######## sync_fifo_param ########
**sync_fifo_param: routed metal per tile**

The die is cut into 22 by 11 equal tiles; dark blue is low, red is high, scaled to the fullest tile. Values are wire area over tile area, all layers added.
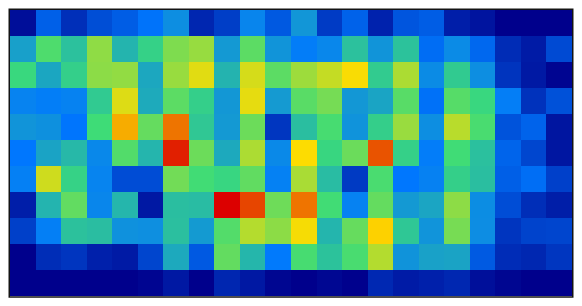
**config.mk**
```make
export PLATFORM = sky130hd
export DESIGN_NAME = sync_fifo_param
export DESIGN_NICKNAME = d
export VERILOG_FILES = /design/src/rtl/sync_fifo_pkg.sv /design/src/rtl/fifo_wrap_ctr.sv /design/src/rtl/sync_fifo_param.sv
export SDC_FILE = /design/constraint.sdc
export NUM_CORES = 1
export LEC_CHECK = 0
export CORE_ASPECT_RATIO = 0.5
export CORE_UTILIZATION = 61
export DETAILED_ROUTE_END_ITERATION = 16
export PLACE_DENSITY_LB_ADDON = 0.3
export SETUP_SLACK_MARGIN = 0.1
export SLEW_MARGIN = 10
export SYNTH_ARGS = -nofsm -noshare
export SYNTH_HDL_FRONTEND = slang
export SYNTH_SLANG_ARGS = --single-unit
```
**constraint.sdc**
```tcl
create_clock -name clk -period 3.4 [get_ports clk]
set_input_delay 0.34 -clock clk [delete_from_list [all_inputs] [get_ports clk]]
set_output_delay 0.34 -clock clk [all_outputs]
set_load 0.01 [all_outputs]
```
**src/rtl/sync_fifo_pkg.sv**
```systemverilog
// sync_fifo_pkg: shared sizing helper and error-flag type for sync_fifo_param
package sync_fifo_pkg;
  function automatic int fifo_cw(input int depth);
    return $clog2(depth + 1);
  endfunction
  typedef struct packed {
    logic overflow;
    logic underflow;
  } err_t;
endpackage

```
**src/rtl/fifo_wrap_ctr.sv**
```systemverilog
// fifo_wrap_ctr: pointer counter that wraps MAX-1 -> 0 by compare, cleared by rst or clr
module fifo_wrap_ctr
  import sync_fifo_pkg::*;
#(
  parameter int MAX = 8,
  localparam int PW = $clog2(MAX)
) (
  input  logic          clk,
  input  logic          rst,
  input  logic          clr,
  input  logic          inc,
  output logic [PW-1:0] ptr
);
  always_ff @(posedge clk)
    if (rst || clr) ptr <= '0;
    else if (inc) ptr <= (ptr == PW'(MAX - 1)) ? '0 : ptr + 1'b1;
endmodule

```
**src/rtl/sync_fifo_param.sv**
```systemverilog
// sync_fifo_param: parametrised sync FIFO with count, thresholds, sticky errors and flush.
// Define SYNC_FIFO_FWFT_EN for first-word-fall-through reads.
module sync_fifo_param
  import sync_fifo_pkg::*;
#(
  parameter int DEPTH = 8,
  parameter int DATA_WIDTH = 8,
  parameter int AF_THRESH = DEPTH - 2,
  parameter int AE_THRESH = 2,
  localparam int CW = fifo_cw(DEPTH),
  localparam int PW = $clog2(DEPTH)
) (
  input  logic                  clk,
  input  logic                  rst,
  input  logic                  clr,
  input  logic                  wren,
  input  logic [DATA_WIDTH-1:0] i_data,
  input  logic                  rden,
  output logic [DATA_WIDTH-1:0] o_data,
  output logic                  full,
  output logic                  empty,
  output logic                  almost_full,
  output logic                  almost_empty,
  output logic [CW-1:0]         count,
  output logic                  overflow,
  output logic                  underflow
);
  logic [PW-1:0] rd_ptr, wr_ptr;
  logic [DATA_WIDTH-1:0] mem [DEPTH];
  logic rd_acc, wr_acc, rd_go, wr_go;
  logic [CW-1:0] next_count;
  err_t err;
  assign rd_acc = rden && !empty;
  assign wr_acc = wren && (!full || rd_acc);
  assign rd_go = rd_acc && !clr;
  assign wr_go = wr_acc && !clr;
  assign next_count = count + CW'(wr_acc) - CW'(rd_acc);
  assign overflow = err.overflow;
  assign underflow = err.underflow;
  fifo_wrap_ctr #(.MAX(DEPTH)) u_rd_ctr (.clk(clk), .rst(rst), .clr(clr), .inc(rd_go), .ptr(rd_ptr));
  fifo_wrap_ctr #(.MAX(DEPTH)) u_wr_ctr (.clk(clk), .rst(rst), .clr(clr), .inc(wr_go), .ptr(wr_ptr));
  always_ff @(posedge clk)
    if (wr_go && !rst) mem[wr_ptr] <= i_data;
  // flags are computed from next_count so they line up with the count they describe
  always_ff @(posedge clk)
    if (rst || clr) begin
      count        <= '0;
      full         <= 1'b0;
      empty        <= 1'b1;
      almost_full  <= (AF_THRESH == 0);
      almost_empty <= 1'b1;
      err          <= '0;
    end else begin
      count        <= next_count;
      full         <= next_count == CW'(DEPTH);
      empty        <= next_count == '0;
      almost_full  <= int'(next_count) >= AF_THRESH;
      almost_empty <= int'(next_count) <= AE_THRESH;
      err          <= err | err_t'({wren && !wr_acc, rden && !rd_acc});
    end
`ifdef SYNC_FIFO_FWFT_EN
  assign o_data = empty ? '0 : mem[rd_ptr];
`else
  always_ff @(posedge clk)
    if (rst) o_data <= '0;
    else if (rd_go) o_data <= mem[rd_ptr];
`endif
endmodule

```
==> run summary <==
Status -> finished, final reports clean
P_int -> 1.77 mW
Port Buffer Count -> 30
WS Path Type -> input pin to flop
Met2 routed WL -> 3220 µm
TAP cells -> 73
Setup TNS -> 0 ns
Pwr Total -> 2.21 mW
Pre-CTS worst setup slack -> 0.528 ns
CTS tree -> done
YS chip area -> 3500 µm²
Initial antenna violation count -> 0
Final Worst Setup Slack -> 0.891 ns
DRC violations left -> 0
Max Used Layer -> met4
Post_cts resized -> 0
Routed len/inst -> 18.2 µm
CP peak stage delay -> 0.52 ns
Setup crit end kind -> flop
CP dominant cell by count -> ha_1
P_sw -> 0.450 mW
Flop pwr share -> 53.4%
R2r worst-path depth -> 10
About 'routed metal per tile' of sync_fifo_param:
densest ninth of the die	centre
tiles over half the peak	26%
emptiest ninth of the die	south-west


######## gamepad_pmod_serializer_flat ########
**gamepad_pmod_serializer_flat: routed metal per tile**

The die is cut into 17 by 11 equal tiles; dark blue is low, red is high, scaled to the fullest tile. Values are wire area over tile area, all layers added.
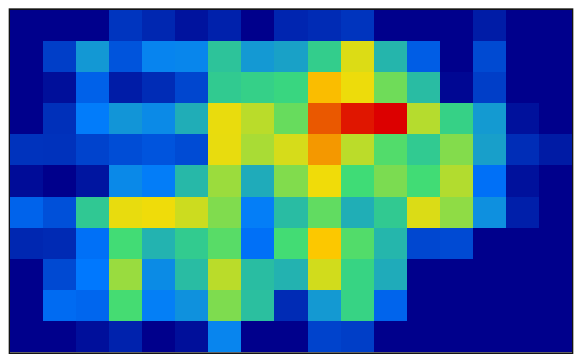
**gamepad_pmod_serializer_flat: cells by drive strength**

The bar under the picture is 20 µm long.
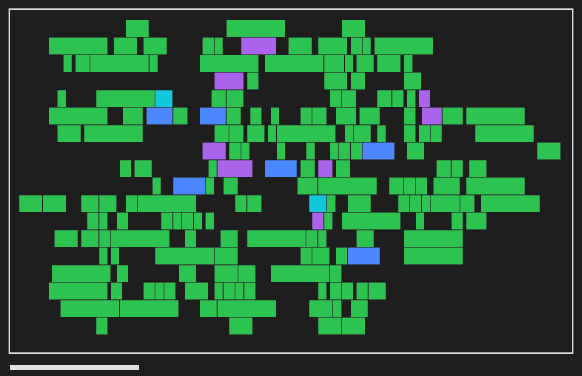
**gamepad_pmod_serializer_flat: clock network drawn from the DEF**

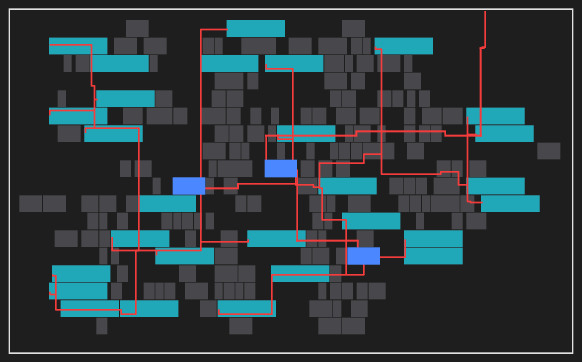
<file path="config.mk">
export PLATFORM = sky130hd
export DESIGN_NAME = gamepad_pmod_serializer_flat
export DESIGN_NICKNAME = d
export VERILOG_FILES = /design/src/rtl/gamepad_pmod_pkg.sv /design/src/rtl/gamepad_pmod_serializer_if.sv /design/src/rtl/gamepad_pmod_serializer.sv /design/src/flat_wrapper.sv
export SDC_FILE = /design/constraint.sdc
export NUM_CORES = 1
export LEC_CHECK = 0
export ABC_AREA = 0
export CORE_ASPECT_RATIO = 0.6
export CORE_UTILIZATION = 35
export DETAILED_ROUTE_END_ITERATION = 10
export GPL_TIMING_DRIVEN = 0
export PLACE_DENSITY = 0.56
export SLEW_MARGIN = 10
export SYNTH_ARGS = -nofsm -noshare
export SYNTH_HDL_FRONTEND = slang
export SYNTH_SLANG_ARGS = --single-unit
</file>
<file path="constraint.sdc">
create_clock -name clk -period 2.7 [get_ports clk]
set_clock_uncertainty 0.05 [all_clocks]
set_input_delay 0.54 -clock clk [delete_from_list [all_inputs] [get_ports clk]]
set_output_delay 0.54 -clock clk [all_outputs]
set_load 0.05 [all_outputs]
</file>
<file path="src/rtl/gamepad_pmod_pkg.sv">
// Shared definitions for the Gamepad Pmod transmit side: FSM state encoding,
// button bit positions within a 12-bit controller word, and default timing.
package gamepad_pmod_pkg;

  typedef enum logic [2:0] {
    ST_IDLE,
    ST_CLK_LO,
    ST_CLK_HI,
    ST_LATCH,
    ST_GAP
  } state_e;

  // Bit positions in the 12-bit word {b,y,select,start,up,down,left,right,a,x,l,r}.
  localparam int BTN_B      = 11;
  localparam int BTN_Y      = 10;
  localparam int BTN_SELECT = 9;
  localparam int BTN_START  = 8;
  localparam int BTN_UP     = 7;
  localparam int BTN_DOWN   = 6;
  localparam int BTN_LEFT   = 5;
  localparam int BTN_RIGHT  = 4;
  localparam int BTN_A      = 3;
  localparam int BTN_X      = 2;
  localparam int BTN_L      = 1;
  localparam int BTN_R      = 0;

  localparam int DEFAULT_BIT_WIDTH  = 12;
  localparam int DEFAULT_CLK_DIV    = 8;
  localparam int DEFAULT_GAP_CYCLES = 16;

  function automatic int max_int(input int a, input int b);
    return (a > b) ? a : b;
  endfunction

endpackage

</file>
<file path="src/rtl/gamepad_pmod_serializer_if.sv">
// Parallel-side request signals and 3-wire serial outputs of the serializer.
// The master drives the button word and enable; the slave is the serializer.
interface gamepad_pmod_serializer_if #(
  parameter int BIT_WIDTH = 12
);
  logic                 enable;
  logic [BIT_WIDTH-1:0] buttons;
  logic                 pmod_data;
  logic                 pmod_clk;
  logic                 pmod_latch;
  logic                 busy;
  logic                 frame_done;

  modport master (
    output enable, buttons,
    input  pmod_data, pmod_clk, pmod_latch, busy, frame_done
  );

  modport slave (
    input  enable, buttons,
    output pmod_data, pmod_clk, pmod_latch, busy, frame_done
  );
endinterface

</file>
<file path="src/rtl/gamepad_pmod_serializer.sv">
// Gamepad Pmod transmitter: snapshots a button word, shifts it out MSB first
// on pmod_data/pmod_clk, then strobes pmod_latch and idles for a gap.
// All serial outputs are registered, computed from the next-state values.
module gamepad_pmod_serializer
  import gamepad_pmod_pkg::*;
#(
  parameter int BIT_WIDTH  = DEFAULT_BIT_WIDTH,
  parameter int CLK_DIV    = DEFAULT_CLK_DIV,
  parameter int GAP_CYCLES = DEFAULT_GAP_CYCLES
) (
  input logic                      clk,
  input logic                      reset,
  gamepad_pmod_serializer_if.slave pad
);

  localparam int DIV_MAX = max_int(CLK_DIV, GAP_CYCLES);
  localparam int DIV_W   = (DIV_MAX > 1) ? $clog2(DIV_MAX) : 1;
  localparam int BIT_W   = $clog2(BIT_WIDTH + 1);

  localparam logic [DIV_W-1:0] DIV_LAST = DIV_W'(CLK_DIV - 1);
  localparam logic [DIV_W-1:0] GAP_LAST = DIV_W'(GAP_CYCLES - 1);
  localparam logic [BIT_W-1:0] BIT_LAST = BIT_W'(BIT_WIDTH - 1);

  state_e               state_q,      state_d;
  logic [DIV_W-1:0]     div_cnt_q,    div_cnt_d;
  logic [BIT_W-1:0]     bit_cnt_q,    bit_cnt_d;
  logic [BIT_WIDTH-1:0] shreg_q,      shreg_d;
  logic                 busy_q,       busy_d;
  logic                 data_q,       data_d;
  logic                 sclk_q,       sclk_d;
  logic                 latch_q,      latch_d;
  logic                 frame_done_q, frame_done_d;

  // Next-state, counters and next-cycle output values.
  always_comb begin
    // NOTE: every variable gets a default before the case so no path leaves it
    // unassigned; otherwise a latch is inferred.
    state_d   = state_q;
    div_cnt_d = div_cnt_q;
    bit_cnt_d = bit_cnt_q;
    shreg_d   = shreg_q;
    busy_d    = busy_q;

    unique case (state_q)
      ST_IDLE: begin
        if (pad.enable) begin
          shreg_d   = pad.buttons;
          bit_cnt_d = '0;
          div_cnt_d = '0;
          busy_d    = 1'b1;
          state_d   = ST_CLK_LO;
        end
      end

      ST_CLK_LO: begin
        if (div_cnt_q >= DIV_LAST) begin
          div_cnt_d = '0;
          state_d   = ST_CLK_HI;
        end else begin
          div_cnt_d = div_cnt_q + DIV_W'(1);
        end
      end

      ST_CLK_HI: begin
        if (div_cnt_q >= DIV_LAST) begin
          div_cnt_d = '0;
          shreg_d   = shreg_q << 1;
          bit_cnt_d = bit_cnt_q + BIT_W'(1);
          state_d   = (bit_cnt_q == BIT_LAST) ? ST_LATCH : ST_CLK_LO;
        end else begin
          div_cnt_d = div_cnt_q + DIV_W'(1);
        end
      end

      ST_LATCH: begin
        if (div_cnt_q >= DIV_LAST) begin
          div_cnt_d = '0;
          state_d   = ST_GAP;
        end else begin
          div_cnt_d = div_cnt_q + DIV_W'(1);
        end
      end

      ST_GAP: begin
        if (div_cnt_q >= GAP_LAST) begin
          div_cnt_d = '0;
          if (pad.enable) begin
            shreg_d   = pad.buttons;
            bit_cnt_d = '0;
            state_d   = ST_CLK_LO;
          end else begin
            busy_d  = 1'b0;
            state_d = ST_IDLE;
          end
        end else begin
          div_cnt_d = div_cnt_q + DIV_W'(1);
        end
      end

      default: begin
        state_d = ST_IDLE;
        busy_d  = 1'b0;
      end
    endcase

    // Outputs follow the state being entered so the pins are registered.
    data_d       = ((state_d == ST_CLK_LO) || (state_d == ST_CLK_HI)) ?
                   shreg_d[BIT_WIDTH-1] : 1'b0;
    sclk_d       = (state_d == ST_CLK_HI);
    latch_d      = (state_d == ST_LATCH);
    frame_done_d = (state_d == ST_LATCH) && (div_cnt_d == DIV_LAST);
  end

  // State, counter, shift register and output registers; reset drops any frame.
  always_ff @(posedge clk or posedge reset) begin
    if (reset) begin
      state_q      <= ST_IDLE;
      div_cnt_q    <= '0;
      bit_cnt_q    <= '0;
      shreg_q      <= '0;
      busy_q       <= 1'b0;
      data_q       <= 1'b0;
      sclk_q       <= 1'b0;
      latch_q      <= 1'b0;
      frame_done_q <= 1'b0;
    end else begin
      // NOTE: sequential state uses non-blocking assignments so every register
      // samples the pre-edge values regardless of statement order.
      state_q      <= state_d;
      div_cnt_q    <= div_cnt_d;
      bit_cnt_q    <= bit_cnt_d;
      shreg_q      <= shreg_d;
      busy_q       <= busy_d;
      data_q       <= data_d;
      sclk_q       <= sclk_d;
      latch_q      <= latch_d;
      frame_done_q <= frame_done_d;
    end
  end

  assign pad.pmod_data  = data_q;
  assign pad.pmod_clk   = sclk_q;
  assign pad.pmod_latch = latch_q;
  assign pad.busy       = busy_q;
  assign pad.frame_done = frame_done_q;

endmodule

</file>
<file path="src/flat_wrapper.sv">
// flat-port wrapper written by rule: the top's interface ports become plain ports
module gamepad_pmod_serializer_flat import gamepad_pmod_pkg::*;
#(
  parameter int BIT_WIDTH  = DEFAULT_BIT_WIDTH,
  parameter int CLK_DIV    = DEFAULT_CLK_DIV,
  parameter int GAP_CYCLES = DEFAULT_GAP_CYCLES
)
  (clk, reset, pad_enable, pad_buttons, pad_pmod_data, pad_pmod_clk, pad_pmod_latch, pad_busy, pad_frame_done);
  gamepad_pmod_serializer_if #(.BIT_WIDTH(BIT_WIDTH)) pad_i ();
  input logic clk;
  input logic reset;
  input wire logic [$bits(pad_i.enable)-1:0] pad_enable;
  input wire logic [$bits(pad_i.buttons)-1:0] pad_buttons;
  output wire logic [$bits(pad_i.pmod_data)-1:0] pad_pmod_data;
  output wire logic [$bits(pad_i.pmod_clk)-1:0] pad_pmod_clk;
  output wire logic [$bits(pad_i.pmod_latch)-1:0] pad_pmod_latch;
  output wire logic [$bits(pad_i.busy)-1:0] pad_busy;
  output wire logic [$bits(pad_i.frame_done)-1:0] pad_frame_done;
  assign pad_i.enable = pad_enable;
  assign pad_i.buttons = pad_buttons;
  assign pad_pmod_data = pad_i.pmod_data;
  assign pad_pmod_clk = pad_i.pmod_clk;
  assign pad_pmod_latch = pad_i.pmod_latch;
  assign pad_busy = pad_i.busy;
  assign pad_frame_done = pad_i.frame_done;
  gamepad_pmod_serializer #(.BIT_WIDTH(BIT_WIDTH), .CLK_DIV(CLK_DIV), .GAP_CYCLES(GAP_CYCLES)) u_core (.clk(clk), .reset(reset), .pad(pad_i));
endmodule
</file>
==> run summary <==
Status -> finished, final reports clean
Number of buffers added for setup after CTS -> 0
Family with the most delay on the worst path -> AND-OR/OR-AND gates
Cell area leaders -> dfrtp_1 46%, o21ai_0 6.5%, a21oi_1 6.2%
Logic share of the area -> 40.0%
Commonest Layout Cell -> dfrtp_1
Layout cells sized above 1 -> 8.51%
Post-cts hold buffer count -> 0
Setup crit start -> u_core.div_cnt_q[0]$_DFF_PP0_
Met3 Usage GRT -> 4.37%
Antenna cells -> 0
CTS root buffer -> clkbuf_8
Grt peak-use layer -> met1
Comb pwr share -> 51.1%
Dominant register cell -> dfrtp_1
Flop pwr share -> 35.0%
Hold endpoint -> u_core.shreg_q[5]$_DFFE_PP0P_
Starting Density -> 36.9%
Setup crit end kind -> flop
Post-Synthesis Cells -> 166
Global route overflow -> 0
Post-synth EDFFs -> 0
Non-clock inverter total of the final layout -> 6
Top cell category -> combinational gates
Maximum clock path buffer count -> 2
Buf/Inv on CP -> 0
Worst Max-Slew Pin Slew -> 1.09 ns
Chip height -> 53.2 µm
Post-Synth AOI/OAI Area -> 22.7%
## Picture notes: 'routed metal per tile' of gamepad_pmod_serializer_flat
tiles over half the peak	23%
fullest tile	0.45
emptiest ninth of the die	south-east

## Picture notes: 'cells by drive strength' of gamepad_pmod_serializer_flat
colour	size	cells	share
cyan	x3 and x4	2	1.1%
green	x1 and smaller	172	91%
blue	x6 and larger	6	3.2%
purple	x2	8	4.3%
Buffers excl. clock: 30
Final Worst Setup Slack: 0.537 ns
post-route cell area: 1840 µm²

## Picture notes: 'clock network drawn from the DEF' of gamepad_pmod_serializer_flat
[red] clock wires | length: 410 µm
[blue] clock-net drivers | count: 3
[cyan] flip-flops | count: 28
flops lie	all over the die
Clk power: 0.273 mW
clock network power share: 13.9%
Late-Pin Clk Latency: 0.28 ns


######## rs_bank ########
**rs_bank: sequential cells grouped by signal name**

The bar under the picture is 100 µm long. Other sequential cells in the stronger grey, the rest of the logic in the fainter grey.
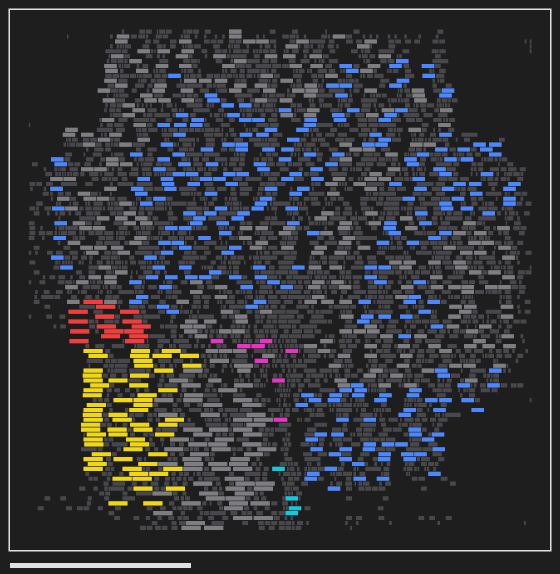
**rs_bank: clock network drawn from the DEF**

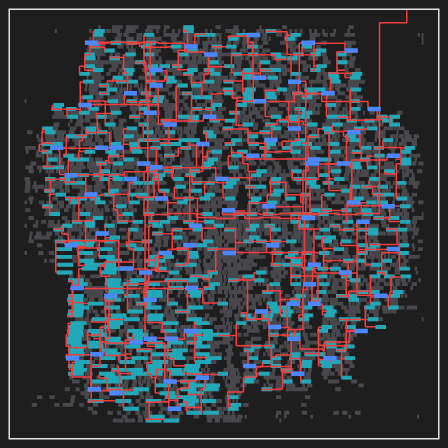
**rs_bank: cell outlines without signal wires**

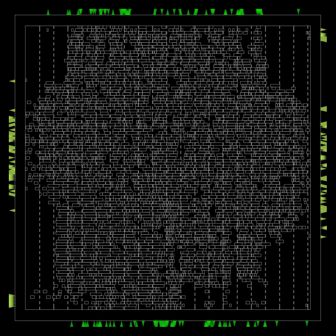
**src/rtl/rs_bank.sv**
```systemverilog
// Reservation-station bank: holds waiting instructions, snoops the CDB for
// operands and issues the lowest-index ready entry to its execution unit.
module rs_bank #(
    parameter int              DEPTH    = 8,
    parameter int              WIDTH    = 32,
    parameter int              TAG_W    = 8,
    parameter int              OP_W     = 2,
    parameter logic [TAG_W-1:0] TAG_BASE = 'h20,
    localparam int             CW       = $clog2(DEPTH + 1)
) (
    input  logic             clk,
    input  logic             rst,
    input  logic             alloc_valid,
    output logic             alloc_ready,
    input  logic [OP_W-1:0]  alloc_op,
    input  logic [TAG_W-1:0] alloc_q1,
    input  logic [WIDTH-1:0] alloc_v1,
    input  logic             alloc_r1,
    input  logic [TAG_W-1:0] alloc_q2,
    input  logic [WIDTH-1:0] alloc_v2,
    input  logic             alloc_r2,
    output logic [TAG_W-1:0] alloc_tag,
    input  logic             cdb_valid,
    input  logic [TAG_W-1:0] cdb_tag,
    input  logic [WIDTH-1:0] cdb_data,
    output logic             issue_valid,
    input  logic             issue_ready,
    output logic [OP_W-1:0]  issue_op,
    output logic [WIDTH-1:0] issue_a,
    output logic [WIDTH-1:0] issue_b,
    output logic [TAG_W-1:0] issue_tag,
    input  logic             flush,
    output logic [CW-1:0]    count
);

    localparam int IW = $clog2(DEPTH);
    localparam logic [63:0] TAG_LAST =
        64'(TAG_BASE) + 64'(DEPTH) - 64'd1;

    if (TAG_LAST >= (64'd1 << TAG_W)) begin : g_tag_err
        $error("rs_bank: tag range exceeds TAG_W");
    end
    if (DEPTH < 2 || DEPTH > 32) begin : g_depth_err
        $error("rs_bank: DEPTH out of range");
    end

    logic [DEPTH-1:0] busy_q, busy_d;
    logic [DEPTH-1:0] r1_q, r1_d;
    logic [DEPTH-1:0] r2_q, r2_d;
    logic [OP_W-1:0]  op_q [DEPTH];
    logic [OP_W-1:0]  op_d [DEPTH];
    logic [TAG_W-1:0] q1_q [DEPTH];
    logic [TAG_W-1:0] q1_d [DEPTH];
    logic [TAG_W-1:0] q2_q [DEPTH];
    logic [TAG_W-1:0] q2_d [DEPTH];
    logic [WIDTH-1:0] v1_q [DEPTH];
    logic [WIDTH-1:0] v1_d [DEPTH];
    logic [WIDTH-1:0] v2_q [DEPTH];
    logic [WIDTH-1:0] v2_d [DEPTH];
    logic [CW-1:0]    cnt_q, cnt_d;

    logic [DEPTH-1:0] rdy;
    logic [IW-1:0]    free_idx;
    logic [IW-1:0]    iss_idx;
    logic             do_alloc;
    logic             do_issue;
    logic             byp1;
    logic             byp2;

    assign rdy = busy_q & r1_q & r2_q;

    // Downward scans so the lowest matching index wins.
    always_comb begin
        free_idx = '0;
        iss_idx  = '0;
        for (int i = DEPTH - 1; i >= 0; i--) begin
            if (!busy_q[i]) free_idx = IW'(i);
            if (rdy[i])     iss_idx  = IW'(i);
        end
    end

    assign alloc_ready = ~&busy_q;
    assign alloc_tag   = TAG_BASE + TAG_W'(free_idx);
    assign issue_valid = |rdy;
    assign issue_op    = op_q[iss_idx];
    assign issue_a     = v1_q[iss_idx];
    assign issue_b     = v2_q[iss_idx];
    assign issue_tag   = TAG_BASE + TAG_W'(iss_idx);
    assign count       = cnt_q;

    assign do_alloc = alloc_valid && alloc_ready && !flush;
    assign do_issue = issue_valid && issue_ready && !flush;
    assign byp1     = cdb_valid && (cdb_tag == alloc_q1);
    assign byp2     = cdb_valid && (cdb_tag == alloc_q2);

    always_comb begin
        busy_d = busy_q;
        r1_d   = r1_q;
        r2_d   = r2_q;
        op_d   = op_q;
        q1_d   = q1_q;
        q2_d   = q2_q;
        v1_d   = v1_q;
        v2_d   = v2_q;
        cnt_d  = cnt_q;
        for (int i = 0; i < DEPTH; i++) begin
            if (busy_q[i] && !r1_q[i] && cdb_valid
                && q1_q[i] == cdb_tag) begin
                v1_d[i] = cdb_data;
                r1_d[i] = 1'b1;
            end
            if (busy_q[i] && !r2_q[i] && cdb_valid
                && q2_q[i] == cdb_tag) begin
                v2_d[i] = cdb_data;
                r2_d[i] = 1'b1;
            end
        end
        if (do_issue) busy_d[iss_idx] = 1'b0;
        if (do_alloc) begin
            busy_d[free_idx] = 1'b1;
            op_d[free_idx]   = alloc_op;
            q1_d[free_idx]   = alloc_q1;
            q2_d[free_idx]   = alloc_q2;
            r1_d[free_idx]   = alloc_r1 | byp1;
            r2_d[free_idx]   = alloc_r2 | byp2;
            v1_d[free_idx]   = alloc_r1 ? alloc_v1 : cdb_data;
            v2_d[free_idx]   = alloc_r2 ? alloc_v2 : cdb_data;
        end
        unique case (1'b1)
            flush:                 cnt_d = '0;
            do_alloc && !do_issue: cnt_d = cnt_q + CW'(1);
            do_issue && !do_alloc: cnt_d = cnt_q - CW'(1);
            default:               cnt_d = cnt_q;
        endcase
        if (flush) busy_d = '0;
    end

    always_ff @(posedge clk) begin
        if (rst) begin
            busy_q <= '0;
            cnt_q  <= '0;
        end else begin
            busy_q <= busy_d;
            cnt_q  <= cnt_d;
        end
        r1_q <= r1_d;
        r2_q <= r2_d;
        op_q <= op_d;
        q1_q <= q1_d;
        q2_q <= q2_d;
        v1_q <= v1_d;
        v2_q <= v2_d;
    end

endmodule

```
**config.mk**
```make
export PLATFORM = sky130hd
export DESIGN_NAME = rs_bank
export DESIGN_NICKNAME = d
export VERILOG_FILES = /design/src/rtl/rs_bank.sv
export SDC_FILE = /design/constraint.sdc
export NUM_CORES = 2
export LEC_CHECK = 0
export CAP_MARGIN = 20
export CORE_MARGIN = 10
export CORE_UTILIZATION = 44
export CTS_CLUSTER_SIZE = 10
export DETAILED_ROUTE_END_ITERATION = 10
export MAX_ROUTING_LAYER = met4
export PLACE_DENSITY = 0.62
export SLEW_MARGIN = 20
export SYNTH_ARGS = -nofsm -noshare
export SYNTH_HDL_FRONTEND = slang
export SYNTH_SLANG_ARGS = --single-unit
```
**constraint.sdc**
```tcl
create_clock -name clk -period 3.5 [get_ports clk]
set_input_delay 1.05 -clock clk [delete_from_list [all_inputs] [get_ports clk]]
set_output_delay 1.05 -clock clk [all_outputs]
set_load 0.01 [all_outputs]
```
==> run summary <==
Post-DP Area -> 38400 µm²
DIE AREA -> 89400 µm²
Max_slew headroom -> 38.0%
MI comb cells -> 2233
Buffering overhead -> 11.7%
Layout fillers -> 6480
RSZ-0062 raised after global routing -> yes
CTS tree -> done
TAP cells -> 1040
Logic power comb -> 1.74 mW
Cts bufs inserted -> 81
Initial antenna violation count -> 5
Final Worst Setup Slack -> -0.228 ns
Failing checks -> setup timing
Endpoints failing setup -> 68
Syn_area_per_cell -> 10.5 µm²
Top cell category -> combinational gates
DR pass1 iterations -> 5
Dominant register cell -> dfxtp_1
Status -> finished, violations left
DP HPWL -> 67600 µm
Hold path depth -> 2
CTS root buffer -> clkbuf_16
R2R Path End -> count[2]$_SDFFE_PP0P_
Top power group -> sequential cells
Registers with the most flip-flops -> v1_q: 256 flops, v2_q: 256 flops
Worst reg2reg path startpoint -> r2_q[3]$_DFF_P_
Combinational gate area -> 18800 µm²
Maximum clock path buffer count -> 3
## Picture notes: 'sequential cells grouped by signal name' of rs_bank
colour	netlist name	placed flops
cyan	count	4
blue	v2_q	256
yellow	q1_q	64
red	op_q	16
magenta	busy_q	8

## Picture notes: 'clock network drawn from the DEF' of rs_bank
[red] clock wires | length: 8920 µm
[blue] clock-net drivers | count: 81
[cyan] flip-flops | count: 684
routed clock nets	82
Clk power: 7.65 mW
clock network power share: 42.4%

## Picture notes: 'cell outlines without signal wires' of rs_bank
total core area: 77300 µm²
Final Util: 55.2%
row cnt: 102
flop share of the area: 35.5%


######## fetch_byte_queue ########
**fetch_byte_queue: sequential cells grouped by signal name**

The bar under the picture is 100 µm long. Other sequential cells in the stronger grey, the rest of the logic in the fainter grey.
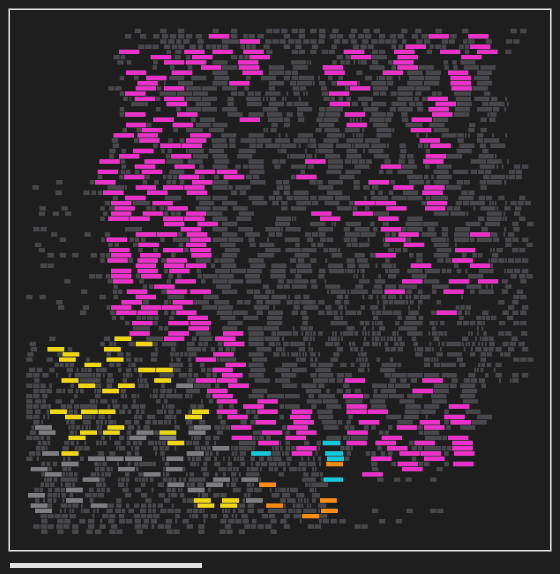
**fetch_byte_queue: routed metal per tile**

The die is cut into 28 by 28 equal tiles; dark blue is low, red is high, scaled to the fullest tile. Values are wire area over tile area, all layers added.
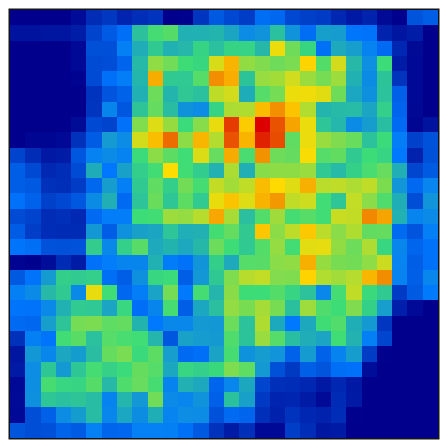
[config.mk]
export PLATFORM = sky130hd
export DESIGN_NAME = fetch_byte_queue
export DESIGN_NICKNAME = d
export VERILOG_FILES = /design/src/rtl/fetch_pkg.sv /design/src/rtl/fq_byte_ring.sv /design/src/rtl/fetch_byte_queue.sv
export SDC_FILE = /design/constraint.sdc
export NUM_CORES = 1
export LEC_CHECK = 0
export CAP_MARGIN = 15
export CORE_MARGIN = 8
export CORE_UTILIZATION = 40
export DETAILED_ROUTE_END_ITERATION = 16
export PLACE_DENSITY = 0.62
export SLEW_MARGIN = 20
export SYNTH_ARGS = -nofsm -noshare
export SYNTH_HDL_FRONTEND = slang
export SYNTH_SLANG_ARGS = --single-unit
[constraint.sdc]
create_clock -name clk -period 11.9 [get_ports clk]
set_input_delay 1.785 -clock clk [delete_from_list [all_inputs] [get_ports clk]]
set_output_delay 1.785 -clock clk [all_outputs]
set_load 0.1 [all_outputs]
[src/rtl/fetch_pkg.sv]
// Shared constants and types for the instruction fetch byte queue.
package fetch_pkg;

    localparam int unsigned LINE_BYTES    = 16;
    localparam int unsigned WIN_BYTES     = 16;
    localparam int unsigned MAX_INSTR_LEN = 15;
    localparam int unsigned PC_W          = 32;

    localparam logic [7:0] NOP_BYTE = 8'h90;

    typedef logic [PC_W-1:0] pc_t;

endpackage

[src/rtl/fq_byte_ring.sv]
// Byte ring storage: one line-wide wrapping write port and one window-wide
// wrapping read port. Pointer arithmetic wraps naturally at PTR_W bits.
module fq_byte_ring
    import fetch_pkg::*;
#(
    parameter int unsigned DEPTH_BYTES = 32
) (
    input  logic                          clk,
    input  logic                          i_we,
    input  logic [$clog2(DEPTH_BYTES)-1:0] i_wptr,
    input  logic [LINE_BYTES*8-1:0]       i_wdata,
    input  logic [$clog2(DEPTH_BYTES)-1:0] i_rptr,
    output logic [WIN_BYTES*8-1:0]        o_window
);

    localparam int unsigned PTR_W = $clog2(DEPTH_BYTES);

    logic [7:0] r_mem [DEPTH_BYTES];

    // Write one full line starting at the write pointer, wrapping at the end
    always_ff @(posedge clk) begin
        if (i_we) begin
            for (int i = 0; i < LINE_BYTES; i++) begin
                r_mem[PTR_W'(i_wptr + PTR_W'(i))] <= i_wdata[i*8 +: 8];
            end
        end
    end

    // Gather the raw window starting at the read pointer, wrapping at the end
    always_comb begin
        o_window = '0;
        for (int i = 0; i < WIN_BYTES; i++) begin
            o_window[i*8 +: 8] = r_mem[PTR_W'(i_rptr + PTR_W'(i))];
        end
    end

endmodule

[src/rtl/fetch_byte_queue.sv]
// Instruction byte queue between line fetch and variable-length x86 decode.
// Fetch pushes 16-byte PC-tagged lines; decode pops 1..15 bytes per cycle.
module fetch_byte_queue
    import fetch_pkg::*;
#(
    parameter int unsigned     DEPTH_BYTES = 32,
    parameter logic [PC_W-1:0] RESET_PC    = 32'h0
) (
    input  logic                                   clk,
    input  logic                                   rst,
    input  logic                                   flush,
    input  logic [PC_W-1:0]                        flush_pc,
    output logic [PC_W-1:0]                        fetch_pc,
    input  logic                                   in_valid,
    output logic                                   in_ready,
    input  logic [LINE_BYTES*8-1:0]                in_data,
    input  logic [PC_W-1:0]                        in_pc,
    output logic                                   out_valid,
    output logic [WIN_BYTES*8-1:0]                 out_window,
    output logic [PC_W-1:0]                        out_pc,
    output logic [$clog2(DEPTH_BYTES):0]           out_count,
    input  logic                                   consume,
    input  logic [$clog2(MAX_INSTR_LEN+1)-1:0]     consume_len,
    output logic                                   err
);

    // DEPTH_BYTES must be a power of two and at least two lines deep.
    localparam int unsigned PTR_W = $clog2(DEPTH_BYTES);
    localparam int unsigned CNT_W = PTR_W + 1;

    logic [PTR_W-1:0] r_head;
    logic [PTR_W-1:0] r_tail;
    logic [CNT_W-1:0] r_count;
    pc_t              r_head_pc;
    pc_t              r_tail_pc;
    logic             r_err;

    logic                   w_in_ready;
    logic                   w_push;
    logic                   w_drop;
    logic                   w_len_ok;
    logic                   w_pop;
    logic                   w_bad_pop;
    logic [CNT_W-1:0]       w_count_next;
    logic [WIN_BYTES*8-1:0] w_raw_window;

    // Push/pop qualification; flush suppresses both and any error report
    always_comb begin
        w_in_ready   = (r_count <= CNT_W'(DEPTH_BYTES - LINE_BYTES)) && !flush;
        w_push       = in_valid && w_in_ready && (in_pc == r_tail_pc);
        w_drop       = in_valid && w_in_ready && (in_pc != r_tail_pc);
        w_len_ok     = (consume_len != '0) && (CNT_W'(consume_len) <= r_count);
        w_pop        = consume && w_len_ok && !flush;
        w_bad_pop    = consume && !w_len_ok && !flush;
        w_count_next = r_count
                     + (w_push ? CNT_W'(LINE_BYTES) : '0)
                     - (w_pop  ? CNT_W'(consume_len) : '0);
    end

    // Pointer, occupancy, PC and error state
    always_ff @(posedge clk or posedge rst) begin
        if (rst) begin
            r_head    <= '0;
            r_tail    <= '0;
            r_count   <= '0;
            r_head_pc <= RESET_PC;
            r_tail_pc <= RESET_PC;
            r_err     <= 1'b0;
        end else if (flush) begin
            r_head    <= '0;
            r_tail    <= '0;
            r_count   <= '0;
            r_head_pc <= flush_pc;
            r_tail_pc <= flush_pc;
            r_err     <= 1'b0;
        end else begin
            if (w_push) begin
                r_tail    <= r_tail + PTR_W'(LINE_BYTES);
                r_tail_pc <= r_tail_pc + PC_W'(LINE_BYTES);
            end
            if (w_pop) begin
                r_head    <= r_head + PTR_W'(consume_len);
                r_head_pc <= r_head_pc + PC_W'(consume_len);
            end
            r_count <= w_count_next;
            r_err   <= w_drop | w_bad_pop;
        end
    end

    fq_byte_ring #(
        .DEPTH_BYTES (DEPTH_BYTES)
    ) u_ring (
        .clk      (clk),
        .i_we     (w_push),
        .i_wptr   (r_tail),
        .i_wdata  (in_data),
        .i_rptr   (r_head),
        .o_window (w_raw_window)
    );

    // Bytes beyond the valid count read as NOP so decode never sees stale data
    always_comb begin
        out_window = '0;
        for (int i = 0; i < WIN_BYTES; i++) begin
            out_window[i*8 +: 8] = (CNT_W'(i) < r_count) ? w_raw_window[i*8 +: 8] : NOP_BYTE;
        end
    end

    assign in_ready  = w_in_ready;
    assign out_valid = (r_count != '0);
    assign out_count = r_count;
    assign out_pc    = r_head_pc;
    assign fetch_pc  = r_tail_pc;
    assign err       = r_err;

endmodule
==> run summary <==
YS chip area -> 28200 µm²
Most numerous cell in the Yosys netlist -> mux4_2
Yosys adder share -> 1.72%
Post-synth EDFFs -> 256
Maximum clock path buffer count -> 3
DRC violations left -> 0
Cell area leaders -> mux4_2 29%, edfxtp_1 27%, mux2i_1 8.7%
Global route overflow -> 0
Placed cells -> 3421
Non-clock inverter total of the final layout -> 42
Post-synthesis simple-gate area fraction -> 8.22%
Tool Warnings -> 38
Met3 Usage GRT -> 9.34%
Status -> finished, final reports clean
RSZ-0062 raised after global routing -> no
Pwr Total -> 10.1 mW
Worst reg2reg setup slack -> 7.32 ns
Synth-to-layout area growth -> 22.3%
WP data required -> 10.12 ns
Setup crit end kind -> output port
P_int -> 4.19 mW
Net count, final -> 2761
TAP cells -> 940
MI comb cells -> 1644
R2R Path End -> u_ring.r_mem[30][3]$_DFFE_PP_
Post-Synth AOI/OAI Area -> 11.4%
Clock network power share -> 11.3%
Buf/Inv on CP -> 3
Late-Pin Clk Latency -> 0.57 ns
DR iter-0 viols -> 3489
About 'sequential cells grouped by signal name' of fetch_byte_queue:
colour	netlist name	placed flops
cyan	r_head	5
yellow	fetch_pc	32
magenta	u_ring.r_mem	256
orange	out_count	6
flop share of the area: 27.9%
Register Area: 9620 µm²
seq pwr: 1.37 mW

About 'routed metal per tile' of fetch_byte_queue:
tiles over half the peak	29%
fullest tile	0.74
mean over tiles	0.25
nearly empty tiles	12%
DRT Wirelength: 116000 µm
GRT Overall Usage: 28.3%
vias post-DR: 23.8k
routed len/inst: 33.2 µm


######## lsu_ctrl ########
**lsu_ctrl: routed metal per tile**

The die is cut into 27 by 27 equal tiles; dark blue is low, red is high, scaled to the fullest tile. Values are wire area over tile area, all layers added.
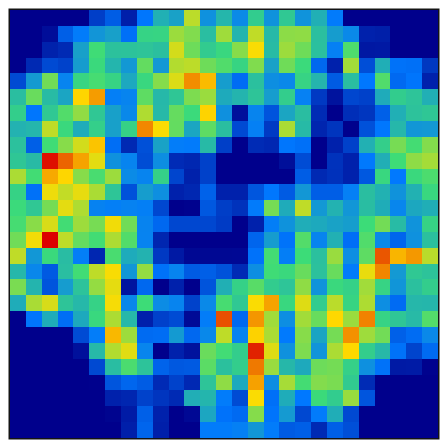
**lsu_ctrl: clock network drawn from the DEF**

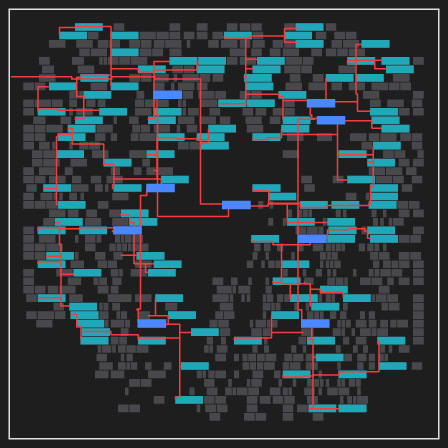
`src/rtl/lsu_ctrl_pkg.sv`:
```
`default_nettype none
// +------------------------------------------------------------------+
// | lsu_ctrl_pkg: width codes, FSM encoding and legality check.       |
// | Rev 1.0                                                           |
// +------------------------------------------------------------------+
package lsu_ctrl_pkg;

  localparam logic [2:0] F3_LB  = 3'b000;
  localparam logic [2:0] F3_LH  = 3'b001;
  localparam logic [2:0] F3_LW  = 3'b010;
  localparam logic [2:0] F3_LBU = 3'b100;
  localparam logic [2:0] F3_LHU = 3'b101;
  localparam logic [2:0] F3_SB  = 3'b000;
  localparam logic [2:0] F3_SH  = 3'b001;
  localparam logic [2:0] F3_SW  = 3'b010;

  typedef enum logic [1:0] {
    ST_IDLE = 2'd0,
    ST_REQ  = 2'd1,
    ST_WAIT = 2'd2
  } state_e;

  // Unknown width code, or an access not naturally aligned to its size.
  function automatic logic is_illegal(input logic store, input logic [2:0] funct3,
                                      input logic [1:0] off);
    logic bad_code;
    logic bad_align;
    if (store) begin
      bad_code = !(funct3 == F3_SB || funct3 == F3_SH || funct3 == F3_SW);
    end else begin
      bad_code = !(funct3 == F3_LB || funct3 == F3_LH || funct3 == F3_LW ||
                   funct3 == F3_LBU || funct3 == F3_LHU);
    end
    case (funct3[1:0])
      2'b01:   bad_align = off[0];
      2'b10:   bad_align = (off != 2'b00);
      default: bad_align = 1'b0;
    endcase
    return bad_code | bad_align;
  endfunction

endpackage
`default_nettype wire

```
`src/rtl/lsu_ctrl_load_align_ext.sv`:
```
`default_nettype none
// +------------------------------------------------------------------+
// | load_align_ext: moves the addressed lane down and extends it.     |
// | Rev 1.0                                                           |
// +------------------------------------------------------------------+
module load_align_ext
  import lsu_ctrl_pkg::*;
(
  input  logic [31:0] rdata,
  input  logic [1:0]  off,
  input  logic [2:0]  funct3,
  output logic [31:0] result
);

  logic [31:0] shifted;

  always_comb begin
    shifted = rdata >> {off, 3'b000};
    case (funct3)
      F3_LB:   result = {{24{shifted[7]}}, shifted[7:0]};
      F3_LH:   result = {{16{shifted[15]}}, shifted[15:0]};
      F3_LBU:  result = {24'd0, shifted[7:0]};
      F3_LHU:  result = {16'd0, shifted[15:0]};
      default: result = shifted;
    endcase
  end

endmodule
`default_nettype wire

```
`src/rtl/lsu_ctrl.sv`:
```
`default_nettype none
// +------------------------------------------------------------------+
// | lsu_ctrl: MEM-stage load/store sequencer over a req/gnt/rvalid bus|
// | Rev 1.0                                                           |
// +------------------------------------------------------------------+
module lsu_ctrl
  import lsu_ctrl_pkg::*;
(
  input  logic        clk,
  input  logic        rst,
  input  logic        op_valid,
  input  logic        op_store,
  input  logic [2:0]  op_funct3,
  input  logic [31:0] op_addr,
  input  logic [31:0] op_wdata,
  input  logic        flush,
  output logic        op_ready,
  output logic        stall,
  output logic        resp_valid,
  output logic [31:0] resp_rdata,
  output logic        resp_err,
  output logic        mem_req,
  output logic        mem_we,
  output logic [31:0] mem_addr,
  output logic [3:0]  mem_be,
  output logic [31:0] mem_wdata,
  input  logic        mem_gnt,
  input  logic        mem_rvalid,
  input  logic [31:0] mem_rdata
);

  state_e      state_q, state_d;
  logic        store_q, store_d;
  logic [2:0]  funct3_q, funct3_d;
  logic [1:0]  off_q, off_d;
  logic        killed_q, killed_d;
  logic        mem_req_q, mem_req_d;
  logic        mem_we_q, mem_we_d;
  logic [31:0] mem_addr_q, mem_addr_d;
  logic [3:0]  mem_be_q, mem_be_d;
  logic [31:0] mem_wdata_q, mem_wdata_d;
  logic        resp_valid_q, resp_valid_d;
  logic [31:0] resp_rdata_q, resp_rdata_d;
  logic        resp_err_q, resp_err_d;
  logic [31:0] load_result;
  logic [3:0]  be_new;
  logic [31:0] wdata_new;

  load_align_ext u_align (
    .rdata  (mem_rdata),
    .off    (off_q),
    .funct3 (funct3_q),
    .result (load_result)
  );

  always_comb begin
    case (op_funct3[1:0])
      2'b00: begin
        be_new    = 4'b0001 << op_addr[1:0];
        wdata_new = {4{op_wdata[7:0]}};
      end
      2'b01: begin
        be_new    = 4'b0011 << op_addr[1:0];
        wdata_new = {2{op_wdata[15:0]}};
      end
      default: begin
        be_new    = 4'b1111;
        wdata_new = op_wdata;
      end
    endcase
  end

  always_comb begin
    state_d      = state_q;
    store_d      = store_q;
    funct3_d     = funct3_q;
    off_d        = off_q;
    killed_d     = killed_q;
    mem_req_d    = mem_req_q;
    mem_we_d     = mem_we_q;
    mem_addr_d   = mem_addr_q;
    mem_be_d     = mem_be_q;
    mem_wdata_d  = mem_wdata_q;
    resp_valid_d = 1'b0;
    resp_rdata_d = resp_rdata_q;
    resp_err_d   = 1'b0;
    case (state_q)
      ST_IDLE: begin
        if (op_valid) begin
          if (is_illegal(op_store, op_funct3, op_addr[1:0])) begin
            resp_err_d = 1'b1;
          end else begin
            state_d     = ST_REQ;
            store_d     = op_store;
            funct3_d    = op_funct3;
            off_d       = op_addr[1:0];
            killed_d    = 1'b0;
            mem_req_d   = 1'b1;
            mem_we_d    = op_store;
            mem_addr_d  = {op_addr[31:2], 2'b00};
            mem_be_d    = be_new;
            mem_wdata_d = wdata_new;
          end
        end
      end
      ST_REQ: begin
        if (mem_gnt) begin
          state_d   = ST_WAIT;
          mem_req_d = 1'b0;
          killed_d  = flush;
        end else if (flush) begin
          state_d   = ST_IDLE;
          mem_req_d = 1'b0;
        end
      end
      ST_WAIT: begin
        // A flush arriving alongside the response still suppresses it.
        if (mem_rvalid) begin
          state_d  = ST_IDLE;
          killed_d = 1'b0;
          if (!(killed_q || flush)) begin
            resp_valid_d = 1'b1;
            resp_rdata_d = store_q ? 32'd0 : load_result;
          end
        end else if (flush) begin
          killed_d = 1'b1;
        end
      end
      default: begin
        state_d   = ST_IDLE;
        mem_req_d = 1'b0;
      end
    endcase
  end

  always_ff @(posedge clk or posedge rst) begin
    if (rst) begin
      state_q      <= ST_IDLE;
      store_q      <= 1'b0;
      funct3_q     <= 3'd0;
      off_q        <= 2'd0;
      killed_q     <= 1'b0;
      mem_req_q    <= 1'b0;
      mem_we_q     <= 1'b0;
      mem_addr_q   <= 32'd0;
      mem_be_q     <= 4'd0;
      mem_wdata_q  <= 32'd0;
      resp_valid_q <= 1'b0;
      resp_rdata_q <= 32'd0;
      resp_err_q   <= 1'b0;
    end else begin
      state_q      <= state_d;
      store_q      <= store_d;
      funct3_q     <= funct3_d;
      off_q        <= off_d;
      killed_q     <= killed_d;
      mem_req_q    <= mem_req_d;
      mem_we_q     <= mem_we_d;
      mem_addr_q   <= mem_addr_d;
      mem_be_q     <= mem_be_d;
      mem_wdata_q  <= mem_wdata_d;
      resp_valid_q <= resp_valid_d;
      resp_rdata_q <= resp_rdata_d;
      resp_err_q   <= resp_err_d;
    end
  end

  assign op_ready   = (state_q == ST_IDLE);
  assign stall      = (op_valid & ~op_ready) | (state_q != ST_IDLE);
  assign resp_valid = resp_valid_q;
  assign resp_rdata = resp_rdata_q;
  assign resp_err   = resp_err_q;
  assign mem_req    = mem_req_q;
  assign mem_we     = mem_we_q;
  assign mem_addr   = mem_addr_q;
  assign mem_be     = mem_be_q;
  assign mem_wdata  = mem_wdata_q;

endmodule
`default_nettype wire

```
`config.mk`:
```
export PLATFORM = sky130hd
export DESIGN_NAME = lsu_ctrl
export DESIGN_NICKNAME = d
export VERILOG_FILES = /design/src/rtl/lsu_ctrl_pkg.sv /design/src/rtl/lsu_ctrl_load_align_ext.sv /design/src/rtl/lsu_ctrl.sv
export SDC_FILE = /design/constraint.sdc
export NUM_CORES = 1
export LEC_CHECK = 0
export CAP_MARGIN = 0
export CORE_MARGIN = 4
export CORE_UTILIZATION = 35
export DETAILED_ROUTE_END_ITERATION = 10
export GPL_TIMING_DRIVEN = 1
export PLACE_DENSITY = 0.65
export SETUP_SLACK_MARGIN = 0.4
export SLEW_MARGIN = 5
export SYNTH_ARGS = -nofsm -noshare
export SYNTH_HDL_FRONTEND = slang
export SYNTH_HIERARCHICAL = 1
export SYNTH_SLANG_ARGS = --single-unit
```
`constraint.sdc`:
```
create_clock -name clk -period 12 [get_ports clk]
set_clock_uncertainty 0.1 [all_clocks]
set_input_delay 3 -clock clk [delete_from_list [all_inputs] [get_ports clk]]
set_output_delay 3 -clock clk [all_outputs]
set_load 0.01 [all_outputs]
```
==> run summary <==
Met1 WL -> 7090 µm
Setup crit end -> mem_addr[25]$_DFFE_PP0P_
Num Clock Sinks -> 110
First-pass GRT wire length -> 24600 µm
Syn_area_per_cell -> 11.5 µm²
# IOs -> 212
Final Worst Setup Slack -> 5.89 ns
Mux frac, synth -> 23.6%
Slowest cell on crit path -> ha_1
Cell variety after synth -> 44
Worst IR Drop VDD -> 0.116 mV
Dominant register cell -> dfrtp_1
Setup crit end kind -> flop
Status -> finished, final reports clean
Setup TNS -> 0 ns
HP Start -> resp_rdata[16]$_DFFE_PP0P_
Top-area cell share -> 47.0%
Final Util -> 50.7%
Hold path depth -> 2
Tool Warnings -> 31
Crit path depth -> 8
Buffering overhead -> 25.4%
WP data required -> 12.14 ns
Routed Antenna Nets -> 0
Post-cts hold buffer count -> 0
Crit path cell chain -> clkdlybuf4s50_1 -> inv_1 -> ha_1 -> o21bai_1 -> a21oi_2 -> nand4_4 -> buf_4 -> mux2_4
## Picture notes: 'routed metal per tile' of lsu_ctrl
fullest tile	0.40
nearly empty tiles	16%
mean over tiles	0.13
densest ninth of the die	west
tiles over half the peak	24%
DRT Wirelength: 15600 µm
routed len/inst: 16.9 µm

## Picture notes: 'clock network drawn from the DEF' of lsu_ctrl
[red] clock wires | length: 1400 µm
[cyan] flip-flops | count: 110
[blue] clock-net drivers | count: 9
flops lie	all over the die
Clk power: 0.301 mW
clock network power share: 15.1%
Late-Pin Clk Latency: 0.34 ns


######## pipeline_stall_ctrl ########
[src/rtl/pipeline_stall_ctrl.sv]
// Stall/flush sequencer for the 5-stage pipeline: arbitrates memory wait, branch flush
// and load-use hazards into one set of register enables, plus saturating stall counters.
//
// state    | meaning
// RUN      | normal issue; branch flush or load-use bubble decoded combinationally
// MEM_WAIT | whole pipeline frozen until data memory acks or the wait times out
module pipeline_stall_ctrl #(
  parameter int CNT_W       = 16,
  parameter int MEM_TIMEOUT = 64
) (
  input  logic             clk_i,
  input  logic             rst_i,
  input  logic             IDEX_MemRead_i,
  input  logic [4:0]       IDEX_RegisterRt_i,
  input  logic [31:0]      IFID_instr_i,
  input  logic             branch_taken_i,
  input  logic             mem_req_i,
  input  logic             mem_ack_i,
  output logic             PCWrite_o,
  output logic             IFIDWrite_o,
  output logic             IDEXWrite_o,
  output logic             EXMEMWrite_o,
  output logic             IDEXBubble_o,
  output logic             IFIDFlush_o,
  output logic             timeout_o,
  output logic [CNT_W-1:0] lu_stall_cnt_o,
  output logic [CNT_W-1:0] mem_stall_cnt_o
);

  typedef enum logic {RUN, MEM_WAIT} state_t;

  localparam logic [7:0] WAIT_LAST = 8'(MEM_TIMEOUT - 1);

  state_t     state_q, state_d;
  logic [7:0] wait_q, wait_d;
  logic       timeout_set;
  logic [4:0] ifid_rs, ifid_rt;
  logic       lu;
  logic       unused_instr_bits;

  assign ifid_rs = IFID_instr_i[25:21];
  assign ifid_rt = IFID_instr_i[20:16];
  assign unused_instr_bits = ^{IFID_instr_i[31:26], IFID_instr_i[15:0]};

  assign lu = IDEX_MemRead_i && (IDEX_RegisterRt_i != 5'd0) &&
              ((IDEX_RegisterRt_i == ifid_rs) || (IDEX_RegisterRt_i == ifid_rt));

  always_comb begin
    state_d      = state_q;
    wait_d       = wait_q;
    timeout_set  = 1'b0;
    PCWrite_o    = 1'b1;
    IFIDWrite_o  = 1'b1;
    IDEXWrite_o  = 1'b1;
    EXMEMWrite_o = 1'b1;
    IDEXBubble_o = 1'b0;
    IFIDFlush_o  = 1'b0;
    // Outputs are forced to idle RUN decode while reset is held.
    if (rst_i) begin
      case (state_q)
        RUN: begin
          if (mem_req_i && !mem_ack_i) begin
            PCWrite_o    = 1'b0;
            IFIDWrite_o  = 1'b0;
            IDEXWrite_o  = 1'b0;
            EXMEMWrite_o = 1'b0;
            state_d      = MEM_WAIT;
            wait_d       = 8'd1;
          end else if (branch_taken_i) begin
            IFIDFlush_o = 1'b1;
          end else if (lu) begin
            PCWrite_o    = 1'b0;
            IFIDWrite_o  = 1'b0;
            IDEXBubble_o = 1'b1;
          end
        end
        MEM_WAIT: begin
          PCWrite_o    = 1'b0;
          IFIDWrite_o  = 1'b0;
          IDEXWrite_o  = 1'b0;
          EXMEMWrite_o = 1'b0;
          if (mem_ack_i) begin
            state_d = RUN;
            wait_d  = 8'd0;
          end else if (wait_q == WAIT_LAST) begin
            timeout_set = 1'b1;
            state_d     = RUN;
            wait_d      = 8'd0;
          end else begin
            wait_d = wait_q + 8'd1;
          end
        end
        default: state_d = RUN;
      endcase
    end
  end

  always_ff @(posedge clk_i or negedge rst_i) begin
    if (!rst_i) begin
      state_q <= RUN;
      wait_q  <= 8'd0;
    end else begin
      state_q <= state_d;
      wait_q  <= wait_d;
    end
  end

  always_ff @(posedge clk_i or negedge rst_i) begin
    if (!rst_i) begin
      timeout_o       <= 1'b0;
      lu_stall_cnt_o  <= '0;
      mem_stall_cnt_o <= '0;
    end else begin
      if (timeout_set) timeout_o <= 1'b1;
      if (IDEXBubble_o && (lu_stall_cnt_o != '1))
        lu_stall_cnt_o <= lu_stall_cnt_o + CNT_W'(1);
      if (!EXMEMWrite_o && (mem_stall_cnt_o != '1))
        mem_stall_cnt_o <= mem_stall_cnt_o + CNT_W'(1);
    end
  end

endmodule

[config.mk]
export PLATFORM = sky130hd
export DESIGN_NAME = pipeline_stall_ctrl
export DESIGN_NICKNAME = d
export VERILOG_FILES = /design/src/rtl/pipeline_stall_ctrl.sv
export SDC_FILE = /design/constraint.sdc
export NUM_CORES = 1
export LEC_CHECK = 0
export CAP_MARGIN = 20
export CORE_MARGIN = 4
export CORE_UTILIZATION = 26
export DETAILED_ROUTE_END_ITERATION = 16
export MAX_ROUTING_LAYER = met4
export PLACE_DENSITY_LB_ADDON = 0.2
export SKIP_CTS_REPAIR_TIMING = 1
export SYNTH_ARGS = -nofsm -noshare
export SYNTH_HDL_FRONTEND = slang
export SYNTH_SLANG_ARGS = --single-unit
[constraint.sdc]
create_clock -name clk_i -period 1.7 [get_ports clk_i]
set_input_delay 0.34 -clock clk_i [delete_from_list [all_inputs] [get_ports clk_i]]
set_output_delay 0.34 -clock clk_i [all_outputs]
set_load 0.005 [all_outputs]
**pipeline_stall_ctrl: cells by drive strength**

The bar under the picture is 20 µm long.
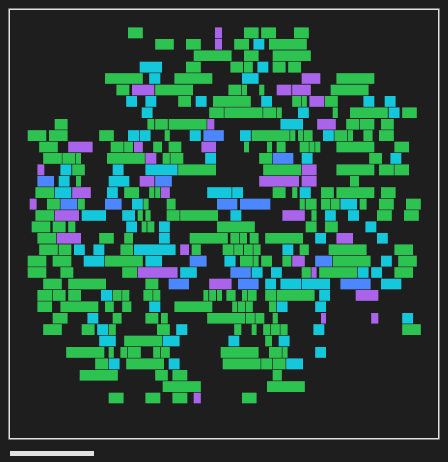
colour	size	cells	share
cyan	x3 and x4	81	23%
purple	x2	34	9.6%
green	x1 and smaller	226	64%
blue	x6 and larger	14	3.9%

**pipeline_stall_ctrl: routed metal per tile**

The die is cut into 20 by 20 equal tiles; dark blue is low, red is high, scaled to the fullest tile. Values are wire area over tile area, all layers added.
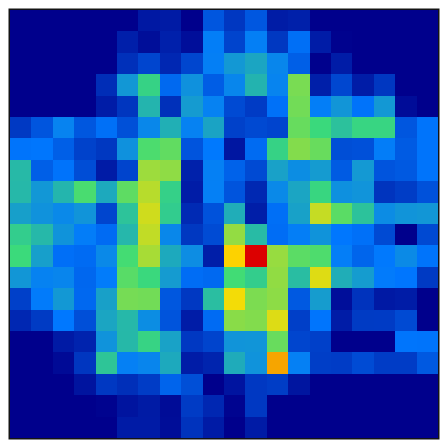
nearly empty tiles	23%
mean over tiles	0.097
emptiest ninth of the die	south-east
fullest tile	0.47
routed len/inst: 13.7 µm
DRT Wirelength: 6330 µm

==> run summary <==
Total of max-cap violations -> 0
Flop pwr share -> 44.4%
Failing checks -> setup timing
Synth Seq Share -> 45.7%
Die x size -> 102 µm
WS Path Type -> input pin to output port
Buffering overhead -> 30.1%
Endpoints failing setup -> 6
Num Clock Sinks -> 42
Chip height -> 102 µm
Hold Crit Class -> input pin to async pin
Commonest Layout Cell -> buf_4
Clk power -> 0.664 mW
Met2 routed WL -> 3100 µm
Registers with the most flip-flops -> lu_stall_cnt_o: 16 flops, mem_stall_cnt_o: 16 flops, wait_q: 8 flops
Status -> finished, violations left
Ys flops -> 42
Total core area -> 8680 µm²
Comb area leader -> simple AND/OR/NAND/NOR gates
Final Worst Setup Slack -> -0.134 ns
Top power group -> sequential cells
Setup crit end -> PCWrite_o
Met1 WL -> 2700 µm
Yosys top cell by area -> dfrtp_1
**pipeline_stall_ctrl: cell outlines without signal wires**

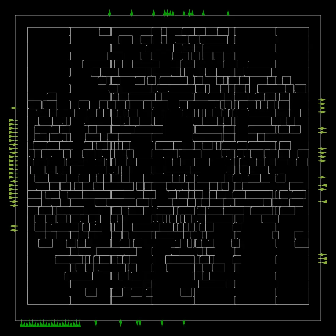
Final Util: 44.1%
row cnt: 34
flop share of the area: 27.5%
Finished Layout Cells: 463
TAP cells: 108


######## ps2_keyboard_ascii ########
**ps2_keyboard_ascii: sequential cells grouped by signal name**

The bar under the picture is 20 µm long. Other sequential cells in the stronger grey, the rest of the logic in the fainter grey.
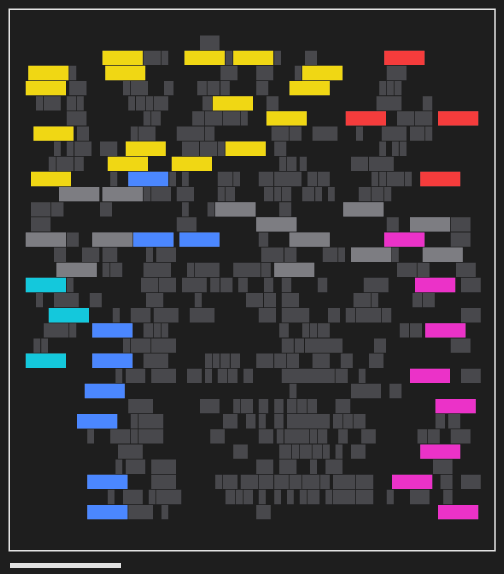
<file path="src/rtl/ps2_keyboard_ascii.sv">
// PS/2 keyboard receiver (scan code set 2) that turns make codes into ASCII
// characters, with arrow keys aliased to w/a/s/d.
module ps2_keyboard_ascii #(
    parameter int FILTER_LEN     = 4,
    parameter int TIMEOUT_CYCLES = 50000
) (
    input  logic       clock,
    input  logic       reset,
    input  logic       ps2Clk,
    input  logic       ps2Data,
    output logic [7:0] asciiCode,
    output logic       asciiReady,
    output logic       frameError
);
    localparam int FW = $clog2(FILTER_LEN + 1);
    localparam int TW = $clog2(TIMEOUT_CYCLES + 1);
    localparam logic [FW-1:0] FILT_LAST    = FW'(FILTER_LEN - 1);
    localparam logic [TW-1:0] TIMEOUT_LAST = TW'(TIMEOUT_CYCLES - 1);

    typedef enum logic [1:0] {IDLE, BREAK, EXT, EXT_BREAK} state_t;

    logic          clk_meta_q, clk_meta_d, clk_sync_q, clk_sync_d;
    logic          dat_meta_q, dat_meta_d, dat_sync_q, dat_sync_d;
    logic          filt_q, filt_d;
    logic [FW-1:0] filt_cnt_q, filt_cnt_d;
    logic          armed_q, armed_d;
    logic [TW-1:0] idle_cnt_q, idle_cnt_d;
    logic [3:0]    bit_cnt_q, bit_cnt_d;
    logic [8:0]    shreg_q, shreg_d;
    logic          rx_valid_q, rx_valid_d, rx_err_q, rx_err_d;
    state_t        state_q, state_d;
    logic          shift_q, shift_d;
    logic [7:0]    ascii_code_q, ascii_code_d;
    logic          ascii_ready_q, ascii_ready_d;
    logic          frame_error_q, frame_error_d;
    logic          sample_evt, timeout;
    logic [8:0]    lookup;

    // Returns {hit, character} for the unprefixed make codes.
    function automatic logic [8:0] map_make(input logic [7:0] code, input logic shifted);
        logic [8:0] res;
        logic [7:0] letter;
        res    = '0;
        letter = 8'h00;
        case (code)
            8'h1D: letter = 8'h77;
            8'h1C: letter = 8'h61;
            8'h1B: letter = 8'h73;
            8'h23: letter = 8'h64;
            8'h15: letter = 8'h71;
            8'h24: letter = 8'h65;
            8'h2D: letter = 8'h72;
            8'h2B: letter = 8'h66;
            8'h45: res = {1'b1, 8'h30};
            8'h16: res = {1'b1, 8'h31};
            8'h1E: res = {1'b1, 8'h32};
            8'h26: res = {1'b1, 8'h33};
            8'h25: res = {1'b1, 8'h34};
            8'h2E: res = {1'b1, 8'h35};
            8'h36: res = {1'b1, 8'h36};
            8'h3D: res = {1'b1, 8'h37};
            8'h3E: res = {1'b1, 8'h38};
            8'h46: res = {1'b1, 8'h39};
            8'h29: res = {1'b1, 8'h20};
            8'h5A: res = {1'b1, 8'h0D};
            8'h76: res = {1'b1, 8'h1B};
            8'h66: res = {1'b1, 8'h08};
            default: res = '0;
        endcase
        if (letter != 8'h00) begin
            res = {1'b1, shifted ? (letter - 8'h20) : letter};
        end
        return res;
    endfunction

    // Input conditioning, arming/timeout supervision and frame assembly.
    always_comb begin
        clk_meta_d = ps2Clk;
        clk_sync_d = clk_meta_q;
        dat_meta_d = ps2Data;
        dat_sync_d = dat_meta_q;
        filt_d     = filt_q;
        filt_cnt_d = '0;
        if (clk_sync_q != filt_q) begin
            if (filt_cnt_q == FILT_LAST) begin
                filt_d = clk_sync_q;
            end else begin
                filt_cnt_d = filt_cnt_q + 1'b1;
            end
        end
        sample_evt = filt_q & ~filt_d;

        armed_d    = armed_q;
        idle_cnt_d = idle_cnt_q;
        timeout    = 1'b0;
        if (!armed_q) begin
            if (!filt_q) begin
                idle_cnt_d = '0;
            end else if (idle_cnt_q == TIMEOUT_LAST) begin
                armed_d    = 1'b1;
                idle_cnt_d = '0;
            end else begin
                idle_cnt_d = idle_cnt_q + 1'b1;
            end
        end else if (sample_evt || bit_cnt_q == 4'd0) begin
            idle_cnt_d = '0;
        end else if (idle_cnt_q == TIMEOUT_LAST) begin
            timeout    = 1'b1;
            idle_cnt_d = '0;
        end else begin
            idle_cnt_d = idle_cnt_q + 1'b1;
        end

        bit_cnt_d  = bit_cnt_q;
        shreg_d    = shreg_q;
        rx_valid_d = 1'b0;
        rx_err_d   = 1'b0;
        if (timeout) begin
            bit_cnt_d = 4'd0;
            rx_err_d  = 1'b1;
        end else if (armed_q && sample_evt) begin
            if (bit_cnt_q == 4'd0) begin
                if (!dat_sync_q) begin
                    bit_cnt_d = 4'd1;
                end
            end else if (bit_cnt_q == 4'd10) begin
                bit_cnt_d = 4'd0;
                // shreg holds 8 data bits plus parity; odd parity XORs to 1
                if ((^shreg_q) && dat_sync_q) begin
                    rx_valid_d = 1'b1;
                end else begin
                    rx_err_d = 1'b1;
                end
            end else begin
                shreg_d   = {dat_sync_q, shreg_q[8:1]};
                bit_cnt_d = bit_cnt_q + 1'b1;
            end
        end
    end

    // Prefix-tracking decoder run once per accepted byte.
    always_comb begin
        state_d       = state_q;
        shift_d       = shift_q;
        ascii_code_d  = ascii_code_q;
        ascii_ready_d = 1'b0;
        frame_error_d = rx_err_q;
        lookup        = map_make(shreg_q[7:0], shift_q);
        if (rx_err_q) begin
            state_d = IDLE;
        end else if (rx_valid_q) begin
            unique case (state_q)
                IDLE: begin
                    if (shreg_q[7:0] == 8'hF0) begin
                        state_d = BREAK;
                    end else if (shreg_q[7:0] == 8'hE0) begin
                        state_d = EXT;
                    end else if (shreg_q[7:0] == 8'h12 || shreg_q[7:0] == 8'h59) begin
                        shift_d = 1'b1;
                    end else if (lookup[8]) begin
                        ascii_code_d  = lookup[7:0];
                        ascii_ready_d = 1'b1;
                    end
                end
                BREAK: begin
                    if (shreg_q[7:0] == 8'h12 || shreg_q[7:0] == 8'h59) begin
                        shift_d = 1'b0;
                    end
                    state_d = IDLE;
                end
                EXT: begin
                    state_d = IDLE;
                    case (shreg_q[7:0])
                        8'hF0: state_d = EXT_BREAK;
                        8'h75: begin ascii_code_d = 8'h77; ascii_ready_d = 1'b1; end
                        8'h72: begin ascii_code_d = 8'h73; ascii_ready_d = 1'b1; end
                        8'h6B: begin ascii_code_d = 8'h61; ascii_ready_d = 1'b1; end
                        8'h74: begin ascii_code_d = 8'h64; ascii_ready_d = 1'b1; end
                        default: state_d = IDLE;
                    endcase
                end
                EXT_BREAK: state_d = IDLE;
                default:   state_d = IDLE;
            endcase
        end
    end

    always_ff @(posedge clock) begin
        if (reset) begin
            clk_meta_q    <= 1'b1;
            clk_sync_q    <= 1'b1;
            dat_meta_q    <= 1'b1;
            dat_sync_q    <= 1'b1;
            filt_q        <= 1'b1;
            filt_cnt_q    <= '0;
            armed_q       <= 1'b0;
            idle_cnt_q    <= '0;
            bit_cnt_q     <= 4'd0;
            shreg_q       <= '0;
            rx_valid_q    <= 1'b0;
            rx_err_q      <= 1'b0;
            state_q       <= IDLE;
            shift_q       <= 1'b0;
            ascii_code_q  <= 8'h00;
            ascii_ready_q <= 1'b0;
            frame_error_q <= 1'b0;
        end else begin
            clk_meta_q    <= clk_meta_d;
            clk_sync_q    <= clk_sync_d;
            dat_meta_q    <= dat_meta_d;
            dat_sync_q    <= dat_sync_d;
            filt_q        <= filt_d;
            filt_cnt_q    <= filt_cnt_d;
            armed_q       <= armed_d;
            idle_cnt_q    <= idle_cnt_d;
            bit_cnt_q     <= bit_cnt_d;
            shreg_q       <= shreg_d;
            rx_valid_q    <= rx_valid_d;
            rx_err_q      <= rx_err_d;
            state_q       <= state_d;
            shift_q       <= shift_d;
            ascii_code_q  <= ascii_code_d;
            ascii_ready_q <= ascii_ready_d;
            frame_error_q <= frame_error_d;
        end
    end

    assign asciiCode  = ascii_code_q;
    assign asciiReady = ascii_ready_q;
    assign frameError = frame_error_q;

endmodule

</file>
<file path="config.mk">
export PLATFORM = sky130hd
export DESIGN_NAME = ps2_keyboard_ascii
export DESIGN_NICKNAME = d
export VERILOG_FILES = /design/src/rtl/ps2_keyboard_ascii.sv
export SDC_FILE = /design/constraint.sdc
export NUM_CORES = 1
export LEC_CHECK = 0
export CELL_PAD_IN_SITES_DETAIL_PLACEMENT = 0
export CELL_PAD_IN_SITES_GLOBAL_PLACEMENT = 1
export CORE_AREA = 2 2 85 95
export CTS_CLUSTER_DIAMETER = 150
export CTS_CLUSTER_SIZE = 16
export DETAILED_ROUTE_END_ITERATION = 6
export DIE_AREA = 0 0 87 97
export PLACE_DENSITY_LB_ADDON = 0.1
export SLEW_MARGIN = 20
export SYNTH_ARGS = -nofsm -noshare
export SYNTH_HDL_FRONTEND = slang
export SYNTH_SLANG_ARGS = --single-unit
</file>
<file path="constraint.sdc">
create_clock -name clock -period 3 [get_ports clock]
set_input_delay 0.45 -clock clock [delete_from_list [all_inputs] [get_ports clock]]
set_output_delay 0.45 -clock clock [all_outputs]
set_load 0.01 [all_outputs]
</file>
==> run summary <==
Top power group -> sequential cells
Pin count of the biggest net entering global routing -> 17
Port Buffer Count -> 13
Asr flop ratio synth -> 0%
Commonest Layout Cell -> dfxtp_1
Top-area cell share -> 35.5%
YS chip area -> 2990 µm²
Vias in the first global route -> 2094
Late-Pin Clk Latency -> 0.30 ns
Buf/Inv on CP -> 3
HP Start -> dat_meta_q$_SDFF_PP1_
Ys cells -> 347
DR pass1 iterations -> 4
Via-per-instance ratio -> 5.44
WS Path Type -> flop to flop
Starting Density -> 40.4%
WP data required -> 3.22 ns
Synth-to-layout area growth -> 9.08%
Post-synth top cells -> 53 x dfxtp_1, 46 x nor2_1, 25 x nand2_1
Max-slew violations -> 0
Post-DP Area -> 3170 µm²
Status -> finished, final reports clean
Yosys top cell by area -> dfxtp_1
Top cell category -> combinational gates
Combinational gate area -> 1790 µm²
Notes on 'sequential cells grouped by signal name' of ps2_keyboard_ascii above:
colour	netlist name	placed flops
magenta	asciiCode	8
blue	shreg_q	9
red	bit_cnt_q	4
yellow	idle_cnt_q	16
cyan	filt_cnt_q	3
not coloured	13


######## addsub_multicycle ########
**addsub_multicycle: cell outlines without signal wires**

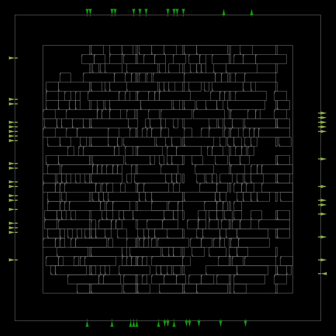
**addsub_multicycle: cells by drive strength**

The bar under the picture is 20 µm long.
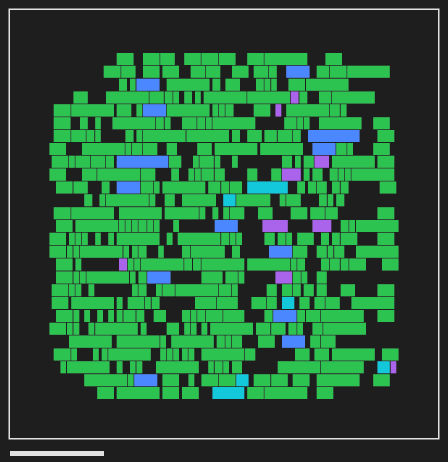
**addsub_multicycle: clock network drawn from the DEF**

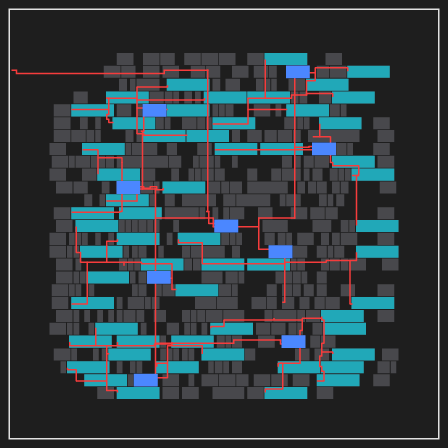
==> src/rtl/addsub_pkg.sv <==
// Shared types and sizing helpers for the multicycle add/subtract block.
package addsub_pkg;

    // Controller states: waiting for a request, stepping through slices,
    // and holding the finished result for the consumer.
    typedef enum logic [1:0] {
        ST_IDLE = 2'd0,
        ST_CALC = 2'd1,
        ST_DONE = 2'd2
    } state_t;

    // Number of CHUNK-bit slices making up a WIDTH-bit operand.
    function automatic int unsigned num_chunks(input int unsigned width,
                                               input int unsigned chunk);
        if (chunk == 0) begin
            return 0;
        end
        return width / chunk;
    endfunction

    // Width of the slice index register; never narrower than one bit so
    // the single-slice configuration still has a legal register.
    function automatic int unsigned idx_width(input int unsigned n);
        if (n > 1) begin
            return $clog2(n);
        end
        return 1;
    endfunction

endpackage

==> src/rtl/addsub_chunk.sv <==
// Combinational ripple-carry adder for one CHUNK-bit slice.
// Cmsb is the carry into the slice MSB, used for signed overflow on the
// most significant slice.
module addsub_chunk #(
    parameter int unsigned W = 4
) (
    input  logic [W-1:0] A,
    input  logic [W-1:0] B,
    input  logic         Cin,
    output logic [W-1:0] S,
    output logic         Cout,
    output logic         Cmsb
);

    // Bit-serial ripple through the slice.
    always_comb begin
        logic [W:0] c;
        c    = '0;
        S    = '0;
        c[0] = Cin;
        for (int unsigned i = 0; i < W; i++) begin
            S[i]   = A[i] ^ B[i] ^ c[i];
            c[i+1] = (A[i] & B[i]) | (c[i] & (A[i] ^ B[i]));
        end
        Cout = c[W];
        Cmsb = c[W-1];
    end

endmodule

==> src/rtl/addsub_multicycle.sv <==
// Multicycle two's-complement adder/subtractor with optional saturation.
// One CHUNK-bit slice is summed per clock, LSB slice first, through a single
// shared slice adder; the result is held with valid/ready until consumed.
module addsub_multicycle
    import addsub_pkg::*;
#(
    parameter int unsigned WIDTH = 16,
    parameter int unsigned CHUNK = 4
) (
    input  logic             clk,
    input  logic             rst,
    input  logic             in_valid,
    output logic             in_ready,
    input  logic [WIDTH-1:0] A,
    input  logic [WIDTH-1:0] B,
    input  logic             sub,
    input  logic             sat,
    output logic             out_valid,
    input  logic             out_ready,
    output logic [WIDTH-1:0] Sum,
    output logic             Ovfl,
    output logic             Zero,
    output logic             Neg
);

    localparam int unsigned N    = num_chunks(WIDTH, CHUNK);
    localparam int unsigned IDXW = idx_width(N);
    localparam logic [IDXW-1:0] LAST_IDX = IDXW'(N - 1);

    // Refuse to build a configuration whose slices do not tile the word.
    if (CHUNK == 0 || (WIDTH % CHUNK) != 0) begin : g_bad_chunk
        $error("addsub_multicycle: WIDTH must be a nonzero multiple of CHUNK");
    end

    // ------------------------------------------------------------------
    // State and datapath registers
    // ------------------------------------------------------------------
    state_t            state_q, state_d;
    logic [WIDTH-1:0]  a_q;
    logic [WIDTH-1:0]  b_q;       // B already inverted for subtraction
    logic              sat_q;
    logic              carry_q;
    logic [IDXW-1:0]   idx_q;
    logic [WIDTH-1:0]  res_q;
    logic              ovfl_q;
    logic              zero_q;
    logic              neg_q;

    // ------------------------------------------------------------------
    // Combinational datapath signals
    // ------------------------------------------------------------------
    logic [CHUNK-1:0]  a_sl;
    logic [CHUNK-1:0]  b_sl;
    logic [CHUNK-1:0]  s_sl;
    logic              c_out;
    logic              c_msb;
    logic [WIDTH-1:0]  res_wr;
    logic              last_slice;
    logic              accept;
    logic              ovfl_raw;
    logic [WIDTH-1:0]  sat_word;
    logic [WIDTH-1:0]  final_word;

    assign accept     = in_valid && in_ready;
    assign last_slice = (idx_q == LAST_IDX);

    // Select the operand slices addressed by the chunk index.
    always_comb begin
        a_sl = '0;
        b_sl = '0;
        for (int unsigned i = 0; i < N; i++) begin
            if (idx_q == IDXW'(i)) begin
                a_sl = a_q[i*CHUNK +: CHUNK];
                b_sl = b_q[i*CHUNK +: CHUNK];
            end
        end
    end

    addsub_chunk #(
        .W (CHUNK)
    ) u_chunk (
        .A    (a_sl),
        .B    (b_sl),
        .Cin  (carry_q),
        .S    (s_sl),
        .Cout (c_out),
        .Cmsb (c_msb)
    );

    // Merge the freshly computed slice into the partial result word.
    always_comb begin
        res_wr = res_q;
        for (int unsigned i = 0; i < N; i++) begin
            if (idx_q == IDXW'(i)) begin
                res_wr[i*CHUNK +: CHUNK] = s_sl;
            end
        end
    end

    // Overflow and saturation only matter on the final (most significant)
    // slice; the saturation direction follows the sign of the captured A.
    always_comb begin
        ovfl_raw   = c_msb ^ c_out;
        sat_word   = a_q[WIDTH-1] ? {1'b1, {(WIDTH-1){1'b0}}}
                                  : {1'b0, {(WIDTH-1){1'b1}}};
        final_word = (sat_q && ovfl_raw) ? sat_word : res_wr;
    end

    // ------------------------------------------------------------------
    // FSM
    // ------------------------------------------------------------------

    // State register with asynchronous abort to IDLE.
    always_ff @(posedge clk or posedge rst) begin
        if (rst) begin
            state_q <= ST_IDLE;
        end else begin
            state_q <= state_d;
        end
    end

    // Next-state logic: requests seen outside IDLE are simply not accepted.
    always_comb begin
        state_d = state_q;
        unique case (state_q)
            ST_IDLE: if (accept)     state_d = ST_CALC;
            ST_CALC: if (last_slice) state_d = ST_DONE;
            ST_DONE: if (out_ready)  state_d = ST_IDLE;
            default:                 state_d = ST_IDLE;
        endcase
    end

    // Handshake outputs decoded from the current state only.
    always_comb begin
        in_ready  = 1'b0;
        out_valid = 1'b0;
        unique case (state_q)
            ST_IDLE: in_ready  = 1'b1;
            ST_DONE: out_valid = 1'b1;
            default: ;
        endcase
    end

    // ------------------------------------------------------------------
    // Datapath registers
    // ------------------------------------------------------------------

    // Capture operands on accept, step one slice per CALC edge, and commit
    // the final (possibly saturated) word and flags on the last slice.
    always_ff @(posedge clk or posedge rst) begin
        if (rst) begin
            a_q     <= '0;
            b_q     <= '0;
            sat_q   <= 1'b0;
            carry_q <= 1'b0;
            idx_q   <= '0;
            res_q   <= '0;
            ovfl_q  <= 1'b0;
            zero_q  <= 1'b0;
            neg_q   <= 1'b0;
        end else begin
            unique case (state_q)
                ST_IDLE: begin
                    if (accept) begin
                        a_q     <= A;
                        b_q     <= sub ? ~B : B;
                        sat_q   <= sat;
                        carry_q <= sub;
                        idx_q   <= '0;
                        ovfl_q  <= 1'b0;
                        zero_q  <= 1'b0;
                        neg_q   <= 1'b0;
                    end
                end
                ST_CALC: begin
                    carry_q <= c_out;
                    if (last_slice) begin
                        idx_q  <= '0;
                        res_q  <= final_word;
                        ovfl_q <= ovfl_raw;
                        zero_q <= (final_word == '0);
                        neg_q  <= final_word[WIDTH-1];
                    end else begin
                        idx_q  <= idx_q + IDXW'(1);
                        res_q  <= res_wr;
                    end
                end
                default: ;
            endcase
        end
    end

    assign Sum  = res_q;
    assign Ovfl = ovfl_q;
    assign Zero = zero_q;
    assign Neg  = neg_q;

endmodule

==> config.mk <==
export PLATFORM = sky130hd
export DESIGN_NAME = addsub_multicycle
export DESIGN_NICKNAME = d
export VERILOG_FILES = /design/src/rtl/addsub_pkg.sv /design/src/rtl/addsub_chunk.sv /design/src/rtl/addsub_multicycle.sv
export SDC_FILE = /design/constraint.sdc
export NUM_CORES = 1
export LEC_CHECK = 0
export CAP_MARGIN = 20
export CORE_MARGIN = 8
export CORE_UTILIZATION = 55
export DETAILED_ROUTE_END_ITERATION = 10
export PLACE_DENSITY_LB_ADDON = 0.25
export SLEW_MARGIN = 20
export SYNTH_ARGS = -nofsm -noshare
export SYNTH_HDL_FRONTEND = slang
export SYNTH_HIERARCHICAL = 1
export SYNTH_SLANG_ARGS = --single-unit
==> constraint.sdc <==
create_clock -name clk -period 9.9 [get_ports clk]
set_input_delay 2.475 -clock clk [delete_from_list [all_inputs] [get_ports clk]]
set_output_delay 2.475 -clock clk [all_outputs]
set_load 0.02 [all_outputs]
==> run summary <==
Placed cells -> 452
DIE AREA -> 8210 µm²
Status -> finished, final reports clean
Max-slew violations -> 0
Top cell category -> combinational gates
Syn_area_per_cell -> 9.03 µm²
Met2 routed WL -> 3560 µm
Most numerous cell in the Yosys netlist -> nand2_1
Cts bufs inserted -> 9
Row cnt -> 27
Global route overflow -> 0
Synthesized area -> 3060 µm²
Worst reg2reg setup slack -> 5.34 ns
Peak Freq -> 0.219 GHz
Layout cells sized above 1 -> 7.07%
WP data required -> 10.17 ns
Tmin final -> 4.56 ns
Tool Warnings -> 29
Total core area -> 5440 µm²
Grt peak-use layer -> met2
CTS H-tree lvls -> 3
WS Path Type -> flop to flop
Ys cells -> 339
CTS tree -> done
Met1 WL -> 3290 µm
Clock transition at path regs -> 0.06 ns
Yosys top cell by area -> dfrtp_1
Hold endpoint -> Neg$_DFFE_PP0P_
## Picture notes: 'cell outlines without signal wires' of addsub_multicycle
Final Util: 71.8%
flop share of the area: 36.5%

## Picture notes: 'cells by drive strength' of addsub_multicycle
colour	size	cells	share
blue	x6 and larger	13	3.3%
green	x1 and smaller	368	93%
purple	x2	9	2.3%
cyan	x3 and x4	6	1.5%
post-route cell area: 3910 µm²
Final Worst Setup Slack: 5.34 ns
Buffers excl. clock: 61
synth-to-layout area growth: 27.5%

## Picture notes: 'clock network drawn from the DEF' of addsub_multicycle
[red] clock wires | length: 768 µm
[blue] clock-net drivers | count: 9
[cyan] flip-flops | count: 57
routed clock nets	10
Clk power: 0.249 mW
clock network power share: 15.5%
clock skew: 0.00617 ns


######## keycode_action_ctrl ########
**keycode_action_ctrl: sequential cells grouped by signal name**

The bar under the picture is 20 µm long. Other sequential cells in the stronger grey, the rest of the logic in the fainter grey.
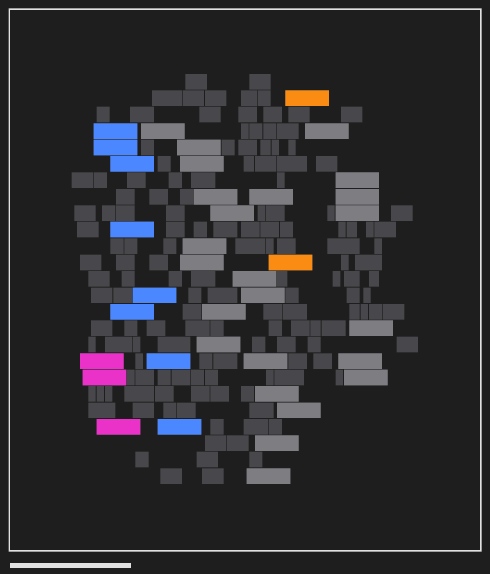
===== config.mk =====
export PLATFORM = sky130hd
export DESIGN_NAME = keycode_action_ctrl
export DESIGN_NICKNAME = d
export VERILOG_FILES = /design/src/rtl/keycode_action_ctrl.sv
export SDC_FILE = /design/constraint.sdc
export NUM_CORES = 1
export LEC_CHECK = 0
export CORE_ASPECT_RATIO = 1.2
export CORE_MARGIN = 10
export CORE_UTILIZATION = 40
export DETAILED_ROUTE_END_ITERATION = 8
export GPL_ROUTABILITY_DRIVEN = 0
export PLACE_DENSITY = 0.64
export SETUP_SLACK_MARGIN = 0.15
export SLEW_MARGIN = 5
export SYNTH_ARGS = -nofsm -noshare
export SYNTH_HDL_FRONTEND = slang
export SYNTH_SLANG_ARGS = --single-unit

===== constraint.sdc =====
create_clock -name Clk -period 4.6 [get_ports Clk]
set_clock_uncertainty 0.15 [all_clocks]
set_input_delay 0.92 -clock Clk [delete_from_list [all_inputs] [get_ports Clk]]
set_output_delay 0.92 -clock Clk [all_outputs]
set_load 0.05 [all_outputs]

===== src/rtl/keycode_action_ctrl.sv =====
// keycode_action_ctrl
// Turns the raw USB HID keycode exported by the SoC into debounced game controls:
// - a debounced keycode for the hex display,
// - a movement enable and a facing direction,
// - a one-cycle sword-attack pulse with a frame-counted cooldown,
// - a pause toggle.
// Single clock domain (Clk) with a synchronous active-high reset (Reset).
module keycode_action_ctrl #(
  parameter int          STABLE_CYCLES   = 4,
  parameter int          ATTACK_COOLDOWN = 3,
  parameter logic [7:0]  KEY_UP          = 8'h1A,
  parameter logic [7:0]  KEY_DOWN        = 8'h16,
  parameter logic [7:0]  KEY_LEFT        = 8'h04,
  parameter logic [7:0]  KEY_RIGHT       = 8'h07,
  parameter logic [7:0]  KEY_ATTACK      = 8'h2C,
  parameter logic [7:0]  KEY_PAUSE       = 8'h28
) (
  input  logic       Clk,
  input  logic       Reset,
  input  logic [7:0] keycode,
  input  logic       frame_tick,
  output logic [7:0] key_stable,
  output logic       move_en,
  output logic [1:0] facing,
  output logic       attack_pulse,
  output logic       attack_busy,
  output logic       paused
);

  localparam int SW = $clog2(STABLE_CYCLES + 1);
  localparam int CW = $clog2(ATTACK_COOLDOWN + 1);

  localparam logic [SW-1:0] STAB_LAST = SW'(STABLE_CYCLES - 1);
  localparam logic [CW-1:0] CD_LOAD   = CW'(ATTACK_COOLDOWN);

  // Direction encodings of the facing output.
  localparam logic [1:0] DIR_UP    = 2'b00;
  localparam logic [1:0] DIR_DOWN  = 2'b01;
  localparam logic [1:0] DIR_LEFT  = 2'b10;
  localparam logic [1:0] DIR_RIGHT = 2'b11;

  typedef enum logic {
    IDLE,
    COOLDOWN
  } atk_state_t;

  // Input and debounce state.
  logic [7:0]    kc_q;
  logic [SW-1:0] stab_cnt;
  logic          stab_inc;

  // Press-event tracking.
  logic [7:0]    key_stable_d;
  logic          key_changed;
  logic          press_evt;
  logic [7:0]    press_code;
  logic          press_attack;
  logic          press_pause;

  // Direction decode.
  logic          dir_hit;
  logic [1:0]    dir_code;

  // Attack FSM state.
  atk_state_t    atk_state;
  logic [CW-1:0] cd_cnt;

  // The registered code counts as held for another cycle when the next
  // sample (the raw input) still matches it. This makes acceptance land
  // STABLE_CYCLES+1 cycles after the raw change, and any change before
  // acceptance restarts the count.
  always_comb begin
    stab_inc = (kc_q != key_stable) && (keycode == kc_q);
  end

  // key_stable moved on the previous edge, so a new key has just been accepted.
  // A release back to 8'h00 also raises this, but it matches no action code.
  always_comb begin
    key_changed  = (key_stable != key_stable_d);
    press_attack = press_evt && (press_code == KEY_ATTACK);
    press_pause  = press_evt && (press_code == KEY_PAUSE);
  end

  // Map the accepted code to a facing direction.
  // Unknown codes fall back to holding the current facing.
  always_comb begin
    dir_hit  = 1'b1;
    dir_code = facing;
    case (key_stable)
      KEY_UP:    dir_code = DIR_UP;
      KEY_DOWN:  dir_code = DIR_DOWN;
      KEY_LEFT:  dir_code = DIR_LEFT;
      KEY_RIGHT: dir_code = DIR_RIGHT;
      default:   dir_hit  = 1'b0;
    endcase
  end

  // Input register, debounce counter, accepted key and press-event capture.
  // NOTE: all clocked state uses non-blocking assignments so every register
  // samples the pre-edge values of the others, regardless of statement order.
  always_ff @(posedge Clk) begin
    if (Reset) begin
      kc_q         <= 8'h00;
      stab_cnt     <= '0;
      key_stable   <= 8'h00;
      key_stable_d <= 8'h00;
      press_evt    <= 1'b0;
      press_code   <= 8'h00;
    end else begin
      kc_q         <= keycode;
      key_stable_d <= key_stable;
      // Latch the code together with the event, so the action logic sees
      // the key that caused it even if key_stable has moved on since.
      press_evt    <= key_changed;
      press_code   <= key_stable;
      if (stab_inc) begin
        if (stab_cnt == STAB_LAST) begin
          key_stable <= kc_q;
          stab_cnt   <= '0;
        end else begin
          stab_cnt <= stab_cnt + SW'(1);
        end
      end else begin
        stab_cnt <= '0;
      end
    end
  end

  // Movement outputs and pause toggle.
  // Both read the pre-toggle pause state on the edge where it flips.
  always_ff @(posedge Clk) begin
    if (Reset) begin
      move_en <= 1'b0;
      facing  <= DIR_DOWN;
      paused  <= 1'b0;
    end else begin
      move_en <= dir_hit && !paused;
      if (dir_hit && !paused) begin
        facing <= dir_code;
      end
      if (press_pause) begin
        paused <= ~paused;
      end
    end
  end

  // Attack FSM: a single pulse per accepted Space press, then a cooldown
  // counted in unpaused frame ticks. Presses during the cooldown are dropped.
  always_ff @(posedge Clk) begin
    if (Reset) begin
      atk_state    <= IDLE;
      cd_cnt       <= '0;
      attack_pulse <= 1'b0;
      attack_busy  <= 1'b0;
    end else begin
      attack_pulse <= 1'b0;
      case (atk_state)
        IDLE: begin
          // A frame tick arriving on this same edge is ignored, so the
          // freshly loaded count is never decremented here.
          if (press_attack && !paused) begin
            attack_pulse <= 1'b1;
            attack_busy  <= 1'b1;
            cd_cnt       <= CD_LOAD;
            atk_state    <= COOLDOWN;
          end
        end
        COOLDOWN: begin
          if (frame_tick && !paused) begin
            if (cd_cnt == CW'(1)) begin
              cd_cnt      <= '0;
              attack_busy <= 1'b0;
              atk_state   <= IDLE;
            end else begin
              cd_cnt <= cd_cnt - CW'(1);
            end
          end
        end
        default: begin
          cd_cnt      <= '0;
          attack_busy <= 1'b0;
          atk_state   <= IDLE;
        end
      endcase
    end
  end

endmodule


==> run summary <==
# IOs -> 25
Flop share of the area -> 37.7%
Setup TNS -> 0 ns
Vias post-DR -> 1153
Post-synthesis simple-gate area fraction -> 21.7%
Asr flop ratio synth -> 0%
Hold Crit Class -> flop to flop
Registers with the most flip-flops -> kc_q: 8 flops, key_stable: 8 flops, press_code: 8 flops
Post-synth top cells -> 37 x dfxtp_1, 24 x nor2b_1, 18 x xor2_1
Combinational gate area -> 820 µm²
Antenna cells -> 0
Max_slew headroom -> 17.4%
Clock transition at path regs -> 0.07 ns
Top power group -> sequential cells
Layout cells sized above 1 -> 9.84%
Status -> finished, final reports clean
Post-route cell area -> 1960 µm²
Met3 Usage GRT -> 4.23%
PwrDens -> 292 nW/µm²
Mux frac, synth -> 5.61%
Max Used Layer -> met4
P_int -> 0.449 mW
Crit path cell chain -> clkdlybuf4s50_1
Met1 WL -> 1260 µm
Row cnt -> 25
HP Start -> stab_cnt[0]$_SDFF_PP0_
Port Buffer Count -> 24
Number of buffers added for setup after CTS -> 0
Pre-CTS worst setup slack -> 1.57 ns
Die x size -> 77.8 µm
## Picture notes: 'sequential cells grouped by signal name' of keycode_action_ctrl
colour	netlist name	placed flops
orange	facing	2
magenta	stab_cnt	3
blue	kc_q	8
not coloured	24


######## fifo_wr_arbiter_flat ########
**fifo_wr_arbiter_flat: cell outlines without signal wires**

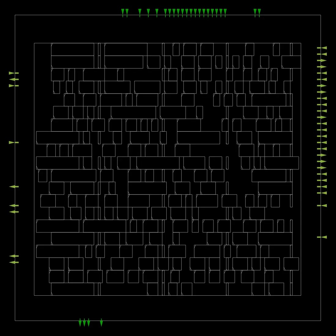
**fifo_wr_arbiter_flat: sequential cells grouped by signal name**

The bar under the picture is 20 µm long. Other sequential cells in the stronger grey, the rest of the logic in the fainter grey.
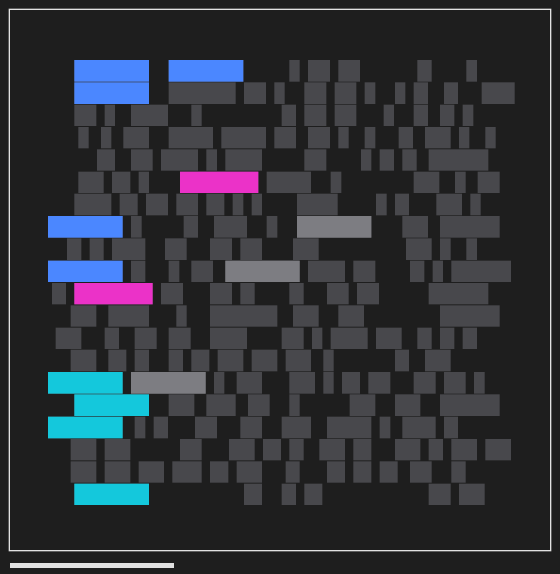
--- config.mk ---
export PLATFORM = sky130hd
export DESIGN_NAME = fifo_wr_arbiter_flat
export DESIGN_NICKNAME = d
export VERILOG_FILES = /design/src/rtl/fifo_wr_arbiter_if.sv /design/src/rtl/fifo_wr_arbiter.sv /design/src/flat_wrapper.sv
export SDC_FILE = /design/constraint.sdc
export NUM_CORES = 1
export LEC_CHECK = 0
export CAP_MARGIN = 20
export CELL_PAD_IN_SITES_DETAIL_PLACEMENT = 1
export CELL_PAD_IN_SITES_GLOBAL_PLACEMENT = 1
export CORE_MARGIN = 4
export CORE_UTILIZATION = 45
export DETAILED_ROUTE_END_ITERATION = 16
export DONT_BUFFER_PORTS = 1
export GPL_TIMING_DRIVEN = 1
export PLACE_DENSITY_LB_ADDON = 0.08
export SYNTH_ARGS = -nofsm -noshare
export SYNTH_HDL_FRONTEND = slang
export SYNTH_SLANG_ARGS = --single-unit
--- constraint.sdc ---
create_clock -name i_clk -period 2.85 [get_ports i_clk]
set_input_delay 0.855 -clock i_clk [delete_from_list [all_inputs] [get_ports i_clk]]
set_output_delay 0.855 -clock i_clk [all_outputs]
set_load 0.05 [all_outputs]
--- src/rtl/fifo_wr_arbiter_if.sv ---
// Producer-side bundle for the shared fifo write port: per-requester word/last/data
// going in, one-hot ack/grant plus the fifo write strobe and data coming out.
interface fifo_wr_arbiter_if #(
  parameter int NUM_REQ = 4,
  parameter int DATA_SZ = 8
);
  logic [NUM_REQ-1:0]         i_req;
  logic [NUM_REQ-1:0]         i_last;
  logic [NUM_REQ*DATA_SZ-1:0] i_data;
  logic                       i_full;
  logic [NUM_REQ-1:0]         o_ack;
  logic [NUM_REQ-1:0]         o_grant;
  logic                       o_wr;
  logic [DATA_SZ-1:0]         o_data;
  logic                       o_busy;

  modport slave (
    input  i_req, i_last, i_data, i_full,
    output o_ack, o_grant, o_wr, o_data, o_busy
  );

  modport master (
    output i_req, i_last, i_data, i_full,
    input  o_ack, o_grant, o_wr, o_data, o_busy
  );
endinterface

--- src/rtl/fifo_wr_arbiter.sv ---
// Round-robin owner of a single fifo write port: a winner keeps the port until its
// last word, a MAX_BURST cap, or it drops its request; one IDLE bubble between grants.
module fifo_wr_arbiter #(
  parameter int NUM_REQ   = 4,
  parameter int DATA_SZ   = 8,
  parameter int MAX_BURST = 16
) (
  input  logic               i_clk,
  input  logic               i_rst_n,
  fifo_wr_arbiter_if.slave   bus
);

  localparam int PW = $clog2(NUM_REQ);
  localparam int CW = $clog2(MAX_BURST) + 1;
  localparam logic [CW-1:0] CNT_LAST = CW'(MAX_BURST - 1);
  localparam logic [PW-1:0] IDX_LAST = PW'(NUM_REQ - 1);

  typedef enum logic {IDLE, GRANT} state_e;

  state_e             state_q, state_d;
  logic [NUM_REQ-1:0] grant_q, grant_d;
  logic [PW-1:0]      g_q, g_d;
  logic [PW-1:0]      ptr_q, ptr_d;
  logic [CW-1:0]      cnt_q, cnt_d;

  logic [PW-1:0]      pick, scan;
  logic               found;
  logic               req_g, last_g, acc, rel;

  // Explicit wrap so non-power-of-2 NUM_REQ never indexes past the last requester.
  function automatic logic [PW-1:0] idx_inc(input logic [PW-1:0] idx);
    return (idx == IDX_LAST) ? '0 : idx + 1'b1;
  endfunction

  always_comb begin
    pick  = ptr_q;
    found = 1'b0;
    scan  = ptr_q;
    for (int i = 0; i < NUM_REQ; i++) begin
      if (!found && bus.i_req[scan]) begin
        pick  = scan;
        found = 1'b1;
      end
      scan = idx_inc(scan);
    end
  end

  assign req_g  = bus.i_req[g_q];
  assign last_g = bus.i_last[g_q];
  assign acc    = (state_q == GRANT) && req_g && !bus.i_full;
  assign rel    = acc && (last_g || (cnt_q == CNT_LAST));

  assign bus.o_wr    = acc;
  assign bus.o_ack   = acc ? grant_q : '0;
  assign bus.o_grant = grant_q;
  assign bus.o_busy  = (state_q == GRANT);

  always_comb begin
    bus.o_data = '0;
    for (int k = 0; k < NUM_REQ; k++) begin
      if (g_q == PW'(k)) bus.o_data = bus.i_data[k*DATA_SZ +: DATA_SZ];
    end
  end

  always_comb begin
    state_d = state_q;
    grant_d = grant_q;
    g_d     = g_q;
    ptr_d   = ptr_q;
    cnt_d   = cnt_q;
    unique case (state_q)
      IDLE: begin
        if (found) begin
          state_d = GRANT;
          grant_d = NUM_REQ'(1) << pick;
          g_d     = pick;
          cnt_d   = '0;
        end
      end
      GRANT: begin
        // Abandon and normal release both hand the pointer to the next requester.
        if (rel || !req_g) begin
          state_d = IDLE;
          grant_d = '0;
          cnt_d   = '0;
          ptr_d   = idx_inc(g_q);
        end else if (acc) begin
          cnt_d = cnt_q + 1'b1;
        end
      end
      default: state_d = IDLE;
    endcase
  end

  always_ff @(posedge i_clk or negedge i_rst_n) begin
    if (!i_rst_n) begin
      state_q <= IDLE;
      grant_q <= '0;
      g_q     <= '0;
      ptr_q   <= '0;
      cnt_q   <= '0;
    end else begin
      state_q <= state_d;
      grant_q <= grant_d;
      g_q     <= g_d;
      ptr_q   <= ptr_d;
      cnt_q   <= cnt_d;
    end
  end

endmodule

--- src/flat_wrapper.sv ---
// flat-port wrapper written by rule: the top's interface ports become plain ports
module fifo_wr_arbiter_flat 
#(
  parameter int NUM_REQ   = 4,
  parameter int DATA_SZ   = 8,
  parameter int MAX_BURST = 16
)
  (i_clk, i_rst_n, bus_i_req, bus_i_last, bus_i_data, bus_i_full, bus_o_ack, bus_o_grant, bus_o_wr, bus_o_data, bus_o_busy);
  fifo_wr_arbiter_if #(.NUM_REQ(NUM_REQ), .DATA_SZ(DATA_SZ)) bus_i ();
  input  logic i_clk;
  input  logic i_rst_n;
  input wire logic [$bits(bus_i.i_req)-1:0] bus_i_req;
  input wire logic [$bits(bus_i.i_last)-1:0] bus_i_last;
  input wire logic [$bits(bus_i.i_data)-1:0] bus_i_data;
  input wire logic [$bits(bus_i.i_full)-1:0] bus_i_full;
  output wire logic [$bits(bus_i.o_ack)-1:0] bus_o_ack;
  output wire logic [$bits(bus_i.o_grant)-1:0] bus_o_grant;
  output wire logic [$bits(bus_i.o_wr)-1:0] bus_o_wr;
  output wire logic [$bits(bus_i.o_data)-1:0] bus_o_data;
  output wire logic [$bits(bus_i.o_busy)-1:0] bus_o_busy;
  assign bus_i.i_req = bus_i_req;
  assign bus_i.i_last = bus_i_last;
  assign bus_i.i_data = bus_i_data;
  assign bus_i.i_full = bus_i_full;
  assign bus_o_ack = bus_i.o_ack;
  assign bus_o_grant = bus_i.o_grant;
  assign bus_o_wr = bus_i.o_wr;
  assign bus_o_data = bus_i.o_data;
  assign bus_o_busy = bus_i.o_busy;
  fifo_wr_arbiter #(.NUM_REQ(NUM_REQ), .DATA_SZ(DATA_SZ), .MAX_BURST(MAX_BURST)) u_core (.i_clk(i_clk), .i_rst_n(i_rst_n), .bus(bus_i));
endmodule
==> run summary <==
Finished Layout Cells -> 243
PwrDens -> 1510 nW/µm²
Number of buffers added for setup after CTS -> 0
Synthesized area -> 1510 µm²
Final hold slack -> 0.250 ns
Status -> finished, final reports clean
Top power group -> combinational cells
Layout fillers -> 382
Crit path depth -> 5
Logic power comb -> 2.18 mW
Routed Antenna Nets -> 0
DR pass1 iterations -> 4
Setup crit end -> bus_o_ack[3]
XOR Share, Synth -> 1.74%
Synth-to-layout area growth -> 19.3%
Mux frac, synth -> 5.14%
Post-synth top cells -> 18 x nand2_1, 18 x nor2_1, 18 x o21ai_0
Chip height -> 65.9 µm
Buffers excl. clock -> 20
Post-Synthesis Cells -> 191
CP peak stage delay -> 0.45 ns
Pre-CTS worst setup slack -> 0.101 ns
Routed len/inst -> 18.9 µm
CTS tree -> done
Post_cts resized -> 3
Worst reg2reg setup slack -> 0.23 ns
Tcrit/Tclk final -> 97.1%
Total core area -> 3130 µm²
Met2 usage in global routing -> 35.8%
## Picture notes: 'cell outlines without signal wires' of fifo_wr_arbiter_flat
row cnt: 20
Flop Count: 14
TAP cells: 44

## Picture notes: 'sequential cells grouped by signal name' of fifo_wr_arbiter_flat
colour	netlist name	placed flops
magenta	u_core.g_q	2
blue	u_core.cnt_q	5
cyan	u_core.bus.o_grant	4
seq pwr: 0.392 mW
flop share of the area: 19.6%
Register Area: 353 µm²


######## seg_shift_out ########
**seg_shift_out: sequential cells grouped by signal name**

The bar under the picture is 20 µm long. Other sequential cells in the stronger grey, the rest of the logic in the fainter grey.
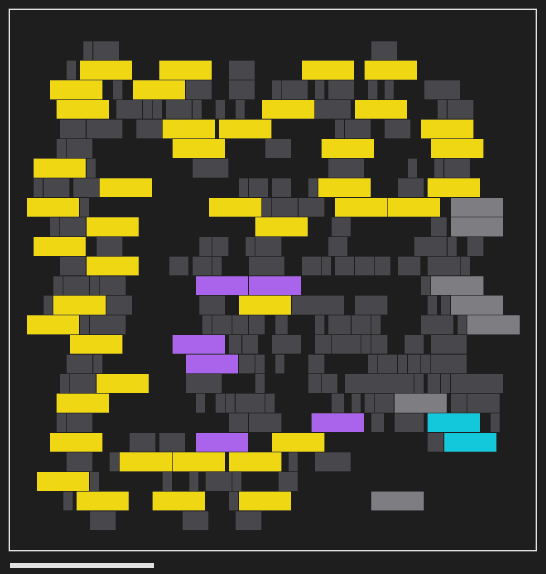
**seg_shift_out: cells by drive strength**

The bar under the picture is 20 µm long.
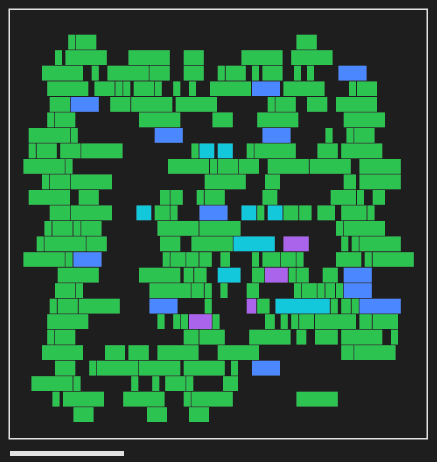
## config.mk

```make
export PLATFORM = sky130hd
export DESIGN_NAME = seg_shift_out
export DESIGN_NICKNAME = d
export VERILOG_FILES = /design/src/rtl/seg_shift_pkg.sv /design/src/rtl/seg_shift_tick.sv /design/src/rtl/seg_shift_out.sv
export SDC_FILE = /design/constraint.sdc
export NUM_CORES = 1
export LEC_CHECK = 0
export CORE_AREA = 2 2 71 73
export DETAILED_ROUTE_END_ITERATION = 6
export DIE_AREA = 0 0 73 75
export DONT_BUFFER_PORTS = 1
export SLEW_MARGIN = 10
export SYNTH_ARGS = -nofsm -noshare
export SYNTH_HDL_FRONTEND = slang
export SYNTH_SLANG_ARGS = --single-unit
export TNS_END_PERCENT = 50
```

## constraint.sdc

```tcl
create_clock -name clk -period 2.3 [get_ports clk]
set_clock_uncertainty 0.1 [all_clocks]
set_input_delay 0.46 -clock clk [delete_from_list [all_inputs] [get_ports clk]]
set_output_delay 0.46 -clock clk [all_outputs]
set_load 0.03 [all_outputs]
```

## src/rtl/seg_shift_pkg.sv

```systemverilog
// ============================================================================
// Module : seg_shift_pkg
// Brief  : Shared state encoding and chain-width helper for seg_shift_out.
//          Optional feature macro: SEG_SHIFT_DP_EN (8 bits per digit incl. dp)
// Rev    : 1.0  initial release
// ============================================================================
`default_nettype none

package seg_shift_pkg;

    typedef enum logic [1:0] {
        IDLE     = 2'd0,
        SHIFT_LO = 2'd1,
        SHIFT_HI = 2'd2,
        LATCH    = 2'd3
    } state_t;

`ifdef SEG_SHIFT_DP_EN
    localparam int c_digit_w = 8;
`else
    localparam int c_digit_w = 7;
`endif

    // Number of bits shifted onto the external chain per transfer.
    function automatic int seg_bits(input int num_digits);
        return num_digits * c_digit_w;
    endfunction

endpackage

`default_nettype wire

```

## src/rtl/seg_shift_tick.sv

```systemverilog
// ============================================================================
// Module : seg_shift_tick
// Brief  : Half-period divider; o_tick marks the last cycle of each CLK_DIV
//          cycle window, i_restart holds the window at its first cycle.
// Rev    : 1.0  initial release
// ============================================================================
`default_nettype none

module seg_shift_tick
    import seg_shift_pkg::*;
#(
    parameter int CLK_DIV = 2
) (
    input  logic clk,
    input  logic rst,
    input  logic i_restart,
    output logic o_tick
);

    localparam int              c_cw   = $clog2(CLK_DIV + 1);
    localparam logic [c_cw-1:0] c_last = c_cw'(CLK_DIV - 1);
    localparam logic [c_cw-1:0] c_one  = c_cw'(1);

    logic [c_cw-1:0] r_cnt;
    logic            w_tick;

    assign w_tick = (r_cnt == c_last);
    assign o_tick = w_tick;

    // Wrapping on tick means every state entry after a tick starts at zero.
    always_ff @(posedge clk) begin
        if (rst) begin
            r_cnt <= '0;
        end else if (i_restart || w_tick) begin
            r_cnt <= '0;
        end else begin
            r_cnt <= r_cnt + c_one;
        end
    end

endmodule

`default_nettype wire

```

## src/rtl/seg_shift_out.sv

```systemverilog
// ============================================================================
// Module : seg_shift_out
// Brief  : Serialises all digit segment patterns MSB-first onto a 74HC595
//          chain (sclk/sdata) and pulses latch. Macro: SEG_SHIFT_DP_EN.
// Rev    : 1.0  initial release
// ============================================================================
`default_nettype none

module seg_shift_out
    import seg_shift_pkg::*;
#(
    parameter int NUM_DIGITS = 6,
    parameter int CLK_DIV    = 2
) (
    input  logic                    clk,
    input  logic                    reset,
    input  logic [7*NUM_DIGITS-1:0] seg_data,
`ifdef SEG_SHIFT_DP_EN
    input  logic [NUM_DIGITS-1:0]   dp,
`endif
    input  logic                    start,
    output logic                    busy,
    output logic                    done,
    output logic                    sclk,
    output logic                    sdata,
    output logic                    latch
);

    localparam int              c_bits = seg_bits(NUM_DIGITS);
    localparam int              c_bw   = $clog2(c_bits);
    localparam logic [c_bw-1:0] c_last = c_bw'(c_bits - 1);
    localparam logic [c_bw-1:0] c_one  = c_bw'(1);

    state_t            r_state;
    state_t            w_state_nxt;
    logic [c_bits-1:0] r_shift;
    logic [c_bits-1:0] w_shift_nxt;
    logic [c_bits-1:0] w_load;
    logic [c_bw-1:0]   r_bitcnt;
    logic [c_bw-1:0]   w_bitcnt_nxt;
    logic              w_done_nxt;
    logic              w_tick;
    logic              w_restart;

    logic              r_busy;
    logic              r_done;
    logic              r_sclk;
    logic              r_sdata;
    logic              r_latch;

    // Digit k's dp bit sits directly above its segment a, so it leaves first.
    for (genvar k = 0; k < NUM_DIGITS; k++) begin : g_pack
`ifdef SEG_SHIFT_DP_EN
        assign w_load[8*k +: 8] = {dp[k], seg_data[7*k +: 7]};
`else
        assign w_load[7*k +: 7] = seg_data[7*k +: 7];
`endif
    end

    assign w_restart = (r_state == IDLE);

    seg_shift_tick #(
        .CLK_DIV (CLK_DIV)
    ) u_tick (
        .clk       (clk),
        .rst       (reset),
        .i_restart (w_restart),
        .o_tick    (w_tick)
    );

    always_comb begin
        w_state_nxt  = r_state;
        w_shift_nxt  = r_shift;
        w_bitcnt_nxt = r_bitcnt;
        w_done_nxt   = 1'b0;
        case (r_state)
            IDLE: begin
                if (start) begin
                    w_shift_nxt  = w_load;
                    w_bitcnt_nxt = c_last;
                    w_state_nxt  = SHIFT_LO;
                end
            end
            SHIFT_LO: begin
                if (w_tick) begin
                    w_state_nxt = SHIFT_HI;
                end
            end
            SHIFT_HI: begin
                if (w_tick) begin
                    if (r_bitcnt == '0) begin
                        w_state_nxt = LATCH;
                    end else begin
                        w_shift_nxt  = {r_shift[c_bits-2:0], 1'b0};
                        w_bitcnt_nxt = r_bitcnt - c_one;
                        w_state_nxt  = SHIFT_LO;
                    end
                end
            end
            LATCH: begin
                if (w_tick) begin
                    w_state_nxt = IDLE;
                    w_done_nxt  = 1'b1;
                end
            end
            default: begin
                w_state_nxt = IDLE;
            end
        endcase
    end

    always_ff @(posedge clk) begin
        if (reset) begin
            r_state  <= IDLE;
            r_shift  <= '0;
            r_bitcnt <= '0;
        end else begin
            r_state  <= w_state_nxt;
            r_shift  <= w_shift_nxt;
            r_bitcnt <= w_bitcnt_nxt;
        end
    end

    // Outputs are decoded from the next state and registered so the pins
    // driving the external chain never glitch on multi-bit state changes.
    always_ff @(posedge clk) begin
        if (reset) begin
            r_busy  <= 1'b0;
            r_done  <= 1'b0;
            r_sclk  <= 1'b0;
            r_sdata <= 1'b0;
            r_latch <= 1'b0;
        end else begin
            r_busy  <= (w_state_nxt != IDLE);
            r_done  <= w_done_nxt;
            r_sclk  <= (w_state_nxt == SHIFT_HI);
            r_latch <= (w_state_nxt == LATCH);
            r_sdata <= ((w_state_nxt == SHIFT_LO) || (w_state_nxt == SHIFT_HI))
                       ? w_shift_nxt[c_bits-1] : 1'b0;
        end
    end

    assign busy  = r_busy;
    assign done  = r_done;
    assign sclk  = r_sclk;
    assign sdata = r_sdata;
    assign latch = r_latch;

endmodule

`default_nettype wire

```

==> run summary <==
DR iter-0 viols -> 248
Status -> finished, final reports clean
Grt peak-use layer -> met2
Buffering overhead -> 2.34%
Worst Path Max Fanout -> 9
Row cnt -> 25
Post-cts hold buffer count -> 0
Buf/Inv on CP -> 0
Final hold slack -> 0.0884 ns
Worst Max-Slew Pin Slew -> 0.515 ns
Leakage Power -> 0.925 nW
Post-synth top cells -> 57 x dfxtp_1, 52 x nor2_1, 39 x a222oi_1
DRC violations left -> 0
Switching Fraction -> 26.1%
Met2 routed WL -> 2350 µm
Routing usage on met1 -> 20.9%
Net count, final -> 277
Pwr Total -> 2.20 mW
DR pass1 iterations -> 5
XOR Share, Synth -> 0%
Clock network power share -> 35.2%
DIE AREA -> 5480 µm²
Starting Density -> 48.6%
WS Path Type -> flop to flop
## Picture notes: 'sequential cells grouped by signal name' of seg_shift_out
colour	netlist name	placed flops
cyan	u_tick.r_cnt	2
yellow	r_shift	42
purple	r_bitcnt	6
Final Util: 52.9%
Register Area: 1140 µm²

## Picture notes: 'cells by drive strength' of seg_shift_out
colour	size	cells	share
green	x1 and smaller	204	89%
cyan	x3 and x4	8	3.5%
blue	x6 and larger	12	5.3%
purple	x2	4	1.8%
Buffers excl. clock: 6
post-route cell area: 2460 µm²
Final Worst Setup Slack: 0.245 ns


######## pe_mem_arbiter ########
**pe_mem_arbiter: routed metal per tile**

The die is cut into 19 by 24 equal tiles; dark blue is low, red is high, scaled to the fullest tile. Values are wire area over tile area, all layers added.
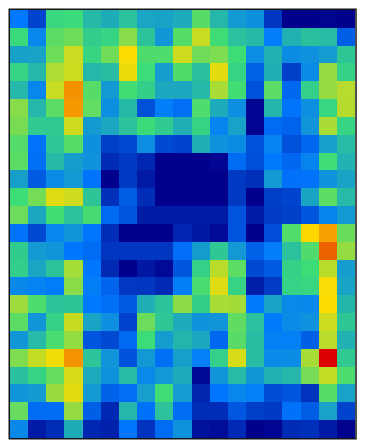
**pe_mem_arbiter: sequential cells grouped by signal name**

The bar under the picture is 20 µm long. Other sequential cells in the stronger grey, the rest of the logic in the fainter grey.
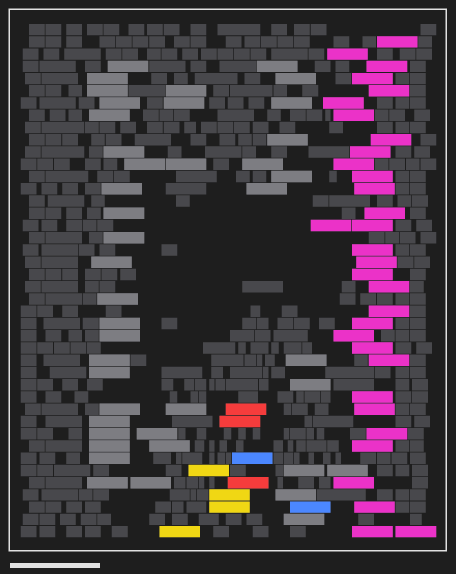
**config.mk**
```make
export PLATFORM = sky130hd
export DESIGN_NAME = pe_mem_arbiter
export DESIGN_NICKNAME = d
export VERILOG_FILES = /design/src/rtl/pe_mem_arbiter.sv
export SDC_FILE = /design/constraint.sdc
export NUM_CORES = 1
export LEC_CHECK = 0
export CORE_ASPECT_RATIO = 1.25
export CORE_MARGIN = 2
export CORE_UTILIZATION = 38
export CTS_CLUSTER_DIAMETER = 30
export DETAILED_ROUTE_END_ITERATION = 10
export GPL_ROUTABILITY_DRIVEN = 0
export HOLD_SLACK_MARGIN = 0.12
export PLACE_DENSITY = 0.86
export SLEW_MARGIN = 20
export SYNTH_ARGS = -nofsm -noshare
export SYNTH_HDL_FRONTEND = slang
export SYNTH_SLANG_ARGS = --single-unit
```
**constraint.sdc**
```tcl
create_clock -name clk -period 4.04 [get_ports clk]
set_clock_uncertainty 0.2 [all_clocks]
set_input_delay 0.606 -clock clk [delete_from_list [all_inputs] [get_ports clk]]
set_output_delay 0.606 -clock clk [all_outputs]
set_load 0.005 [all_outputs]
```
**src/rtl/pe_mem_arbiter.sv**
```systemverilog
`default_nettype none
// ============================================================================
// Module   : pe_mem_arbiter
// Purpose  : Round-robin arbiter for NREQ PE loads onto a single memory read
//            port, with a bounded wait that ends in an error completion.
// Revision : 1.0
// ============================================================================
module pe_mem_arbiter #(
    parameter int NREQ    = 4,
    parameter int TIMEOUT = 16
) (
    input  logic                 clk,
    input  logic                 rst_n,
    input  logic [NREQ-1:0]      pe_read,
    input  logic [NREQ*32-1:0]   pe_addr,
    output logic [NREQ-1:0]      pe_ack,
    output logic [31:0]          pe_rdata,
    output logic                 pe_err,
    output logic                 mem_read,
    output logic [31:0]          mem_address,
    input  logic                 mem_ack,
    input  logic [31:0]          mem_Message,
    output logic                 busy,
    output logic [2:0]           grant_id
);

    localparam int c_cnt_w = (TIMEOUT > 1) ? $clog2(TIMEOUT) : 1;
    localparam logic [c_cnt_w-1:0] c_cnt_last = c_cnt_w'(TIMEOUT - 1);

    typedef enum logic [1:0] {
        S_IDLE = 2'd0,
        S_WAIT = 2'd1,
        S_RESP = 2'd2
    } state_t;

    state_t               state_q, state_d;
    logic [2:0]           rr_ptr_q, rr_ptr_d;
    logic [2:0]           grant_id_q, grant_id_d;
    logic [c_cnt_w-1:0]   cnt_q, cnt_d;
    logic                 mem_read_q, mem_read_d;
    logic [31:0]          mem_address_q, mem_address_d;
    logic [NREQ-1:0]      pe_ack_q, pe_ack_d;
    logic [31:0]          pe_rdata_q, pe_rdata_d;
    logic                 pe_err_q, pe_err_d;
    logic                 busy_q, busy_d;

    logic [2*NREQ-1:0]    w_dbl;
    logic [NREQ-1:0]      w_rot;
    logic [2:0]           w_off;
    logic [3:0]           w_sum;
    logic [2:0]           w_sel;
    logic                 w_found;
    logic [31:0]          w_addr;
    logic [NREQ-1:0]      w_onehot;

    // Rotate requests so bit 0 is rr_ptr; the lowest set bit is the winner.
    always_comb begin
        w_dbl   = {pe_read, pe_read};
        w_rot   = NREQ'(w_dbl >> rr_ptr_q);
        w_off   = 3'd0;
        w_found = |pe_read;
        for (int k = NREQ - 1; k >= 0; k--) begin
            if (w_rot[k]) begin
                w_off = 3'(k);
            end
        end
        w_sum = {1'b0, rr_ptr_q} + {1'b0, w_off};
        w_sel = (w_sum >= 4'(NREQ)) ? 3'(w_sum - 4'(NREQ)) : w_sum[2:0];

        w_addr = 32'd0;
        for (int i = 0; i < NREQ; i++) begin
            if (3'(i) == w_sel) begin
                w_addr = pe_addr[i*32 +: 32];
            end
        end

        for (int i = 0; i < NREQ; i++) begin
            w_onehot[i] = (3'(i) == grant_id_q);
        end
    end

    always_comb begin
        state_d       = state_q;
        rr_ptr_d      = rr_ptr_q;
        grant_id_d    = grant_id_q;
        cnt_d         = cnt_q;
        mem_read_d    = mem_read_q;
        mem_address_d = mem_address_q;
        pe_ack_d      = '0;
        pe_rdata_d    = pe_rdata_q;
        pe_err_d      = pe_err_q;

        case (state_q)
            S_IDLE: begin
                if (w_found) begin
                    grant_id_d    = w_sel;
                    mem_address_d = w_addr;
                    mem_read_d    = 1'b1;
                    cnt_d         = '0;
                    state_d       = S_WAIT;
                end
            end
            S_WAIT: begin
                // A late mem_ack still beats the timeout in the same cycle.
                if (mem_ack || (cnt_q == c_cnt_last)) begin
                    pe_rdata_d = mem_ack ? mem_Message : 32'd0;
                    pe_err_d   = ~mem_ack;
                    pe_ack_d   = w_onehot;
                    mem_read_d = 1'b0;
                    rr_ptr_d   = (grant_id_q == 3'(NREQ - 1)) ? 3'd0 : grant_id_q + 3'd1;
                    state_d    = S_RESP;
                end else begin
                    cnt_d = cnt_q + 1'b1;
                end
            end
            S_RESP: begin
                state_d = S_IDLE;
            end
            default: begin
                state_d = S_IDLE;
            end
        endcase

        busy_d = (state_d != S_IDLE);
    end

    always_ff @(posedge clk or negedge rst_n) begin
        if (!rst_n) begin
            state_q       <= S_IDLE;
            rr_ptr_q      <= 3'd0;
            grant_id_q    <= 3'd0;
            cnt_q         <= '0;
            mem_read_q    <= 1'b0;
            mem_address_q <= 32'd0;
            pe_ack_q      <= '0;
            pe_rdata_q    <= 32'd0;
            pe_err_q      <= 1'b0;
            busy_q        <= 1'b0;
        end else begin
            state_q       <= state_d;
            rr_ptr_q      <= rr_ptr_d;
            grant_id_q    <= grant_id_d;
            cnt_q         <= cnt_d;
            mem_read_q    <= mem_read_d;
            mem_address_q <= mem_address_d;
            pe_ack_q      <= pe_ack_d;
            pe_rdata_q    <= pe_rdata_d;
            pe_err_q      <= pe_err_d;
            busy_q        <= busy_d;
        end
    end

    assign pe_ack      = pe_ack_q;
    assign pe_rdata    = pe_rdata_q;
    assign pe_err      = pe_err_q;
    assign mem_read    = mem_read_q;
    assign mem_address = mem_address_q;
    assign busy        = busy_q;
    assign grant_id    = grant_id_q;

endmodule
`default_nettype wire
```
==> run summary <==
Status -> finished, final reports clean
Ys flops -> 83
Final Worst Setup Slack -> 0.723 ns
Pin count of the biggest net entering global routing -> 84
Flop Count -> 83
Endpoints failing setup -> 0
Synth Seq Share -> 50.8%
WP data required -> 4.06 ns
Buf/Inv on CP -> 3
Yosys adder share -> 2.63%
Met3 Usage GRT -> 7.34%
Starting Density -> 38.7%
Row cnt -> 42
Met1 WL -> 4730 µm
Cell variety after synth -> 37
Clk power -> 0.863 mW
P_int -> 3.57 mW
DR iter-0 viols -> 148
# IOs -> 241
Asr flop ratio synth -> 100%
Post-Synth AOI/OAI Area -> 17.3%
Synthesized area -> 4090 µm²
Clock network power share -> 16.5%
DRT Wirelength -> 12000 µm
Tcrit/Tclk final -> 82.1%
Buffering overhead -> 35.7%
## Picture notes: 'routed metal per tile' of pe_mem_arbiter
fullest tile	0.50
densest ninth of the die	north-west
mean over tiles	0.17
nearly empty tiles	6.4%
vias post-DR: 3439
GRT Overall Usage: 20.7%

## Picture notes: 'sequential cells grouped by signal name' of pe_mem_arbiter
colour	netlist name	placed flops
magenta	pe_rdata	32
red	rr_ptr_q	3
blue	state_q	2
yellow	pe_ack	4
not coloured	42
Final Util: 65.3%
seq pwr: 1.46 mW
flop share of the area: 30.1%
Register Area: 2080 µm²


######## sub_serial16 ########
--- src/rtl/sub_serial16.sv ---
// sub_serial16: bit-serial 16-bit subtractor (A + ~B + 1, LSB first) with borrow/overflow/zero flags; ports clk, rst, i_start, i_a, i_b -> o_busy, o_done, o_res, o_borrow, o_ovf, o_zero
module sub_serial16 (
  input  logic        clk,
  input  logic        rst,
  input  logic        i_start,
  input  logic [15:0] i_a,
  input  logic [15:0] i_b,
  output logic        o_busy,
  output logic        o_done,
  output logic [15:0] o_res,
  output logic        o_borrow,
  output logic        o_ovf,
  output logic        o_zero
);
  localparam logic [1:0] IDLE = 2'd0, RUN = 2'd1, DONE = 2'd2;
  logic [1:0]  state;
  logic [15:0] a, b;
  logic [3:0]  k;
  logic        c, bn, sum, cout;
  logic [15:0] res_next;
  assign bn       = ~b[k];
  assign sum      = a[k] ^ bn ^ c;
  assign cout     = (a[k] & bn) | (a[k] & c) | (bn & c);
  // result shifts in from the MSB so that after 16 steps bit k sits at position k
  assign res_next = {sum, o_res[15:1]};
  assign o_busy   = state == RUN;
  assign o_done   = state == DONE;
  always_ff @(posedge clk or posedge rst) begin
    if (rst) begin
      state    <= IDLE;
      a        <= '0;
      b        <= '0;
      k        <= '0;
      c        <= 1'b0;
      o_res    <= '0;
      o_borrow <= 1'b0;
      o_ovf    <= 1'b0;
      o_zero   <= 1'b0;
    end else if (state != RUN && i_start) begin
      state <= RUN;
      a     <= i_a;
      b     <= i_b;
      k     <= '0;
      c     <= 1'b1;
    end else if (state == RUN) begin
      o_res <= res_next;
      c     <= cout;
      k     <= k + 4'd1;
      if (k == 4'd15) begin
        state    <= DONE;
        o_borrow <= ~cout;
        o_ovf    <= (a[15] ^ b[15]) & (sum ^ a[15]);
        o_zero   <= res_next == '0;
      end
    end else if (state == DONE) begin
      state <= IDLE;
    end
  end
endmodule

--- config.mk ---
export PLATFORM = sky130hd
export DESIGN_NAME = sub_serial16
export DESIGN_NICKNAME = d
export VERILOG_FILES = /design/src/rtl/sub_serial16.sv
export SDC_FILE = /design/constraint.sdc
export NUM_CORES = 1
export LEC_CHECK = 0
export CORE_MARGIN = 2
export CORE_UTILIZATION = 40
export DETAILED_ROUTE_END_ITERATION = 8
export GPL_TIMING_DRIVEN = 0
export PLACE_DENSITY = 0.68
export RECOVER_POWER = 25
export SYNTH_ARGS = -nofsm -noshare
export SYNTH_HDL_FRONTEND = slang
export SYNTH_SLANG_ARGS = --single-unit
export TNS_END_PERCENT = 10
--- constraint.sdc ---
create_clock -name clk -period 2.76 [get_ports clk]
set_input_delay 0.828 -clock clk [delete_from_list [all_inputs] [get_ports clk]]
set_output_delay 0.828 -clock clk [all_outputs]
set_load 0.03 [all_outputs]
**sub_serial16: sequential cells grouped by signal name**

The bar under the picture is 20 µm long. Other sequential cells in the stronger grey, the rest of the logic in the fainter grey.
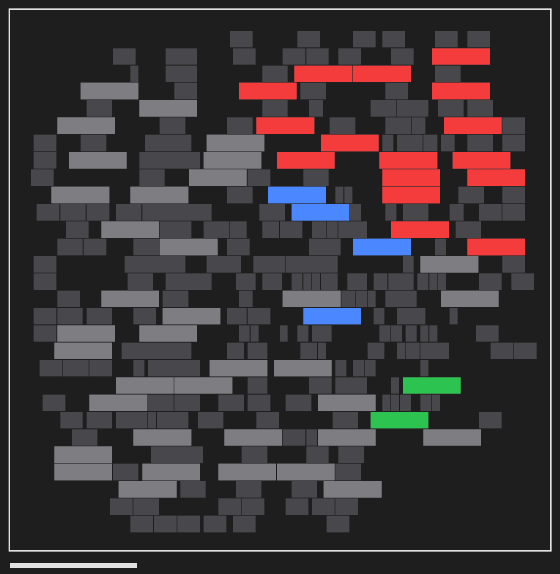
colour	netlist name	placed flops
blue	k	4
green	state	2
red	o_res	16
not coloured	36

**sub_serial16: cells by drive strength**

The bar under the picture is 20 µm long.
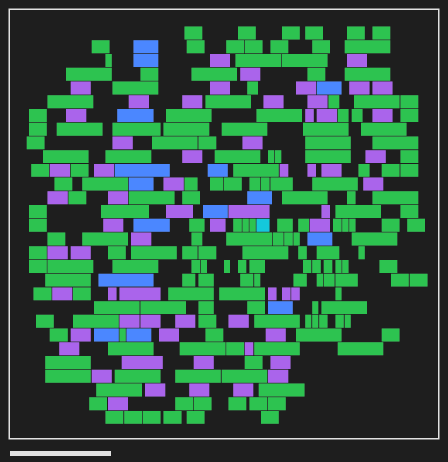
colour	size	cells	share
blue	x6 and larger	15	5.8%
purple	x2	62	24%
cyan	x3 and x4	1	0.38%
green	x1 and smaller	182	70%

==> run summary <==
Vias post-DR -> 1729
Worst IR Drop VDD -> 0.710 mV
Net count, final -> 294
Met3 Usage GRT -> 3.60%
Top cells excl fill/tap -> 58 x dfrtp_1, 54 x clkdlybuf4s50_1, 48 x mux2_2
Setup crit start -> k[0]$_DFFE_PP0P_
Pin count of the biggest net entering global routing -> 34
DRT Wirelength -> 5080 µm
Switching Fraction -> 35.3%
Mux frac, synth -> 27.9%
Flop pwr share -> 34.5%
Commonest Layout Cell -> dfrtp_1
Crit path cell chain -> buf_6 -> mux4_1 -> a221oi_2 -> fa_2 -> nor4_1 -> nand4_1 -> o21ai_1
Status -> finished, final reports clean
Maximum clock path buffer count -> 2
Layout cells sized above 1 -> 30.0%
Logic power comb -> 2.07 mW
DRC violations left -> 0
Global route overflow -> 0
Chip height -> 84.8 µm
Number of buffers added for setup after CTS -> 0
DIE AREA -> 7190 µm²
Post-synth EDFFs -> 0
YS chip area -> 2610 µm²
Post-synth top cells -> 58 x dfrtp_1, 48 x mux2_2, 11 x nand2_1
Dominant register cell -> dfrtp_1
CTS tree -> done
XOR Share, Synth -> 0.670%
Max_slew headroom -> 30.6%
**sub_serial16: clock network drawn from the DEF**

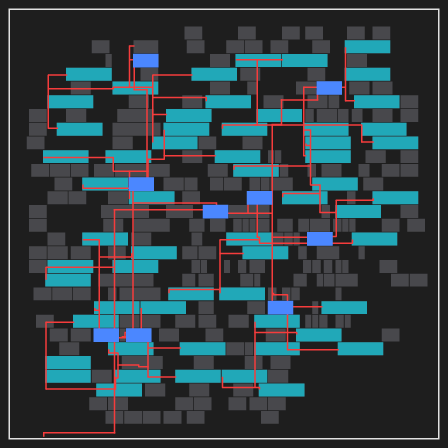
[cyan] flip-flops | count: 58
[blue] clock-net drivers | count: 9
[red] clock wires | length: 800 µm
flops lie	all over the die


######## skid_register_flat ########
**skid_register_flat: routed metal per tile**

The die is cut into 15 by 22 equal tiles; dark blue is low, red is high, scaled to the fullest tile. Values are wire area over tile area, all layers added.
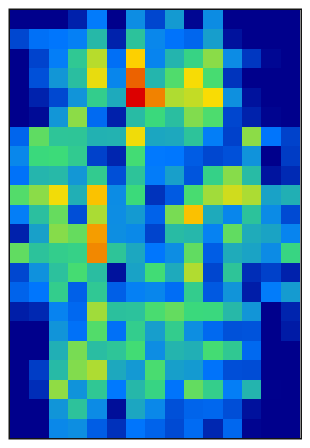
**skid_register_flat: cells by drive strength**

The bar under the picture is 20 µm long.
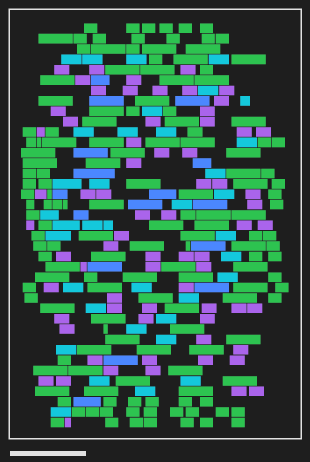
--- src/rtl/simd_pipe_pkg.sv ---
// Shared types for the skid register: FSM state encoding, occupancy width and
// a helper that maps a state to its held-beat count.
// Ports: none (package).
package simd_pipe_pkg;

    localparam int OCC_W = 2;

    typedef enum logic [1:0] {
        ST_EMPTY = 2'd0,
        ST_BUSY  = 2'd1,
        ST_FULL  = 2'd2
    } skid_state_e;

    function automatic logic [OCC_W-1:0] occ_of(input skid_state_e st);
        case (st)
            ST_BUSY: return OCC_W'(1);
            ST_FULL: return OCC_W'(2);
            default: return OCC_W'(0);
        endcase
    endfunction

endpackage

--- src/rtl/skid_register_if.sv ---
// Valid/ready stream of N-bit beats, one instance per side of the skid register.
// Ports: valid/data driven by the master, ready driven by the slave.
// Modports: master (producer side), slave (consumer side).
interface skid_register_if #(
    parameter int N = 32
);
    logic         valid;
    logic         ready;
    logic [N-1:0] data;

    modport master (output valid, output data, input  ready);
    modport slave  (input  valid, input  data, output ready);
endinterface

--- src/rtl/skid_register.sv ---
// Two-slot skid register: registered in_ready, one-cycle latency, order preserved.
// Latency 1 cycle; in_ready is a flop so it never depends combinationally on out_ready.
// Backpressure: the skid slot absorbs the beat in flight while out_ready is low.
// Ports: clk, rst (async active-low), [flush when SKID_FLUSH_EN is defined],
//        in_if (slave stream), out_if (master stream), occupancy (0/1/2 held beats).
// Optional feature: define SKID_FLUSH_EN to add the synchronous flush input.
module skid_register
    import simd_pipe_pkg::*;
#(
    parameter int N = 32
) (
    input  logic              clk,
    input  logic              rst,
`ifdef SKID_FLUSH_EN
    input  logic              flush,
`endif
    skid_register_if.slave    in_if,
    skid_register_if.master   out_if,
    output logic [OCC_W-1:0]  occupancy
);

    skid_state_e  r_state;
    skid_state_e  w_state_nxt;
    logic [N-1:0] r_main;
    logic [N-1:0] r_skid;
    logic         r_in_rdy;

    logic w_flush;
    logic w_in_xfer;
    logic w_out_xfer;
    logic w_load_main;
    logic w_main_from_skid;
    logic w_load_skid;

`ifdef SKID_FLUSH_EN
    assign w_flush = flush;
`else
    assign w_flush = 1'b0;
`endif

    assign w_in_xfer  = in_if.valid & r_in_rdy;
    assign w_out_xfer = (r_state != ST_EMPTY) & out_if.ready;

    always_comb begin
        w_state_nxt      = r_state;
        w_load_main      = 1'b0;
        w_main_from_skid = 1'b0;
        w_load_skid      = 1'b0;
        case (r_state)
            ST_EMPTY: begin
                if (w_in_xfer) begin
                    w_load_main = 1'b1;
                    w_state_nxt = ST_BUSY;
                end
            end
            ST_BUSY: begin
                if (w_in_xfer && w_out_xfer) begin
                    w_load_main = 1'b1;
                end else if (w_in_xfer) begin
                    w_load_skid = 1'b1;
                    w_state_nxt = ST_FULL;
                end else if (w_out_xfer) begin
                    w_state_nxt = ST_EMPTY;
                end
            end
            ST_FULL: begin
                // in_ready is low here, so only the output side can move.
                if (w_out_xfer) begin
                    w_load_main      = 1'b1;
                    w_main_from_skid = 1'b1;
                    w_state_nxt      = ST_BUSY;
                end
            end
            default: w_state_nxt = ST_EMPTY;
        endcase
        // Flush wins over every transition and drops any simultaneous input beat.
        if (w_flush) begin
            w_state_nxt      = ST_EMPTY;
            w_load_main      = 1'b0;
            w_main_from_skid = 1'b0;
            w_load_skid      = 1'b0;
        end
    end

    always_ff @(posedge clk or negedge rst) begin
        if (!rst) begin
            r_state  <= ST_EMPTY;
            r_main   <= '0;
            r_skid   <= '0;
            r_in_rdy <= 1'b0;
        end else begin
            r_state  <= w_state_nxt;
            // Look-ahead on the next state keeps in_ready registered yet exact.
            r_in_rdy <= (w_state_nxt != ST_FULL);
            if (w_load_main) r_main <= w_main_from_skid ? r_skid : in_if.data;
            if (w_load_skid) r_skid <= in_if.data;
        end
    end

    assign in_if.ready  = r_in_rdy;
    assign out_if.valid = (r_state != ST_EMPTY);
    assign out_if.data  = r_main;   // held at last value while EMPTY
    assign occupancy    = occ_of(r_state);

endmodule

--- src/flat_wrapper.sv ---
// flat-port wrapper written by rule: the top's interface ports become plain ports
module skid_register_flat import simd_pipe_pkg::*;
#(
    parameter int N = 32
)
  (clk, rst, occupancy, in_if_valid, in_if_data, in_if_ready, out_if_valid, out_if_data, out_if_ready);
  skid_register_if #(.N(N)) in_if_i ();
  skid_register_if #(.N(N)) out_if_i ();
  input  logic clk;
  input  logic rst;
  output logic [OCC_W-1:0] occupancy;
  input wire logic [$bits(in_if_i.valid)-1:0] in_if_valid;
  input wire logic [$bits(in_if_i.data)-1:0] in_if_data;
  output wire logic [$bits(in_if_i.ready)-1:0] in_if_ready;
  output wire logic [$bits(out_if_i.valid)-1:0] out_if_valid;
  output wire logic [$bits(out_if_i.data)-1:0] out_if_data;
  input wire logic [$bits(out_if_i.ready)-1:0] out_if_ready;
  assign in_if_i.valid = in_if_valid;
  assign in_if_i.data = in_if_data;
  assign in_if_ready = in_if_i.ready;
  assign out_if_valid = out_if_i.valid;
  assign out_if_data = out_if_i.data;
  assign out_if_i.ready = out_if_ready;
  skid_register #(.N(N)) u_core (.clk(clk), .rst(rst), .in_if(in_if_i), .out_if(out_if_i), .occupancy(occupancy));
endmodule
--- config.mk ---
export PLATFORM = sky130hd
export DESIGN_NAME = skid_register_flat
export DESIGN_NICKNAME = d
export VERILOG_FILES = /design/src/rtl/simd_pipe_pkg.sv /design/src/rtl/skid_register_if.sv /design/src/rtl/skid_register.sv /design/src/flat_wrapper.sv
export SDC_FILE = /design/constraint.sdc
export NUM_CORES = 1
export LEC_CHECK = 0
export CAP_MARGIN = 40
export CORE_ASPECT_RATIO = 1.5
export CORE_MARGIN = 2
export CORE_UTILIZATION = 40
export CTS_CLUSTER_SIZE = 30
export DETAILED_ROUTE_END_ITERATION = 12
export PLACE_DENSITY = 0.66
export SLEW_MARGIN = 20
export SYNTH_ARGS = -nofsm -noshare
export SYNTH_HDL_FRONTEND = slang
export SYNTH_SLANG_ARGS = --single-unit
--- constraint.sdc ---
create_clock -name clk -period 4.32 [get_ports clk]
set_clock_uncertainty 0.05 [all_clocks]
set_input_delay 0.432 -clock clk [delete_from_list [all_inputs] [get_ports clk]]
set_output_delay 0.432 -clock clk [all_outputs]
set_load 0.02 [all_outputs]
==> run summary <==
Status -> finished, final reports clean
Met3 WL -> 200 µm
Pwr Total -> 3.12 mW
Total core area -> 7610 µm²
Comb pwr share -> 40.7%
Slowest cell on crit path -> clkdlybuf4s50_1
Placed cells -> 356
CTS H-tree lvls -> 3
Asr flop ratio synth -> 100%
R2r worst-path depth -> 4
Worst reg2reg setup slack -> 1.97 ns
DIE AREA -> 8540 µm²
CTS root buffer -> clkbuf_16
Final Util -> 55.4%
Combinational gate area -> 1340 µm²
CTS tree -> done
Setup crit start -> out_if_ready
Dominant register cell -> dfrtp_1
Family with the most delay on the worst path -> buffers and inverters
Routed Antenna Nets -> 0
Pre-CTS worst setup slack -> 1.46 ns
Post-Synth AOI/OAI Area -> 1.12%
Tcrit/Tclk final -> 57.3%
P_int -> 2.19 mW
Ys flops -> 67
Comb area leader -> multiplexers
Most numerous cell in the Yosys netlist -> dfrtp_1
Notes on 'routed metal per tile' of skid_register_flat above:
mean over tiles	0.11
fullest tile	0.37
nearly empty tiles	15%
GRT Overall Usage: 15.5%
DRT Wirelength: 6200 µm
routed len/inst: 16.7 µm
vias post-DR: 1770

Notes on 'cells by drive strength' of skid_register_flat above:
colour	size	cells	share
blue	x6 and larger	16	5.9%
green	x1 and smaller	149	55%
purple	x2	69	26%
cyan	x3 and x4	36	13%
synth-to-layout area growth: 35.1%
Final Worst Setup Slack: 1.84 ns
post-route cell area: 4220 µm²
Buffers excl. clock: 77


######## tx_stm_frmseq ########
--- src/rtl/stm_frm_pkg.sv ---
// Shared STM-1 frame geometry, sequencer state encoding and row indices
// used by the TX frame sequencer slice.
package stm_frm_pkg;

    localparam int STM1_NROW = 9;
    localparam int STM1_NCOL = 90;
    localparam int STM1_NSUB = 3;
    localparam int STM1_NTOH = 3;

    localparam logic [3:0] ROW_PTR   = 4'd3;
    localparam logic [3:0] ROW_MSOH0 = 4'd4;

    typedef enum logic [1:0] {
        IDLE  = 2'd0,
        ALIGN = 2'd1,
        RUN   = 2'd2
    } frm_state_t;

endpackage

--- src/rtl/frmseq_modcnt.sv ---
// Modulo-N position counter with clear-to-zero, count enable and carry-out
// on the N-1 -> 0 wrap; the next value is exported for registered decodes.
module frmseq_modcnt #(
    parameter int N = 3,
    parameter int W = 2
) (
    input  logic         clk19,
    input  logic         rst19,
    input  logic         clr,
    input  logic         inc,
    output logic [W-1:0] cnt,
    output logic [W-1:0] cnt_nxt,
    output logic         co
);

    logic [W-1:0] cnt_r;
    logic [W-1:0] cnt_nxt_s;
    logic         at_max_s;

    assign at_max_s = (cnt_r == W'(N - 1));
    assign co       = inc & ~clr & at_max_s;
    assign cnt      = cnt_r;
    assign cnt_nxt  = cnt_nxt_s;

    // next-count selection: clear dominates, then wrap or increment
    always_comb begin
        cnt_nxt_s = cnt_r;
        if (clr) begin
            cnt_nxt_s = '0;
        end else if (inc) begin
            cnt_nxt_s = at_max_s ? '0 : (cnt_r + W'(1));
        end else begin
            cnt_nxt_s = cnt_r;
        end
    end

    // count register
    always_ff @(posedge clk19) begin
        if (rst19) begin
            cnt_r <= '0;
        end else begin
            cnt_r <= cnt_nxt_s;
        end
    end

endmodule

--- src/rtl/tx_stm_frmseq.sv ---
// STM-1 transmit frame sequencer: row/col/sub byte position, TOH window strobes,
// multiframe count and fsync alignment with loss hysteresis, all registered.
module tx_stm_frmseq
    import stm_frm_pkg::*;
#(
    parameter int NROW      = STM1_NROW,
    parameter int NCOL      = STM1_NCOL,
    parameter int NSUB      = STM1_NSUB,
    parameter int NTOH      = STM1_NTOH,
    parameter int SYNC_LOSS = 3,
    parameter int FREERUN   = 1
) (
    input  logic       clk19,
    input  logic       rst19,
    input  logic       en,
    input  logic       fsync,
    output logic [3:0] ps_rrow,
    output logic [6:0] ps_rcol,
    output logic [1:0] ps_rsub,
    output logic       frm_start,
    output logic       soh_win,
    output logic       ptr_win,
    output logic       msoh_win,
    output logic [1:0] mfrm,
    output logic       running,
    output logic       realign
);

    localparam int MW = $clog2(SYNC_LOSS + 1);

    frm_state_t  state_r;
    logic [MW-1:0] mis_cnt_r;

    logic [3:0] row_s, row_nxt_s;
    logic [6:0] col_s, col_nxt_s;
    logic [1:0] sub_s, sub_nxt_s;
    logic       sub_co_s, col_co_s, wrap_s;

    logic at_last_s, mis_hit_s, resync_s, align_s;
    logic run_nxt_s, advance_s, nxt_zero_s, toh_s;

    assign at_last_s  = (row_s == 4'(NROW - 1)) & (col_s == 7'(NCOL - 1)) & (sub_s == 2'(NSUB - 1));
    assign mis_hit_s  = (state_r == RUN) & fsync & ~at_last_s;
    assign resync_s   = en & mis_hit_s & (mis_cnt_r == MW'(SYNC_LOSS - 1));
    assign align_s    = en & (state_r == ALIGN) & fsync;
    // a realign load replaces the normal advance and forces the counters to zero
    assign advance_s  = en & (state_r == RUN) & ~resync_s;
    assign nxt_zero_s = (row_nxt_s == 4'd0) & (col_nxt_s == 7'd0) & (sub_nxt_s == 2'd0);
    assign toh_s      = (col_nxt_s < 7'(NTOH));

    // whether the sequencer is in RUN on the next cycle
    always_comb begin
        run_nxt_s = 1'b0;
        case (state_r)
            IDLE:    run_nxt_s = en & (FREERUN != 0);
            ALIGN:   run_nxt_s = en & fsync;
            RUN:     run_nxt_s = en;
            default: run_nxt_s = 1'b0;
        endcase
    end

    frmseq_modcnt #(.N(NSUB), .W(2)) u_sub (
        .clk19(clk19), .rst19(rst19), .clr(~advance_s), .inc(advance_s),
        .cnt(sub_s), .cnt_nxt(sub_nxt_s), .co(sub_co_s)
    );

    frmseq_modcnt #(.N(NCOL), .W(7)) u_col (
        .clk19(clk19), .rst19(rst19), .clr(~advance_s), .inc(sub_co_s),
        .cnt(col_s), .cnt_nxt(col_nxt_s), .co(col_co_s)
    );

    frmseq_modcnt #(.N(NROW), .W(4)) u_row (
        .clk19(clk19), .rst19(rst19), .clr(~advance_s), .inc(col_co_s),
        .cnt(row_s), .cnt_nxt(row_nxt_s), .co(wrap_s)
    );

    assign ps_rrow = row_s;
    assign ps_rcol = col_s;
    assign ps_rsub = sub_s;

    // FSM, mismatch hysteresis, multiframe count and registered window decode
    always_ff @(posedge clk19) begin
        if (rst19) begin
            state_r   <= IDLE;
            mis_cnt_r <= '0;
            frm_start <= 1'b0;
            soh_win   <= 1'b0;
            ptr_win   <= 1'b0;
            msoh_win  <= 1'b0;
            mfrm      <= 2'd0;
            running   <= 1'b0;
            realign   <= 1'b0;
        end else begin
            case (state_r)
                IDLE:    state_r <= !en ? IDLE : ((FREERUN != 0) ? RUN : ALIGN);
                ALIGN:   state_r <= !en ? IDLE : (fsync ? RUN : ALIGN);
                RUN:     state_r <= en ? RUN : IDLE;
                default: state_r <= IDLE;
            endcase

            if (!en || state_r != RUN) begin
                mis_cnt_r <= '0;
            end else if (fsync) begin
                if (at_last_s || resync_s) begin
                    mis_cnt_r <= '0;
                end else if (mis_cnt_r != MW'(SYNC_LOSS)) begin
                    mis_cnt_r <= mis_cnt_r + MW'(1);
                end else begin
                    mis_cnt_r <= mis_cnt_r;
                end
            end else begin
                mis_cnt_r <= mis_cnt_r;
            end

            // entering RUN or reloading by fsync restarts the multiframe count
            if (!run_nxt_s || state_r != RUN || resync_s) begin
                mfrm <= 2'd0;
            end else if (wrap_s) begin
                mfrm <= mfrm + 2'd1;
            end else begin
                mfrm <= mfrm;
            end

            running   <= run_nxt_s;
            realign   <= align_s | resync_s;
            frm_start <= run_nxt_s & nxt_zero_s;
            soh_win   <= run_nxt_s & toh_s & (row_nxt_s < ROW_PTR);
            ptr_win   <= run_nxt_s & toh_s & (row_nxt_s == ROW_PTR);
            msoh_win  <= run_nxt_s & toh_s & (row_nxt_s >= ROW_MSOH0) & (row_nxt_s < 4'(NROW));
        end
    end

endmodule

--- config.mk ---
export PLATFORM = sky130hd
export DESIGN_NAME = tx_stm_frmseq
export DESIGN_NICKNAME = d
export VERILOG_FILES = /design/src/rtl/stm_frm_pkg.sv /design/src/rtl/frmseq_modcnt.sv /design/src/rtl/tx_stm_frmseq.sv
export SDC_FILE = /design/constraint.sdc
export NUM_CORES = 1
export LEC_CHECK = 0
export ABC_AREA = 1
export CAP_MARGIN = 25
export CELL_PAD_IN_SITES_DETAIL_PLACEMENT = 1
export CELL_PAD_IN_SITES_GLOBAL_PLACEMENT = 2
export CORE_MARGIN = 2
export CORE_UTILIZATION = 30
export DETAILED_ROUTE_END_ITERATION = 8
export GPL_ROUTABILITY_DRIVEN = 0
export HOLD_SLACK_MARGIN = 0.03
export PLACE_DENSITY_LB_ADDON = 0.08
export SYNTH_ARGS = -nofsm -noshare
export SYNTH_HDL_FRONTEND = slang
export SYNTH_SLANG_ARGS = --single-unit
export TNS_END_PERCENT = 5
--- constraint.sdc ---
create_clock -name clk19 -period 3.2 [get_ports clk19]
set_input_delay 0.64 -clock clk19 [delete_from_list [all_inputs] [get_ports clk19]]
set_output_delay 0.64 -clock clk19 [all_outputs]
set_load 0.01 [all_outputs]
**tx_stm_frmseq: clock network drawn from the DEF**

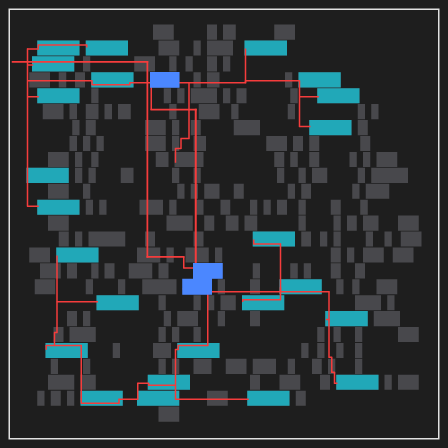
[cyan] flip-flops | count: 24
[red] clock wires | length: 397 µm
[blue] clock-net drivers | count: 3
routed clock nets	4

==> run summary <==
Global route overflow -> 0
Syn_area_per_cell -> 7.17 µm²
Post-synthesis simple-gate area fraction -> 42.3%
XOR Share, Synth -> 1.22%
Buf/Inv on CP -> 0
Buffers excl. clock -> 24
MI comb cells -> 144
Routing usage on met1 -> 20.1%
CTS H-tree lvls -> 1
Tcrit/Tclk final -> 71.1%
R2r worst-path depth -> 10
Comb pwr share -> 5.5%
Post-route cell area -> 1780 µm²
Final Worst Setup Slack -> 0.925 ns
Floorplan Nets -> 210
CP dominant cell by count -> nand3_2
Vias post-DR -> 1352
Leakage Power -> 0.774 nW
Status -> finished, final reports clean
Net count, final -> 237
Buffering overhead -> 13.5%
Crit path cell chain -> ha_1 -> nand3_2 -> nor2_4 -> nand2_4 -> a21oi_4 -> nand4_1 -> nand3_2 -> nand2_2 -> or2_1 -> nor2_1
YS chip area -> 1430 µm²
Post-Synth AOI/OAI Area -> 8.81%

######## bridge_gate_supervisor_flat ########
**bridge_gate_supervisor_flat: sequential cells grouped by signal name**

The bar under the picture is 20 µm long. Other sequential cells in the stronger grey, the rest of the logic in the fainter grey.
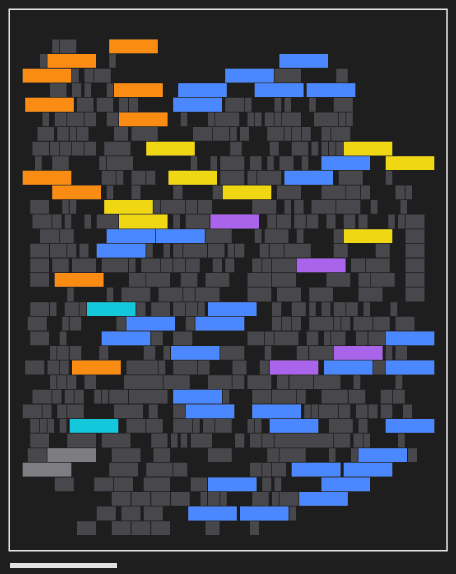
File: src/rtl/bridge_pkg.sv
// Shared definitions for the H-bridge gate supervisor: FSM state encoding
// and gate index helpers for the request/output bit layout.
package bridge_pkg;

    typedef enum logic [1:0] {
        ST_IDLE      = 2'd0,
        ST_PRECHARGE = 2'd1,
        ST_RUN       = 2'd2,
        ST_FAULT     = 2'd3
    } state_t;

    // High-side gate bit of leg l.
    function automatic int unsigned HS(input int unsigned l);
        return 2 * l;
    endfunction

    // Low-side gate bit of leg l.
    function automatic int unsigned LS(input int unsigned l);
        return 2 * l + 1;
    endfunction

endpackage

File: src/rtl/bridge_gate_supervisor_if.sv
// Control/gate bundle of the bridge gate supervisor. Parameters must match
// those of the bridge_gate_supervisor instance the interface is bound to.
// BRIDGE_FAULT_LOG_EN adds the fault-log outputs.
interface bridge_gate_supervisor_if #(
    parameter int unsigned N_LEGS = 2,
    parameter int unsigned N_SRC  = 3,
    parameter int unsigned DT_W   = 8,
    parameter int unsigned SEL_W  = 2
);
    logic                       i_enable;
    logic [SEL_W-1:0]           i_src_sel;
    logic [N_SRC*2*N_LEGS-1:0]  i_src;
    logic [DT_W-1:0]            i_deadtime;
    logic                       i_fault_clear;
    logic [2*N_LEGS-1:0]        o_gate;
    logic [1:0]                 o_state;
    logic                       o_on;
    logic                       o_fault;
`ifdef BRIDGE_FAULT_LOG_EN
    logic [N_LEGS-1:0]          o_fault_leg;
    logic [7:0]                 o_fault_cnt;

    modport slave (
        input  i_enable, i_src_sel, i_src, i_deadtime, i_fault_clear,
        output o_gate, o_state, o_on, o_fault, o_fault_leg, o_fault_cnt
    );
    modport master (
        output i_enable, i_src_sel, i_src, i_deadtime, i_fault_clear,
        input  o_gate, o_state, o_on, o_fault, o_fault_leg, o_fault_cnt
    );
`else
    modport slave (
        input  i_enable, i_src_sel, i_src, i_deadtime, i_fault_clear,
        output o_gate, o_state, o_on, o_fault
    );
    modport master (
        output i_enable, i_src_sel, i_src, i_deadtime, i_fault_clear,
        input  o_gate, o_state, o_on, o_fault
    );
`endif
endinterface

File: src/rtl/dt_gate_channel.sv
// One gate channel: dead-time counter plus registered gate drive.
// The output rises once the request has been high for dt_i cycles and the
// leg partner's registered output is low; it falls as soon as the request
// drops. Outside RUN the flop simply loads hold_i.
module dt_gate_channel #(
    parameter int unsigned DT_W = 8
) (
    input  logic            clk_i,
    input  logic            rst_i,
    input  logic            req_i,
    input  logic            partner_i,
    input  logic [DT_W-1:0] dt_i,
    input  logic            run_i,
    input  logic            hold_i,
    output logic            out_o
);

    logic [DT_W-1:0] cnt_q, cnt_d;
    logic            out_q, out_d;

    // Next-state: saturating high-time count and interlocked rise.
    always_comb begin
        cnt_d = cnt_q;
        out_d = out_q;
        if (!run_i) begin
            cnt_d = '0;
            out_d = hold_i;
        end else if (!req_i) begin
            cnt_d = '0;
            out_d = 1'b0;
        end else begin
            if (cnt_q != '1) begin
                cnt_d = cnt_q + DT_W'(1);
            end
            out_d = out_q | ((cnt_q >= dt_i) & ~partner_i);
        end
    end

    // Channel state registers.
    always_ff @(posedge clk_i or posedge rst_i) begin
        if (rst_i) begin
            cnt_q <= '0;
            out_q <= 1'b0;
        end else begin
            cnt_q <= cnt_d;
            out_q <= out_d;
        end
    end

    assign out_o = out_q;

endmodule

File: src/rtl/bridge_gate_supervisor.sv
// H-bridge gate supervisor: source select, bootstrap precharge/run/fault
// FSM, per-gate dead time with leg interlock, sticky shoot-through fault.
// Optional BRIDGE_FAULT_LOG_EN: leg mask and saturating count of faults.
module bridge_gate_supervisor
    import bridge_pkg::*;
#(
    parameter int unsigned N_LEGS        = 2,
    parameter int unsigned N_SRC         = 3,
    parameter int unsigned DT_W          = 8,
    parameter int unsigned PRECHARGE_CYC = 1000,
    parameter int unsigned SEL_W         = 2
) (
    input  logic                     i_clock,
    input  logic                     i_RESET,
    bridge_gate_supervisor_if.slave  bus
);

    localparam int unsigned G    = 2 * N_LEGS;
    localparam int unsigned PC_W = (PRECHARGE_CYC > 1) ? $clog2(PRECHARGE_CYC) : 1;
    localparam logic [PC_W-1:0] PC_LAST = PC_W'(PRECHARGE_CYC - 1);

    state_t            state_q;
    logic [PC_W-1:0]   pc_q;
    logic [DT_W-1:0]   dt_q;
    logic              fault_q;
    logic              on_q;

    logic [G-1:0]      req;
    logic [G-1:0]      gate;
    logic [N_LEGS-1:0] shoot_leg;
    logic              shoot;
    logic              pc_done;
    logic              run_go;
    logic              pre_next;

    // Source mux; out-of-range selects yield an all-zero request.
    always_comb begin
        req = '0;
        for (int unsigned s = 0; s < N_SRC; s++) begin
            if (bus.i_src_sel == SEL_W'(s)) begin
                req = bus.i_src[s*G +: G];
            end
        end
    end

    // Per-leg shoot-through detect on the selected request.
    always_comb begin
        shoot_leg = '0;
        for (int unsigned l = 0; l < N_LEGS; l++) begin
            shoot_leg[l] = req[HS(l)] & req[LS(l)];
        end
    end

    assign shoot    = (state_q == ST_RUN) && (|shoot_leg);
    assign pc_done  = (pc_q == PC_LAST);
    assign run_go   = (state_q == ST_RUN) && bus.i_enable && !shoot;
    assign pre_next = bus.i_enable &&
                      ((state_q == ST_IDLE) || ((state_q == ST_PRECHARGE) && !pc_done));

    // The precharge pattern is loaded into the channel flops through hold_i,
    // so every gate drive comes straight from one flop in all states.
    for (genvar g = 0; g < G; g++) begin : g_ch
        localparam int unsigned PARTNER = (g % 2 == 1) ? g - 1 : g + 1;
        localparam bit          IS_LS   = (g % 2 == 1);
        dt_gate_channel #(.DT_W(DT_W)) u_ch (
            .clk_i     (i_clock),
            .rst_i     (i_RESET),
            .req_i     (req[g]),
            .partner_i (gate[PARTNER]),
            .dt_i      (dt_q),
            .run_i     (run_go),
            .hold_i    (IS_LS ? pre_next : 1'b0),
            .out_o     (gate[g])
        );
    end

    // Supervisor FSM with registered status outputs.
    always_ff @(posedge i_clock or posedge i_RESET) begin
        if (i_RESET) begin
            state_q <= ST_IDLE;
            pc_q    <= '0;
            dt_q    <= '0;
            fault_q <= 1'b0;
            on_q    <= 1'b0;
        end else begin
            case (state_q)
                ST_IDLE: begin
                    if (bus.i_enable) begin
                        dt_q    <= bus.i_deadtime;
                        pc_q    <= '0;
                        state_q <= ST_PRECHARGE;
                    end
                end
                ST_PRECHARGE: begin
                    if (!bus.i_enable) begin
                        state_q <= ST_IDLE;
                    end else if (pc_done) begin
                        state_q <= ST_RUN;
                        on_q    <= 1'b1;
                    end else begin
                        pc_q <= pc_q + PC_W'(1);
                    end
                end
                ST_RUN: begin
                    if (shoot) begin
                        state_q <= ST_FAULT;
                        fault_q <= 1'b1;
                        on_q    <= 1'b0;
                    end else if (!bus.i_enable) begin
                        state_q <= ST_IDLE;
                        on_q    <= 1'b0;
                    end
                end
                ST_FAULT: begin
                    if (bus.i_fault_clear && !bus.i_enable) begin
                        state_q <= ST_IDLE;
                        fault_q <= 1'b0;
                    end
                end
                default: begin
                    state_q <= ST_IDLE;
                    on_q    <= 1'b0;
                end
            endcase
        end
    end

    assign bus.o_gate  = gate;
    assign bus.o_state = state_q;
    assign bus.o_on    = on_q;
    assign bus.o_fault = fault_q;

`ifdef BRIDGE_FAULT_LOG_EN
    logic [N_LEGS-1:0] fleg_q;
    logic [7:0]        fcnt_q;

    // Fault log: offending legs of the last entry, saturating entry count.
    always_ff @(posedge i_clock or posedge i_RESET) begin
        if (i_RESET) begin
            fleg_q <= '0;
            fcnt_q <= '0;
        end else if (shoot) begin
            fleg_q <= shoot_leg;
            if (fcnt_q != '1) begin
                fcnt_q <= fcnt_q + 8'd1;
            end
        end else if ((state_q == ST_FAULT) && bus.i_fault_clear && !bus.i_enable) begin
            fleg_q <= '0;
        end
    end

    assign bus.o_fault_leg = fleg_q;
    assign bus.o_fault_cnt = fcnt_q;
`endif

endmodule

File: src/flat_wrapper.sv
// flat-port wrapper written by rule: the top's interface ports become plain ports
module bridge_gate_supervisor_flat import bridge_pkg::*;
#(
    parameter int unsigned N_LEGS        = 2,
    parameter int unsigned N_SRC         = 3,
    parameter int unsigned DT_W          = 8,
    parameter int unsigned PRECHARGE_CYC = 1000,
    parameter int unsigned SEL_W         = 2
)
  (i_clock, i_RESET, bus_i_enable, bus_i_src_sel, bus_i_src, bus_i_deadtime, bus_i_fault_clear, bus_o_gate, bus_o_state, bus_o_on, bus_o_fault);
  bridge_gate_supervisor_if #(.N_LEGS(N_LEGS), .N_SRC(N_SRC), .DT_W(DT_W), .SEL_W(SEL_W)) bus_i ();
  input  logic i_clock;
  input  logic i_RESET;
  input wire logic [$bits(bus_i.i_enable)-1:0] bus_i_enable;
  input wire logic [$bits(bus_i.i_src_sel)-1:0] bus_i_src_sel;
  input wire logic [$bits(bus_i.i_src)-1:0] bus_i_src;
  input wire logic [$bits(bus_i.i_deadtime)-1:0] bus_i_deadtime;
  input wire logic [$bits(bus_i.i_fault_clear)-1:0] bus_i_fault_clear;
  output wire logic [$bits(bus_i.o_gate)-1:0] bus_o_gate;
  output wire logic [$bits(bus_i.o_state)-1:0] bus_o_state;
  output wire logic [$bits(bus_i.o_on)-1:0] bus_o_on;
  output wire logic [$bits(bus_i.o_fault)-1:0] bus_o_fault;
  assign bus_i.i_enable = bus_i_enable;
  assign bus_i.i_src_sel = bus_i_src_sel;
  assign bus_i.i_src = bus_i_src;
  assign bus_i.i_deadtime = bus_i_deadtime;
  assign bus_i.i_fault_clear = bus_i_fault_clear;
  assign bus_o_gate = bus_i.o_gate;
  assign bus_o_state = bus_i.o_state;
  assign bus_o_on = bus_i.o_on;
  assign bus_o_fault = bus_i.o_fault;
  bridge_gate_supervisor #(.N_LEGS(N_LEGS), .N_SRC(N_SRC), .DT_W(DT_W), .PRECHARGE_CYC(PRECHARGE_CYC), .SEL_W(SEL_W)) u_core (.i_clock(i_clock), .i_RESET(i_RESET), .bus(bus_i));
endmodule
File: config.mk
export PLATFORM = sky130hd
export DESIGN_NAME = bridge_gate_supervisor_flat
export DESIGN_NICKNAME = d
export VERILOG_FILES = /design/src/rtl/bridge_pkg.sv /design/src/rtl/bridge_gate_supervisor_if.sv /design/src/rtl/dt_gate_channel.sv /design/src/rtl/bridge_gate_supervisor.sv /design/src/flat_wrapper.sv
export SDC_FILE = /design/constraint.sdc
export NUM_CORES = 1
export LEC_CHECK = 0
export CORE_ASPECT_RATIO = 1.25
export CORE_MARGIN = 2
export CORE_UTILIZATION = 50
export CTS_CLUSTER_DIAMETER = 200
export DETAILED_ROUTE_END_ITERATION = 10
export PLACE_DENSITY = 0.71
export RECOVER_POWER = 50
export SLEW_MARGIN = 20
export SYNTH_ARGS = -nofsm -noshare
export SYNTH_HDL_FRONTEND = slang
export SYNTH_SLANG_ARGS = --single-unit
File: constraint.sdc
create_clock -name i_clock -period 2.5 [get_ports i_clock]
set_clock_uncertainty 0.05 [all_clocks]
set_input_delay 0.5 -clock i_clock [delete_from_list [all_inputs] [get_ports i_clock]]
set_output_delay 0.5 -clock i_clock [all_outputs]
set_load 0.01 [all_outputs]
==> run summary <==
Asr flop ratio synth -> 100%
Port Buffer Count -> 33
Die x size -> 81.3 µm
CLK BUF -> 11
Switching Fraction -> 33.9%
DIE AREA -> 8180 µm²
Clock transition at path regs -> 0.07 ns
Status -> finished, final reports clean
YS chip area -> 3730 µm²
Post-DP Area -> 4170 µm²
CP peak stage delay -> 0.63 ns
Worst reg2reg setup slack -> 0.66 ns
Leakage Power -> 2.07 nW
Starting Density -> 51.1%
Routed Antenna Nets -> 0
Met1 WL -> 3420 µm
About 'sequential cells grouped by signal name' of bridge_gate_supervisor_flat:
colour	netlist name	placed flops
purple	u_core.g_ch.u_ch.out_o	4
yellow	u_core.dt_q	8
blue	u_core.g_ch.u_ch.cnt_q	32
cyan	u_core.bus.o_state	2
orange	u_core.pc_q	10
flop share of the area: 33.3%
Register Area: 1450 µm²


######## unified_mem_arbiter ########
$ cat config.mk
export PLATFORM = sky130hd
export DESIGN_NAME = unified_mem_arbiter
export DESIGN_NICKNAME = d
export VERILOG_FILES = /design/src/rtl/unified_mem_arbiter.sv
export SDC_FILE = /design/constraint.sdc
export NUM_CORES = 1
export LEC_CHECK = 0
export CAP_MARGIN = 20
export CELL_PAD_IN_SITES_DETAIL_PLACEMENT = 1
export CELL_PAD_IN_SITES_GLOBAL_PLACEMENT = 2
export CORE_MARGIN = 3
export CORE_UTILIZATION = 25
export DETAILED_ROUTE_END_ITERATION = 10
export PLACE_DENSITY_LB_ADDON = 0.1
export SLEW_MARGIN = 10
export SYNTH_ARGS = -nofsm -noshare
export SYNTH_HDL_FRONTEND = slang
export SYNTH_SLANG_ARGS = --single-unit
$ cat constraint.sdc
create_clock -name CLK -period 6.45 [get_ports CLK]
set_input_delay 1.29 -clock CLK [delete_from_list [all_inputs] [get_ports CLK]]
set_output_delay 1.29 -clock CLK [all_outputs]
set_load 0.1 [all_outputs]
$ cat src/rtl/unified_mem_arbiter.sv
// rtl/unified_mem_arbiter.sv - round-robin arbiter sharing one fixed-latency memory between IF and LS ports
module unified_mem_arbiter #(
  parameter int ADDR_W  = 32,
  parameter int DATA_W  = 32,
  parameter int MEM_LAT = 2
) (
  input  logic              CLK,
  input  logic              Reset,
  input  logic              if_req,
  input  logic [ADDR_W-1:0] if_addr,
  output logic [DATA_W-1:0] if_rdata,
  output logic              if_ack,
  input  logic              ls_req,
  input  logic              ls_we,
  input  logic [ADDR_W-1:0] ls_addr,
  input  logic [DATA_W-1:0] ls_wdata,
  output logic [DATA_W-1:0] ls_rdata,
  output logic              ls_ack,
  output logic [ADDR_W-1:0] mem_addr,
  output logic [DATA_W-1:0] mem_wdata,
  input  logic [DATA_W-1:0] mem_rdata,
  output logic              mem_RD_n,
  output logic              mem_WR_n,
  output logic              busy
);

  typedef enum logic [1:0] {IDLE, ACCESS, RESP} state_t;

  state_t     state, state_nxt;
  logic [3:0] cnt;
  logic       gnt_ls;     // granted port of the current transaction: 1=LS, 0=IF
  logic       we_r;
  logic       rr_last;    // last tie winner: 1=LS, 0=IF
  logic       any_req;
  logic       pick_ls;

  assign any_req = if_req | ls_req;
  // On a tie the port that did not win the previous tie is chosen
  assign pick_ls = ls_req & (~if_req | ~rr_last);

  always_ff @(posedge CLK or posedge Reset) begin
    if (Reset) state <= IDLE;
    else       state <= state_nxt;
  end

  always_comb begin
    state_nxt = state;
    case (state)
      IDLE:    if (any_req) state_nxt = ACCESS;
      ACCESS:  if (cnt == 4'd1) state_nxt = RESP;
      RESP:    state_nxt = IDLE;
      default: state_nxt = IDLE;
    endcase
  end

  always_comb begin
    mem_RD_n = 1'b1;
    mem_WR_n = 1'b1;
    if_ack   = 1'b0;
    ls_ack   = 1'b0;
    busy     = (state != IDLE);
    case (state)
      ACCESS: begin
        mem_RD_n = we_r;
        mem_WR_n = ~we_r;
      end
      RESP: begin
        if_ack = ~gnt_ls;
        ls_ack = gnt_ls;
      end
      default: ;
    endcase
  end

  always_ff @(posedge CLK or posedge Reset) begin
    if (Reset) begin
      cnt       <= '0;
      gnt_ls    <= 1'b0;
      we_r      <= 1'b0;
      rr_last   <= 1'b1;
      mem_addr  <= '0;
      mem_wdata <= '0;
      if_rdata  <= '0;
      ls_rdata  <= '0;
    end else begin
      case (state)
        IDLE: if (any_req) begin
          gnt_ls   <= pick_ls;
          we_r     <= pick_ls & ls_we;
          mem_addr <= pick_ls ? ls_addr : if_addr;
          if (pick_ls) mem_wdata <= ls_wdata;
          cnt      <= 4'(MEM_LAT);
          if (if_req && ls_req) rr_last <= pick_ls;
        end
        ACCESS: begin
          cnt <= cnt - 4'd1;
          if (cnt == 4'd1 && !we_r) begin
            if (gnt_ls) ls_rdata <= mem_rdata;
            else        if_rdata <= mem_rdata;
          end
        end
        default: ;
      endcase
    end
  end

endmodule

==> run summary <==
Status -> finished, final reports clean
Starting Density -> 25.8%
Routed Antenna Nets -> 0
Max-slew violations -> 0
Tool Warnings -> 27
Tmin final -> 3.81 ns
HP Start -> if_rdata[15]$_DFFE_PP0P_
Combinational gate area -> 2090 µm²
Layout fillers -> 2339
Logic share of the area -> 22.7%
Commonest Layout Cell -> clkdlybuf4s50_1
XOR Share, Synth -> 0.461%
Hold path depth -> 1
First-pass GRT wire length -> 28500 µm
Endpoints failing setup -> 0
**unified_mem_arbiter: clock network drawn from the DEF**

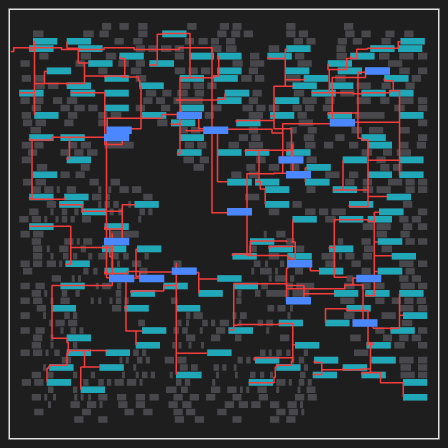
[red] clock wires | length: 2150 µm
[cyan] flip-flops | count: 137
[blue] clock-net drivers | count: 17
routed clock nets	18
clock skew: 0.0124 ns

**unified_mem_arbiter: routed metal per tile**

The die is cut into 31 by 31 equal tiles; dark blue is low, red is high, scaled to the fullest tile. Values are wire area over tile area, all layers added.
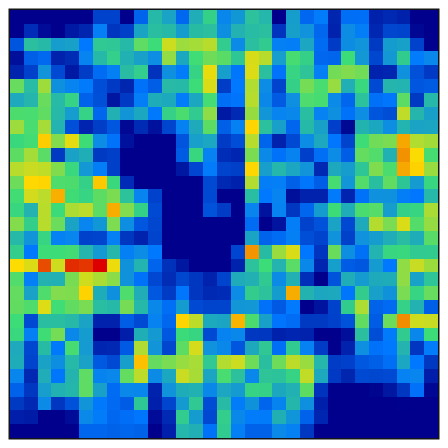
tiles over half the peak	20%
fullest tile	0.39
nearly empty tiles	11%
DRT Wirelength: 18300 µm
routed len/inst: 18.6 µm
GRT Overall Usage: 14.8%

**unified_mem_arbiter: sequential cells grouped by signal name**

The bar under the picture is 50 µm long. Other sequential cells in the stronger grey, the rest of the logic in the fainter grey.
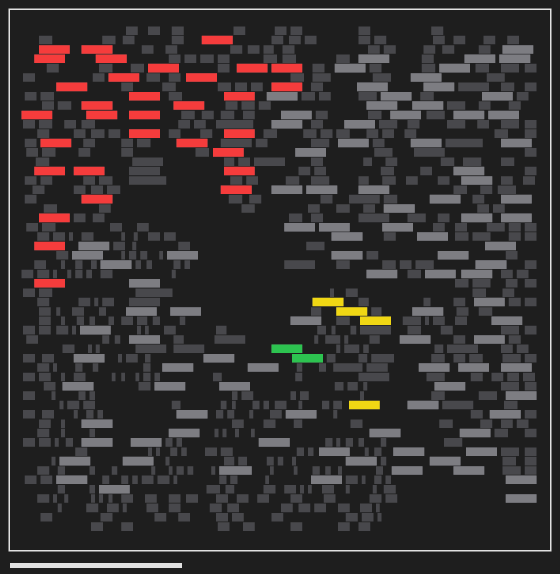
colour	netlist name	placed flops
red	mem_wdata	32
yellow	cnt	4
green	state	2
Final Util: 41.7%
Register Area: 3430 µm²


######## ob_mk_qry_ctrl_flat ########
**ob_mk_qry_ctrl_flat: routed metal per tile**

The die is cut into 20 by 20 equal tiles; dark blue is low, red is high, scaled to the fullest tile. Values are wire area over tile area, all layers added.
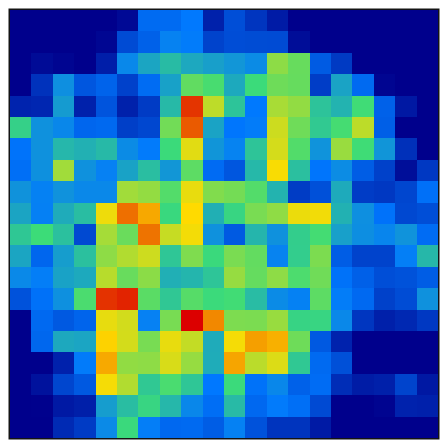
**ob_mk_qry_ctrl_flat: sequential cells grouped by signal name**

The bar under the picture is 20 µm long. Other sequential cells in the stronger grey, the rest of the logic in the fainter grey.
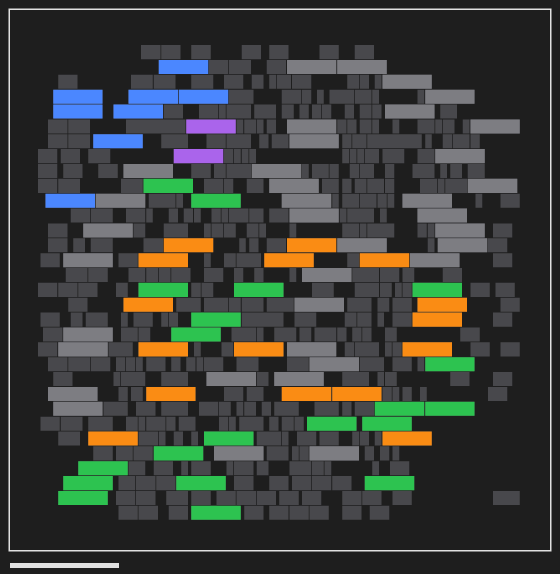
===== config.mk =====
export PLATFORM = sky130hd
export DESIGN_NAME = ob_mk_qry_ctrl_flat
export DESIGN_NICKNAME = d
export VERILOG_FILES = /design/src/rtl/ob_mk_qry_ctrl_if.sv /design/src/rtl/ob_mk_qry_ctrl.sv /design/src/flat_wrapper.sv
export SDC_FILE = /design/constraint.sdc
export NUM_CORES = 1
export LEC_CHECK = 0
export CORE_MARGIN = 5
export CORE_UTILIZATION = 50
export CTS_CLUSTER_DIAMETER = 200
export DETAILED_ROUTE_END_ITERATION = 7
export GPL_TIMING_DRIVEN = 1
export PLACE_DENSITY = 0.81
export SETUP_SLACK_MARGIN = 0.05
export SLEW_MARGIN = 40
export SYNTH_ARGS = -nofsm -noshare
export SYNTH_HDL_FRONTEND = slang
export SYNTH_SLANG_ARGS = --single-unit

===== constraint.sdc =====
create_clock -name clk -period 5.8 [get_ports clk]
set_clock_uncertainty 0.1 [all_clocks]
set_input_delay 1.16 -clock clk [delete_from_list [all_inputs] [get_ports clk]]
set_output_delay 1.16 -clock clk [all_outputs]
set_load 0.05 [all_outputs]

===== src/rtl/ob_mk_qry_ctrl_if.sv =====
// Query / count-unit / response bundle for the market-order qualification controller.
//   slave  : controller side (accepts queries, drives count command, returns responses)
//   master : environment side (issues queries, models the count unit, consumes responses)
interface ob_mk_qry_ctrl_if #(
    parameter int unsigned QTY_W = 16,
    parameter int unsigned ACC_W = 20,
    parameter int unsigned ID_W  = 8
);
    // query channel
    logic             in_vld;
    logic [ID_W-1:0]  in_id;
    logic [QTY_W-1:0] in_qty;
    logic             in_rdy;

    // count unit
    logic             cnt_cmd_vld;
    logic             cnt_busy;
    logic [ACC_W-1:0] cnt_quantity;

    // response channel
    logic             out_vld;
    logic             out_rdy;
    logic [ID_W-1:0]  out_id;
    logic             out_fill;
    logic [QTY_W-1:0] out_fill_qty;
    logic [ACC_W-1:0] out_avail;
    logic             out_err;

    modport slave (
        input  in_vld, in_id, in_qty,
        output in_rdy,
        output cnt_cmd_vld,
        input  cnt_busy, cnt_quantity,
        output out_vld,
        input  out_rdy,
        output out_id, out_fill, out_fill_qty, out_avail, out_err
    );

    modport master (
        output in_vld, in_id, in_qty,
        input  in_rdy,
        input  cnt_cmd_vld,
        output cnt_busy, cnt_quantity,
        input  out_vld,
        output out_rdy,
        input  out_id, out_fill, out_fill_qty, out_avail, out_err
    );
endinterface


===== src/rtl/ob_mk_qry_ctrl.sv =====
// Market-order qualification controller.
// Accepts one query at a time, pulses a count command, waits for the count unit
// (with a watchdog), and returns a registered fill decision.
// Ports:
//   clk   - clock, rising edge
//   rst   - asynchronous active-low reset
//   bus   - ob_mk_qry_ctrl_if.slave: query in, count command/result, response out
module ob_mk_qry_ctrl #(
    parameter int unsigned QTY_W     = 16,
    parameter int unsigned ACC_W     = 20,
    parameter int unsigned ID_W      = 8,
    parameter int unsigned TIMEOUT_N = 64
) (
    input  logic              clk,
    input  logic              rst,
    ob_mk_qry_ctrl_if.slave   bus
);

    localparam int unsigned TMR_W = 16;
    localparam logic [TMR_W-1:0] TMR_LAST = TMR_W'(TIMEOUT_N - 1);

    typedef enum logic [1:0] {
        ST_IDLE  = 2'd0,
        ST_ISSUE = 2'd1,
        ST_WAIT  = 2'd2,
        ST_RESP  = 2'd3
    } state_e;

    state_e           state_q, state_d;
    logic [TMR_W-1:0] timer_q, timer_d;
    logic [ID_W-1:0]  id_q, id_d;
    logic [QTY_W-1:0] qty_q, qty_d;
    logic             cmd_q, cmd_d;
    logic             vld_q, vld_d;
    logic             fill_q, fill_d;
    logic [QTY_W-1:0] fill_qty_q, fill_qty_d;
    logic [ACC_W-1:0] avail_q, avail_d;
    logic             err_q, err_d;

    logic             in_rdy_c;
    logic [ACC_W-1:0] qty_ext_c;
    logic             fits_c;

    // New commands are held off while a (possibly abandoned) count is still draining.
    assign in_rdy_c  = (state_q == ST_IDLE) && !bus.cnt_busy;
    assign qty_ext_c = ACC_W'(qty_q);
    assign fits_c    = (qty_ext_c <= bus.cnt_quantity);

    // Next-state and registered-output logic
    always_comb begin
        state_d    = state_q;
        timer_d    = timer_q;
        id_d       = id_q;
        qty_d      = qty_q;
        cmd_d      = 1'b0;
        vld_d      = vld_q;
        fill_d     = fill_q;
        fill_qty_d = fill_qty_q;
        avail_d    = avail_q;
        err_d      = err_q;

        unique case (state_q)
            ST_IDLE: begin
                if (bus.in_vld && in_rdy_c) begin
                    id_d  = bus.in_id;
                    qty_d = bus.in_qty;
                    if (bus.in_qty == '0) begin
                        // Nothing to count: trivially fillable
                        vld_d      = 1'b1;
                        fill_d     = 1'b1;
                        fill_qty_d = '0;
                        avail_d    = '0;
                        err_d      = 1'b0;
                        state_d    = ST_RESP;
                    end else begin
                        cmd_d   = 1'b1;
                        state_d = ST_ISSUE;
                    end
                end
            end

            ST_ISSUE: begin
                timer_d = '0;
                state_d = ST_WAIT;
            end

            ST_WAIT: begin
                if (!bus.cnt_busy) begin
                    avail_d    = bus.cnt_quantity;
                    fill_d     = fits_c;
                    // min(requested, available); available fits QTY_W when not fillable
                    fill_qty_d = fits_c ? qty_q : bus.cnt_quantity[QTY_W-1:0];
                    err_d      = 1'b0;
                    vld_d      = 1'b1;
                    state_d    = ST_RESP;
                end else if (timer_q == TMR_LAST) begin
                    fill_d     = 1'b0;
                    fill_qty_d = '0;
                    avail_d    = '0;
                    err_d      = 1'b1;
                    vld_d      = 1'b1;
                    state_d    = ST_RESP;
                end else begin
                    timer_d = timer_q + TMR_W'(1);
                end
            end

            ST_RESP: begin
                if (bus.out_rdy) begin
                    vld_d   = 1'b0;
                    state_d = ST_IDLE;
                end
            end

            default: state_d = ST_IDLE;
        endcase
    end

    // State and output registers
    always_ff @(posedge clk or negedge rst) begin
        if (!rst) begin
            state_q    <= ST_IDLE;
            timer_q    <= '0;
            id_q       <= '0;
            qty_q      <= '0;
            cmd_q      <= 1'b0;
            vld_q      <= 1'b0;
            fill_q     <= 1'b0;
            fill_qty_q <= '0;
            avail_q    <= '0;
            err_q      <= 1'b0;
        end else begin
            state_q    <= state_d;
            timer_q    <= timer_d;
            id_q       <= id_d;
            qty_q      <= qty_d;
            cmd_q      <= cmd_d;
            vld_q      <= vld_d;
            fill_q     <= fill_d;
            fill_qty_q <= fill_qty_d;
            avail_q    <= avail_d;
            err_q      <= err_d;
        end
    end

    assign bus.in_rdy       = in_rdy_c;
    assign bus.cnt_cmd_vld  = cmd_q;
    assign bus.out_vld      = vld_q;
    assign bus.out_id       = id_q;
    assign bus.out_fill     = fill_q;
    assign bus.out_fill_qty = fill_qty_q;
    assign bus.out_avail    = avail_q;
    assign bus.out_err      = err_q;

endmodule

===== src/flat_wrapper.sv =====
// flat-port wrapper written by rule: the top's interface ports become plain ports
module ob_mk_qry_ctrl_flat 
#(
    parameter int unsigned QTY_W     = 16,
    parameter int unsigned ACC_W     = 20,
    parameter int unsigned ID_W      = 8,
    parameter int unsigned TIMEOUT_N = 64
)
  (clk, rst, bus_in_vld, bus_in_id, bus_in_qty, bus_in_rdy, bus_cnt_cmd_vld, bus_cnt_busy, bus_cnt_quantity, bus_out_vld, bus_out_rdy, bus_out_id, bus_out_fill, bus_out_fill_qty, bus_out_avail, bus_out_err);
  ob_mk_qry_ctrl_if #(.QTY_W(QTY_W), .ACC_W(ACC_W), .ID_W(ID_W)) bus_i ();
  input  logic clk;
  input  logic rst;
  input wire logic [$bits(bus_i.in_vld)-1:0] bus_in_vld;
  input wire logic [$bits(bus_i.in_id)-1:0] bus_in_id;
  input wire logic [$bits(bus_i.in_qty)-1:0] bus_in_qty;
  output wire logic [$bits(bus_i.in_rdy)-1:0] bus_in_rdy;
  output wire logic [$bits(bus_i.cnt_cmd_vld)-1:0] bus_cnt_cmd_vld;
  input wire logic [$bits(bus_i.cnt_busy)-1:0] bus_cnt_busy;
  input wire logic [$bits(bus_i.cnt_quantity)-1:0] bus_cnt_quantity;
  output wire logic [$bits(bus_i.out_vld)-1:0] bus_out_vld;
  input wire logic [$bits(bus_i.out_rdy)-1:0] bus_out_rdy;
  output wire logic [$bits(bus_i.out_id)-1:0] bus_out_id;
  output wire logic [$bits(bus_i.out_fill)-1:0] bus_out_fill;
  output wire logic [$bits(bus_i.out_fill_qty)-1:0] bus_out_fill_qty;
  output wire logic [$bits(bus_i.out_avail)-1:0] bus_out_avail;
  output wire logic [$bits(bus_i.out_err)-1:0] bus_out_err;
  assign bus_i.in_vld = bus_in_vld;
  assign bus_i.in_id = bus_in_id;
  assign bus_i.in_qty = bus_in_qty;
  assign bus_in_rdy = bus_i.in_rdy;
  assign bus_cnt_cmd_vld = bus_i.cnt_cmd_vld;
  assign bus_i.cnt_busy = bus_cnt_busy;
  assign bus_i.cnt_quantity = bus_cnt_quantity;
  assign bus_out_vld = bus_i.out_vld;
  assign bus_i.out_rdy = bus_out_rdy;
  assign bus_out_id = bus_i.out_id;
  assign bus_out_fill = bus_i.out_fill;
  assign bus_out_fill_qty = bus_i.out_fill_qty;
  assign bus_out_avail = bus_i.out_avail;
  assign bus_out_err = bus_i.out_err;
  ob_mk_qry_ctrl #(.QTY_W(QTY_W), .ACC_W(ACC_W), .ID_W(ID_W), .TIMEOUT_N(TIMEOUT_N)) u_core (.clk(clk), .rst(rst), .bus(bus_i));
endmodule

==> run summary <==
Worst reg2reg path startpoint -> u_core.qty_q[7]$_DFFE_PN0P_
Total of max-cap violations -> 0
Maximum clock path buffer count -> 2
Ys cells -> 351
MI comb cells -> 233
Met1 WL -> 4160 µm
Crit path cell chain -> clkdlybuf4s50_1 -> nor2b_1 -> clkdlybuf4s50_1
Comb area leader -> simple AND/OR/NAND/NOR gates
Top power group -> combinational cells
Cts bufs inserted -> 9
Buffering overhead -> 19.2%
Syn_area_per_cell -> 11.2 µm²
Post-cts hold buffer count -> 0
Setup crit end kind -> output port
Top cells excl fill/tap -> 96 x clkdlybuf4s50_1, 82 x dfrtp_1, 27 x nand2_1, 27 x o21ai_0, 26 x mux2_2
Buffers excl. clock -> 99
Post-route cell area -> 5160 µm²
CTS root buffer -> clkbuf_8
Status -> finished, final reports clean
Hold path depth -> 2
Initial antenna violation count -> 0
Number of buffers added for setup after CTS -> 0
Yosys warnings -> 0
Grt peak-use layer -> met2
Met3 WL -> 554 µm
DR pass1 iterations -> 4
Buf/Inv on CP -> 2
Setup crit end -> bus_in_rdy
Routed Antenna Nets -> 0
## Picture notes: 'routed metal per tile' of ob_mk_qry_ctrl_flat
nearly empty tiles	16%
emptiest ninth of the die	south-east
mean over tiles	0.15
DRT Wirelength: 9340 µm
GRT Overall Usage: 20.2%

## Picture notes: 'sequential cells grouped by signal name' of ob_mk_qry_ctrl_flat
colour	netlist name	placed flops
blue	u_core.bus.out_id	8
purple	u_core.state_q	2
green	u_core.bus.out_avail	20
orange	u_core.bus.out_fill_qty	16
not coloured	36
Final Util: 67.1%
Register Area: 2050 µm²
seq pwr: 0.903 mW
flop share of the area: 39.8%


######## mem_access_stage ########
**mem_access_stage: cells by drive strength**

The bar under the picture is 50 µm long.
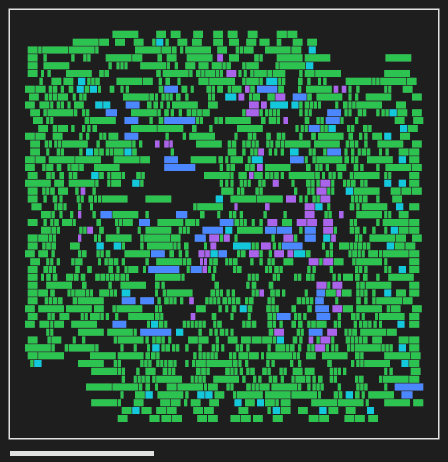
**mem_access_stage: clock network drawn from the DEF**

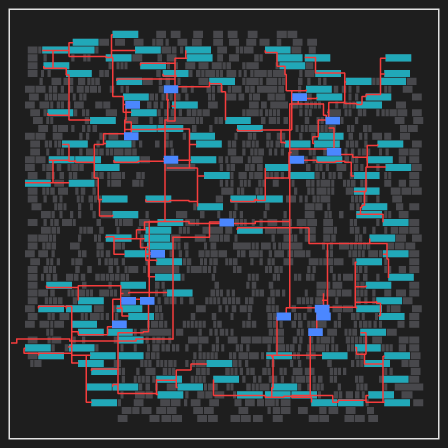
**mem_access_stage: routed metal per tile**

The die is cut into 30 by 30 equal tiles; dark blue is low, red is high, scaled to the fullest tile. Values are wire area over tile area, all layers added.
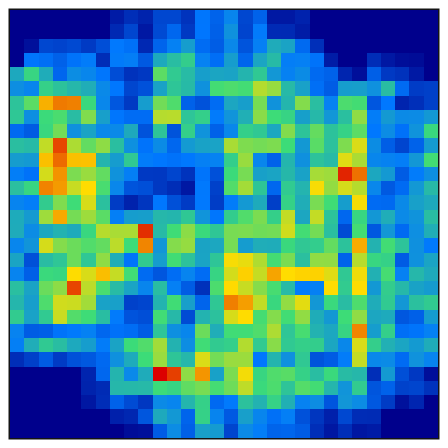
==> config.mk <==
export PLATFORM = sky130hd
export DESIGN_NAME = mem_access_stage
export DESIGN_NICKNAME = d
export VERILOG_FILES = /design/src/rtl/mem_access_pkg.sv /design/src/rtl/mem_access_stage_lane.sv /design/src/rtl/mem_access_stage.sv
export SDC_FILE = /design/constraint.sdc
export NUM_CORES = 1
export LEC_CHECK = 0
export ABC_AREA = 1
export CAP_MARGIN = 20
export CORE_MARGIN = 5
export CORE_UTILIZATION = 41
export CTS_BUF_LIST = sky130_fd_sc_hd__clkbuf_2 sky130_fd_sc_hd__clkbuf_4 sky130_fd_sc_hd__clkbuf_8
export DETAILED_ROUTE_END_ITERATION = 8
export GPL_TIMING_DRIVEN = 0
export PLACE_DENSITY = 0.7
export SLEW_MARGIN = 10
export SYNTH_ARGS = -nofsm -noshare
export SYNTH_HDL_FRONTEND = slang
export SYNTH_HIERARCHICAL = 1
export SYNTH_SLANG_ARGS = --single-unit
==> constraint.sdc <==
create_clock -name clk -period 2.8 [get_ports clk]
set_clock_uncertainty 0.15 [all_clocks]
set_input_delay 0.56 -clock clk [delete_from_list [all_inputs] [get_ports clk]]
set_output_delay 0.56 -clock clk [all_outputs]
set_load 0.02 [all_outputs]
==> src/rtl/mem_access_pkg.sv <==
// Shared RV32I opcode/func3 codes, MEM-stage state encoding and low-address helpers.
package mem_access_pkg;

    localparam logic [4:0] OP_LOAD   = 5'b00000;
    localparam logic [4:0] OP_STORE  = 5'b01000;
    localparam logic [4:0] OP_BRANCH = 5'b11000;
    localparam logic [4:0] OP_JAL    = 5'b11011;
    localparam logic [4:0] OP_JALR   = 5'b11001;
    localparam logic [4:0] OP_LUI    = 5'b01101;
    localparam logic [4:0] OP_AUIPC  = 5'b00101;
    localparam logic [4:0] OP_OP     = 5'b01100;
    localparam logic [4:0] OP_OPIMM  = 5'b00100;

    // Load and store widths share encodings; SB/SH/SW alias LB/LH/LW.
    localparam logic [2:0] F3_B  = 3'b000;
    localparam logic [2:0] F3_H  = 3'b001;
    localparam logic [2:0] F3_W  = 3'b010;
    localparam logic [2:0] F3_BU = 3'b100;
    localparam logic [2:0] F3_HU = 3'b101;

    typedef enum logic [1:0] {
        StIdle = 2'd0,
        StReq  = 2'd1,
        StWait = 2'd2
    } mem_state_e;

    // Undefined widths behave as word accesses.
    function automatic logic [1:0] force_align(input logic [2:0] func3, input logic [1:0] lo);
        case (func3)
            F3_B, F3_BU: force_align = lo;
            F3_H, F3_HU: force_align = {lo[1], 1'b0};
            default:     force_align = 2'b00;
        endcase
    endfunction

    function automatic logic is_misaligned(input logic [2:0] func3, input logic [1:0] lo);
        case (func3)
            F3_B, F3_BU: is_misaligned = 1'b0;
            F3_H, F3_HU: is_misaligned = lo[0];
            default:     is_misaligned = (lo != 2'b00);
        endcase
    endfunction

endpackage

==> src/rtl/mem_access_stage_lane.sv <==
// mem_lane_align: combinational store lane replication/strobes and load shift/extend.
module mem_lane_align
    import mem_access_pkg::*;
#(
    parameter int unsigned XLEN = 32
) (
    input  logic [2:0]      i_st_func3,
    input  logic [1:0]      i_st_lo,
    input  logic [XLEN-1:0] i_st_data,
    input  logic [2:0]      i_ld_func3,
    input  logic [1:0]      i_ld_lo,
    input  logic [XLEN-1:0] i_ld_rdata,
    output logic [3:0]      o_wstrb,
    output logic [XLEN-1:0] o_wdata,
    output logic [XLEN-1:0] o_ld_data
);

    logic [15:0] w_half;

    always_comb begin
        o_wstrb = 4'b1111;
        o_wdata = i_st_data;
        case (i_st_func3)
            F3_B: begin
                o_wstrb = 4'b0001 << i_st_lo;
                o_wdata = {4{i_st_data[7:0]}};
            end
            F3_H: begin
                o_wstrb = 4'b0011 << {i_st_lo[1], 1'b0};
                o_wdata = {2{i_st_data[15:0]}};
            end
            default: ;
        endcase
    end

    // Only the addressed byte/half is ever needed after the shift.
    assign w_half = 16'(i_ld_rdata >> {i_ld_lo, 3'b000});

    always_comb begin
        o_ld_data = i_ld_rdata;
        case (i_ld_func3)
            F3_B:    o_ld_data = {{(XLEN-8){w_half[7]}}, w_half[7:0]};
            F3_BU:   o_ld_data = {{(XLEN-8){1'b0}}, w_half[7:0]};
            F3_H:    o_ld_data = {{(XLEN-16){w_half[15]}}, w_half};
            F3_HU:   o_ld_data = {{(XLEN-16){1'b0}}, w_half};
            default: ;
        endcase
    end

endmodule

==> src/rtl/mem_access_stage.sv <==
// RV32I MEM stage: data-memory handshake, load extension, timeout. Define MEM_MISALIGN_TRAP_EN
// to trap misaligned half/word accesses instead of silently forcing the low address bits.
module mem_access_stage
    import mem_access_pkg::*;
#(
    parameter int unsigned XLEN        = 32,
    parameter int unsigned TIMEOUT_CYC = 255
) (
    input  logic            clk,
    input  logic            rst_n,
    input  logic            in_valid,
    input  logic [4:0]      in_opcode,
    input  logic [2:0]      in_func3,
    input  logic [XLEN-1:0] in_alu_out,
    input  logic [XLEN-1:0] in_rs2,
    input  logic [4:0]      in_rd,
    input  logic            in_flush,
    output logic            stall,
    output logic            mem_req_valid,
    input  logic            mem_req_ready,
    output logic            mem_we,
    output logic [XLEN-1:0] mem_addr,
    output logic [3:0]      mem_wstrb,
    output logic [XLEN-1:0] mem_wdata,
    input  logic            mem_rsp_valid,
    input  logic [XLEN-1:0] mem_rdata,
    output logic            out_valid,
    output logic            out_we,
    output logic [4:0]      out_rd,
    output logic [XLEN-1:0] out_data,
    output logic            out_exc
);

    localparam logic [7:0] CntLast = 8'(TIMEOUT_CYC - 1);

    mem_state_e      r_state;
    logic [7:0]      r_cnt;
    logic            r_we;
    logic [XLEN-1:0] r_addr;
    logic [2:0]      r_func3;
    logic [4:0]      r_rd;
    logic [3:0]      r_wstrb;
    logic [XLEN-1:0] r_wdata;
    logic            r_out_valid;
    logic            r_out_we;
    logic [4:0]      r_out_rd;
    logic [XLEN-1:0] r_out_data;
    logic            r_out_exc;

    logic            w_accept;
    logic            w_is_load;
    logic            w_is_store;
    logic            w_trap;
    logic            w_timeout;
    logic [1:0]      w_st_lo;
    logic [1:0]      w_ld_lo;
    logic [3:0]      w_st_wstrb;
    logic [XLEN-1:0] w_st_wdata;
    logic [XLEN-1:0] w_ld_data;

    assign w_accept   = in_valid && !in_flush;
    assign w_is_load  = (in_opcode == OP_LOAD);
    assign w_is_store = (in_opcode == OP_STORE);
    assign w_st_lo    = force_align(in_func3, in_alu_out[1:0]);
    assign w_ld_lo    = force_align(r_func3, r_addr[1:0]);
    assign w_timeout  = (r_cnt == CntLast);

`ifdef MEM_MISALIGN_TRAP_EN
    assign w_trap = is_misaligned(in_func3, in_alu_out[1:0]);
`else
    assign w_trap = 1'b0;
`endif

    mem_lane_align #(
        .XLEN(XLEN)
    ) u_lane (
        .i_st_func3 (in_func3),
        .i_st_lo    (w_st_lo),
        .i_st_data  (in_rs2),
        .i_ld_func3 (r_func3),
        .i_ld_lo    (w_ld_lo),
        .i_ld_rdata (mem_rdata),
        .o_wstrb    (w_st_wstrb),
        .o_wdata    (w_st_wdata),
        .o_ld_data  (w_ld_data)
    );

    always_ff @(posedge clk or negedge rst_n) begin
        if (!rst_n) begin
            r_state     <= StIdle;
            r_cnt       <= 8'd0;
            r_we        <= 1'b0;
            r_addr      <= '0;
            r_func3     <= 3'd0;
            r_rd        <= 5'd0;
            r_wstrb     <= 4'd0;
            r_wdata     <= '0;
            r_out_valid <= 1'b0;
            r_out_we    <= 1'b0;
            r_out_rd    <= 5'd0;
            r_out_data  <= '0;
            r_out_exc   <= 1'b0;
        end else begin
            r_out_valid <= 1'b0;
            case (r_state)
                StIdle: begin
                    if (w_accept) begin
                        r_out_rd <= in_rd;
                        if ((w_is_load || w_is_store) && w_trap) begin
                            r_out_valid <= 1'b1;
                            r_out_we    <= 1'b0;
                            r_out_data  <= in_alu_out;
                            r_out_exc   <= 1'b1;
                        end else if (w_is_load || w_is_store) begin
                            r_state <= StReq;
                            r_cnt   <= 8'd0;
                            r_we    <= w_is_store;
                            r_addr  <= in_alu_out;
                            r_func3 <= in_func3;
                            r_rd    <= in_rd;
                            r_wstrb <= w_is_store ? w_st_wstrb : 4'd0;
                            r_wdata <= w_is_store ? w_st_wdata : '0;
                        end else begin
                            r_out_valid <= 1'b1;
                            r_out_we    <= (in_rd != 5'd0) && (in_opcode != OP_BRANCH);
                            r_out_data  <= in_alu_out;
                            r_out_exc   <= 1'b0;
                        end
                    end
                end
                StReq, StWait: begin
                    r_cnt <= r_cnt + 8'd1;
                    // A completing handshake wins over a coincident timeout.
                    if (r_state == StReq && mem_req_ready) begin
                        if (r_we) begin
                            r_state     <= StIdle;
                            r_out_valid <= 1'b1;
                            r_out_we    <= 1'b0;
                            r_out_rd    <= r_rd;
                            r_out_data  <= r_addr;
                            r_out_exc   <= 1'b0;
                        end else begin
                            r_state <= StWait;
                        end
                    end else if (r_state == StWait && mem_rsp_valid) begin
                        r_state     <= StIdle;
                        r_out_valid <= 1'b1;
                        r_out_we    <= (r_rd != 5'd0);
                        r_out_rd    <= r_rd;
                        r_out_data  <= w_ld_data;
                        r_out_exc   <= 1'b0;
                    end else if (w_timeout) begin
                        r_state     <= StIdle;
                        r_out_valid <= 1'b1;
                        r_out_we    <= 1'b0;
                        r_out_rd    <= r_rd;
                        r_out_data  <= r_addr;
                        r_out_exc   <= 1'b1;
                    end
                end
                default: r_state <= StIdle;
            endcase
        end
    end

    assign stall         = (r_state != StIdle);
    assign mem_req_valid = (r_state == StReq);
    assign mem_we        = r_we;
    assign mem_addr      = {r_addr[XLEN-1:2], 2'b00};
    assign mem_wstrb     = r_wstrb;
    assign mem_wdata     = r_wdata;
    assign out_valid     = r_out_valid;
    assign out_we        = r_out_we;
    assign out_rd        = r_out_rd;
    assign out_data      = r_out_data;
    assign out_exc       = r_out_exc;

endmodule

==> run summary <==
Status -> finished, final reports clean
Switching Fraction -> 43.2%
Max_slew headroom -> 62.3%
Setup TNS -> 0 ns
Cell variety after synth -> 35
DP HPWL -> 19900 µm
Hold path depth -> 2
Synth Seq Share -> 40.4%
Logic power comb -> 5.77 mW
Setup crit start -> r_state[0]$_DFFE_PN0P_
RSZ-0062 raised after global routing -> no
Commonest Layout Cell -> nand2_1
Hold Crit Class -> flop to flop
Met3 WL -> 2020 µm
Post-DP Area -> 10500 µm²
Top-area cell share -> 40.4%
Post-synthesis simple-gate area fraction -> 37.3%
PwrDens -> 957 nW/µm²
R2R Path End -> out_data[24]$_DFFE_PN0P_
## Picture notes: 'cells by drive strength' of mem_access_stage
colour	size	cells	share
green	x1 and smaller	1213	88%
blue	x6 and larger	42	3.0%
cyan	x3 and x4	60	4.4%
purple	x2	64	4.6%

## Picture notes: 'clock network drawn from the DEF' of mem_access_stage
[blue] clock-net drivers | count: 17
[cyan] flip-flops | count: 127
[red] clock wires | length: 1880 µm
flops lie	all over the die
clock network power share: 17.5%
Late-Pin Clk Latency: 0.44 ns
Clk power: 1.83 mW

## Picture notes: 'routed metal per tile' of mem_access_stage
nearly empty tiles	9.4%
fullest tile	0.56
mean over tiles	0.19
tiles over half the peak	23%


######## picorv32_mem_arbiter ########
--- src/rtl/picorv32_demo_pkg.sv ---
`default_nettype none
// ============================================================================
// Module   : picorv32_demo_pkg
// Brief    : Shared constants and types for the PicoRV32 demo memory fabric.
// Revision : 1.0 - initial release
// ============================================================================
package picorv32_demo_pkg;

  // Arbiter FSM encoding
  localparam logic [0:0] ARB_IDLE = 1'b0;
  localparam logic [0:0] ARB_BUSY = 1'b1;

  // Watchdog defaults
  localparam int unsigned DEFAULT_TIMEOUT_CYCLES = 255;
  localparam logic [31:0] DEFAULT_TIMEOUT_RDATA  = 32'hDEAD_BEEF;

  // Master indices (also the value of the grant / owner signal)
  localparam logic MASTER_CPU = 1'b0;
  localparam logic MASTER_AUX = 1'b1;

  // Request payload that travels with valid from a master to the slave
  typedef struct packed {
    logic        instr;
    logic [31:0] addr;
    logic [31:0] wdata;
    logic [3:0]  wstrb;
  } mem_req_t;

  // Round-robin pick: on a tie the master that did not win last time wins,
  // otherwise the sole requester wins.
  function automatic logic arb_pick(input logic v0, input logic v1, input logic last);
    if (v0 && v1) begin
      return ~last;
    end
    return v1;
  endfunction

endpackage
`default_nettype wire

--- src/rtl/bus_watchdog.sv ---
`default_nettype none
// ============================================================================
// Module   : bus_watchdog
// Brief    : Saturating cycle counter with clear/enable; expired_o is high
//            while the count sits at TIMEOUT_CYCLES-1. TIMEOUT_CYCLES=0
//            disables it (expired_o tied low).
// Revision : 1.0 - initial release
// ============================================================================
module bus_watchdog #(
  parameter int unsigned TIMEOUT_CYCLES = 255
) (
  input  logic clk_i,
  input  logic rst_n_i,
  input  logic clear_i,
  input  logic enable_i,
  output logic expired_o
);

  generate
    if (TIMEOUT_CYCLES == 0) begin : g_disabled
      // Inputs are intentionally ignored when the watchdog is compiled out
      logic w_unused;
      assign w_unused  = &{1'b0, clk_i, rst_n_i, clear_i, enable_i};
      assign expired_o = 1'b0;
    end else begin : g_enabled
      localparam int unsigned CW = (TIMEOUT_CYCLES > 1) ? $clog2(TIMEOUT_CYCLES) : 1;
      localparam logic [CW-1:0] LIMIT = CW'(TIMEOUT_CYCLES - 1);

      logic [CW-1:0] count_q;
      logic [CW-1:0] count_d;

      // Next count: clear has priority, then count up and hold at the limit
      always_comb begin
        count_d = count_q;
        if (clear_i) begin
          count_d = '0;
        end else if (enable_i && (count_q != LIMIT)) begin
          count_d = count_q + 1'b1;
        end
      end

      // Count register
      always_ff @(posedge clk_i or negedge rst_n_i) begin
        if (!rst_n_i) begin
          count_q <= '0;
        end else begin
          count_q <= count_d;
        end
      end

      assign expired_o = (count_q == LIMIT);
    end
  endgenerate

endmodule
`default_nettype wire

--- src/rtl/picorv32_mem_arbiter.sv ---
`default_nettype none
// ============================================================================
// Module   : picorv32_mem_arbiter
// Brief    : Two-master / one-slave round-robin arbiter for the PicoRV32
//            native memory bus, with a response watchdog that completes
//            accesses the slave never acknowledges.
// Revision : 1.0 - initial release
// ============================================================================
module picorv32_mem_arbiter
  import picorv32_demo_pkg::*;
#(
  parameter int unsigned TIMEOUT_CYCLES = DEFAULT_TIMEOUT_CYCLES,
  parameter logic [31:0] TIMEOUT_RDATA  = DEFAULT_TIMEOUT_RDATA
) (
  input  logic        clk_i,
  input  logic        rst_n_i,
  // master 0 (CPU)
  input  logic        m0_valid_i,
  input  logic        m0_instr_i,
  input  logic [31:0] m0_addr_i,
  input  logic [31:0] m0_wdata_i,
  input  logic [3:0]  m0_wstrb_i,
  output logic        m0_ready_o,
  output logic [31:0] m0_rdata_o,
  // master 1 (auxiliary)
  input  logic        m1_valid_i,
  input  logic        m1_instr_i,
  input  logic [31:0] m1_addr_i,
  input  logic [31:0] m1_wdata_i,
  input  logic [3:0]  m1_wstrb_i,
  output logic        m1_ready_o,
  output logic [31:0] m1_rdata_o,
  // slave
  output logic        s_valid_o,
  output logic        s_instr_o,
  output logic [31:0] s_addr_o,
  output logic [31:0] s_wdata_o,
  output logic [3:0]  s_wstrb_o,
  input  logic        s_ready_i,
  input  logic [31:0] s_rdata_i,
  // status
  output logic        owner_o,
  output logic        timeout_o
);

  logic [0:0] state_q, state_d;
  logic       grant_q, grant_d;
  logic       last_grant_q, last_grant_d;

  logic       w_busy;
  logic       w_expired;
  logic       w_sel0, w_sel1;
  logic       w_to0, w_to1;
  logic       w_sel_valid;
  mem_req_t   w_req0, w_req1, w_sel;

  assign w_busy = (state_q == ARB_BUSY);
  assign w_sel0 = w_busy && (grant_q == MASTER_CPU);
  assign w_sel1 = w_busy && (grant_q == MASTER_AUX);

  assign w_req0 = '{instr: m0_instr_i, addr: m0_addr_i, wdata: m0_wdata_i, wstrb: m0_wstrb_i};
  assign w_req1 = '{instr: m1_instr_i, addr: m1_addr_i, wdata: m1_wdata_i, wstrb: m1_wstrb_i};
  assign w_sel       = (grant_q == MASTER_AUX) ? w_req1 : w_req0;
  assign w_sel_valid = (grant_q == MASTER_AUX) ? m1_valid_i : m0_valid_i;

  // Counter runs only while an access is outstanding; every IDLE cycle rearms it
  bus_watchdog #(
    .TIMEOUT_CYCLES (TIMEOUT_CYCLES)
  ) u_watchdog (
    .clk_i     (clk_i),
    .rst_n_i   (rst_n_i),
    .clear_i   (~w_busy),
    .enable_i  (w_busy),
    .expired_o (w_expired)
  );

  // A timeout is only declared when the slave is silent in the expiry cycle;
  // a simultaneous s_ready_i is treated as a normal completion. Each master's
  // terms use only its own inputs so the masters never see each other.
  assign w_to0 = w_sel0 && m0_valid_i && !s_ready_i && w_expired;
  assign w_to1 = w_sel1 && m1_valid_i && !s_ready_i && w_expired;

  assign m0_ready_o = w_sel0 && m0_valid_i && (s_ready_i || w_expired);
  assign m1_ready_o = w_sel1 && m1_valid_i && (s_ready_i || w_expired);
  assign m0_rdata_o = w_sel0 ? (w_to0 ? TIMEOUT_RDATA : s_rdata_i) : 32'h0;
  assign m1_rdata_o = w_sel1 ? (w_to1 ? TIMEOUT_RDATA : s_rdata_i) : 32'h0;
  assign timeout_o  = w_to0 || w_to1;

  // Slave side is a plain mux of the granted master; quiet in IDLE and
  // withdrawn in the timeout cycle so the slave sees the access abandoned.
  assign s_valid_o = w_busy && w_sel_valid && !timeout_o;
  assign s_instr_o = w_busy ? w_sel.instr : 1'b0;
  assign s_addr_o  = w_busy ? w_sel.addr  : 32'h0;
  assign s_wdata_o = w_busy ? w_sel.wdata : 32'h0;
  assign s_wstrb_o = w_busy ? w_sel.wstrb : 4'h0;

  assign owner_o = grant_q;

  // Next-state: arbitrate in IDLE, leave BUSY on completion, timeout or a
  // withdrawn request
  always_comb begin
    state_d      = state_q;
    grant_d      = grant_q;
    last_grant_d = last_grant_q;
    case (state_q)
      ARB_IDLE: begin
        if (m0_valid_i || m1_valid_i) begin
          grant_d      = arb_pick(m0_valid_i, m1_valid_i, last_grant_q);
          last_grant_d = grant_d;
          state_d      = ARB_BUSY;
        end
      end
      ARB_BUSY: begin
        if (!w_sel_valid || s_ready_i || w_expired) begin
          state_d = ARB_IDLE;
        end
      end
      default: begin
        state_d = ARB_IDLE;
      end
    endcase
  end

  // State, grant and fairness history; last_grant resets to 1 so CPU wins the first tie
  always_ff @(posedge clk_i or negedge rst_n_i) begin
    if (!rst_n_i) begin
      state_q      <= ARB_IDLE;
      grant_q      <= MASTER_CPU;
      last_grant_q <= MASTER_AUX;
    end else begin
      state_q      <= state_d;
      grant_q      <= grant_d;
      last_grant_q <= last_grant_d;
    end
  end

endmodule
`default_nettype wire

--- config.mk ---
export PLATFORM = sky130hd
export DESIGN_NAME = picorv32_mem_arbiter
export DESIGN_NICKNAME = d
export VERILOG_FILES = /design/src/rtl/picorv32_demo_pkg.sv /design/src/rtl/bus_watchdog.sv /design/src/rtl/picorv32_mem_arbiter.sv
export SDC_FILE = /design/constraint.sdc
export NUM_CORES = 1
export LEC_CHECK = 0
export CORE_AREA = 2 2 120 122
export CTS_BUF_LIST = sky130_fd_sc_hd__clkbuf_8
export DETAILED_ROUTE_END_ITERATION = 8
export DIE_AREA = 0 0 122 124
export PLACE_DENSITY = 0.58
export RECOVER_POWER = 50
export SLEW_MARGIN = 5
export SYNTH_ARGS = -nofsm -noshare
export SYNTH_HDL_FRONTEND = slang
export SYNTH_SLANG_ARGS = --single-unit
--- constraint.sdc ---
create_clock -name clk_i -period 1.8 [get_ports clk_i]
set_clock_uncertainty 0.05 [all_clocks]
set_input_delay 0.18 -clock clk_i [delete_from_list [all_inputs] [get_ports clk_i]]
set_output_delay 0.18 -clock clk_i [all_outputs]
set_load 0.01 [all_outputs]
**picorv32_mem_arbiter: routed metal per tile**

The die is cut into 24 by 25 equal tiles; dark blue is low, red is high, scaled to the fullest tile. Values are wire area over tile area, all layers added.
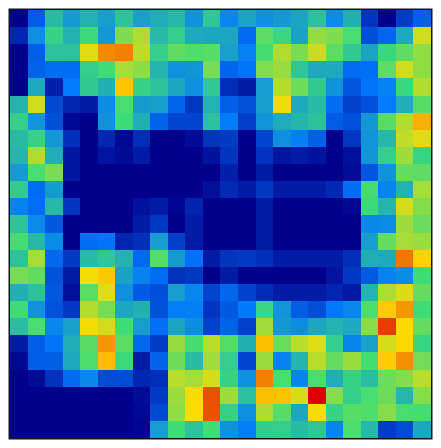
fullest tile	0.48
emptiest ninth of the die	centre
tiles over half the peak	25%
mean over tiles	0.15
densest ninth of the die	south-east
nearly empty tiles	18%
vias post-DR: 3568
GRT Overall Usage: 15.9%

**picorv32_mem_arbiter: cells by drive strength**

The bar under the picture is 20 µm long.
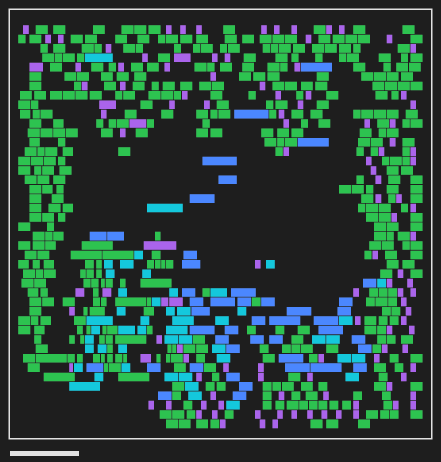
colour	size	cells	share
cyan	x3 and x4	48	7.5%
purple	x2	117	18%
blue	x6 and larger	44	6.9%
green	x1 and smaller	429	67%

**picorv32_mem_arbiter: the metal 3 layer**

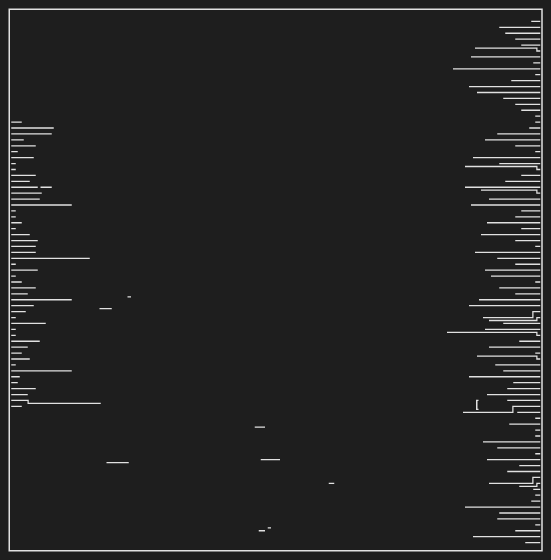
share of all routed wire	7.2%
wire length on this layer	1000 µm
DRT Wirelength: 14000 µm
met3 Usage GRT: 2.61%

==> run summary <==
Top power group -> combinational cells
CLK BUF -> 3
Routing usage on met1 -> 19.2%
Post-synth top cells -> 70 x mux2i_1, 70 x nor2b_1, 48 x o21a_1
Met1 WL -> 5660 µm
Asr flop ratio synth -> 100%
Syn_area_per_cell -> 7.93 µm²
DR pass1 iterations -> 4
Setup TNS -> -11.80 ns
CTS root buffer -> clkbuf_8
Endpoints failing setup -> 103
Crit path depth -> 8
Ys cells -> 305
Met2 routed WL -> 7250 µm
Yosys top cell by area -> mux2i_1
P_sw -> 2.52 mW
Cts bufs inserted -> 3
Max Used Layer -> met4
Number of buffers added for setup after CTS -> 9
WS Path Type -> flop to output port
YS chip area -> 2420 µm²
Post-synth EDFFs -> 0
Status -> finished, violations left
Final Worst Setup Slack -> -0.211 ns
Clock transition at path regs -> 0.05 ns
Slowest cell on crit path -> dfrtp_1
Commonest Layout Cell -> clkdlybuf4s50_1
Tool Warnings -> 29
Buf/Inv on CP -> 4
Failing checks -> setup timing

######## rategen_bank ########
File: config.mk
export PLATFORM = sky130hd
export DESIGN_NAME = rategen_bank
export DESIGN_NICKNAME = d
export VERILOG_FILES = /design/src/rtl/rategen_pkg.sv /design/src/rtl/rategen_chan.sv /design/src/rtl/rategen_bank.sv
export SDC_FILE = /design/constraint.sdc
export NUM_CORES = 1
export LEC_CHECK = 0
export CAP_MARGIN = 15
export CORE_MARGIN = 3
export CORE_UTILIZATION = 35
export CTS_CLUSTER_DIAMETER = 150
export CTS_CLUSTER_SIZE = 20
export DETAILED_ROUTE_END_ITERATION = 6
export PLACE_DENSITY_LB_ADDON = 0.1
export SETUP_SLACK_MARGIN = 0.02
export SYNTH_ARGS = -nofsm -noshare
export SYNTH_HDL_FRONTEND = slang
export SYNTH_SLANG_ARGS = --single-unit
File: constraint.sdc
create_clock -name clk -period 7.31 [get_ports clk]
set_input_delay 1.0965 -clock clk [delete_from_list [all_inputs] [get_ports clk]]
set_output_delay 1.0965 -clock clk [all_outputs]
set_load 0.05 [all_outputs]
File: src/rtl/rategen_pkg.sv
// rategen_pkg: shared constants and helpers for the rate generator bank.
//   DEFAULT_DIV : divisor every channel holds after reset
//   chw(n)      : width of a channel index for n channels (at least 1 bit)
package rategen_pkg;

    localparam int unsigned DEFAULT_DIV = 262144;

    function automatic int chw(input int n);
        return (n > 1) ? $clog2(n) : 1;
    endfunction

endpackage

File: src/rtl/rategen_chan.sv
// rategen_chan: one divider channel of the rate generator bank.
// Counts shared prescaler strobes and emits a one-cycle tick plus a
// toggling square wave every div strobes.
// Ports:
//   clk_i, rst_i : clock, asynchronous active-high reset
//   stb_i        : shared prescaler strobe (already gated by enable)
//   clr_i        : clear counter and square wave, suppress next tick
//   load_i       : load div_i into the divisor register
//   div_i        : new divisor (0 parks the channel)
//   tick_o       : registered one-cycle strobe
//   sq_o         : registered square wave, toggles on each tick
module rategen_chan
    import rategen_pkg::*;
#(
    parameter int          CW          = 19,
    parameter int unsigned DEFAULT_DIV = rategen_pkg::DEFAULT_DIV
) (
    input  logic          clk_i,
    input  logic          rst_i,
    input  logic          stb_i,
    input  logic          clr_i,
    input  logic          load_i,
    input  logic [CW-1:0] div_i,
    output logic          tick_o,
    output logic          sq_o
);

    logic [CW-1:0] div_q, div_d;
    logic [CW-1:0] cnt_q, cnt_d;
    logic          tick_q, tick_d;
    logic          sq_q, sq_d;

    always_comb begin
        div_d  = load_i ? div_i : div_q;
        cnt_d  = cnt_q;
        tick_d = 1'b0;
        sq_d   = sq_q;
        if (clr_i) begin
            // Clear also covers a write to this channel; the old divisor
            // must not produce a tick in the cycle after the write.
            cnt_d = '0;
            sq_d  = 1'b0;
        end else if (div_q == '0) begin
            cnt_d = '0;
            sq_d  = 1'b0;
        end else if (stb_i) begin
            if (cnt_q == div_q - CW'(1)) begin
                cnt_d  = '0;
                tick_d = 1'b1;
                sq_d   = ~sq_q;
            end else begin
                cnt_d = cnt_q + CW'(1);
            end
        end
    end

    always_ff @(posedge clk_i or posedge rst_i) begin
        if (rst_i) begin
            div_q  <= CW'(DEFAULT_DIV);
            cnt_q  <= '0;
            tick_q <= 1'b0;
            sq_q   <= 1'b0;
        end else begin
            div_q  <= div_d;
            cnt_q  <= cnt_d;
            tick_q <= tick_d;
            sq_q   <= sq_d;
        end
    end

    assign tick_o = tick_q;
    assign sq_o   = sq_q;

endmodule

File: src/rtl/rategen_bank.sv
// rategen_bank: shared prescaler feeding NCH programmable divider channels.
// Ports:
//   clk, rst     : clock, asynchronous active-high reset
//   en           : global enable, low freezes prescaler and channel counters
//   sync         : clears prescaler, all channel counters and square waves
//   cfg_we       : divisor write strobe
//   cfg_ch       : target channel of the write
//   cfg_div      : divisor to write (0 disables the channel)
//   cfg_ack      : one-cycle pulse after an accepted write
//   tick, sq     : per-channel tick strobes and square waves
// Write handshake: a write is offered for exactly the cycle cfg_we is high;
// it is always accepted when cfg_ch < NCH (no back-pressure), and cfg_ack
// pulses for one cycle on the following cycle. Writes to cfg_ch >= NCH are
// dropped without an ack. One write per cycle is allowed.
module rategen_bank
    import rategen_pkg::*;
#(
    parameter int          NCH         = 4,
    parameter int          CW          = 19,
    parameter int          PRESCALE    = 1,
    parameter int unsigned DEFAULT_DIV = rategen_pkg::DEFAULT_DIV,
    localparam int         CHW         = chw(NCH)
) (
    input  logic           clk,
    input  logic           rst,
    input  logic           en,
    input  logic           sync,
    input  logic           cfg_we,
    input  logic [CHW-1:0] cfg_ch,
    input  logic [CW-1:0]  cfg_div,
    output logic           cfg_ack,
    output logic [NCH-1:0] tick,
    output logic [NCH-1:0] sq
);

    localparam int PCW = (PRESCALE > 1) ? $clog2(PRESCALE) : 1;
    localparam logic [PCW-1:0] PC_LAST = PCW'(PRESCALE - 1);

    logic [PCW-1:0] pc_q, pc_d;
    logic           stb;
    logic           ack_q, ack_d;
    logic [31:0]    ch_ext;
    logic           wr_ok;
    logic [NCH-1:0] wr_sel;

    assign stb = en && (pc_q == PC_LAST);

    // sync wins over enable so the prescaler phase restarts from zero.
    always_comb begin
        pc_d = pc_q;
        if (sync || stb) begin
            pc_d = '0;
        end else if (en) begin
            pc_d = pc_q + PCW'(1);
        end
    end

    // Compare at full integer width so the range check stays meaningful
    // when NCH is not a power of two.
    assign ch_ext = 32'(cfg_ch);
    assign wr_ok  = cfg_we && (ch_ext < 32'(NCH));
    assign ack_d  = wr_ok;

    always_ff @(posedge clk or posedge rst) begin
        if (rst) begin
            pc_q  <= '0;
            ack_q <= 1'b0;
        end else begin
            pc_q  <= pc_d;
            ack_q <= ack_d;
        end
    end

    assign cfg_ack = ack_q;

    for (genvar g = 0; g < NCH; g++) begin : g_chan
        assign wr_sel[g] = wr_ok && (ch_ext == 32'(g));

        rategen_chan #(
            .CW          (CW),
            .DEFAULT_DIV (DEFAULT_DIV)
        ) u_chan (
            .clk_i  (clk),
            .rst_i  (rst),
            .stb_i  (stb),
            .clr_i  (sync || wr_sel[g]),
            .load_i (wr_sel[g]),
            .div_i  (cfg_div),
            .tick_o (tick[g]),
            .sq_o   (sq[g])
        );
    end

endmodule

**rategen_bank: cells by drive strength**

The bar under the picture is 50 µm long.
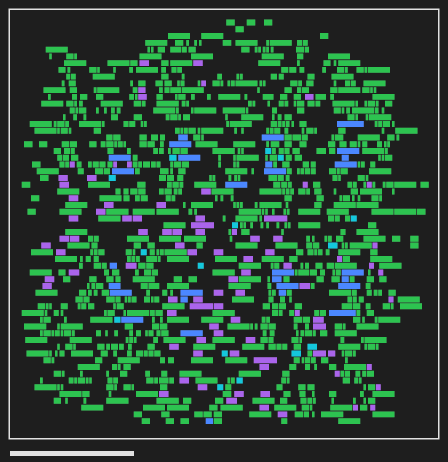
colour	size	cells	share
purple	x2	89	8.5%
cyan	x3 and x4	15	1.4%
blue	x6 and larger	29	2.8%
green	x1 and smaller	919	87%
post-route cell area: 10900 µm²
Buffers excl. clock: 43
Final Worst Setup Slack: 3.68 ns
synth-to-layout area growth: 12.8%

**rategen_bank: sequential cells grouped by signal name**

The bar under the picture is 50 µm long. Other sequential cells in the stronger grey, the rest of the logic in the fainter grey.
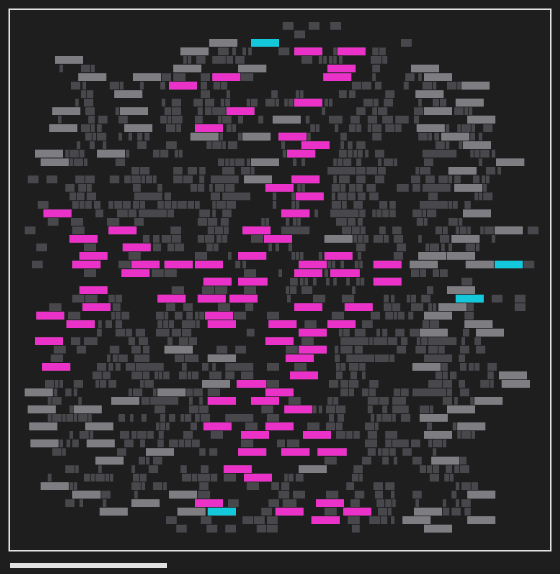
colour	netlist name	placed flops
magenta	g_chan.u_chan.div_q	76
cyan	g_chan.u_chan.tick_o	4
flop share of the area: 37.1%
Register Area: 4060 µm²

==> run summary <==
Routability Congestion -> 0.800
Post_cts resized -> 0
Leakage Power -> 4.41 nW
WS Path Type -> flop to flop
Finished Layout Cells -> 1425
Hold path depth -> 2
Yosys adder share -> 1.03%
Status -> finished, final reports clean
R2r worst-path depth -> 10
Logic share of the area -> 48.3%
Tcrit/Tclk final -> 49.6%
Met1 WL -> 12200 µm
PwrDens -> 225 nW/µm²
Setup crit end kind -> flop
DRT Wirelength -> 24900 µm
Top cell category -> combinational gates

######## tick_recovery ########
**tick_recovery: routed metal per tile**

The die is cut into 14 by 28 equal tiles; dark blue is low, red is high, scaled to the fullest tile. Values are wire area over tile area, all layers added.
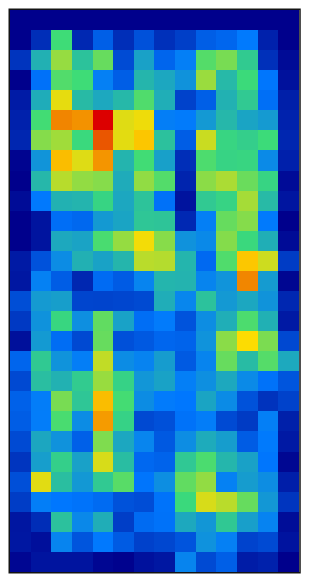
**tick_recovery: sequential cells grouped by signal name**

The bar under the picture is 20 µm long. Other sequential cells in the stronger grey, the rest of the logic in the fainter grey.
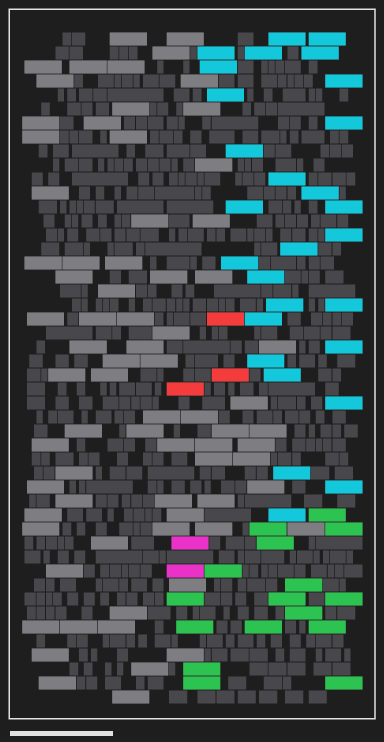
===== config.mk =====
export PLATFORM = sky130hd
export DESIGN_NAME = tick_recovery
export DESIGN_NICKNAME = d
export VERILOG_FILES = /design/src/rtl/tick_recovery_pkg.sv /design/src/rtl/tick_channel.sv /design/src/rtl/tick_recovery.sv
export SDC_FILE = /design/constraint.sdc
export NUM_CORES = 1
export LEC_CHECK = 0
export ABC_CLOCK_PERIOD_IN_PS = 3800
export CORE_ASPECT_RATIO = 2
export CORE_MARGIN = 2
export CORE_UTILIZATION = 64
export DETAILED_ROUTE_END_ITERATION = 10
export GPL_TIMING_DRIVEN = 1
export PLACE_DENSITY = 0.82
export SLEW_MARGIN = 30
export SYNTH_ARGS = -nofsm -noshare
export SYNTH_HDL_FRONTEND = slang
export SYNTH_SLANG_ARGS = --single-unit

===== constraint.sdc =====
create_clock -name clock_in -period 3.8 [get_ports clock_in]
set_input_delay 0.76 -clock clock_in [delete_from_list [all_inputs] [get_ports clock_in]]
set_output_delay 0.76 -clock clock_in [all_outputs]
set_load 0.005 [all_outputs]

===== src/rtl/tick_recovery_pkg.sv =====
// Shared constants for the divided game clocks: divisors, default stall timeouts, counter width.
// Used by both the clock divider and the receiving tick_recovery block.
package tick_recovery_pkg;

  localparam int CNT_W = 28;

  localparam int DIV_BLINK = 50000000;
  localparam int DIV_GAME  = 1000000;
  localparam int DIV_FAST  = 100000;

  // Roughly twice the nominal period of each divided clock
  localparam logic [CNT_W-1:0] TIMEOUT_BLINK_DEF = 28'd200000000;
  localparam logic [CNT_W-1:0] TIMEOUT_GAME_DEF  = 28'd4000000;
  localparam logic [CNT_W-1:0] TIMEOUT_FAST_DEF  = 28'd400000;

  // The warm-up must cover the synchronizer depth plus the edge-history flop
  function automatic logic [2:0] warm_init(input int sync_stages);
    return 3'(sync_stages + 1);
  endfunction

endpackage


===== src/rtl/tick_channel.sv =====
// One divided-clock channel: synchronizer, rising-edge strobe and stall watchdog.
// Latency: tick at edge N+SYNC_STAGES+1 after the input is first sampled at edge N; no backpressure.
module tick_channel
  import tick_recovery_pkg::*;
#(
  parameter int               SYNC_STAGES = 2,
  parameter logic [CNT_W-1:0] TIMEOUT     = TIMEOUT_FAST_DEF
) (
  input  logic clock_in,
  input  logic rst,
  input  logic warm,
  input  logic async_in,
  output logic tick,
  output logic stall
);

  localparam logic [CNT_W-1:0] TIMEOUT_M1 = TIMEOUT - 1'b1;

  logic [SYNC_STAGES-1:0] sync;
  logic                   sync_out;
  logic                   hist;
  logic                   rise_q;
  logic [CNT_W-1:0]       cnt;

  assign sync_out = sync[SYNC_STAGES-1];

  always_ff @(posedge clock_in) begin
    if (rst) begin
      sync   <= '0;
      hist   <= 1'b0;
      rise_q <= 1'b0;
      tick   <= 1'b0;
      cnt    <= '0;
      stall  <= 1'b0;
    end else begin
      sync   <= {sync[SYNC_STAGES-2:0], async_in};
      hist   <= sync_out;
      rise_q <= sync_out & ~hist & ~warm;
      tick   <= rise_q & ~warm;

      // rise_q is the value tick takes on this edge, so a coincident timeout loses to the tick
      if (warm) begin
        cnt <= '0;
      end else if (rise_q) begin
        cnt   <= '0;
        stall <= 1'b0;
      end else if (cnt != TIMEOUT) begin
        cnt <= cnt + 1'b1;
        if (cnt == TIMEOUT_M1) stall <= 1'b1;
      end
    end
  end

endmodule


===== src/rtl/tick_recovery.sv =====
// Re-times the divided game clocks into clock_in enables, plus frame counter, blink phase and stall flags.
// Latency: ticks SYNC_STAGES+1 cycles after input sampling, counters one cycle after the tick; no backpressure.
module tick_recovery
  import tick_recovery_pkg::*;
#(
  parameter int               SYNC_STAGES   = 2,
  parameter logic [CNT_W-1:0] TIMEOUT_BLINK = TIMEOUT_BLINK_DEF,
  parameter logic [CNT_W-1:0] TIMEOUT_GAME  = TIMEOUT_GAME_DEF,
  parameter logic [CNT_W-1:0] TIMEOUT_FAST  = TIMEOUT_FAST_DEF,
  parameter int               FRAME_W       = 16
) (
  input  logic               clock_in,
  input  logic               rst,
  input  logic               clk_blink,
  input  logic               clk_game,
  input  logic               clk_fast,
  input  logic               clear_frame,
  output logic               tick_blink,
  output logic               tick_game,
  output logic               tick_fast,
  output logic               blink_phase,
  output logic [FRAME_W-1:0] frame_count,
  output logic               stall_blink,
  output logic               stall_game,
  output logic               stall_fast
);

  logic [2:0] warm_cnt;
  logic       warm;

  assign warm = (warm_cnt != 3'd0);

  always_ff @(posedge clock_in) begin
    if (rst) begin
      warm_cnt <= warm_init(SYNC_STAGES);
    end else if (warm) begin
      warm_cnt <= warm_cnt - 3'd1;
    end
  end

  tick_channel #(.SYNC_STAGES(SYNC_STAGES), .TIMEOUT(TIMEOUT_BLINK)) u_blink (
    .clock_in (clock_in),
    .rst      (rst),
    .warm     (warm),
    .async_in (clk_blink),
    .tick     (tick_blink),
    .stall    (stall_blink)
  );

  tick_channel #(.SYNC_STAGES(SYNC_STAGES), .TIMEOUT(TIMEOUT_GAME)) u_game (
    .clock_in (clock_in),
    .rst      (rst),
    .warm     (warm),
    .async_in (clk_game),
    .tick     (tick_game),
    .stall    (stall_game)
  );

  tick_channel #(.SYNC_STAGES(SYNC_STAGES), .TIMEOUT(TIMEOUT_FAST)) u_fast (
    .clock_in (clock_in),
    .rst      (rst),
    .warm     (warm),
    .async_in (clk_fast),
    .tick     (tick_fast),
    .stall    (stall_fast)
  );

  // A clear coinciding with a game tick drops that tick from the count
  always_ff @(posedge clock_in) begin
    if (rst) begin
      blink_phase <= 1'b0;
      frame_count <= '0;
    end else begin
      blink_phase <= blink_phase ^ tick_blink;
      if (clear_frame) begin
        frame_count <= '0;
      end else if (tick_game) begin
        frame_count <= frame_count + 1'b1;
      end
    end
  end

endmodule


==> run summary <==
Comb pwr share -> 2.7%
Vias in the first global route -> 4966
Buffers excl. clock -> 30
Status -> finished, final reports clean
Antenna cells -> 0
DP HPWL -> 8830 µm
Max_slew headroom -> 36.4%
Tool Warnings -> 30
Top power group -> clock
Routability Congestion -> 0.913
Endpoints failing setup -> 0
Tcrit/Tclk final -> 65.0%
Total core area -> 8650 µm²
Crit path depth -> 4
Seq pwr -> 1.30 mW
WS Path Type -> input pin to flop
Pin count of the biggest net entering global routing -> 29
Initial antenna violation count -> 0
Global route overflow -> 0
About 'routed metal per tile' of tick_recovery:
mean over tiles	0.21
tiles over half the peak	19%
fullest tile	0.68
nearly empty tiles	7.1%
vias post-DR: 5110
routed len/inst: 16.1 µm
GRT Overall Usage: 27.4%

About 'sequential cells grouped by signal name' of tick_recovery:
colour	netlist name	placed flops
cyan	u_game.cnt	28
magenta	u_fast.sync	2
green	frame_count	16
red	warm_cnt	3
not coloured	73
flop share of the area: 37.0%
Register Area: 2440 µm²
Final Util: 76.2%


######## dispatch_allocator ########
**dispatch_allocator: cells by drive strength**

The bar under the picture is 20 µm long.
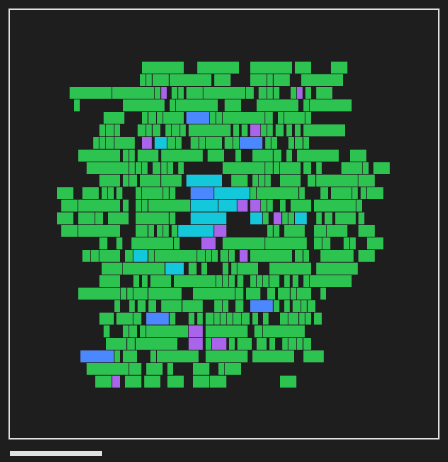
**dispatch_allocator: routed metal per tile**

The die is cut into 19 by 19 equal tiles; dark blue is low, red is high, scaled to the fullest tile. Values are wire area over tile area, all layers added.
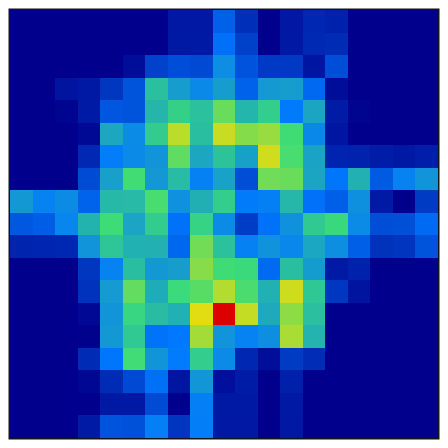
**dispatch_allocator: cell outlines without signal wires**

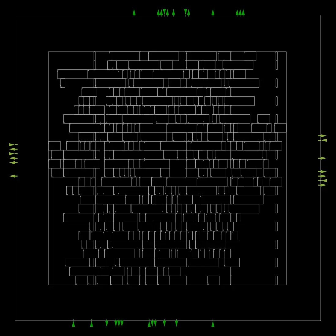
**config.mk**
```make
export PLATFORM = sky130hd
export DESIGN_NAME = dispatch_allocator
export DESIGN_NICKNAME = d
export VERILOG_FILES = /design/src/rtl/dispatch_allocator.sv
export SDC_FILE = /design/constraint.sdc
export NUM_CORES = 1
export LEC_CHECK = 0
export ABC_AREA = 1
export ABC_CLOCK_PERIOD_IN_PS = 3600
export CAP_MARGIN = 20
export CORE_MARGIN = 10
export CORE_UTILIZATION = 51
export CTS_CLUSTER_SIZE = 40
export DETAILED_ROUTE_END_ITERATION = 10
export GPL_ROUTABILITY_DRIVEN = 0
export PLACE_DENSITY = 0.84
export SYNTH_ARGS = -nofsm -noshare
export SYNTH_HDL_FRONTEND = slang
export SYNTH_SLANG_ARGS = --single-unit
```
**constraint.sdc**
```tcl
create_clock -name clk -period 3.6 [get_ports clk]
set_input_delay 0.36 -clock clk [delete_from_list [all_inputs] [get_ports clk]]
set_output_delay 0.36 -clock clk [all_outputs]
set_load 0.02 [all_outputs]
```
**src/rtl/dispatch_allocator.sv**
```systemverilog
// Dispatch allocator: checks ROB/LDQ/STQ capacity for each decoded instruction,
// allocates tail entries and emits a registered dispatch with the assigned tags.

module dispatch_queue_ptr #(
    parameter int unsigned SIZE = 8,
    localparam int unsigned W = $clog2(SIZE)
) (
    input  logic         clk,
    input  logic         reset_n,
    input  logic         alloc,
    input  logic         commit,
    input  logic         flush,
    output logic [W-1:0] tail_q,
    output logic [W:0]   count_q,
    output logic         full
);
    localparam logic [W-1:0] LAST = W'(SIZE - 1);

    logic [W-1:0] head_q, head_d, tail_d;
    logic [W:0]   count_d;
    logic         commit_ok;

    function automatic logic [W-1:0] wrap_inc(input logic [W-1:0] p);
        return (p == LAST) ? '0 : p + W'(1);
    endfunction

    assign full      = (count_q == (W+1)'(SIZE));
    assign commit_ok = commit && (count_q != '0);

    // Commits still retire during a flush; the flush then collapses tail onto the new head.
    always_comb begin
        head_d  = head_q;
        tail_d  = tail_q;
        count_d = count_q;
        if (commit_ok) begin
            head_d = wrap_inc(head_q);
        end
        if (flush) begin
            tail_d  = head_d;
            count_d = '0;
        end else begin
            if (alloc) begin
                tail_d = wrap_inc(tail_q);
            end
            count_d = count_q + (W+1)'(alloc) - (W+1)'(commit_ok);
        end
    end

    always_ff @(posedge clk or negedge reset_n) begin
        if (!reset_n) begin
            head_q  <= '0;
            tail_q  <= '0;
            count_q <= '0;
        end else begin
            head_q  <= head_d;
            tail_q  <= tail_d;
            count_q <= count_d;
        end
    end
endmodule

module dispatch_allocator #(
    parameter int unsigned ROB_SIZE = 16,
    parameter int unsigned LDQ_SIZE = 8,
    parameter int unsigned STQ_SIZE = 8,
    localparam int unsigned RW = $clog2(ROB_SIZE),
    localparam int unsigned LW = $clog2(LDQ_SIZE),
    localparam int unsigned SW = $clog2(STQ_SIZE)
) (
    input  logic          clk,
    input  logic          reset_n,
    input  logic          dec_valid,
    input  logic          dec_alloc_rob,
    input  logic          dec_alloc_ldq,
    input  logic          dec_alloc_stq,
    output logic          dec_ready,
    input  logic          rob_commit,
    input  logic          ldq_commit,
    input  logic          stq_commit,
    input  logic          flush,
    output logic          dispatch_valid,
    output logic [RW-1:0] dispatch_rob_tag,
    output logic [LW-1:0] dispatch_ldq_index,
    output logic [SW-1:0] dispatch_stq_index,
    output logic          dispatch_ldq,
    output logic          dispatch_stq,
    output logic [RW:0]   rob_count,
    output logic [LW:0]   ldq_count,
    output logic [SW:0]   stq_count
);
    logic [RW-1:0] rob_tail;
    logic [LW-1:0] ldq_tail;
    logic [SW-1:0] stq_tail;
    logic          rob_full, ldq_full, stq_full;
    logic          accept;

    // Capacity check uses registered counts only; same-cycle commits do not bypass.
    assign dec_ready = !flush && !(dec_alloc_rob && rob_full)
                     && !(dec_alloc_ldq && ldq_full) && !(dec_alloc_stq && stq_full);
    assign accept    = dec_valid && dec_ready;

    dispatch_queue_ptr #(.SIZE(ROB_SIZE)) u_rob (
        .clk(clk), .reset_n(reset_n), .alloc(accept && dec_alloc_rob), .commit(rob_commit),
        .flush(flush), .tail_q(rob_tail), .count_q(rob_count), .full(rob_full)
    );

    dispatch_queue_ptr #(.SIZE(LDQ_SIZE)) u_ldq (
        .clk(clk), .reset_n(reset_n), .alloc(accept && dec_alloc_ldq), .commit(ldq_commit),
        .flush(flush), .tail_q(ldq_tail), .count_q(ldq_count), .full(ldq_full)
    );

    dispatch_queue_ptr #(.SIZE(STQ_SIZE)) u_stq (
        .clk(clk), .reset_n(reset_n), .alloc(accept && dec_alloc_stq), .commit(stq_commit),
        .flush(flush), .tail_q(stq_tail), .count_q(stq_count), .full(stq_full)
    );

    // Index registers capture the tail only for the queues the instruction uses.
    always_ff @(posedge clk or negedge reset_n) begin
        if (!reset_n) begin
            dispatch_valid     <= 1'b0;
            dispatch_ldq       <= 1'b0;
            dispatch_stq       <= 1'b0;
            dispatch_rob_tag   <= '0;
            dispatch_ldq_index <= '0;
            dispatch_stq_index <= '0;
        end else begin
            dispatch_valid <= accept;
            dispatch_ldq   <= accept && dec_alloc_ldq;
            dispatch_stq   <= accept && dec_alloc_stq;
            if (accept && dec_alloc_rob) begin
                dispatch_rob_tag <= rob_tail;
            end
            if (accept && dec_alloc_ldq) begin
                dispatch_ldq_index <= ldq_tail;
            end
            if (accept && dec_alloc_stq) begin
                dispatch_stq_index <= stq_tail;
            end
        end
    end
endmodule

```
==> run summary <==
TAP cells -> 70
Met2 routed WL -> 2790 µm
Met2 usage in global routing -> 23.7%
Final hold violation count -> 0
CP peak stage delay -> 0.40 ns
Via-per-instance ratio -> 4.88
Top reg by flops -> u_rob.count_q
Top power group -> combinational cells
Met3 Usage GRT -> 3.23%
Ys cells -> 308
Post-synth top cells -> 77 x nand2_1, 49 x inv_1, 46 x dfrtp_1
Top cell category -> combinational gates
Late-Pin Clk Latency -> 0.31 ns
Post-synthesis simple-gate area fraction -> 24.4%
Met1 WL -> 2390 µm
Post-synth EDFFs -> 0
Flop pwr share -> 34.1%
Grt peak-use layer -> met2
Yosys top cell by area -> dfrtp_1
Logic share of the area -> 40.5%
DR iter-0 viols -> 139
Worst reg2reg path startpoint -> u_stq.count_q[2]$_DFF_PN0_
PwrDens -> 855 nW/µm²
Status -> finished, final reports clean
Mux frac, synth -> 0%
Total core area -> 5110 µm²
Yosys adder share -> 15.2%
About 'cells by drive strength' of dispatch_allocator:
colour	size	cells	share
purple	x2	14	4.0%
green	x1 and smaller	319	91%
cyan	x3 and x4	11	3.1%
blue	x6 and larger	6	1.7%

About 'routed metal per tile' of dispatch_allocator:
emptiest ninth of the die	south-east
fullest tile	0.55
mean over tiles	0.099
tiles over half the peak	8.0%
vias post-DR: 2051
routed len/inst: 13.0 µm

About 'cell outlines without signal wires' of dispatch_allocator:
Flop Count: 46
Final Util: 63.3%


######## ret_stack ########
**ret_stack: sequential cells grouped by signal name**

The bar under the picture is 20 µm long. Other sequential cells in the stronger grey, the rest of the logic in the fainter grey.
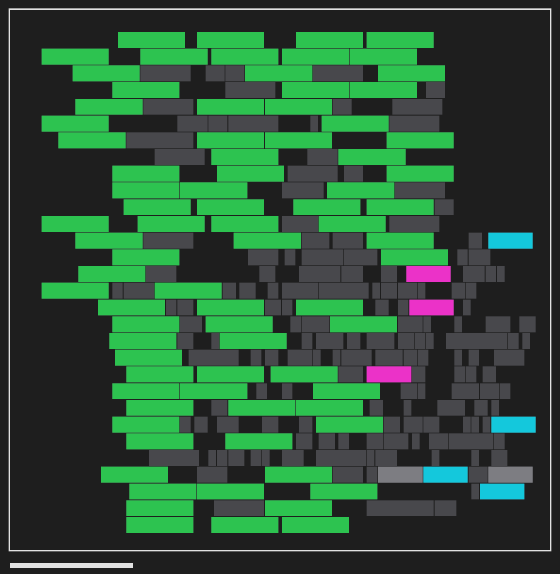
File: config.mk
export PLATFORM = sky130hd
export DESIGN_NAME = ret_stack
export DESIGN_NICKNAME = d
export VERILOG_FILES = /design/src/rtl/ret_stack_pkg.sv /design/src/rtl/ret_stack_mem.sv /design/src/rtl/ret_stack.sv
export SDC_FILE = /design/constraint.sdc
export NUM_CORES = 1
export LEC_CHECK = 0
export CAP_MARGIN = 25
export CORE_MARGIN = 2
export CORE_UTILIZATION = 55
export DETAILED_ROUTE_END_ITERATION = 6
export DONT_BUFFER_PORTS = 1
export PLACE_DENSITY = 0.8
export SLEW_MARGIN = 30
export SYNTH_ARGS = -nofsm -noshare
export SYNTH_HDL_FRONTEND = slang
export SYNTH_SLANG_ARGS = --single-unit
export TNS_END_PERCENT = 1
File: constraint.sdc
create_clock -name clk -period 7 [get_ports clk]
set_input_delay 1.05 -clock clk [delete_from_list [all_inputs] [get_ports clk]]
set_output_delay 1.05 -clock clk [all_outputs]
set_load 0.02 [all_outputs]
File: src/rtl/ret_stack_pkg.sv
// Shared constants and helpers for the return-address stack.
// Policy encodings for the WRAP parameter and a ceiling-log2 used for port/pointer widths.
package ret_stack_pkg;

   localparam int RS_WRAP_DROP      = 0;
   localparam int RS_WRAP_OVERWRITE = 1;

   function automatic int rs_clog2(input int value);
      int result;
      result = 0;
      for (int i = 0; i < 31; i++) begin
         if ((32'sd1 <<< i) < value) begin
            result = i + 1;
         end else begin
            result = result;
         end
      end
      return result;
   endfunction

endpackage

File: src/rtl/ret_stack_mem.sv
// DEPTH x WIDTH storage for the return stack.
// Has one synchronous write port and one asynchronous read port.
module ret_stack_mem #(
   parameter int WIDTH = 10,
   parameter int DEPTH = 8,
   parameter int AW    = 3
) (
   input  logic             clk,
   input  logic             we,
   input  logic [AW-1:0]    waddr,
   input  logic [WIDTH-1:0] wdata,
   input  logic [AW-1:0]    raddr,
   output logic [WIDTH-1:0] rdata
);

   logic [WIDTH-1:0] mem_r [DEPTH];

   // Write port: array contents carry no reset, validity comes from the owner's count.
   always_ff @(posedge clk) begin
      if (we) begin
         mem_r[waddr] <= wdata;
      end
   end

   assign rdata = mem_r[raddr];

endmodule

File: src/rtl/ret_stack.sv
// Return-address stack: circular storage, pointer/count bookkeeping and sticky error flags.
// The top entry is read combinationally from the registered pointer, so q follows each edge at once.
module ret_stack
   import ret_stack_pkg::*;
#(
   parameter  int WIDTH = 10,
   parameter  int DEPTH = 8,
   parameter  int WRAP  = 0,
   localparam int CW    = rs_clog2(DEPTH + 1)
) (
   input  logic             clk,
   input  logic             reset,
   input  logic             push,
   input  logic             pop,
   input  logic [WIDTH-1:0] d,
   input  logic             clr_err,
   output logic [WIDTH-1:0] q,
   output logic [CW-1:0]    count,
   output logic             empty,
   output logic             full,
   output logic             ovf,
   output logic             unf
);

   localparam int PW = rs_clog2(DEPTH);

   logic [PW-1:0]    wp_r;
   logic [CW-1:0]    count_r;
   logic             ovf_r;
   logic             unf_r;

   logic [PW-1:0]    wp_inc_s;
   logic [PW-1:0]    top_idx_s;
   logic [PW-1:0]    wp_nxt_s;
   logic [CW-1:0]    count_nxt_s;
   logic             we_s;
   logic [PW-1:0]    waddr_s;
   logic             ovf_set_s;
   logic             unf_set_s;
   logic             empty_s;
   logic             full_s;
   logic [WIDTH-1:0] rdata_s;

   assign empty_s   = (count_r == {CW{1'b0}});
   assign full_s    = (count_r == CW'(DEPTH));
   // Explicit wrap keeps modulo-DEPTH correct for non-power-of-two depths.
   assign wp_inc_s  = (wp_r == PW'(DEPTH - 1)) ? {PW{1'b0}} : (wp_r + PW'(1));
   assign top_idx_s = (wp_r == {PW{1'b0}}) ? PW'(DEPTH - 1) : (wp_r - PW'(1));

   // Command decode: next pointer/count, write strobe and error events.
   always_comb begin
      wp_nxt_s    = wp_r;
      count_nxt_s = count_r;
      we_s        = 1'b0;
      waddr_s     = wp_r;
      ovf_set_s   = 1'b0;
      unf_set_s   = 1'b0;
      case ({push, pop})
         2'b10: begin
            if (!full_s) begin
               we_s        = 1'b1;
               wp_nxt_s    = wp_inc_s;
               count_nxt_s = count_r + CW'(1);
            end else if (WRAP == RS_WRAP_OVERWRITE) begin
               we_s      = 1'b1;
               wp_nxt_s  = wp_inc_s;
               ovf_set_s = 1'b1;
            end else begin
               ovf_set_s = 1'b1;
            end
         end
         2'b01: begin
            if (!empty_s) begin
               wp_nxt_s    = top_idx_s;
               count_nxt_s = count_r - CW'(1);
            end else begin
               unf_set_s = 1'b1;
            end
         end
         2'b11: begin
            if (!empty_s) begin
               we_s    = 1'b1;
               waddr_s = top_idx_s;
            end else begin
               we_s        = 1'b1;
               wp_nxt_s    = wp_inc_s;
               count_nxt_s = count_r + CW'(1);
            end
         end
         default: begin
            wp_nxt_s = wp_r;
         end
      endcase
   end

   // State registers; a new error on the same edge as clr_err leaves the flag set.
   always_ff @(posedge clk) begin
      if (!reset) begin
         wp_r    <= {PW{1'b0}};
         count_r <= {CW{1'b0}};
         ovf_r   <= 1'b0;
         unf_r   <= 1'b0;
      end else begin
         wp_r    <= wp_nxt_s;
         count_r <= count_nxt_s;
         ovf_r   <= ovf_set_s | (ovf_r & ~clr_err);
         unf_r   <= unf_set_s | (unf_r & ~clr_err);
      end
   end

   ret_stack_mem #(
      .WIDTH (WIDTH),
      .DEPTH (DEPTH),
      .AW    (PW)
   ) u_mem (
      .clk   (clk),
      .we    (we_s & reset),
      .waddr (waddr_s),
      .wdata (d),
      .raddr (top_idx_s),
      .rdata (rdata_s)
   );

   assign q     = empty_s ? {WIDTH{1'b0}} : rdata_s;
   assign count = count_r;
   assign empty = empty_s;
   assign full  = full_s;
   assign ovf   = ovf_r;
   assign unf   = unf_r;

endmodule

==> run summary <==
Dominant register cell -> edfxtp_1
DR iter-0 viols -> 166
Top power group -> combinational cells
Via-per-instance ratio -> 6.00
Vias post-DR -> 2034
Logic share of the area -> 28.8%
Tool Warnings -> 28
Starting Density -> 56.9%
Met2 usage in global routing -> 33.1%
Clock transition at path regs -> 0.08 ns
Max-slew violations -> 0
Comb pwr share -> 41.4%
Worst reg2reg path startpoint -> wp_r[0]$_SDFFE_PN0P_
XOR Share, Synth -> 0.453%
Post-Synth AOI/OAI Area -> 8.06%
Logic power comb -> 0.756 mW
Ys cells -> 230
Grt peak-use layer -> met2
CTS root buffer -> clkbuf_8
Clk tree area frac -> 5.16%
Tmin final -> 4.15 ns
Status -> finished, final reports clean
# IOs -> 33
Cts bufs inserted -> 9
Non-clock inverter total of the final layout -> 11
Family with the most delay on the worst path -> buffers and inverters
Top cell category -> sequential cells
Crit path cell chain -> buf_4 -> inv_1 -> ha_1 -> buf_4 -> a211oi_1 -> a311o_1 -> a21oi_1
Flop Count -> 89
CP peak stage delay -> 0.67 ns
Notes on 'sequential cells grouped by signal name' of ret_stack above:
colour	netlist name	placed flops
cyan	count	4
magenta	wp_r	3
green	u_mem.mem_r	80
not coloured	2


######## hdr_collector ########
$ cat src/rtl/hdr_collector_pkg.sv
// Shared types for the header collector: byte/header geometry, FSM states, header array.
// BYTE_BUS / HDR_MAX_LEN / TRUE / FALSE default here when def.svh has not already defined them.
`ifndef BYTE_BUS
`define BYTE_BUS 8
`endif
`ifndef HDR_MAX_LEN
`define HDR_MAX_LEN 16
`endif
`ifndef TRUE
`define TRUE 1'b1
`endif
`ifndef FALSE
`define FALSE 1'b0
`endif

package hdr_collector_pkg;
    localparam int BYTE_W  = `BYTE_BUS;
    localparam int HDR_LEN = `HDR_MAX_LEN;
    localparam int LEN_W   = 8;
    localparam int IDX_W   = $clog2(HDR_LEN);

    typedef logic [HDR_LEN-1:0][BYTE_W-1:0] hdr_t;

    typedef enum logic [2:0] {
        IDLE,
        COLLECT,
        START,
        WAIT,
        OUT
    } state_t;
endpackage

$ cat src/rtl/hdr_collect_buf.sv
// Header byte buffer with saturating write count and truncation flag.
module hdr_collect_buf
    import hdr_collector_pkg::*;
(
    input  logic              clk,
    input  logic              rst,
    input  logic              first,
    input  logic              wr,
    input  logic              trunc_clr,
    input  logic [BYTE_W-1:0] data,
    output hdr_t              hdr,
    output logic [LEN_W-1:0]  count,
    output logic              trunc
);
    localparam logic [LEN_W-1:0] LEN_MAX = LEN_W'(HDR_LEN);

    always_ff @(posedge clk or posedge rst) begin
        if (rst) begin
            hdr   <= '0;
            count <= '0;
            trunc <= 1'b0;
        end else begin
            if (first) begin
                // A new packet wipes leftovers so short headers read back zero-padded.
                hdr    <= '0;
                hdr[0] <= data;
                count  <= LEN_W'(1);
                trunc  <= 1'b0;
            end else if (wr) begin
                if (count < LEN_MAX) begin
                    hdr[count[IDX_W-1:0]] <= data;
                    count                 <= count + LEN_W'(1);
                end else begin
                    trunc <= 1'b1;
                end
            end
            if (trunc_clr)
                trunc <= 1'b0;
        end
    end
endmodule

$ cat src/rtl/hdr_collector.sv
// Header collector: byte-stream ingress, processor start/wait handshake, held result.
// Optional processor watchdog enabled by defining HDR_COLLECT_TIMEOUT_EN.
module hdr_collector
    import hdr_collector_pkg::*;
#(
    parameter int TIMEOUT_CYCLES = 1024
) (
    input  logic              clk,
    input  logic              rst,
    input  logic              in_valid_i,
    input  logic [BYTE_W-1:0] in_data_i,
    input  logic              in_last_i,
    output logic              in_ready_o,
    output logic              proc_start_o,
    output hdr_t              proc_hdr_o,
    input  logic              proc_ready_i,
    input  hdr_t              proc_hdr_i,
    output logic              out_valid_o,
    output hdr_t              out_hdr_o,
    output logic [LEN_W-1:0]  out_len_o,
    output logic              out_trunc_o,
    input  logic              out_ack_i,
    output logic              err_o
);
    state_t           state, state_nxt;
    logic             guard;
    logic             accept;
    logic             capture;
    logic             timeout;
    logic             ack;
    logic [LEN_W-1:0] count;
    logic             trunc;
    hdr_t             buf_hdr;

    assign in_ready_o   = !rst && (state == IDLE || state == COLLECT);
    assign accept       = in_valid_i && in_ready_o;
    // Processor ready is stale during the first WAIT cycle; guard masks it.
    assign capture      = (state == WAIT) && !guard && proc_ready_i;
    assign ack          = (state == OUT) && out_ack_i;
    assign proc_start_o = (state == START);
    assign proc_hdr_o   = buf_hdr;
    assign out_len_o    = count;
    assign out_trunc_o  = trunc;

    hdr_collect_buf u_buf (
        .clk       (clk),
        .rst       (rst),
        .first     (accept && state == IDLE),
        .wr        (accept && state == COLLECT),
        .trunc_clr (ack),
        .data      (in_data_i),
        .hdr       (buf_hdr),
        .count     (count),
        .trunc     (trunc)
    );

`ifdef HDR_COLLECT_TIMEOUT_EN
    localparam int TO_W = $clog2(TIMEOUT_CYCLES + 1);
    logic [TO_W-1:0] to_cnt;

    always_ff @(posedge clk or posedge rst) begin
        if (rst)
            to_cnt <= '0;
        else if (state == START)
            to_cnt <= '0;
        else if (state == WAIT)
            to_cnt <= to_cnt + TO_W'(1);
    end

    assign timeout = (state == WAIT) && !capture && (to_cnt == TO_W'(TIMEOUT_CYCLES - 1));
`else
    logic unused_cfg;
    assign unused_cfg = (TIMEOUT_CYCLES != 0);
    assign timeout    = 1'b0;
`endif

    always_comb begin
        state_nxt = state;
        case (state)
            IDLE:    if (accept) state_nxt = in_last_i ? START : COLLECT;
            COLLECT: if (accept && in_last_i) state_nxt = START;
            START:   state_nxt = WAIT;
            WAIT: begin
                if (capture)
                    state_nxt = OUT;
                else if (timeout)
                    state_nxt = IDLE;
            end
            OUT:     if (out_ack_i) state_nxt = IDLE;
            default: state_nxt = IDLE;
        endcase
    end

    always_ff @(posedge clk or posedge rst) begin
        if (rst) begin
            state       <= IDLE;
            guard       <= 1'b0;
            out_valid_o <= 1'b0;
            out_hdr_o   <= '0;
            err_o       <= 1'b0;
        end else begin
            state <= state_nxt;
            guard <= (state == START);
            err_o <= timeout;
            if (capture) begin
                out_valid_o <= 1'b1;
                out_hdr_o   <= proc_hdr_i;
            end else if (ack) begin
                out_valid_o <= 1'b0;
            end
        end
    end
endmodule

$ cat config.mk
export PLATFORM = sky130hd
export DESIGN_NAME = hdr_collector
export DESIGN_NICKNAME = d
export VERILOG_FILES = /design/src/rtl/hdr_collector_pkg.sv /design/src/rtl/hdr_collect_buf.sv /design/src/rtl/hdr_collector.sv
export SDC_FILE = /design/constraint.sdc
export NUM_CORES = 1
export LEC_CHECK = 0
export CORE_MARGIN = 5
export CORE_UTILIZATION = 40
export DETAILED_ROUTE_END_ITERATION = 10
export MAX_ROUTING_LAYER = met4
export PLACE_DENSITY = 0.79
export SETUP_SLACK_MARGIN = 0.02
export SLEW_MARGIN = 20
export SYNTH_ARGS = -nofsm -noshare
export SYNTH_HDL_FRONTEND = slang
export SYNTH_SLANG_ARGS = --single-unit
export TNS_END_PERCENT = 30
$ cat constraint.sdc
create_clock -name clk -period 11.7 [get_ports clk]
set_clock_uncertainty 0.1 [all_clocks]
set_input_delay 2.34 -clock clk [delete_from_list [all_inputs] [get_ports clk]]
set_output_delay 2.34 -clock clk [all_outputs]
set_load 0.1 [all_outputs]
**hdr_collector: routed metal per tile**

The die is cut into 36 by 36 equal tiles; dark blue is low, red is high, scaled to the fullest tile. Values are wire area over tile area, all layers added.
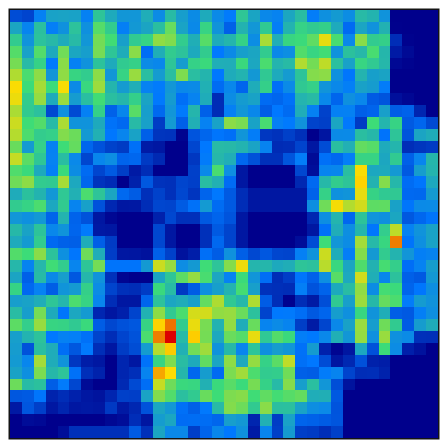
tiles over half the peak	14%
nearly empty tiles	11%
mean over tiles	0.17
densest ninth of the die	south
fullest tile	0.60
DRT Wirelength: 36000 µm
GRT Overall Usage: 21.9%
routed len/inst: 22.1 µm
vias post-DR: 8507

==> run summary <==
Status -> finished, final reports clean
Peak Freq -> 0.144 GHz
Synth Seq Share -> 58.0%
Met3 Usage GRT -> 4.82%
Met3 WL -> 2180 µm
Met1 WL -> 15000 µm
Synth-to-layout area growth -> 44.0%
Combinational gate area -> 4340 µm²
Maximum clock path buffer count -> 3
Max_slew headroom -> 23.8%
Post-synth top cells -> 270 x dfrtp_1, 128 x mux2_2, 124 x mux2i_1
Post-Synthesis Cells -> 851
Register Area -> 6760 µm²
HP Start -> out_valid_o$_DFFE_PP0P_
Comb area leader -> multiplexers
DR iter-0 viols -> 659
Slowest cell on crit path -> clkdlybuf4s50_1
Crit path depth -> 3
Via-per-instance ratio -> 5.22
Syn_area_per_cell -> 13.7 µm²
CP peak stage delay -> 1.20 ns
Tmin final -> 6.95 ns
WP data arrival -> 4.51 ns
TAP cells -> 384
Synthesized area -> 11600 µm²

######## eau_seq ########
**eau_seq: clock network drawn from the DEF**

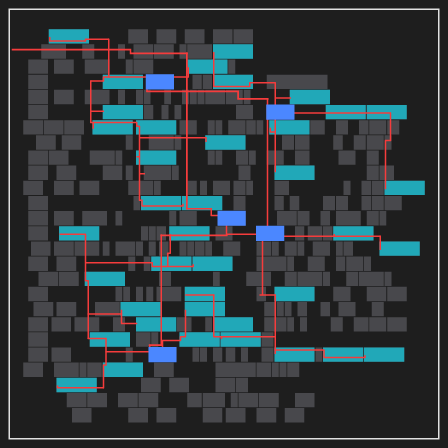
[src/rtl/eau_seq.sv]
// eau_seq: two-way arbiter and load sequencer for the effective address unit.
// Grants the eau to fetch (0) or load/store (1). It writes the granted address
// low byte then high byte over the 8-bit bus, and skips the high-byte write
// when the cached high byte matches. It then holds the memory access open
// until mem_ready arrives or the timeout expires.
module eau_seq #(
    parameter int unsigned TIMEOUT = 15
) (
    input  logic        clk,
    input  logic        rst,
    input  logic        req0,
    input  logic [15:0] addr0,
    output logic        ack0,
    input  logic        req1,
    input  logic [15:0] addr1,
    output logic        ack1,
    output logic        err,
    output logic        gnt,
    output logic        busy,
    output logic [7:0]  d,
    output logic        wl,
    output logic        wh,
    output logic        oe,
    output logic        mem_valid,
    input  logic        mem_ready
);

    typedef enum logic [2:0] {
        IDLE   = 3'd0,
        LOADL  = 3'd1,
        LOADH  = 3'd2,
        ACCESS = 3'd3,
        DONE   = 3'd4
    } state_t;

    // Counter value seen in the last ACCESS cycle allowed before the abort.
    localparam logic [7:0] CNT_LAST = 8'(TIMEOUT - 1);

    state_t      state_q, state_d;
    logic [15:0] addr_lat_q, addr_lat_d;
    logic        gnt_q, gnt_d;
    logic        last_q, last_d;
    logic [7:0]  hi_byte_q, hi_byte_d;
    logic        hi_valid_q, hi_valid_d;
    logic [7:0]  cnt_q, cnt_d;
    logic        err_lat_q, err_lat_d;
    logic        pick_s;
    logic        hi_hit_s;

    // State and datapath registers with synchronous reset.
    always_ff @(posedge clk) begin
        if (rst) begin
            state_q    <= IDLE;
            addr_lat_q <= 16'h0000;
            gnt_q      <= 1'b0;
            last_q     <= 1'b1;
            hi_byte_q  <= 8'h00;
            hi_valid_q <= 1'b0;
            cnt_q      <= 8'h00;
            err_lat_q  <= 1'b0;
        end else begin
            state_q    <= state_d;
            addr_lat_q <= addr_lat_d;
            gnt_q      <= gnt_d;
            last_q     <= last_d;
            hi_byte_q  <= hi_byte_d;
            hi_valid_q <= hi_valid_d;
            cnt_q      <= cnt_d;
            err_lat_q  <= err_lat_d;
        end
    end

    // Next-state logic: arbitration, byte-load sequencing, access timeout.
    always_comb begin
        state_d    = state_q;
        addr_lat_d = addr_lat_q;
        gnt_d      = gnt_q;
        last_d     = last_q;
        hi_byte_d  = hi_byte_q;
        hi_valid_d = hi_valid_q;
        cnt_d      = cnt_q;
        err_lat_d  = err_lat_q;
        // On a tie the requester that was not granted last time wins.
        pick_s     = (req0 && req1) ? ~last_q : req1;
        hi_hit_s   = hi_valid_q && (hi_byte_q == addr_lat_q[15:8]);
        case (state_q)
            IDLE: begin
                if (req0 || req1) begin
                    gnt_d      = pick_s;
                    last_d     = pick_s;
                    addr_lat_d = pick_s ? addr1 : addr0;
                    state_d    = LOADL;
                end else begin
                    state_d = IDLE;
                end
            end
            LOADL: begin
                if (hi_hit_s) begin
                    cnt_d   = 8'h00;
                    state_d = ACCESS;
                end else begin
                    state_d = LOADH;
                end
            end
            LOADH: begin
                hi_byte_d  = addr_lat_q[15:8];
                hi_valid_d = 1'b1;
                cnt_d      = 8'h00;
                state_d    = ACCESS;
            end
            ACCESS: begin
                if (mem_ready) begin
                    err_lat_d = 1'b0;
                    state_d   = DONE;
                end else begin
                    cnt_d = cnt_q + 8'd1;
                    if (cnt_q == CNT_LAST) begin
                        err_lat_d = 1'b1;
                        state_d   = DONE;
                    end else begin
                        state_d = ACCESS;
                    end
                end
            end
            DONE: begin
                state_d = IDLE;
            end
            default: begin
                state_d = IDLE;
            end
        endcase
    end

    // Moore output decode from the state and the registered data.
    always_comb begin
        d         = 8'h00;
        wl        = 1'b0;
        wh        = 1'b0;
        oe        = 1'b0;
        mem_valid = 1'b0;
        ack0      = 1'b0;
        ack1      = 1'b0;
        err       = 1'b0;
        busy      = (state_q != IDLE);
        gnt       = gnt_q;
        case (state_q)
            LOADL: begin
                d  = addr_lat_q[7:0];
                wl = 1'b1;
            end
            LOADH: begin
                d  = addr_lat_q[15:8];
                wh = 1'b1;
            end
            ACCESS: begin
                oe        = 1'b1;
                mem_valid = 1'b1;
            end
            DONE: begin
                ack0 = ~gnt_q;
                ack1 = gnt_q;
                err  = err_lat_q;
            end
            default: begin
                d = 8'h00;
            end
        endcase
    end

endmodule
[config.mk]
export PLATFORM = sky130hd
export DESIGN_NAME = eau_seq
export DESIGN_NICKNAME = d
export VERILOG_FILES = /design/src/rtl/eau_seq.sv
export SDC_FILE = /design/constraint.sdc
export NUM_CORES = 1
export LEC_CHECK = 0
export CORE_MARGIN = 2
export CORE_UTILIZATION = 40
export DETAILED_ROUTE_END_ITERATION = 12
export GPL_ROUTABILITY_DRIVEN = 0
export GPL_TIMING_DRIVEN = 1
export PLACE_DENSITY_LB_ADDON = 0.1
export SYNTH_ARGS = -nofsm -noshare
export SYNTH_HDL_FRONTEND = slang
export SYNTH_SLANG_ARGS = --single-unit
[constraint.sdc]
create_clock -name clk -period 3.84 [get_ports clk]
set_clock_uncertainty 0.2 [all_clocks]
set_input_delay 0.768 -clock clk [delete_from_list [all_inputs] [get_ports clk]]
set_output_delay 0.768 -clock clk [all_outputs]
set_load 0.02 [all_outputs]
==> run summary <==
WP data required -> 2.87 ns
Ys flops -> 39
Starting Density -> 41.5%
Clock network power share -> 29.5%
Initial antenna violation count -> 0
Die x size -> 76.8 µm
Buf/Inv on CP -> 1
P_int -> 0.822 mW
Status -> finished, final reports clean
Synth-to-layout area growth -> 31.3%
Vias in the first global route -> 1848
Layout fillers -> 492
Met1 WL -> 2340 µm
Late-Pin Clk Latency -> 0.29 ns
Total core area -> 5110 µm²
Final Util -> 54.5%
Top cell category -> combinational gates
Buffers excl. clock -> 55
Clk tree area frac -> 4.22%
Flop pwr share -> 40.7%
CLK BUF -> 6
About 'clock network drawn from the DEF' of eau_seq:
[cyan] flip-flops | count: 39
[red] clock wires | length: 528 µm
[blue] clock-net drivers | count: 5
routed clock nets	6



==> layout pictures side by side <==
Cells by drive strength.
picture 1
The bar under the picture is 20 µm long.
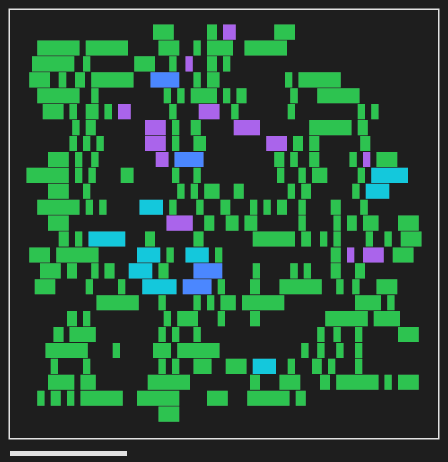
picture 2
The bar under the picture is 50 µm long.
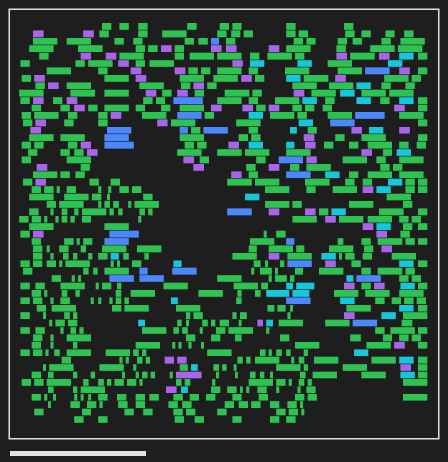
picture 3
The bar under the picture is 100 µm long.
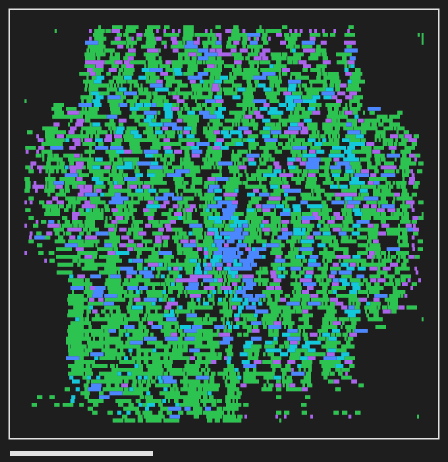
picture 4
The bar under the picture is 20 µm long.
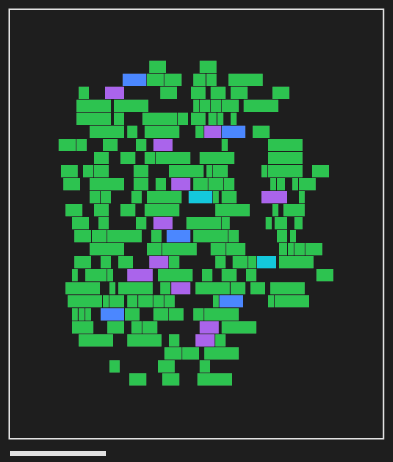
picture 5
The bar under the picture is 50 µm long.
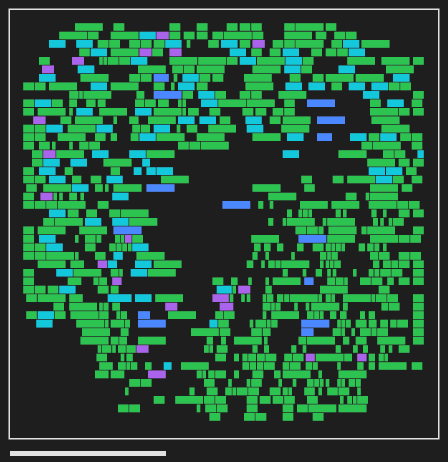
picture 6
The bar under the picture is 50 µm long.
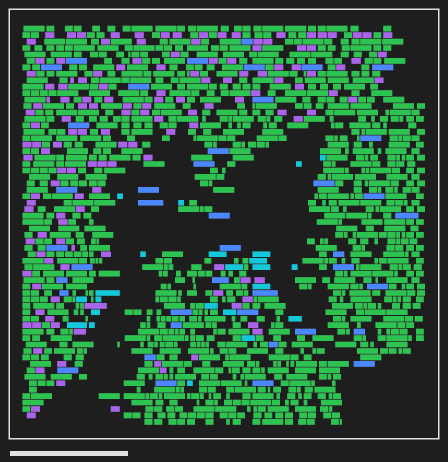
| from | picture |
|---|---|
| rs_bank | picture 3 |
| unified_mem_arbiter | picture 2 |
| hdr_collector | picture 6 |
| tx_stm_frmseq | picture 1 |
| keycode_action_ctrl | picture 4 |
| lsu_ctrl | picture 5 |
- most cells: picture 3


==> layout pictures side by side <==
Clock network drawn from the DEF.
(a)
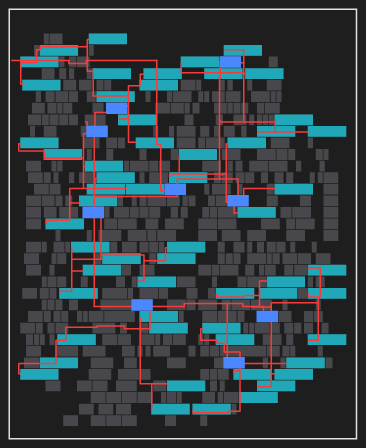
(b)
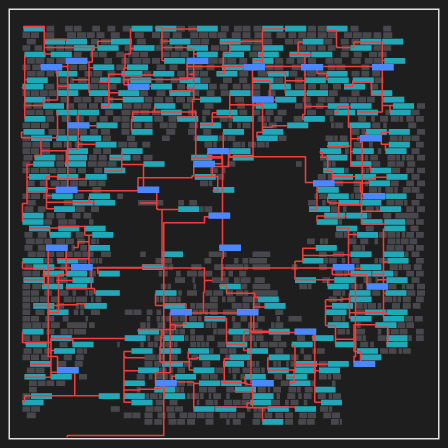
(c)
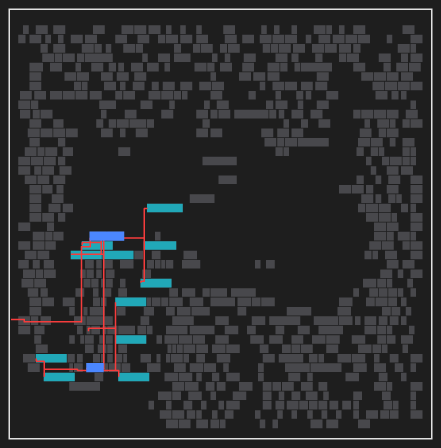
(d)
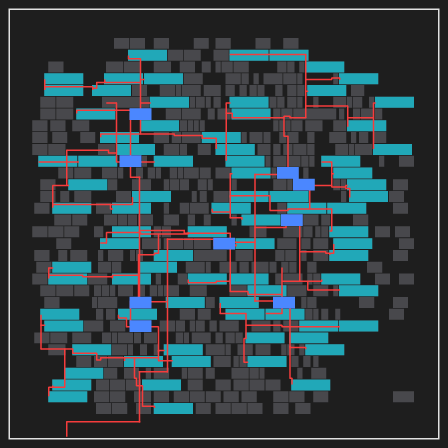
(e)
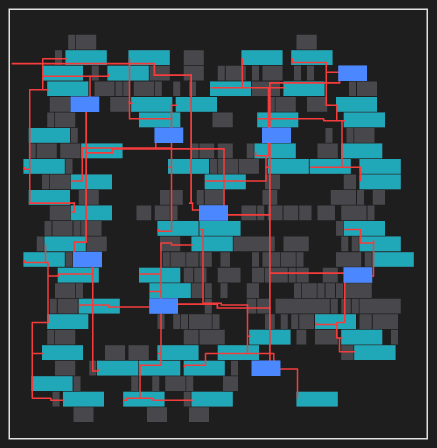
(f)
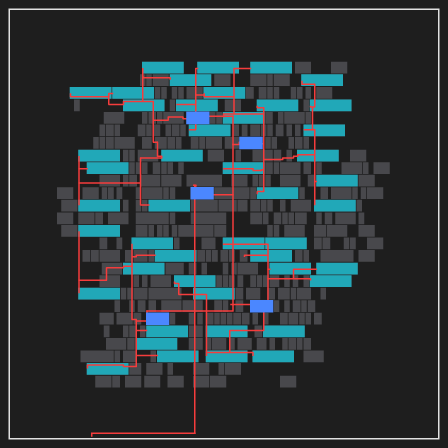
dispatch_allocator: (f)
ob_mk_qry_ctrl_flat: (d)
bridge_gate_supervisor_flat: (a)
picorv32_mem_arbiter: (c)
hdr_collector: (b)
seg_shift_out: (e)
The one with the fewest sequential cells is (c).

No activity file was given, so power comes from the tool's default toggle rates.
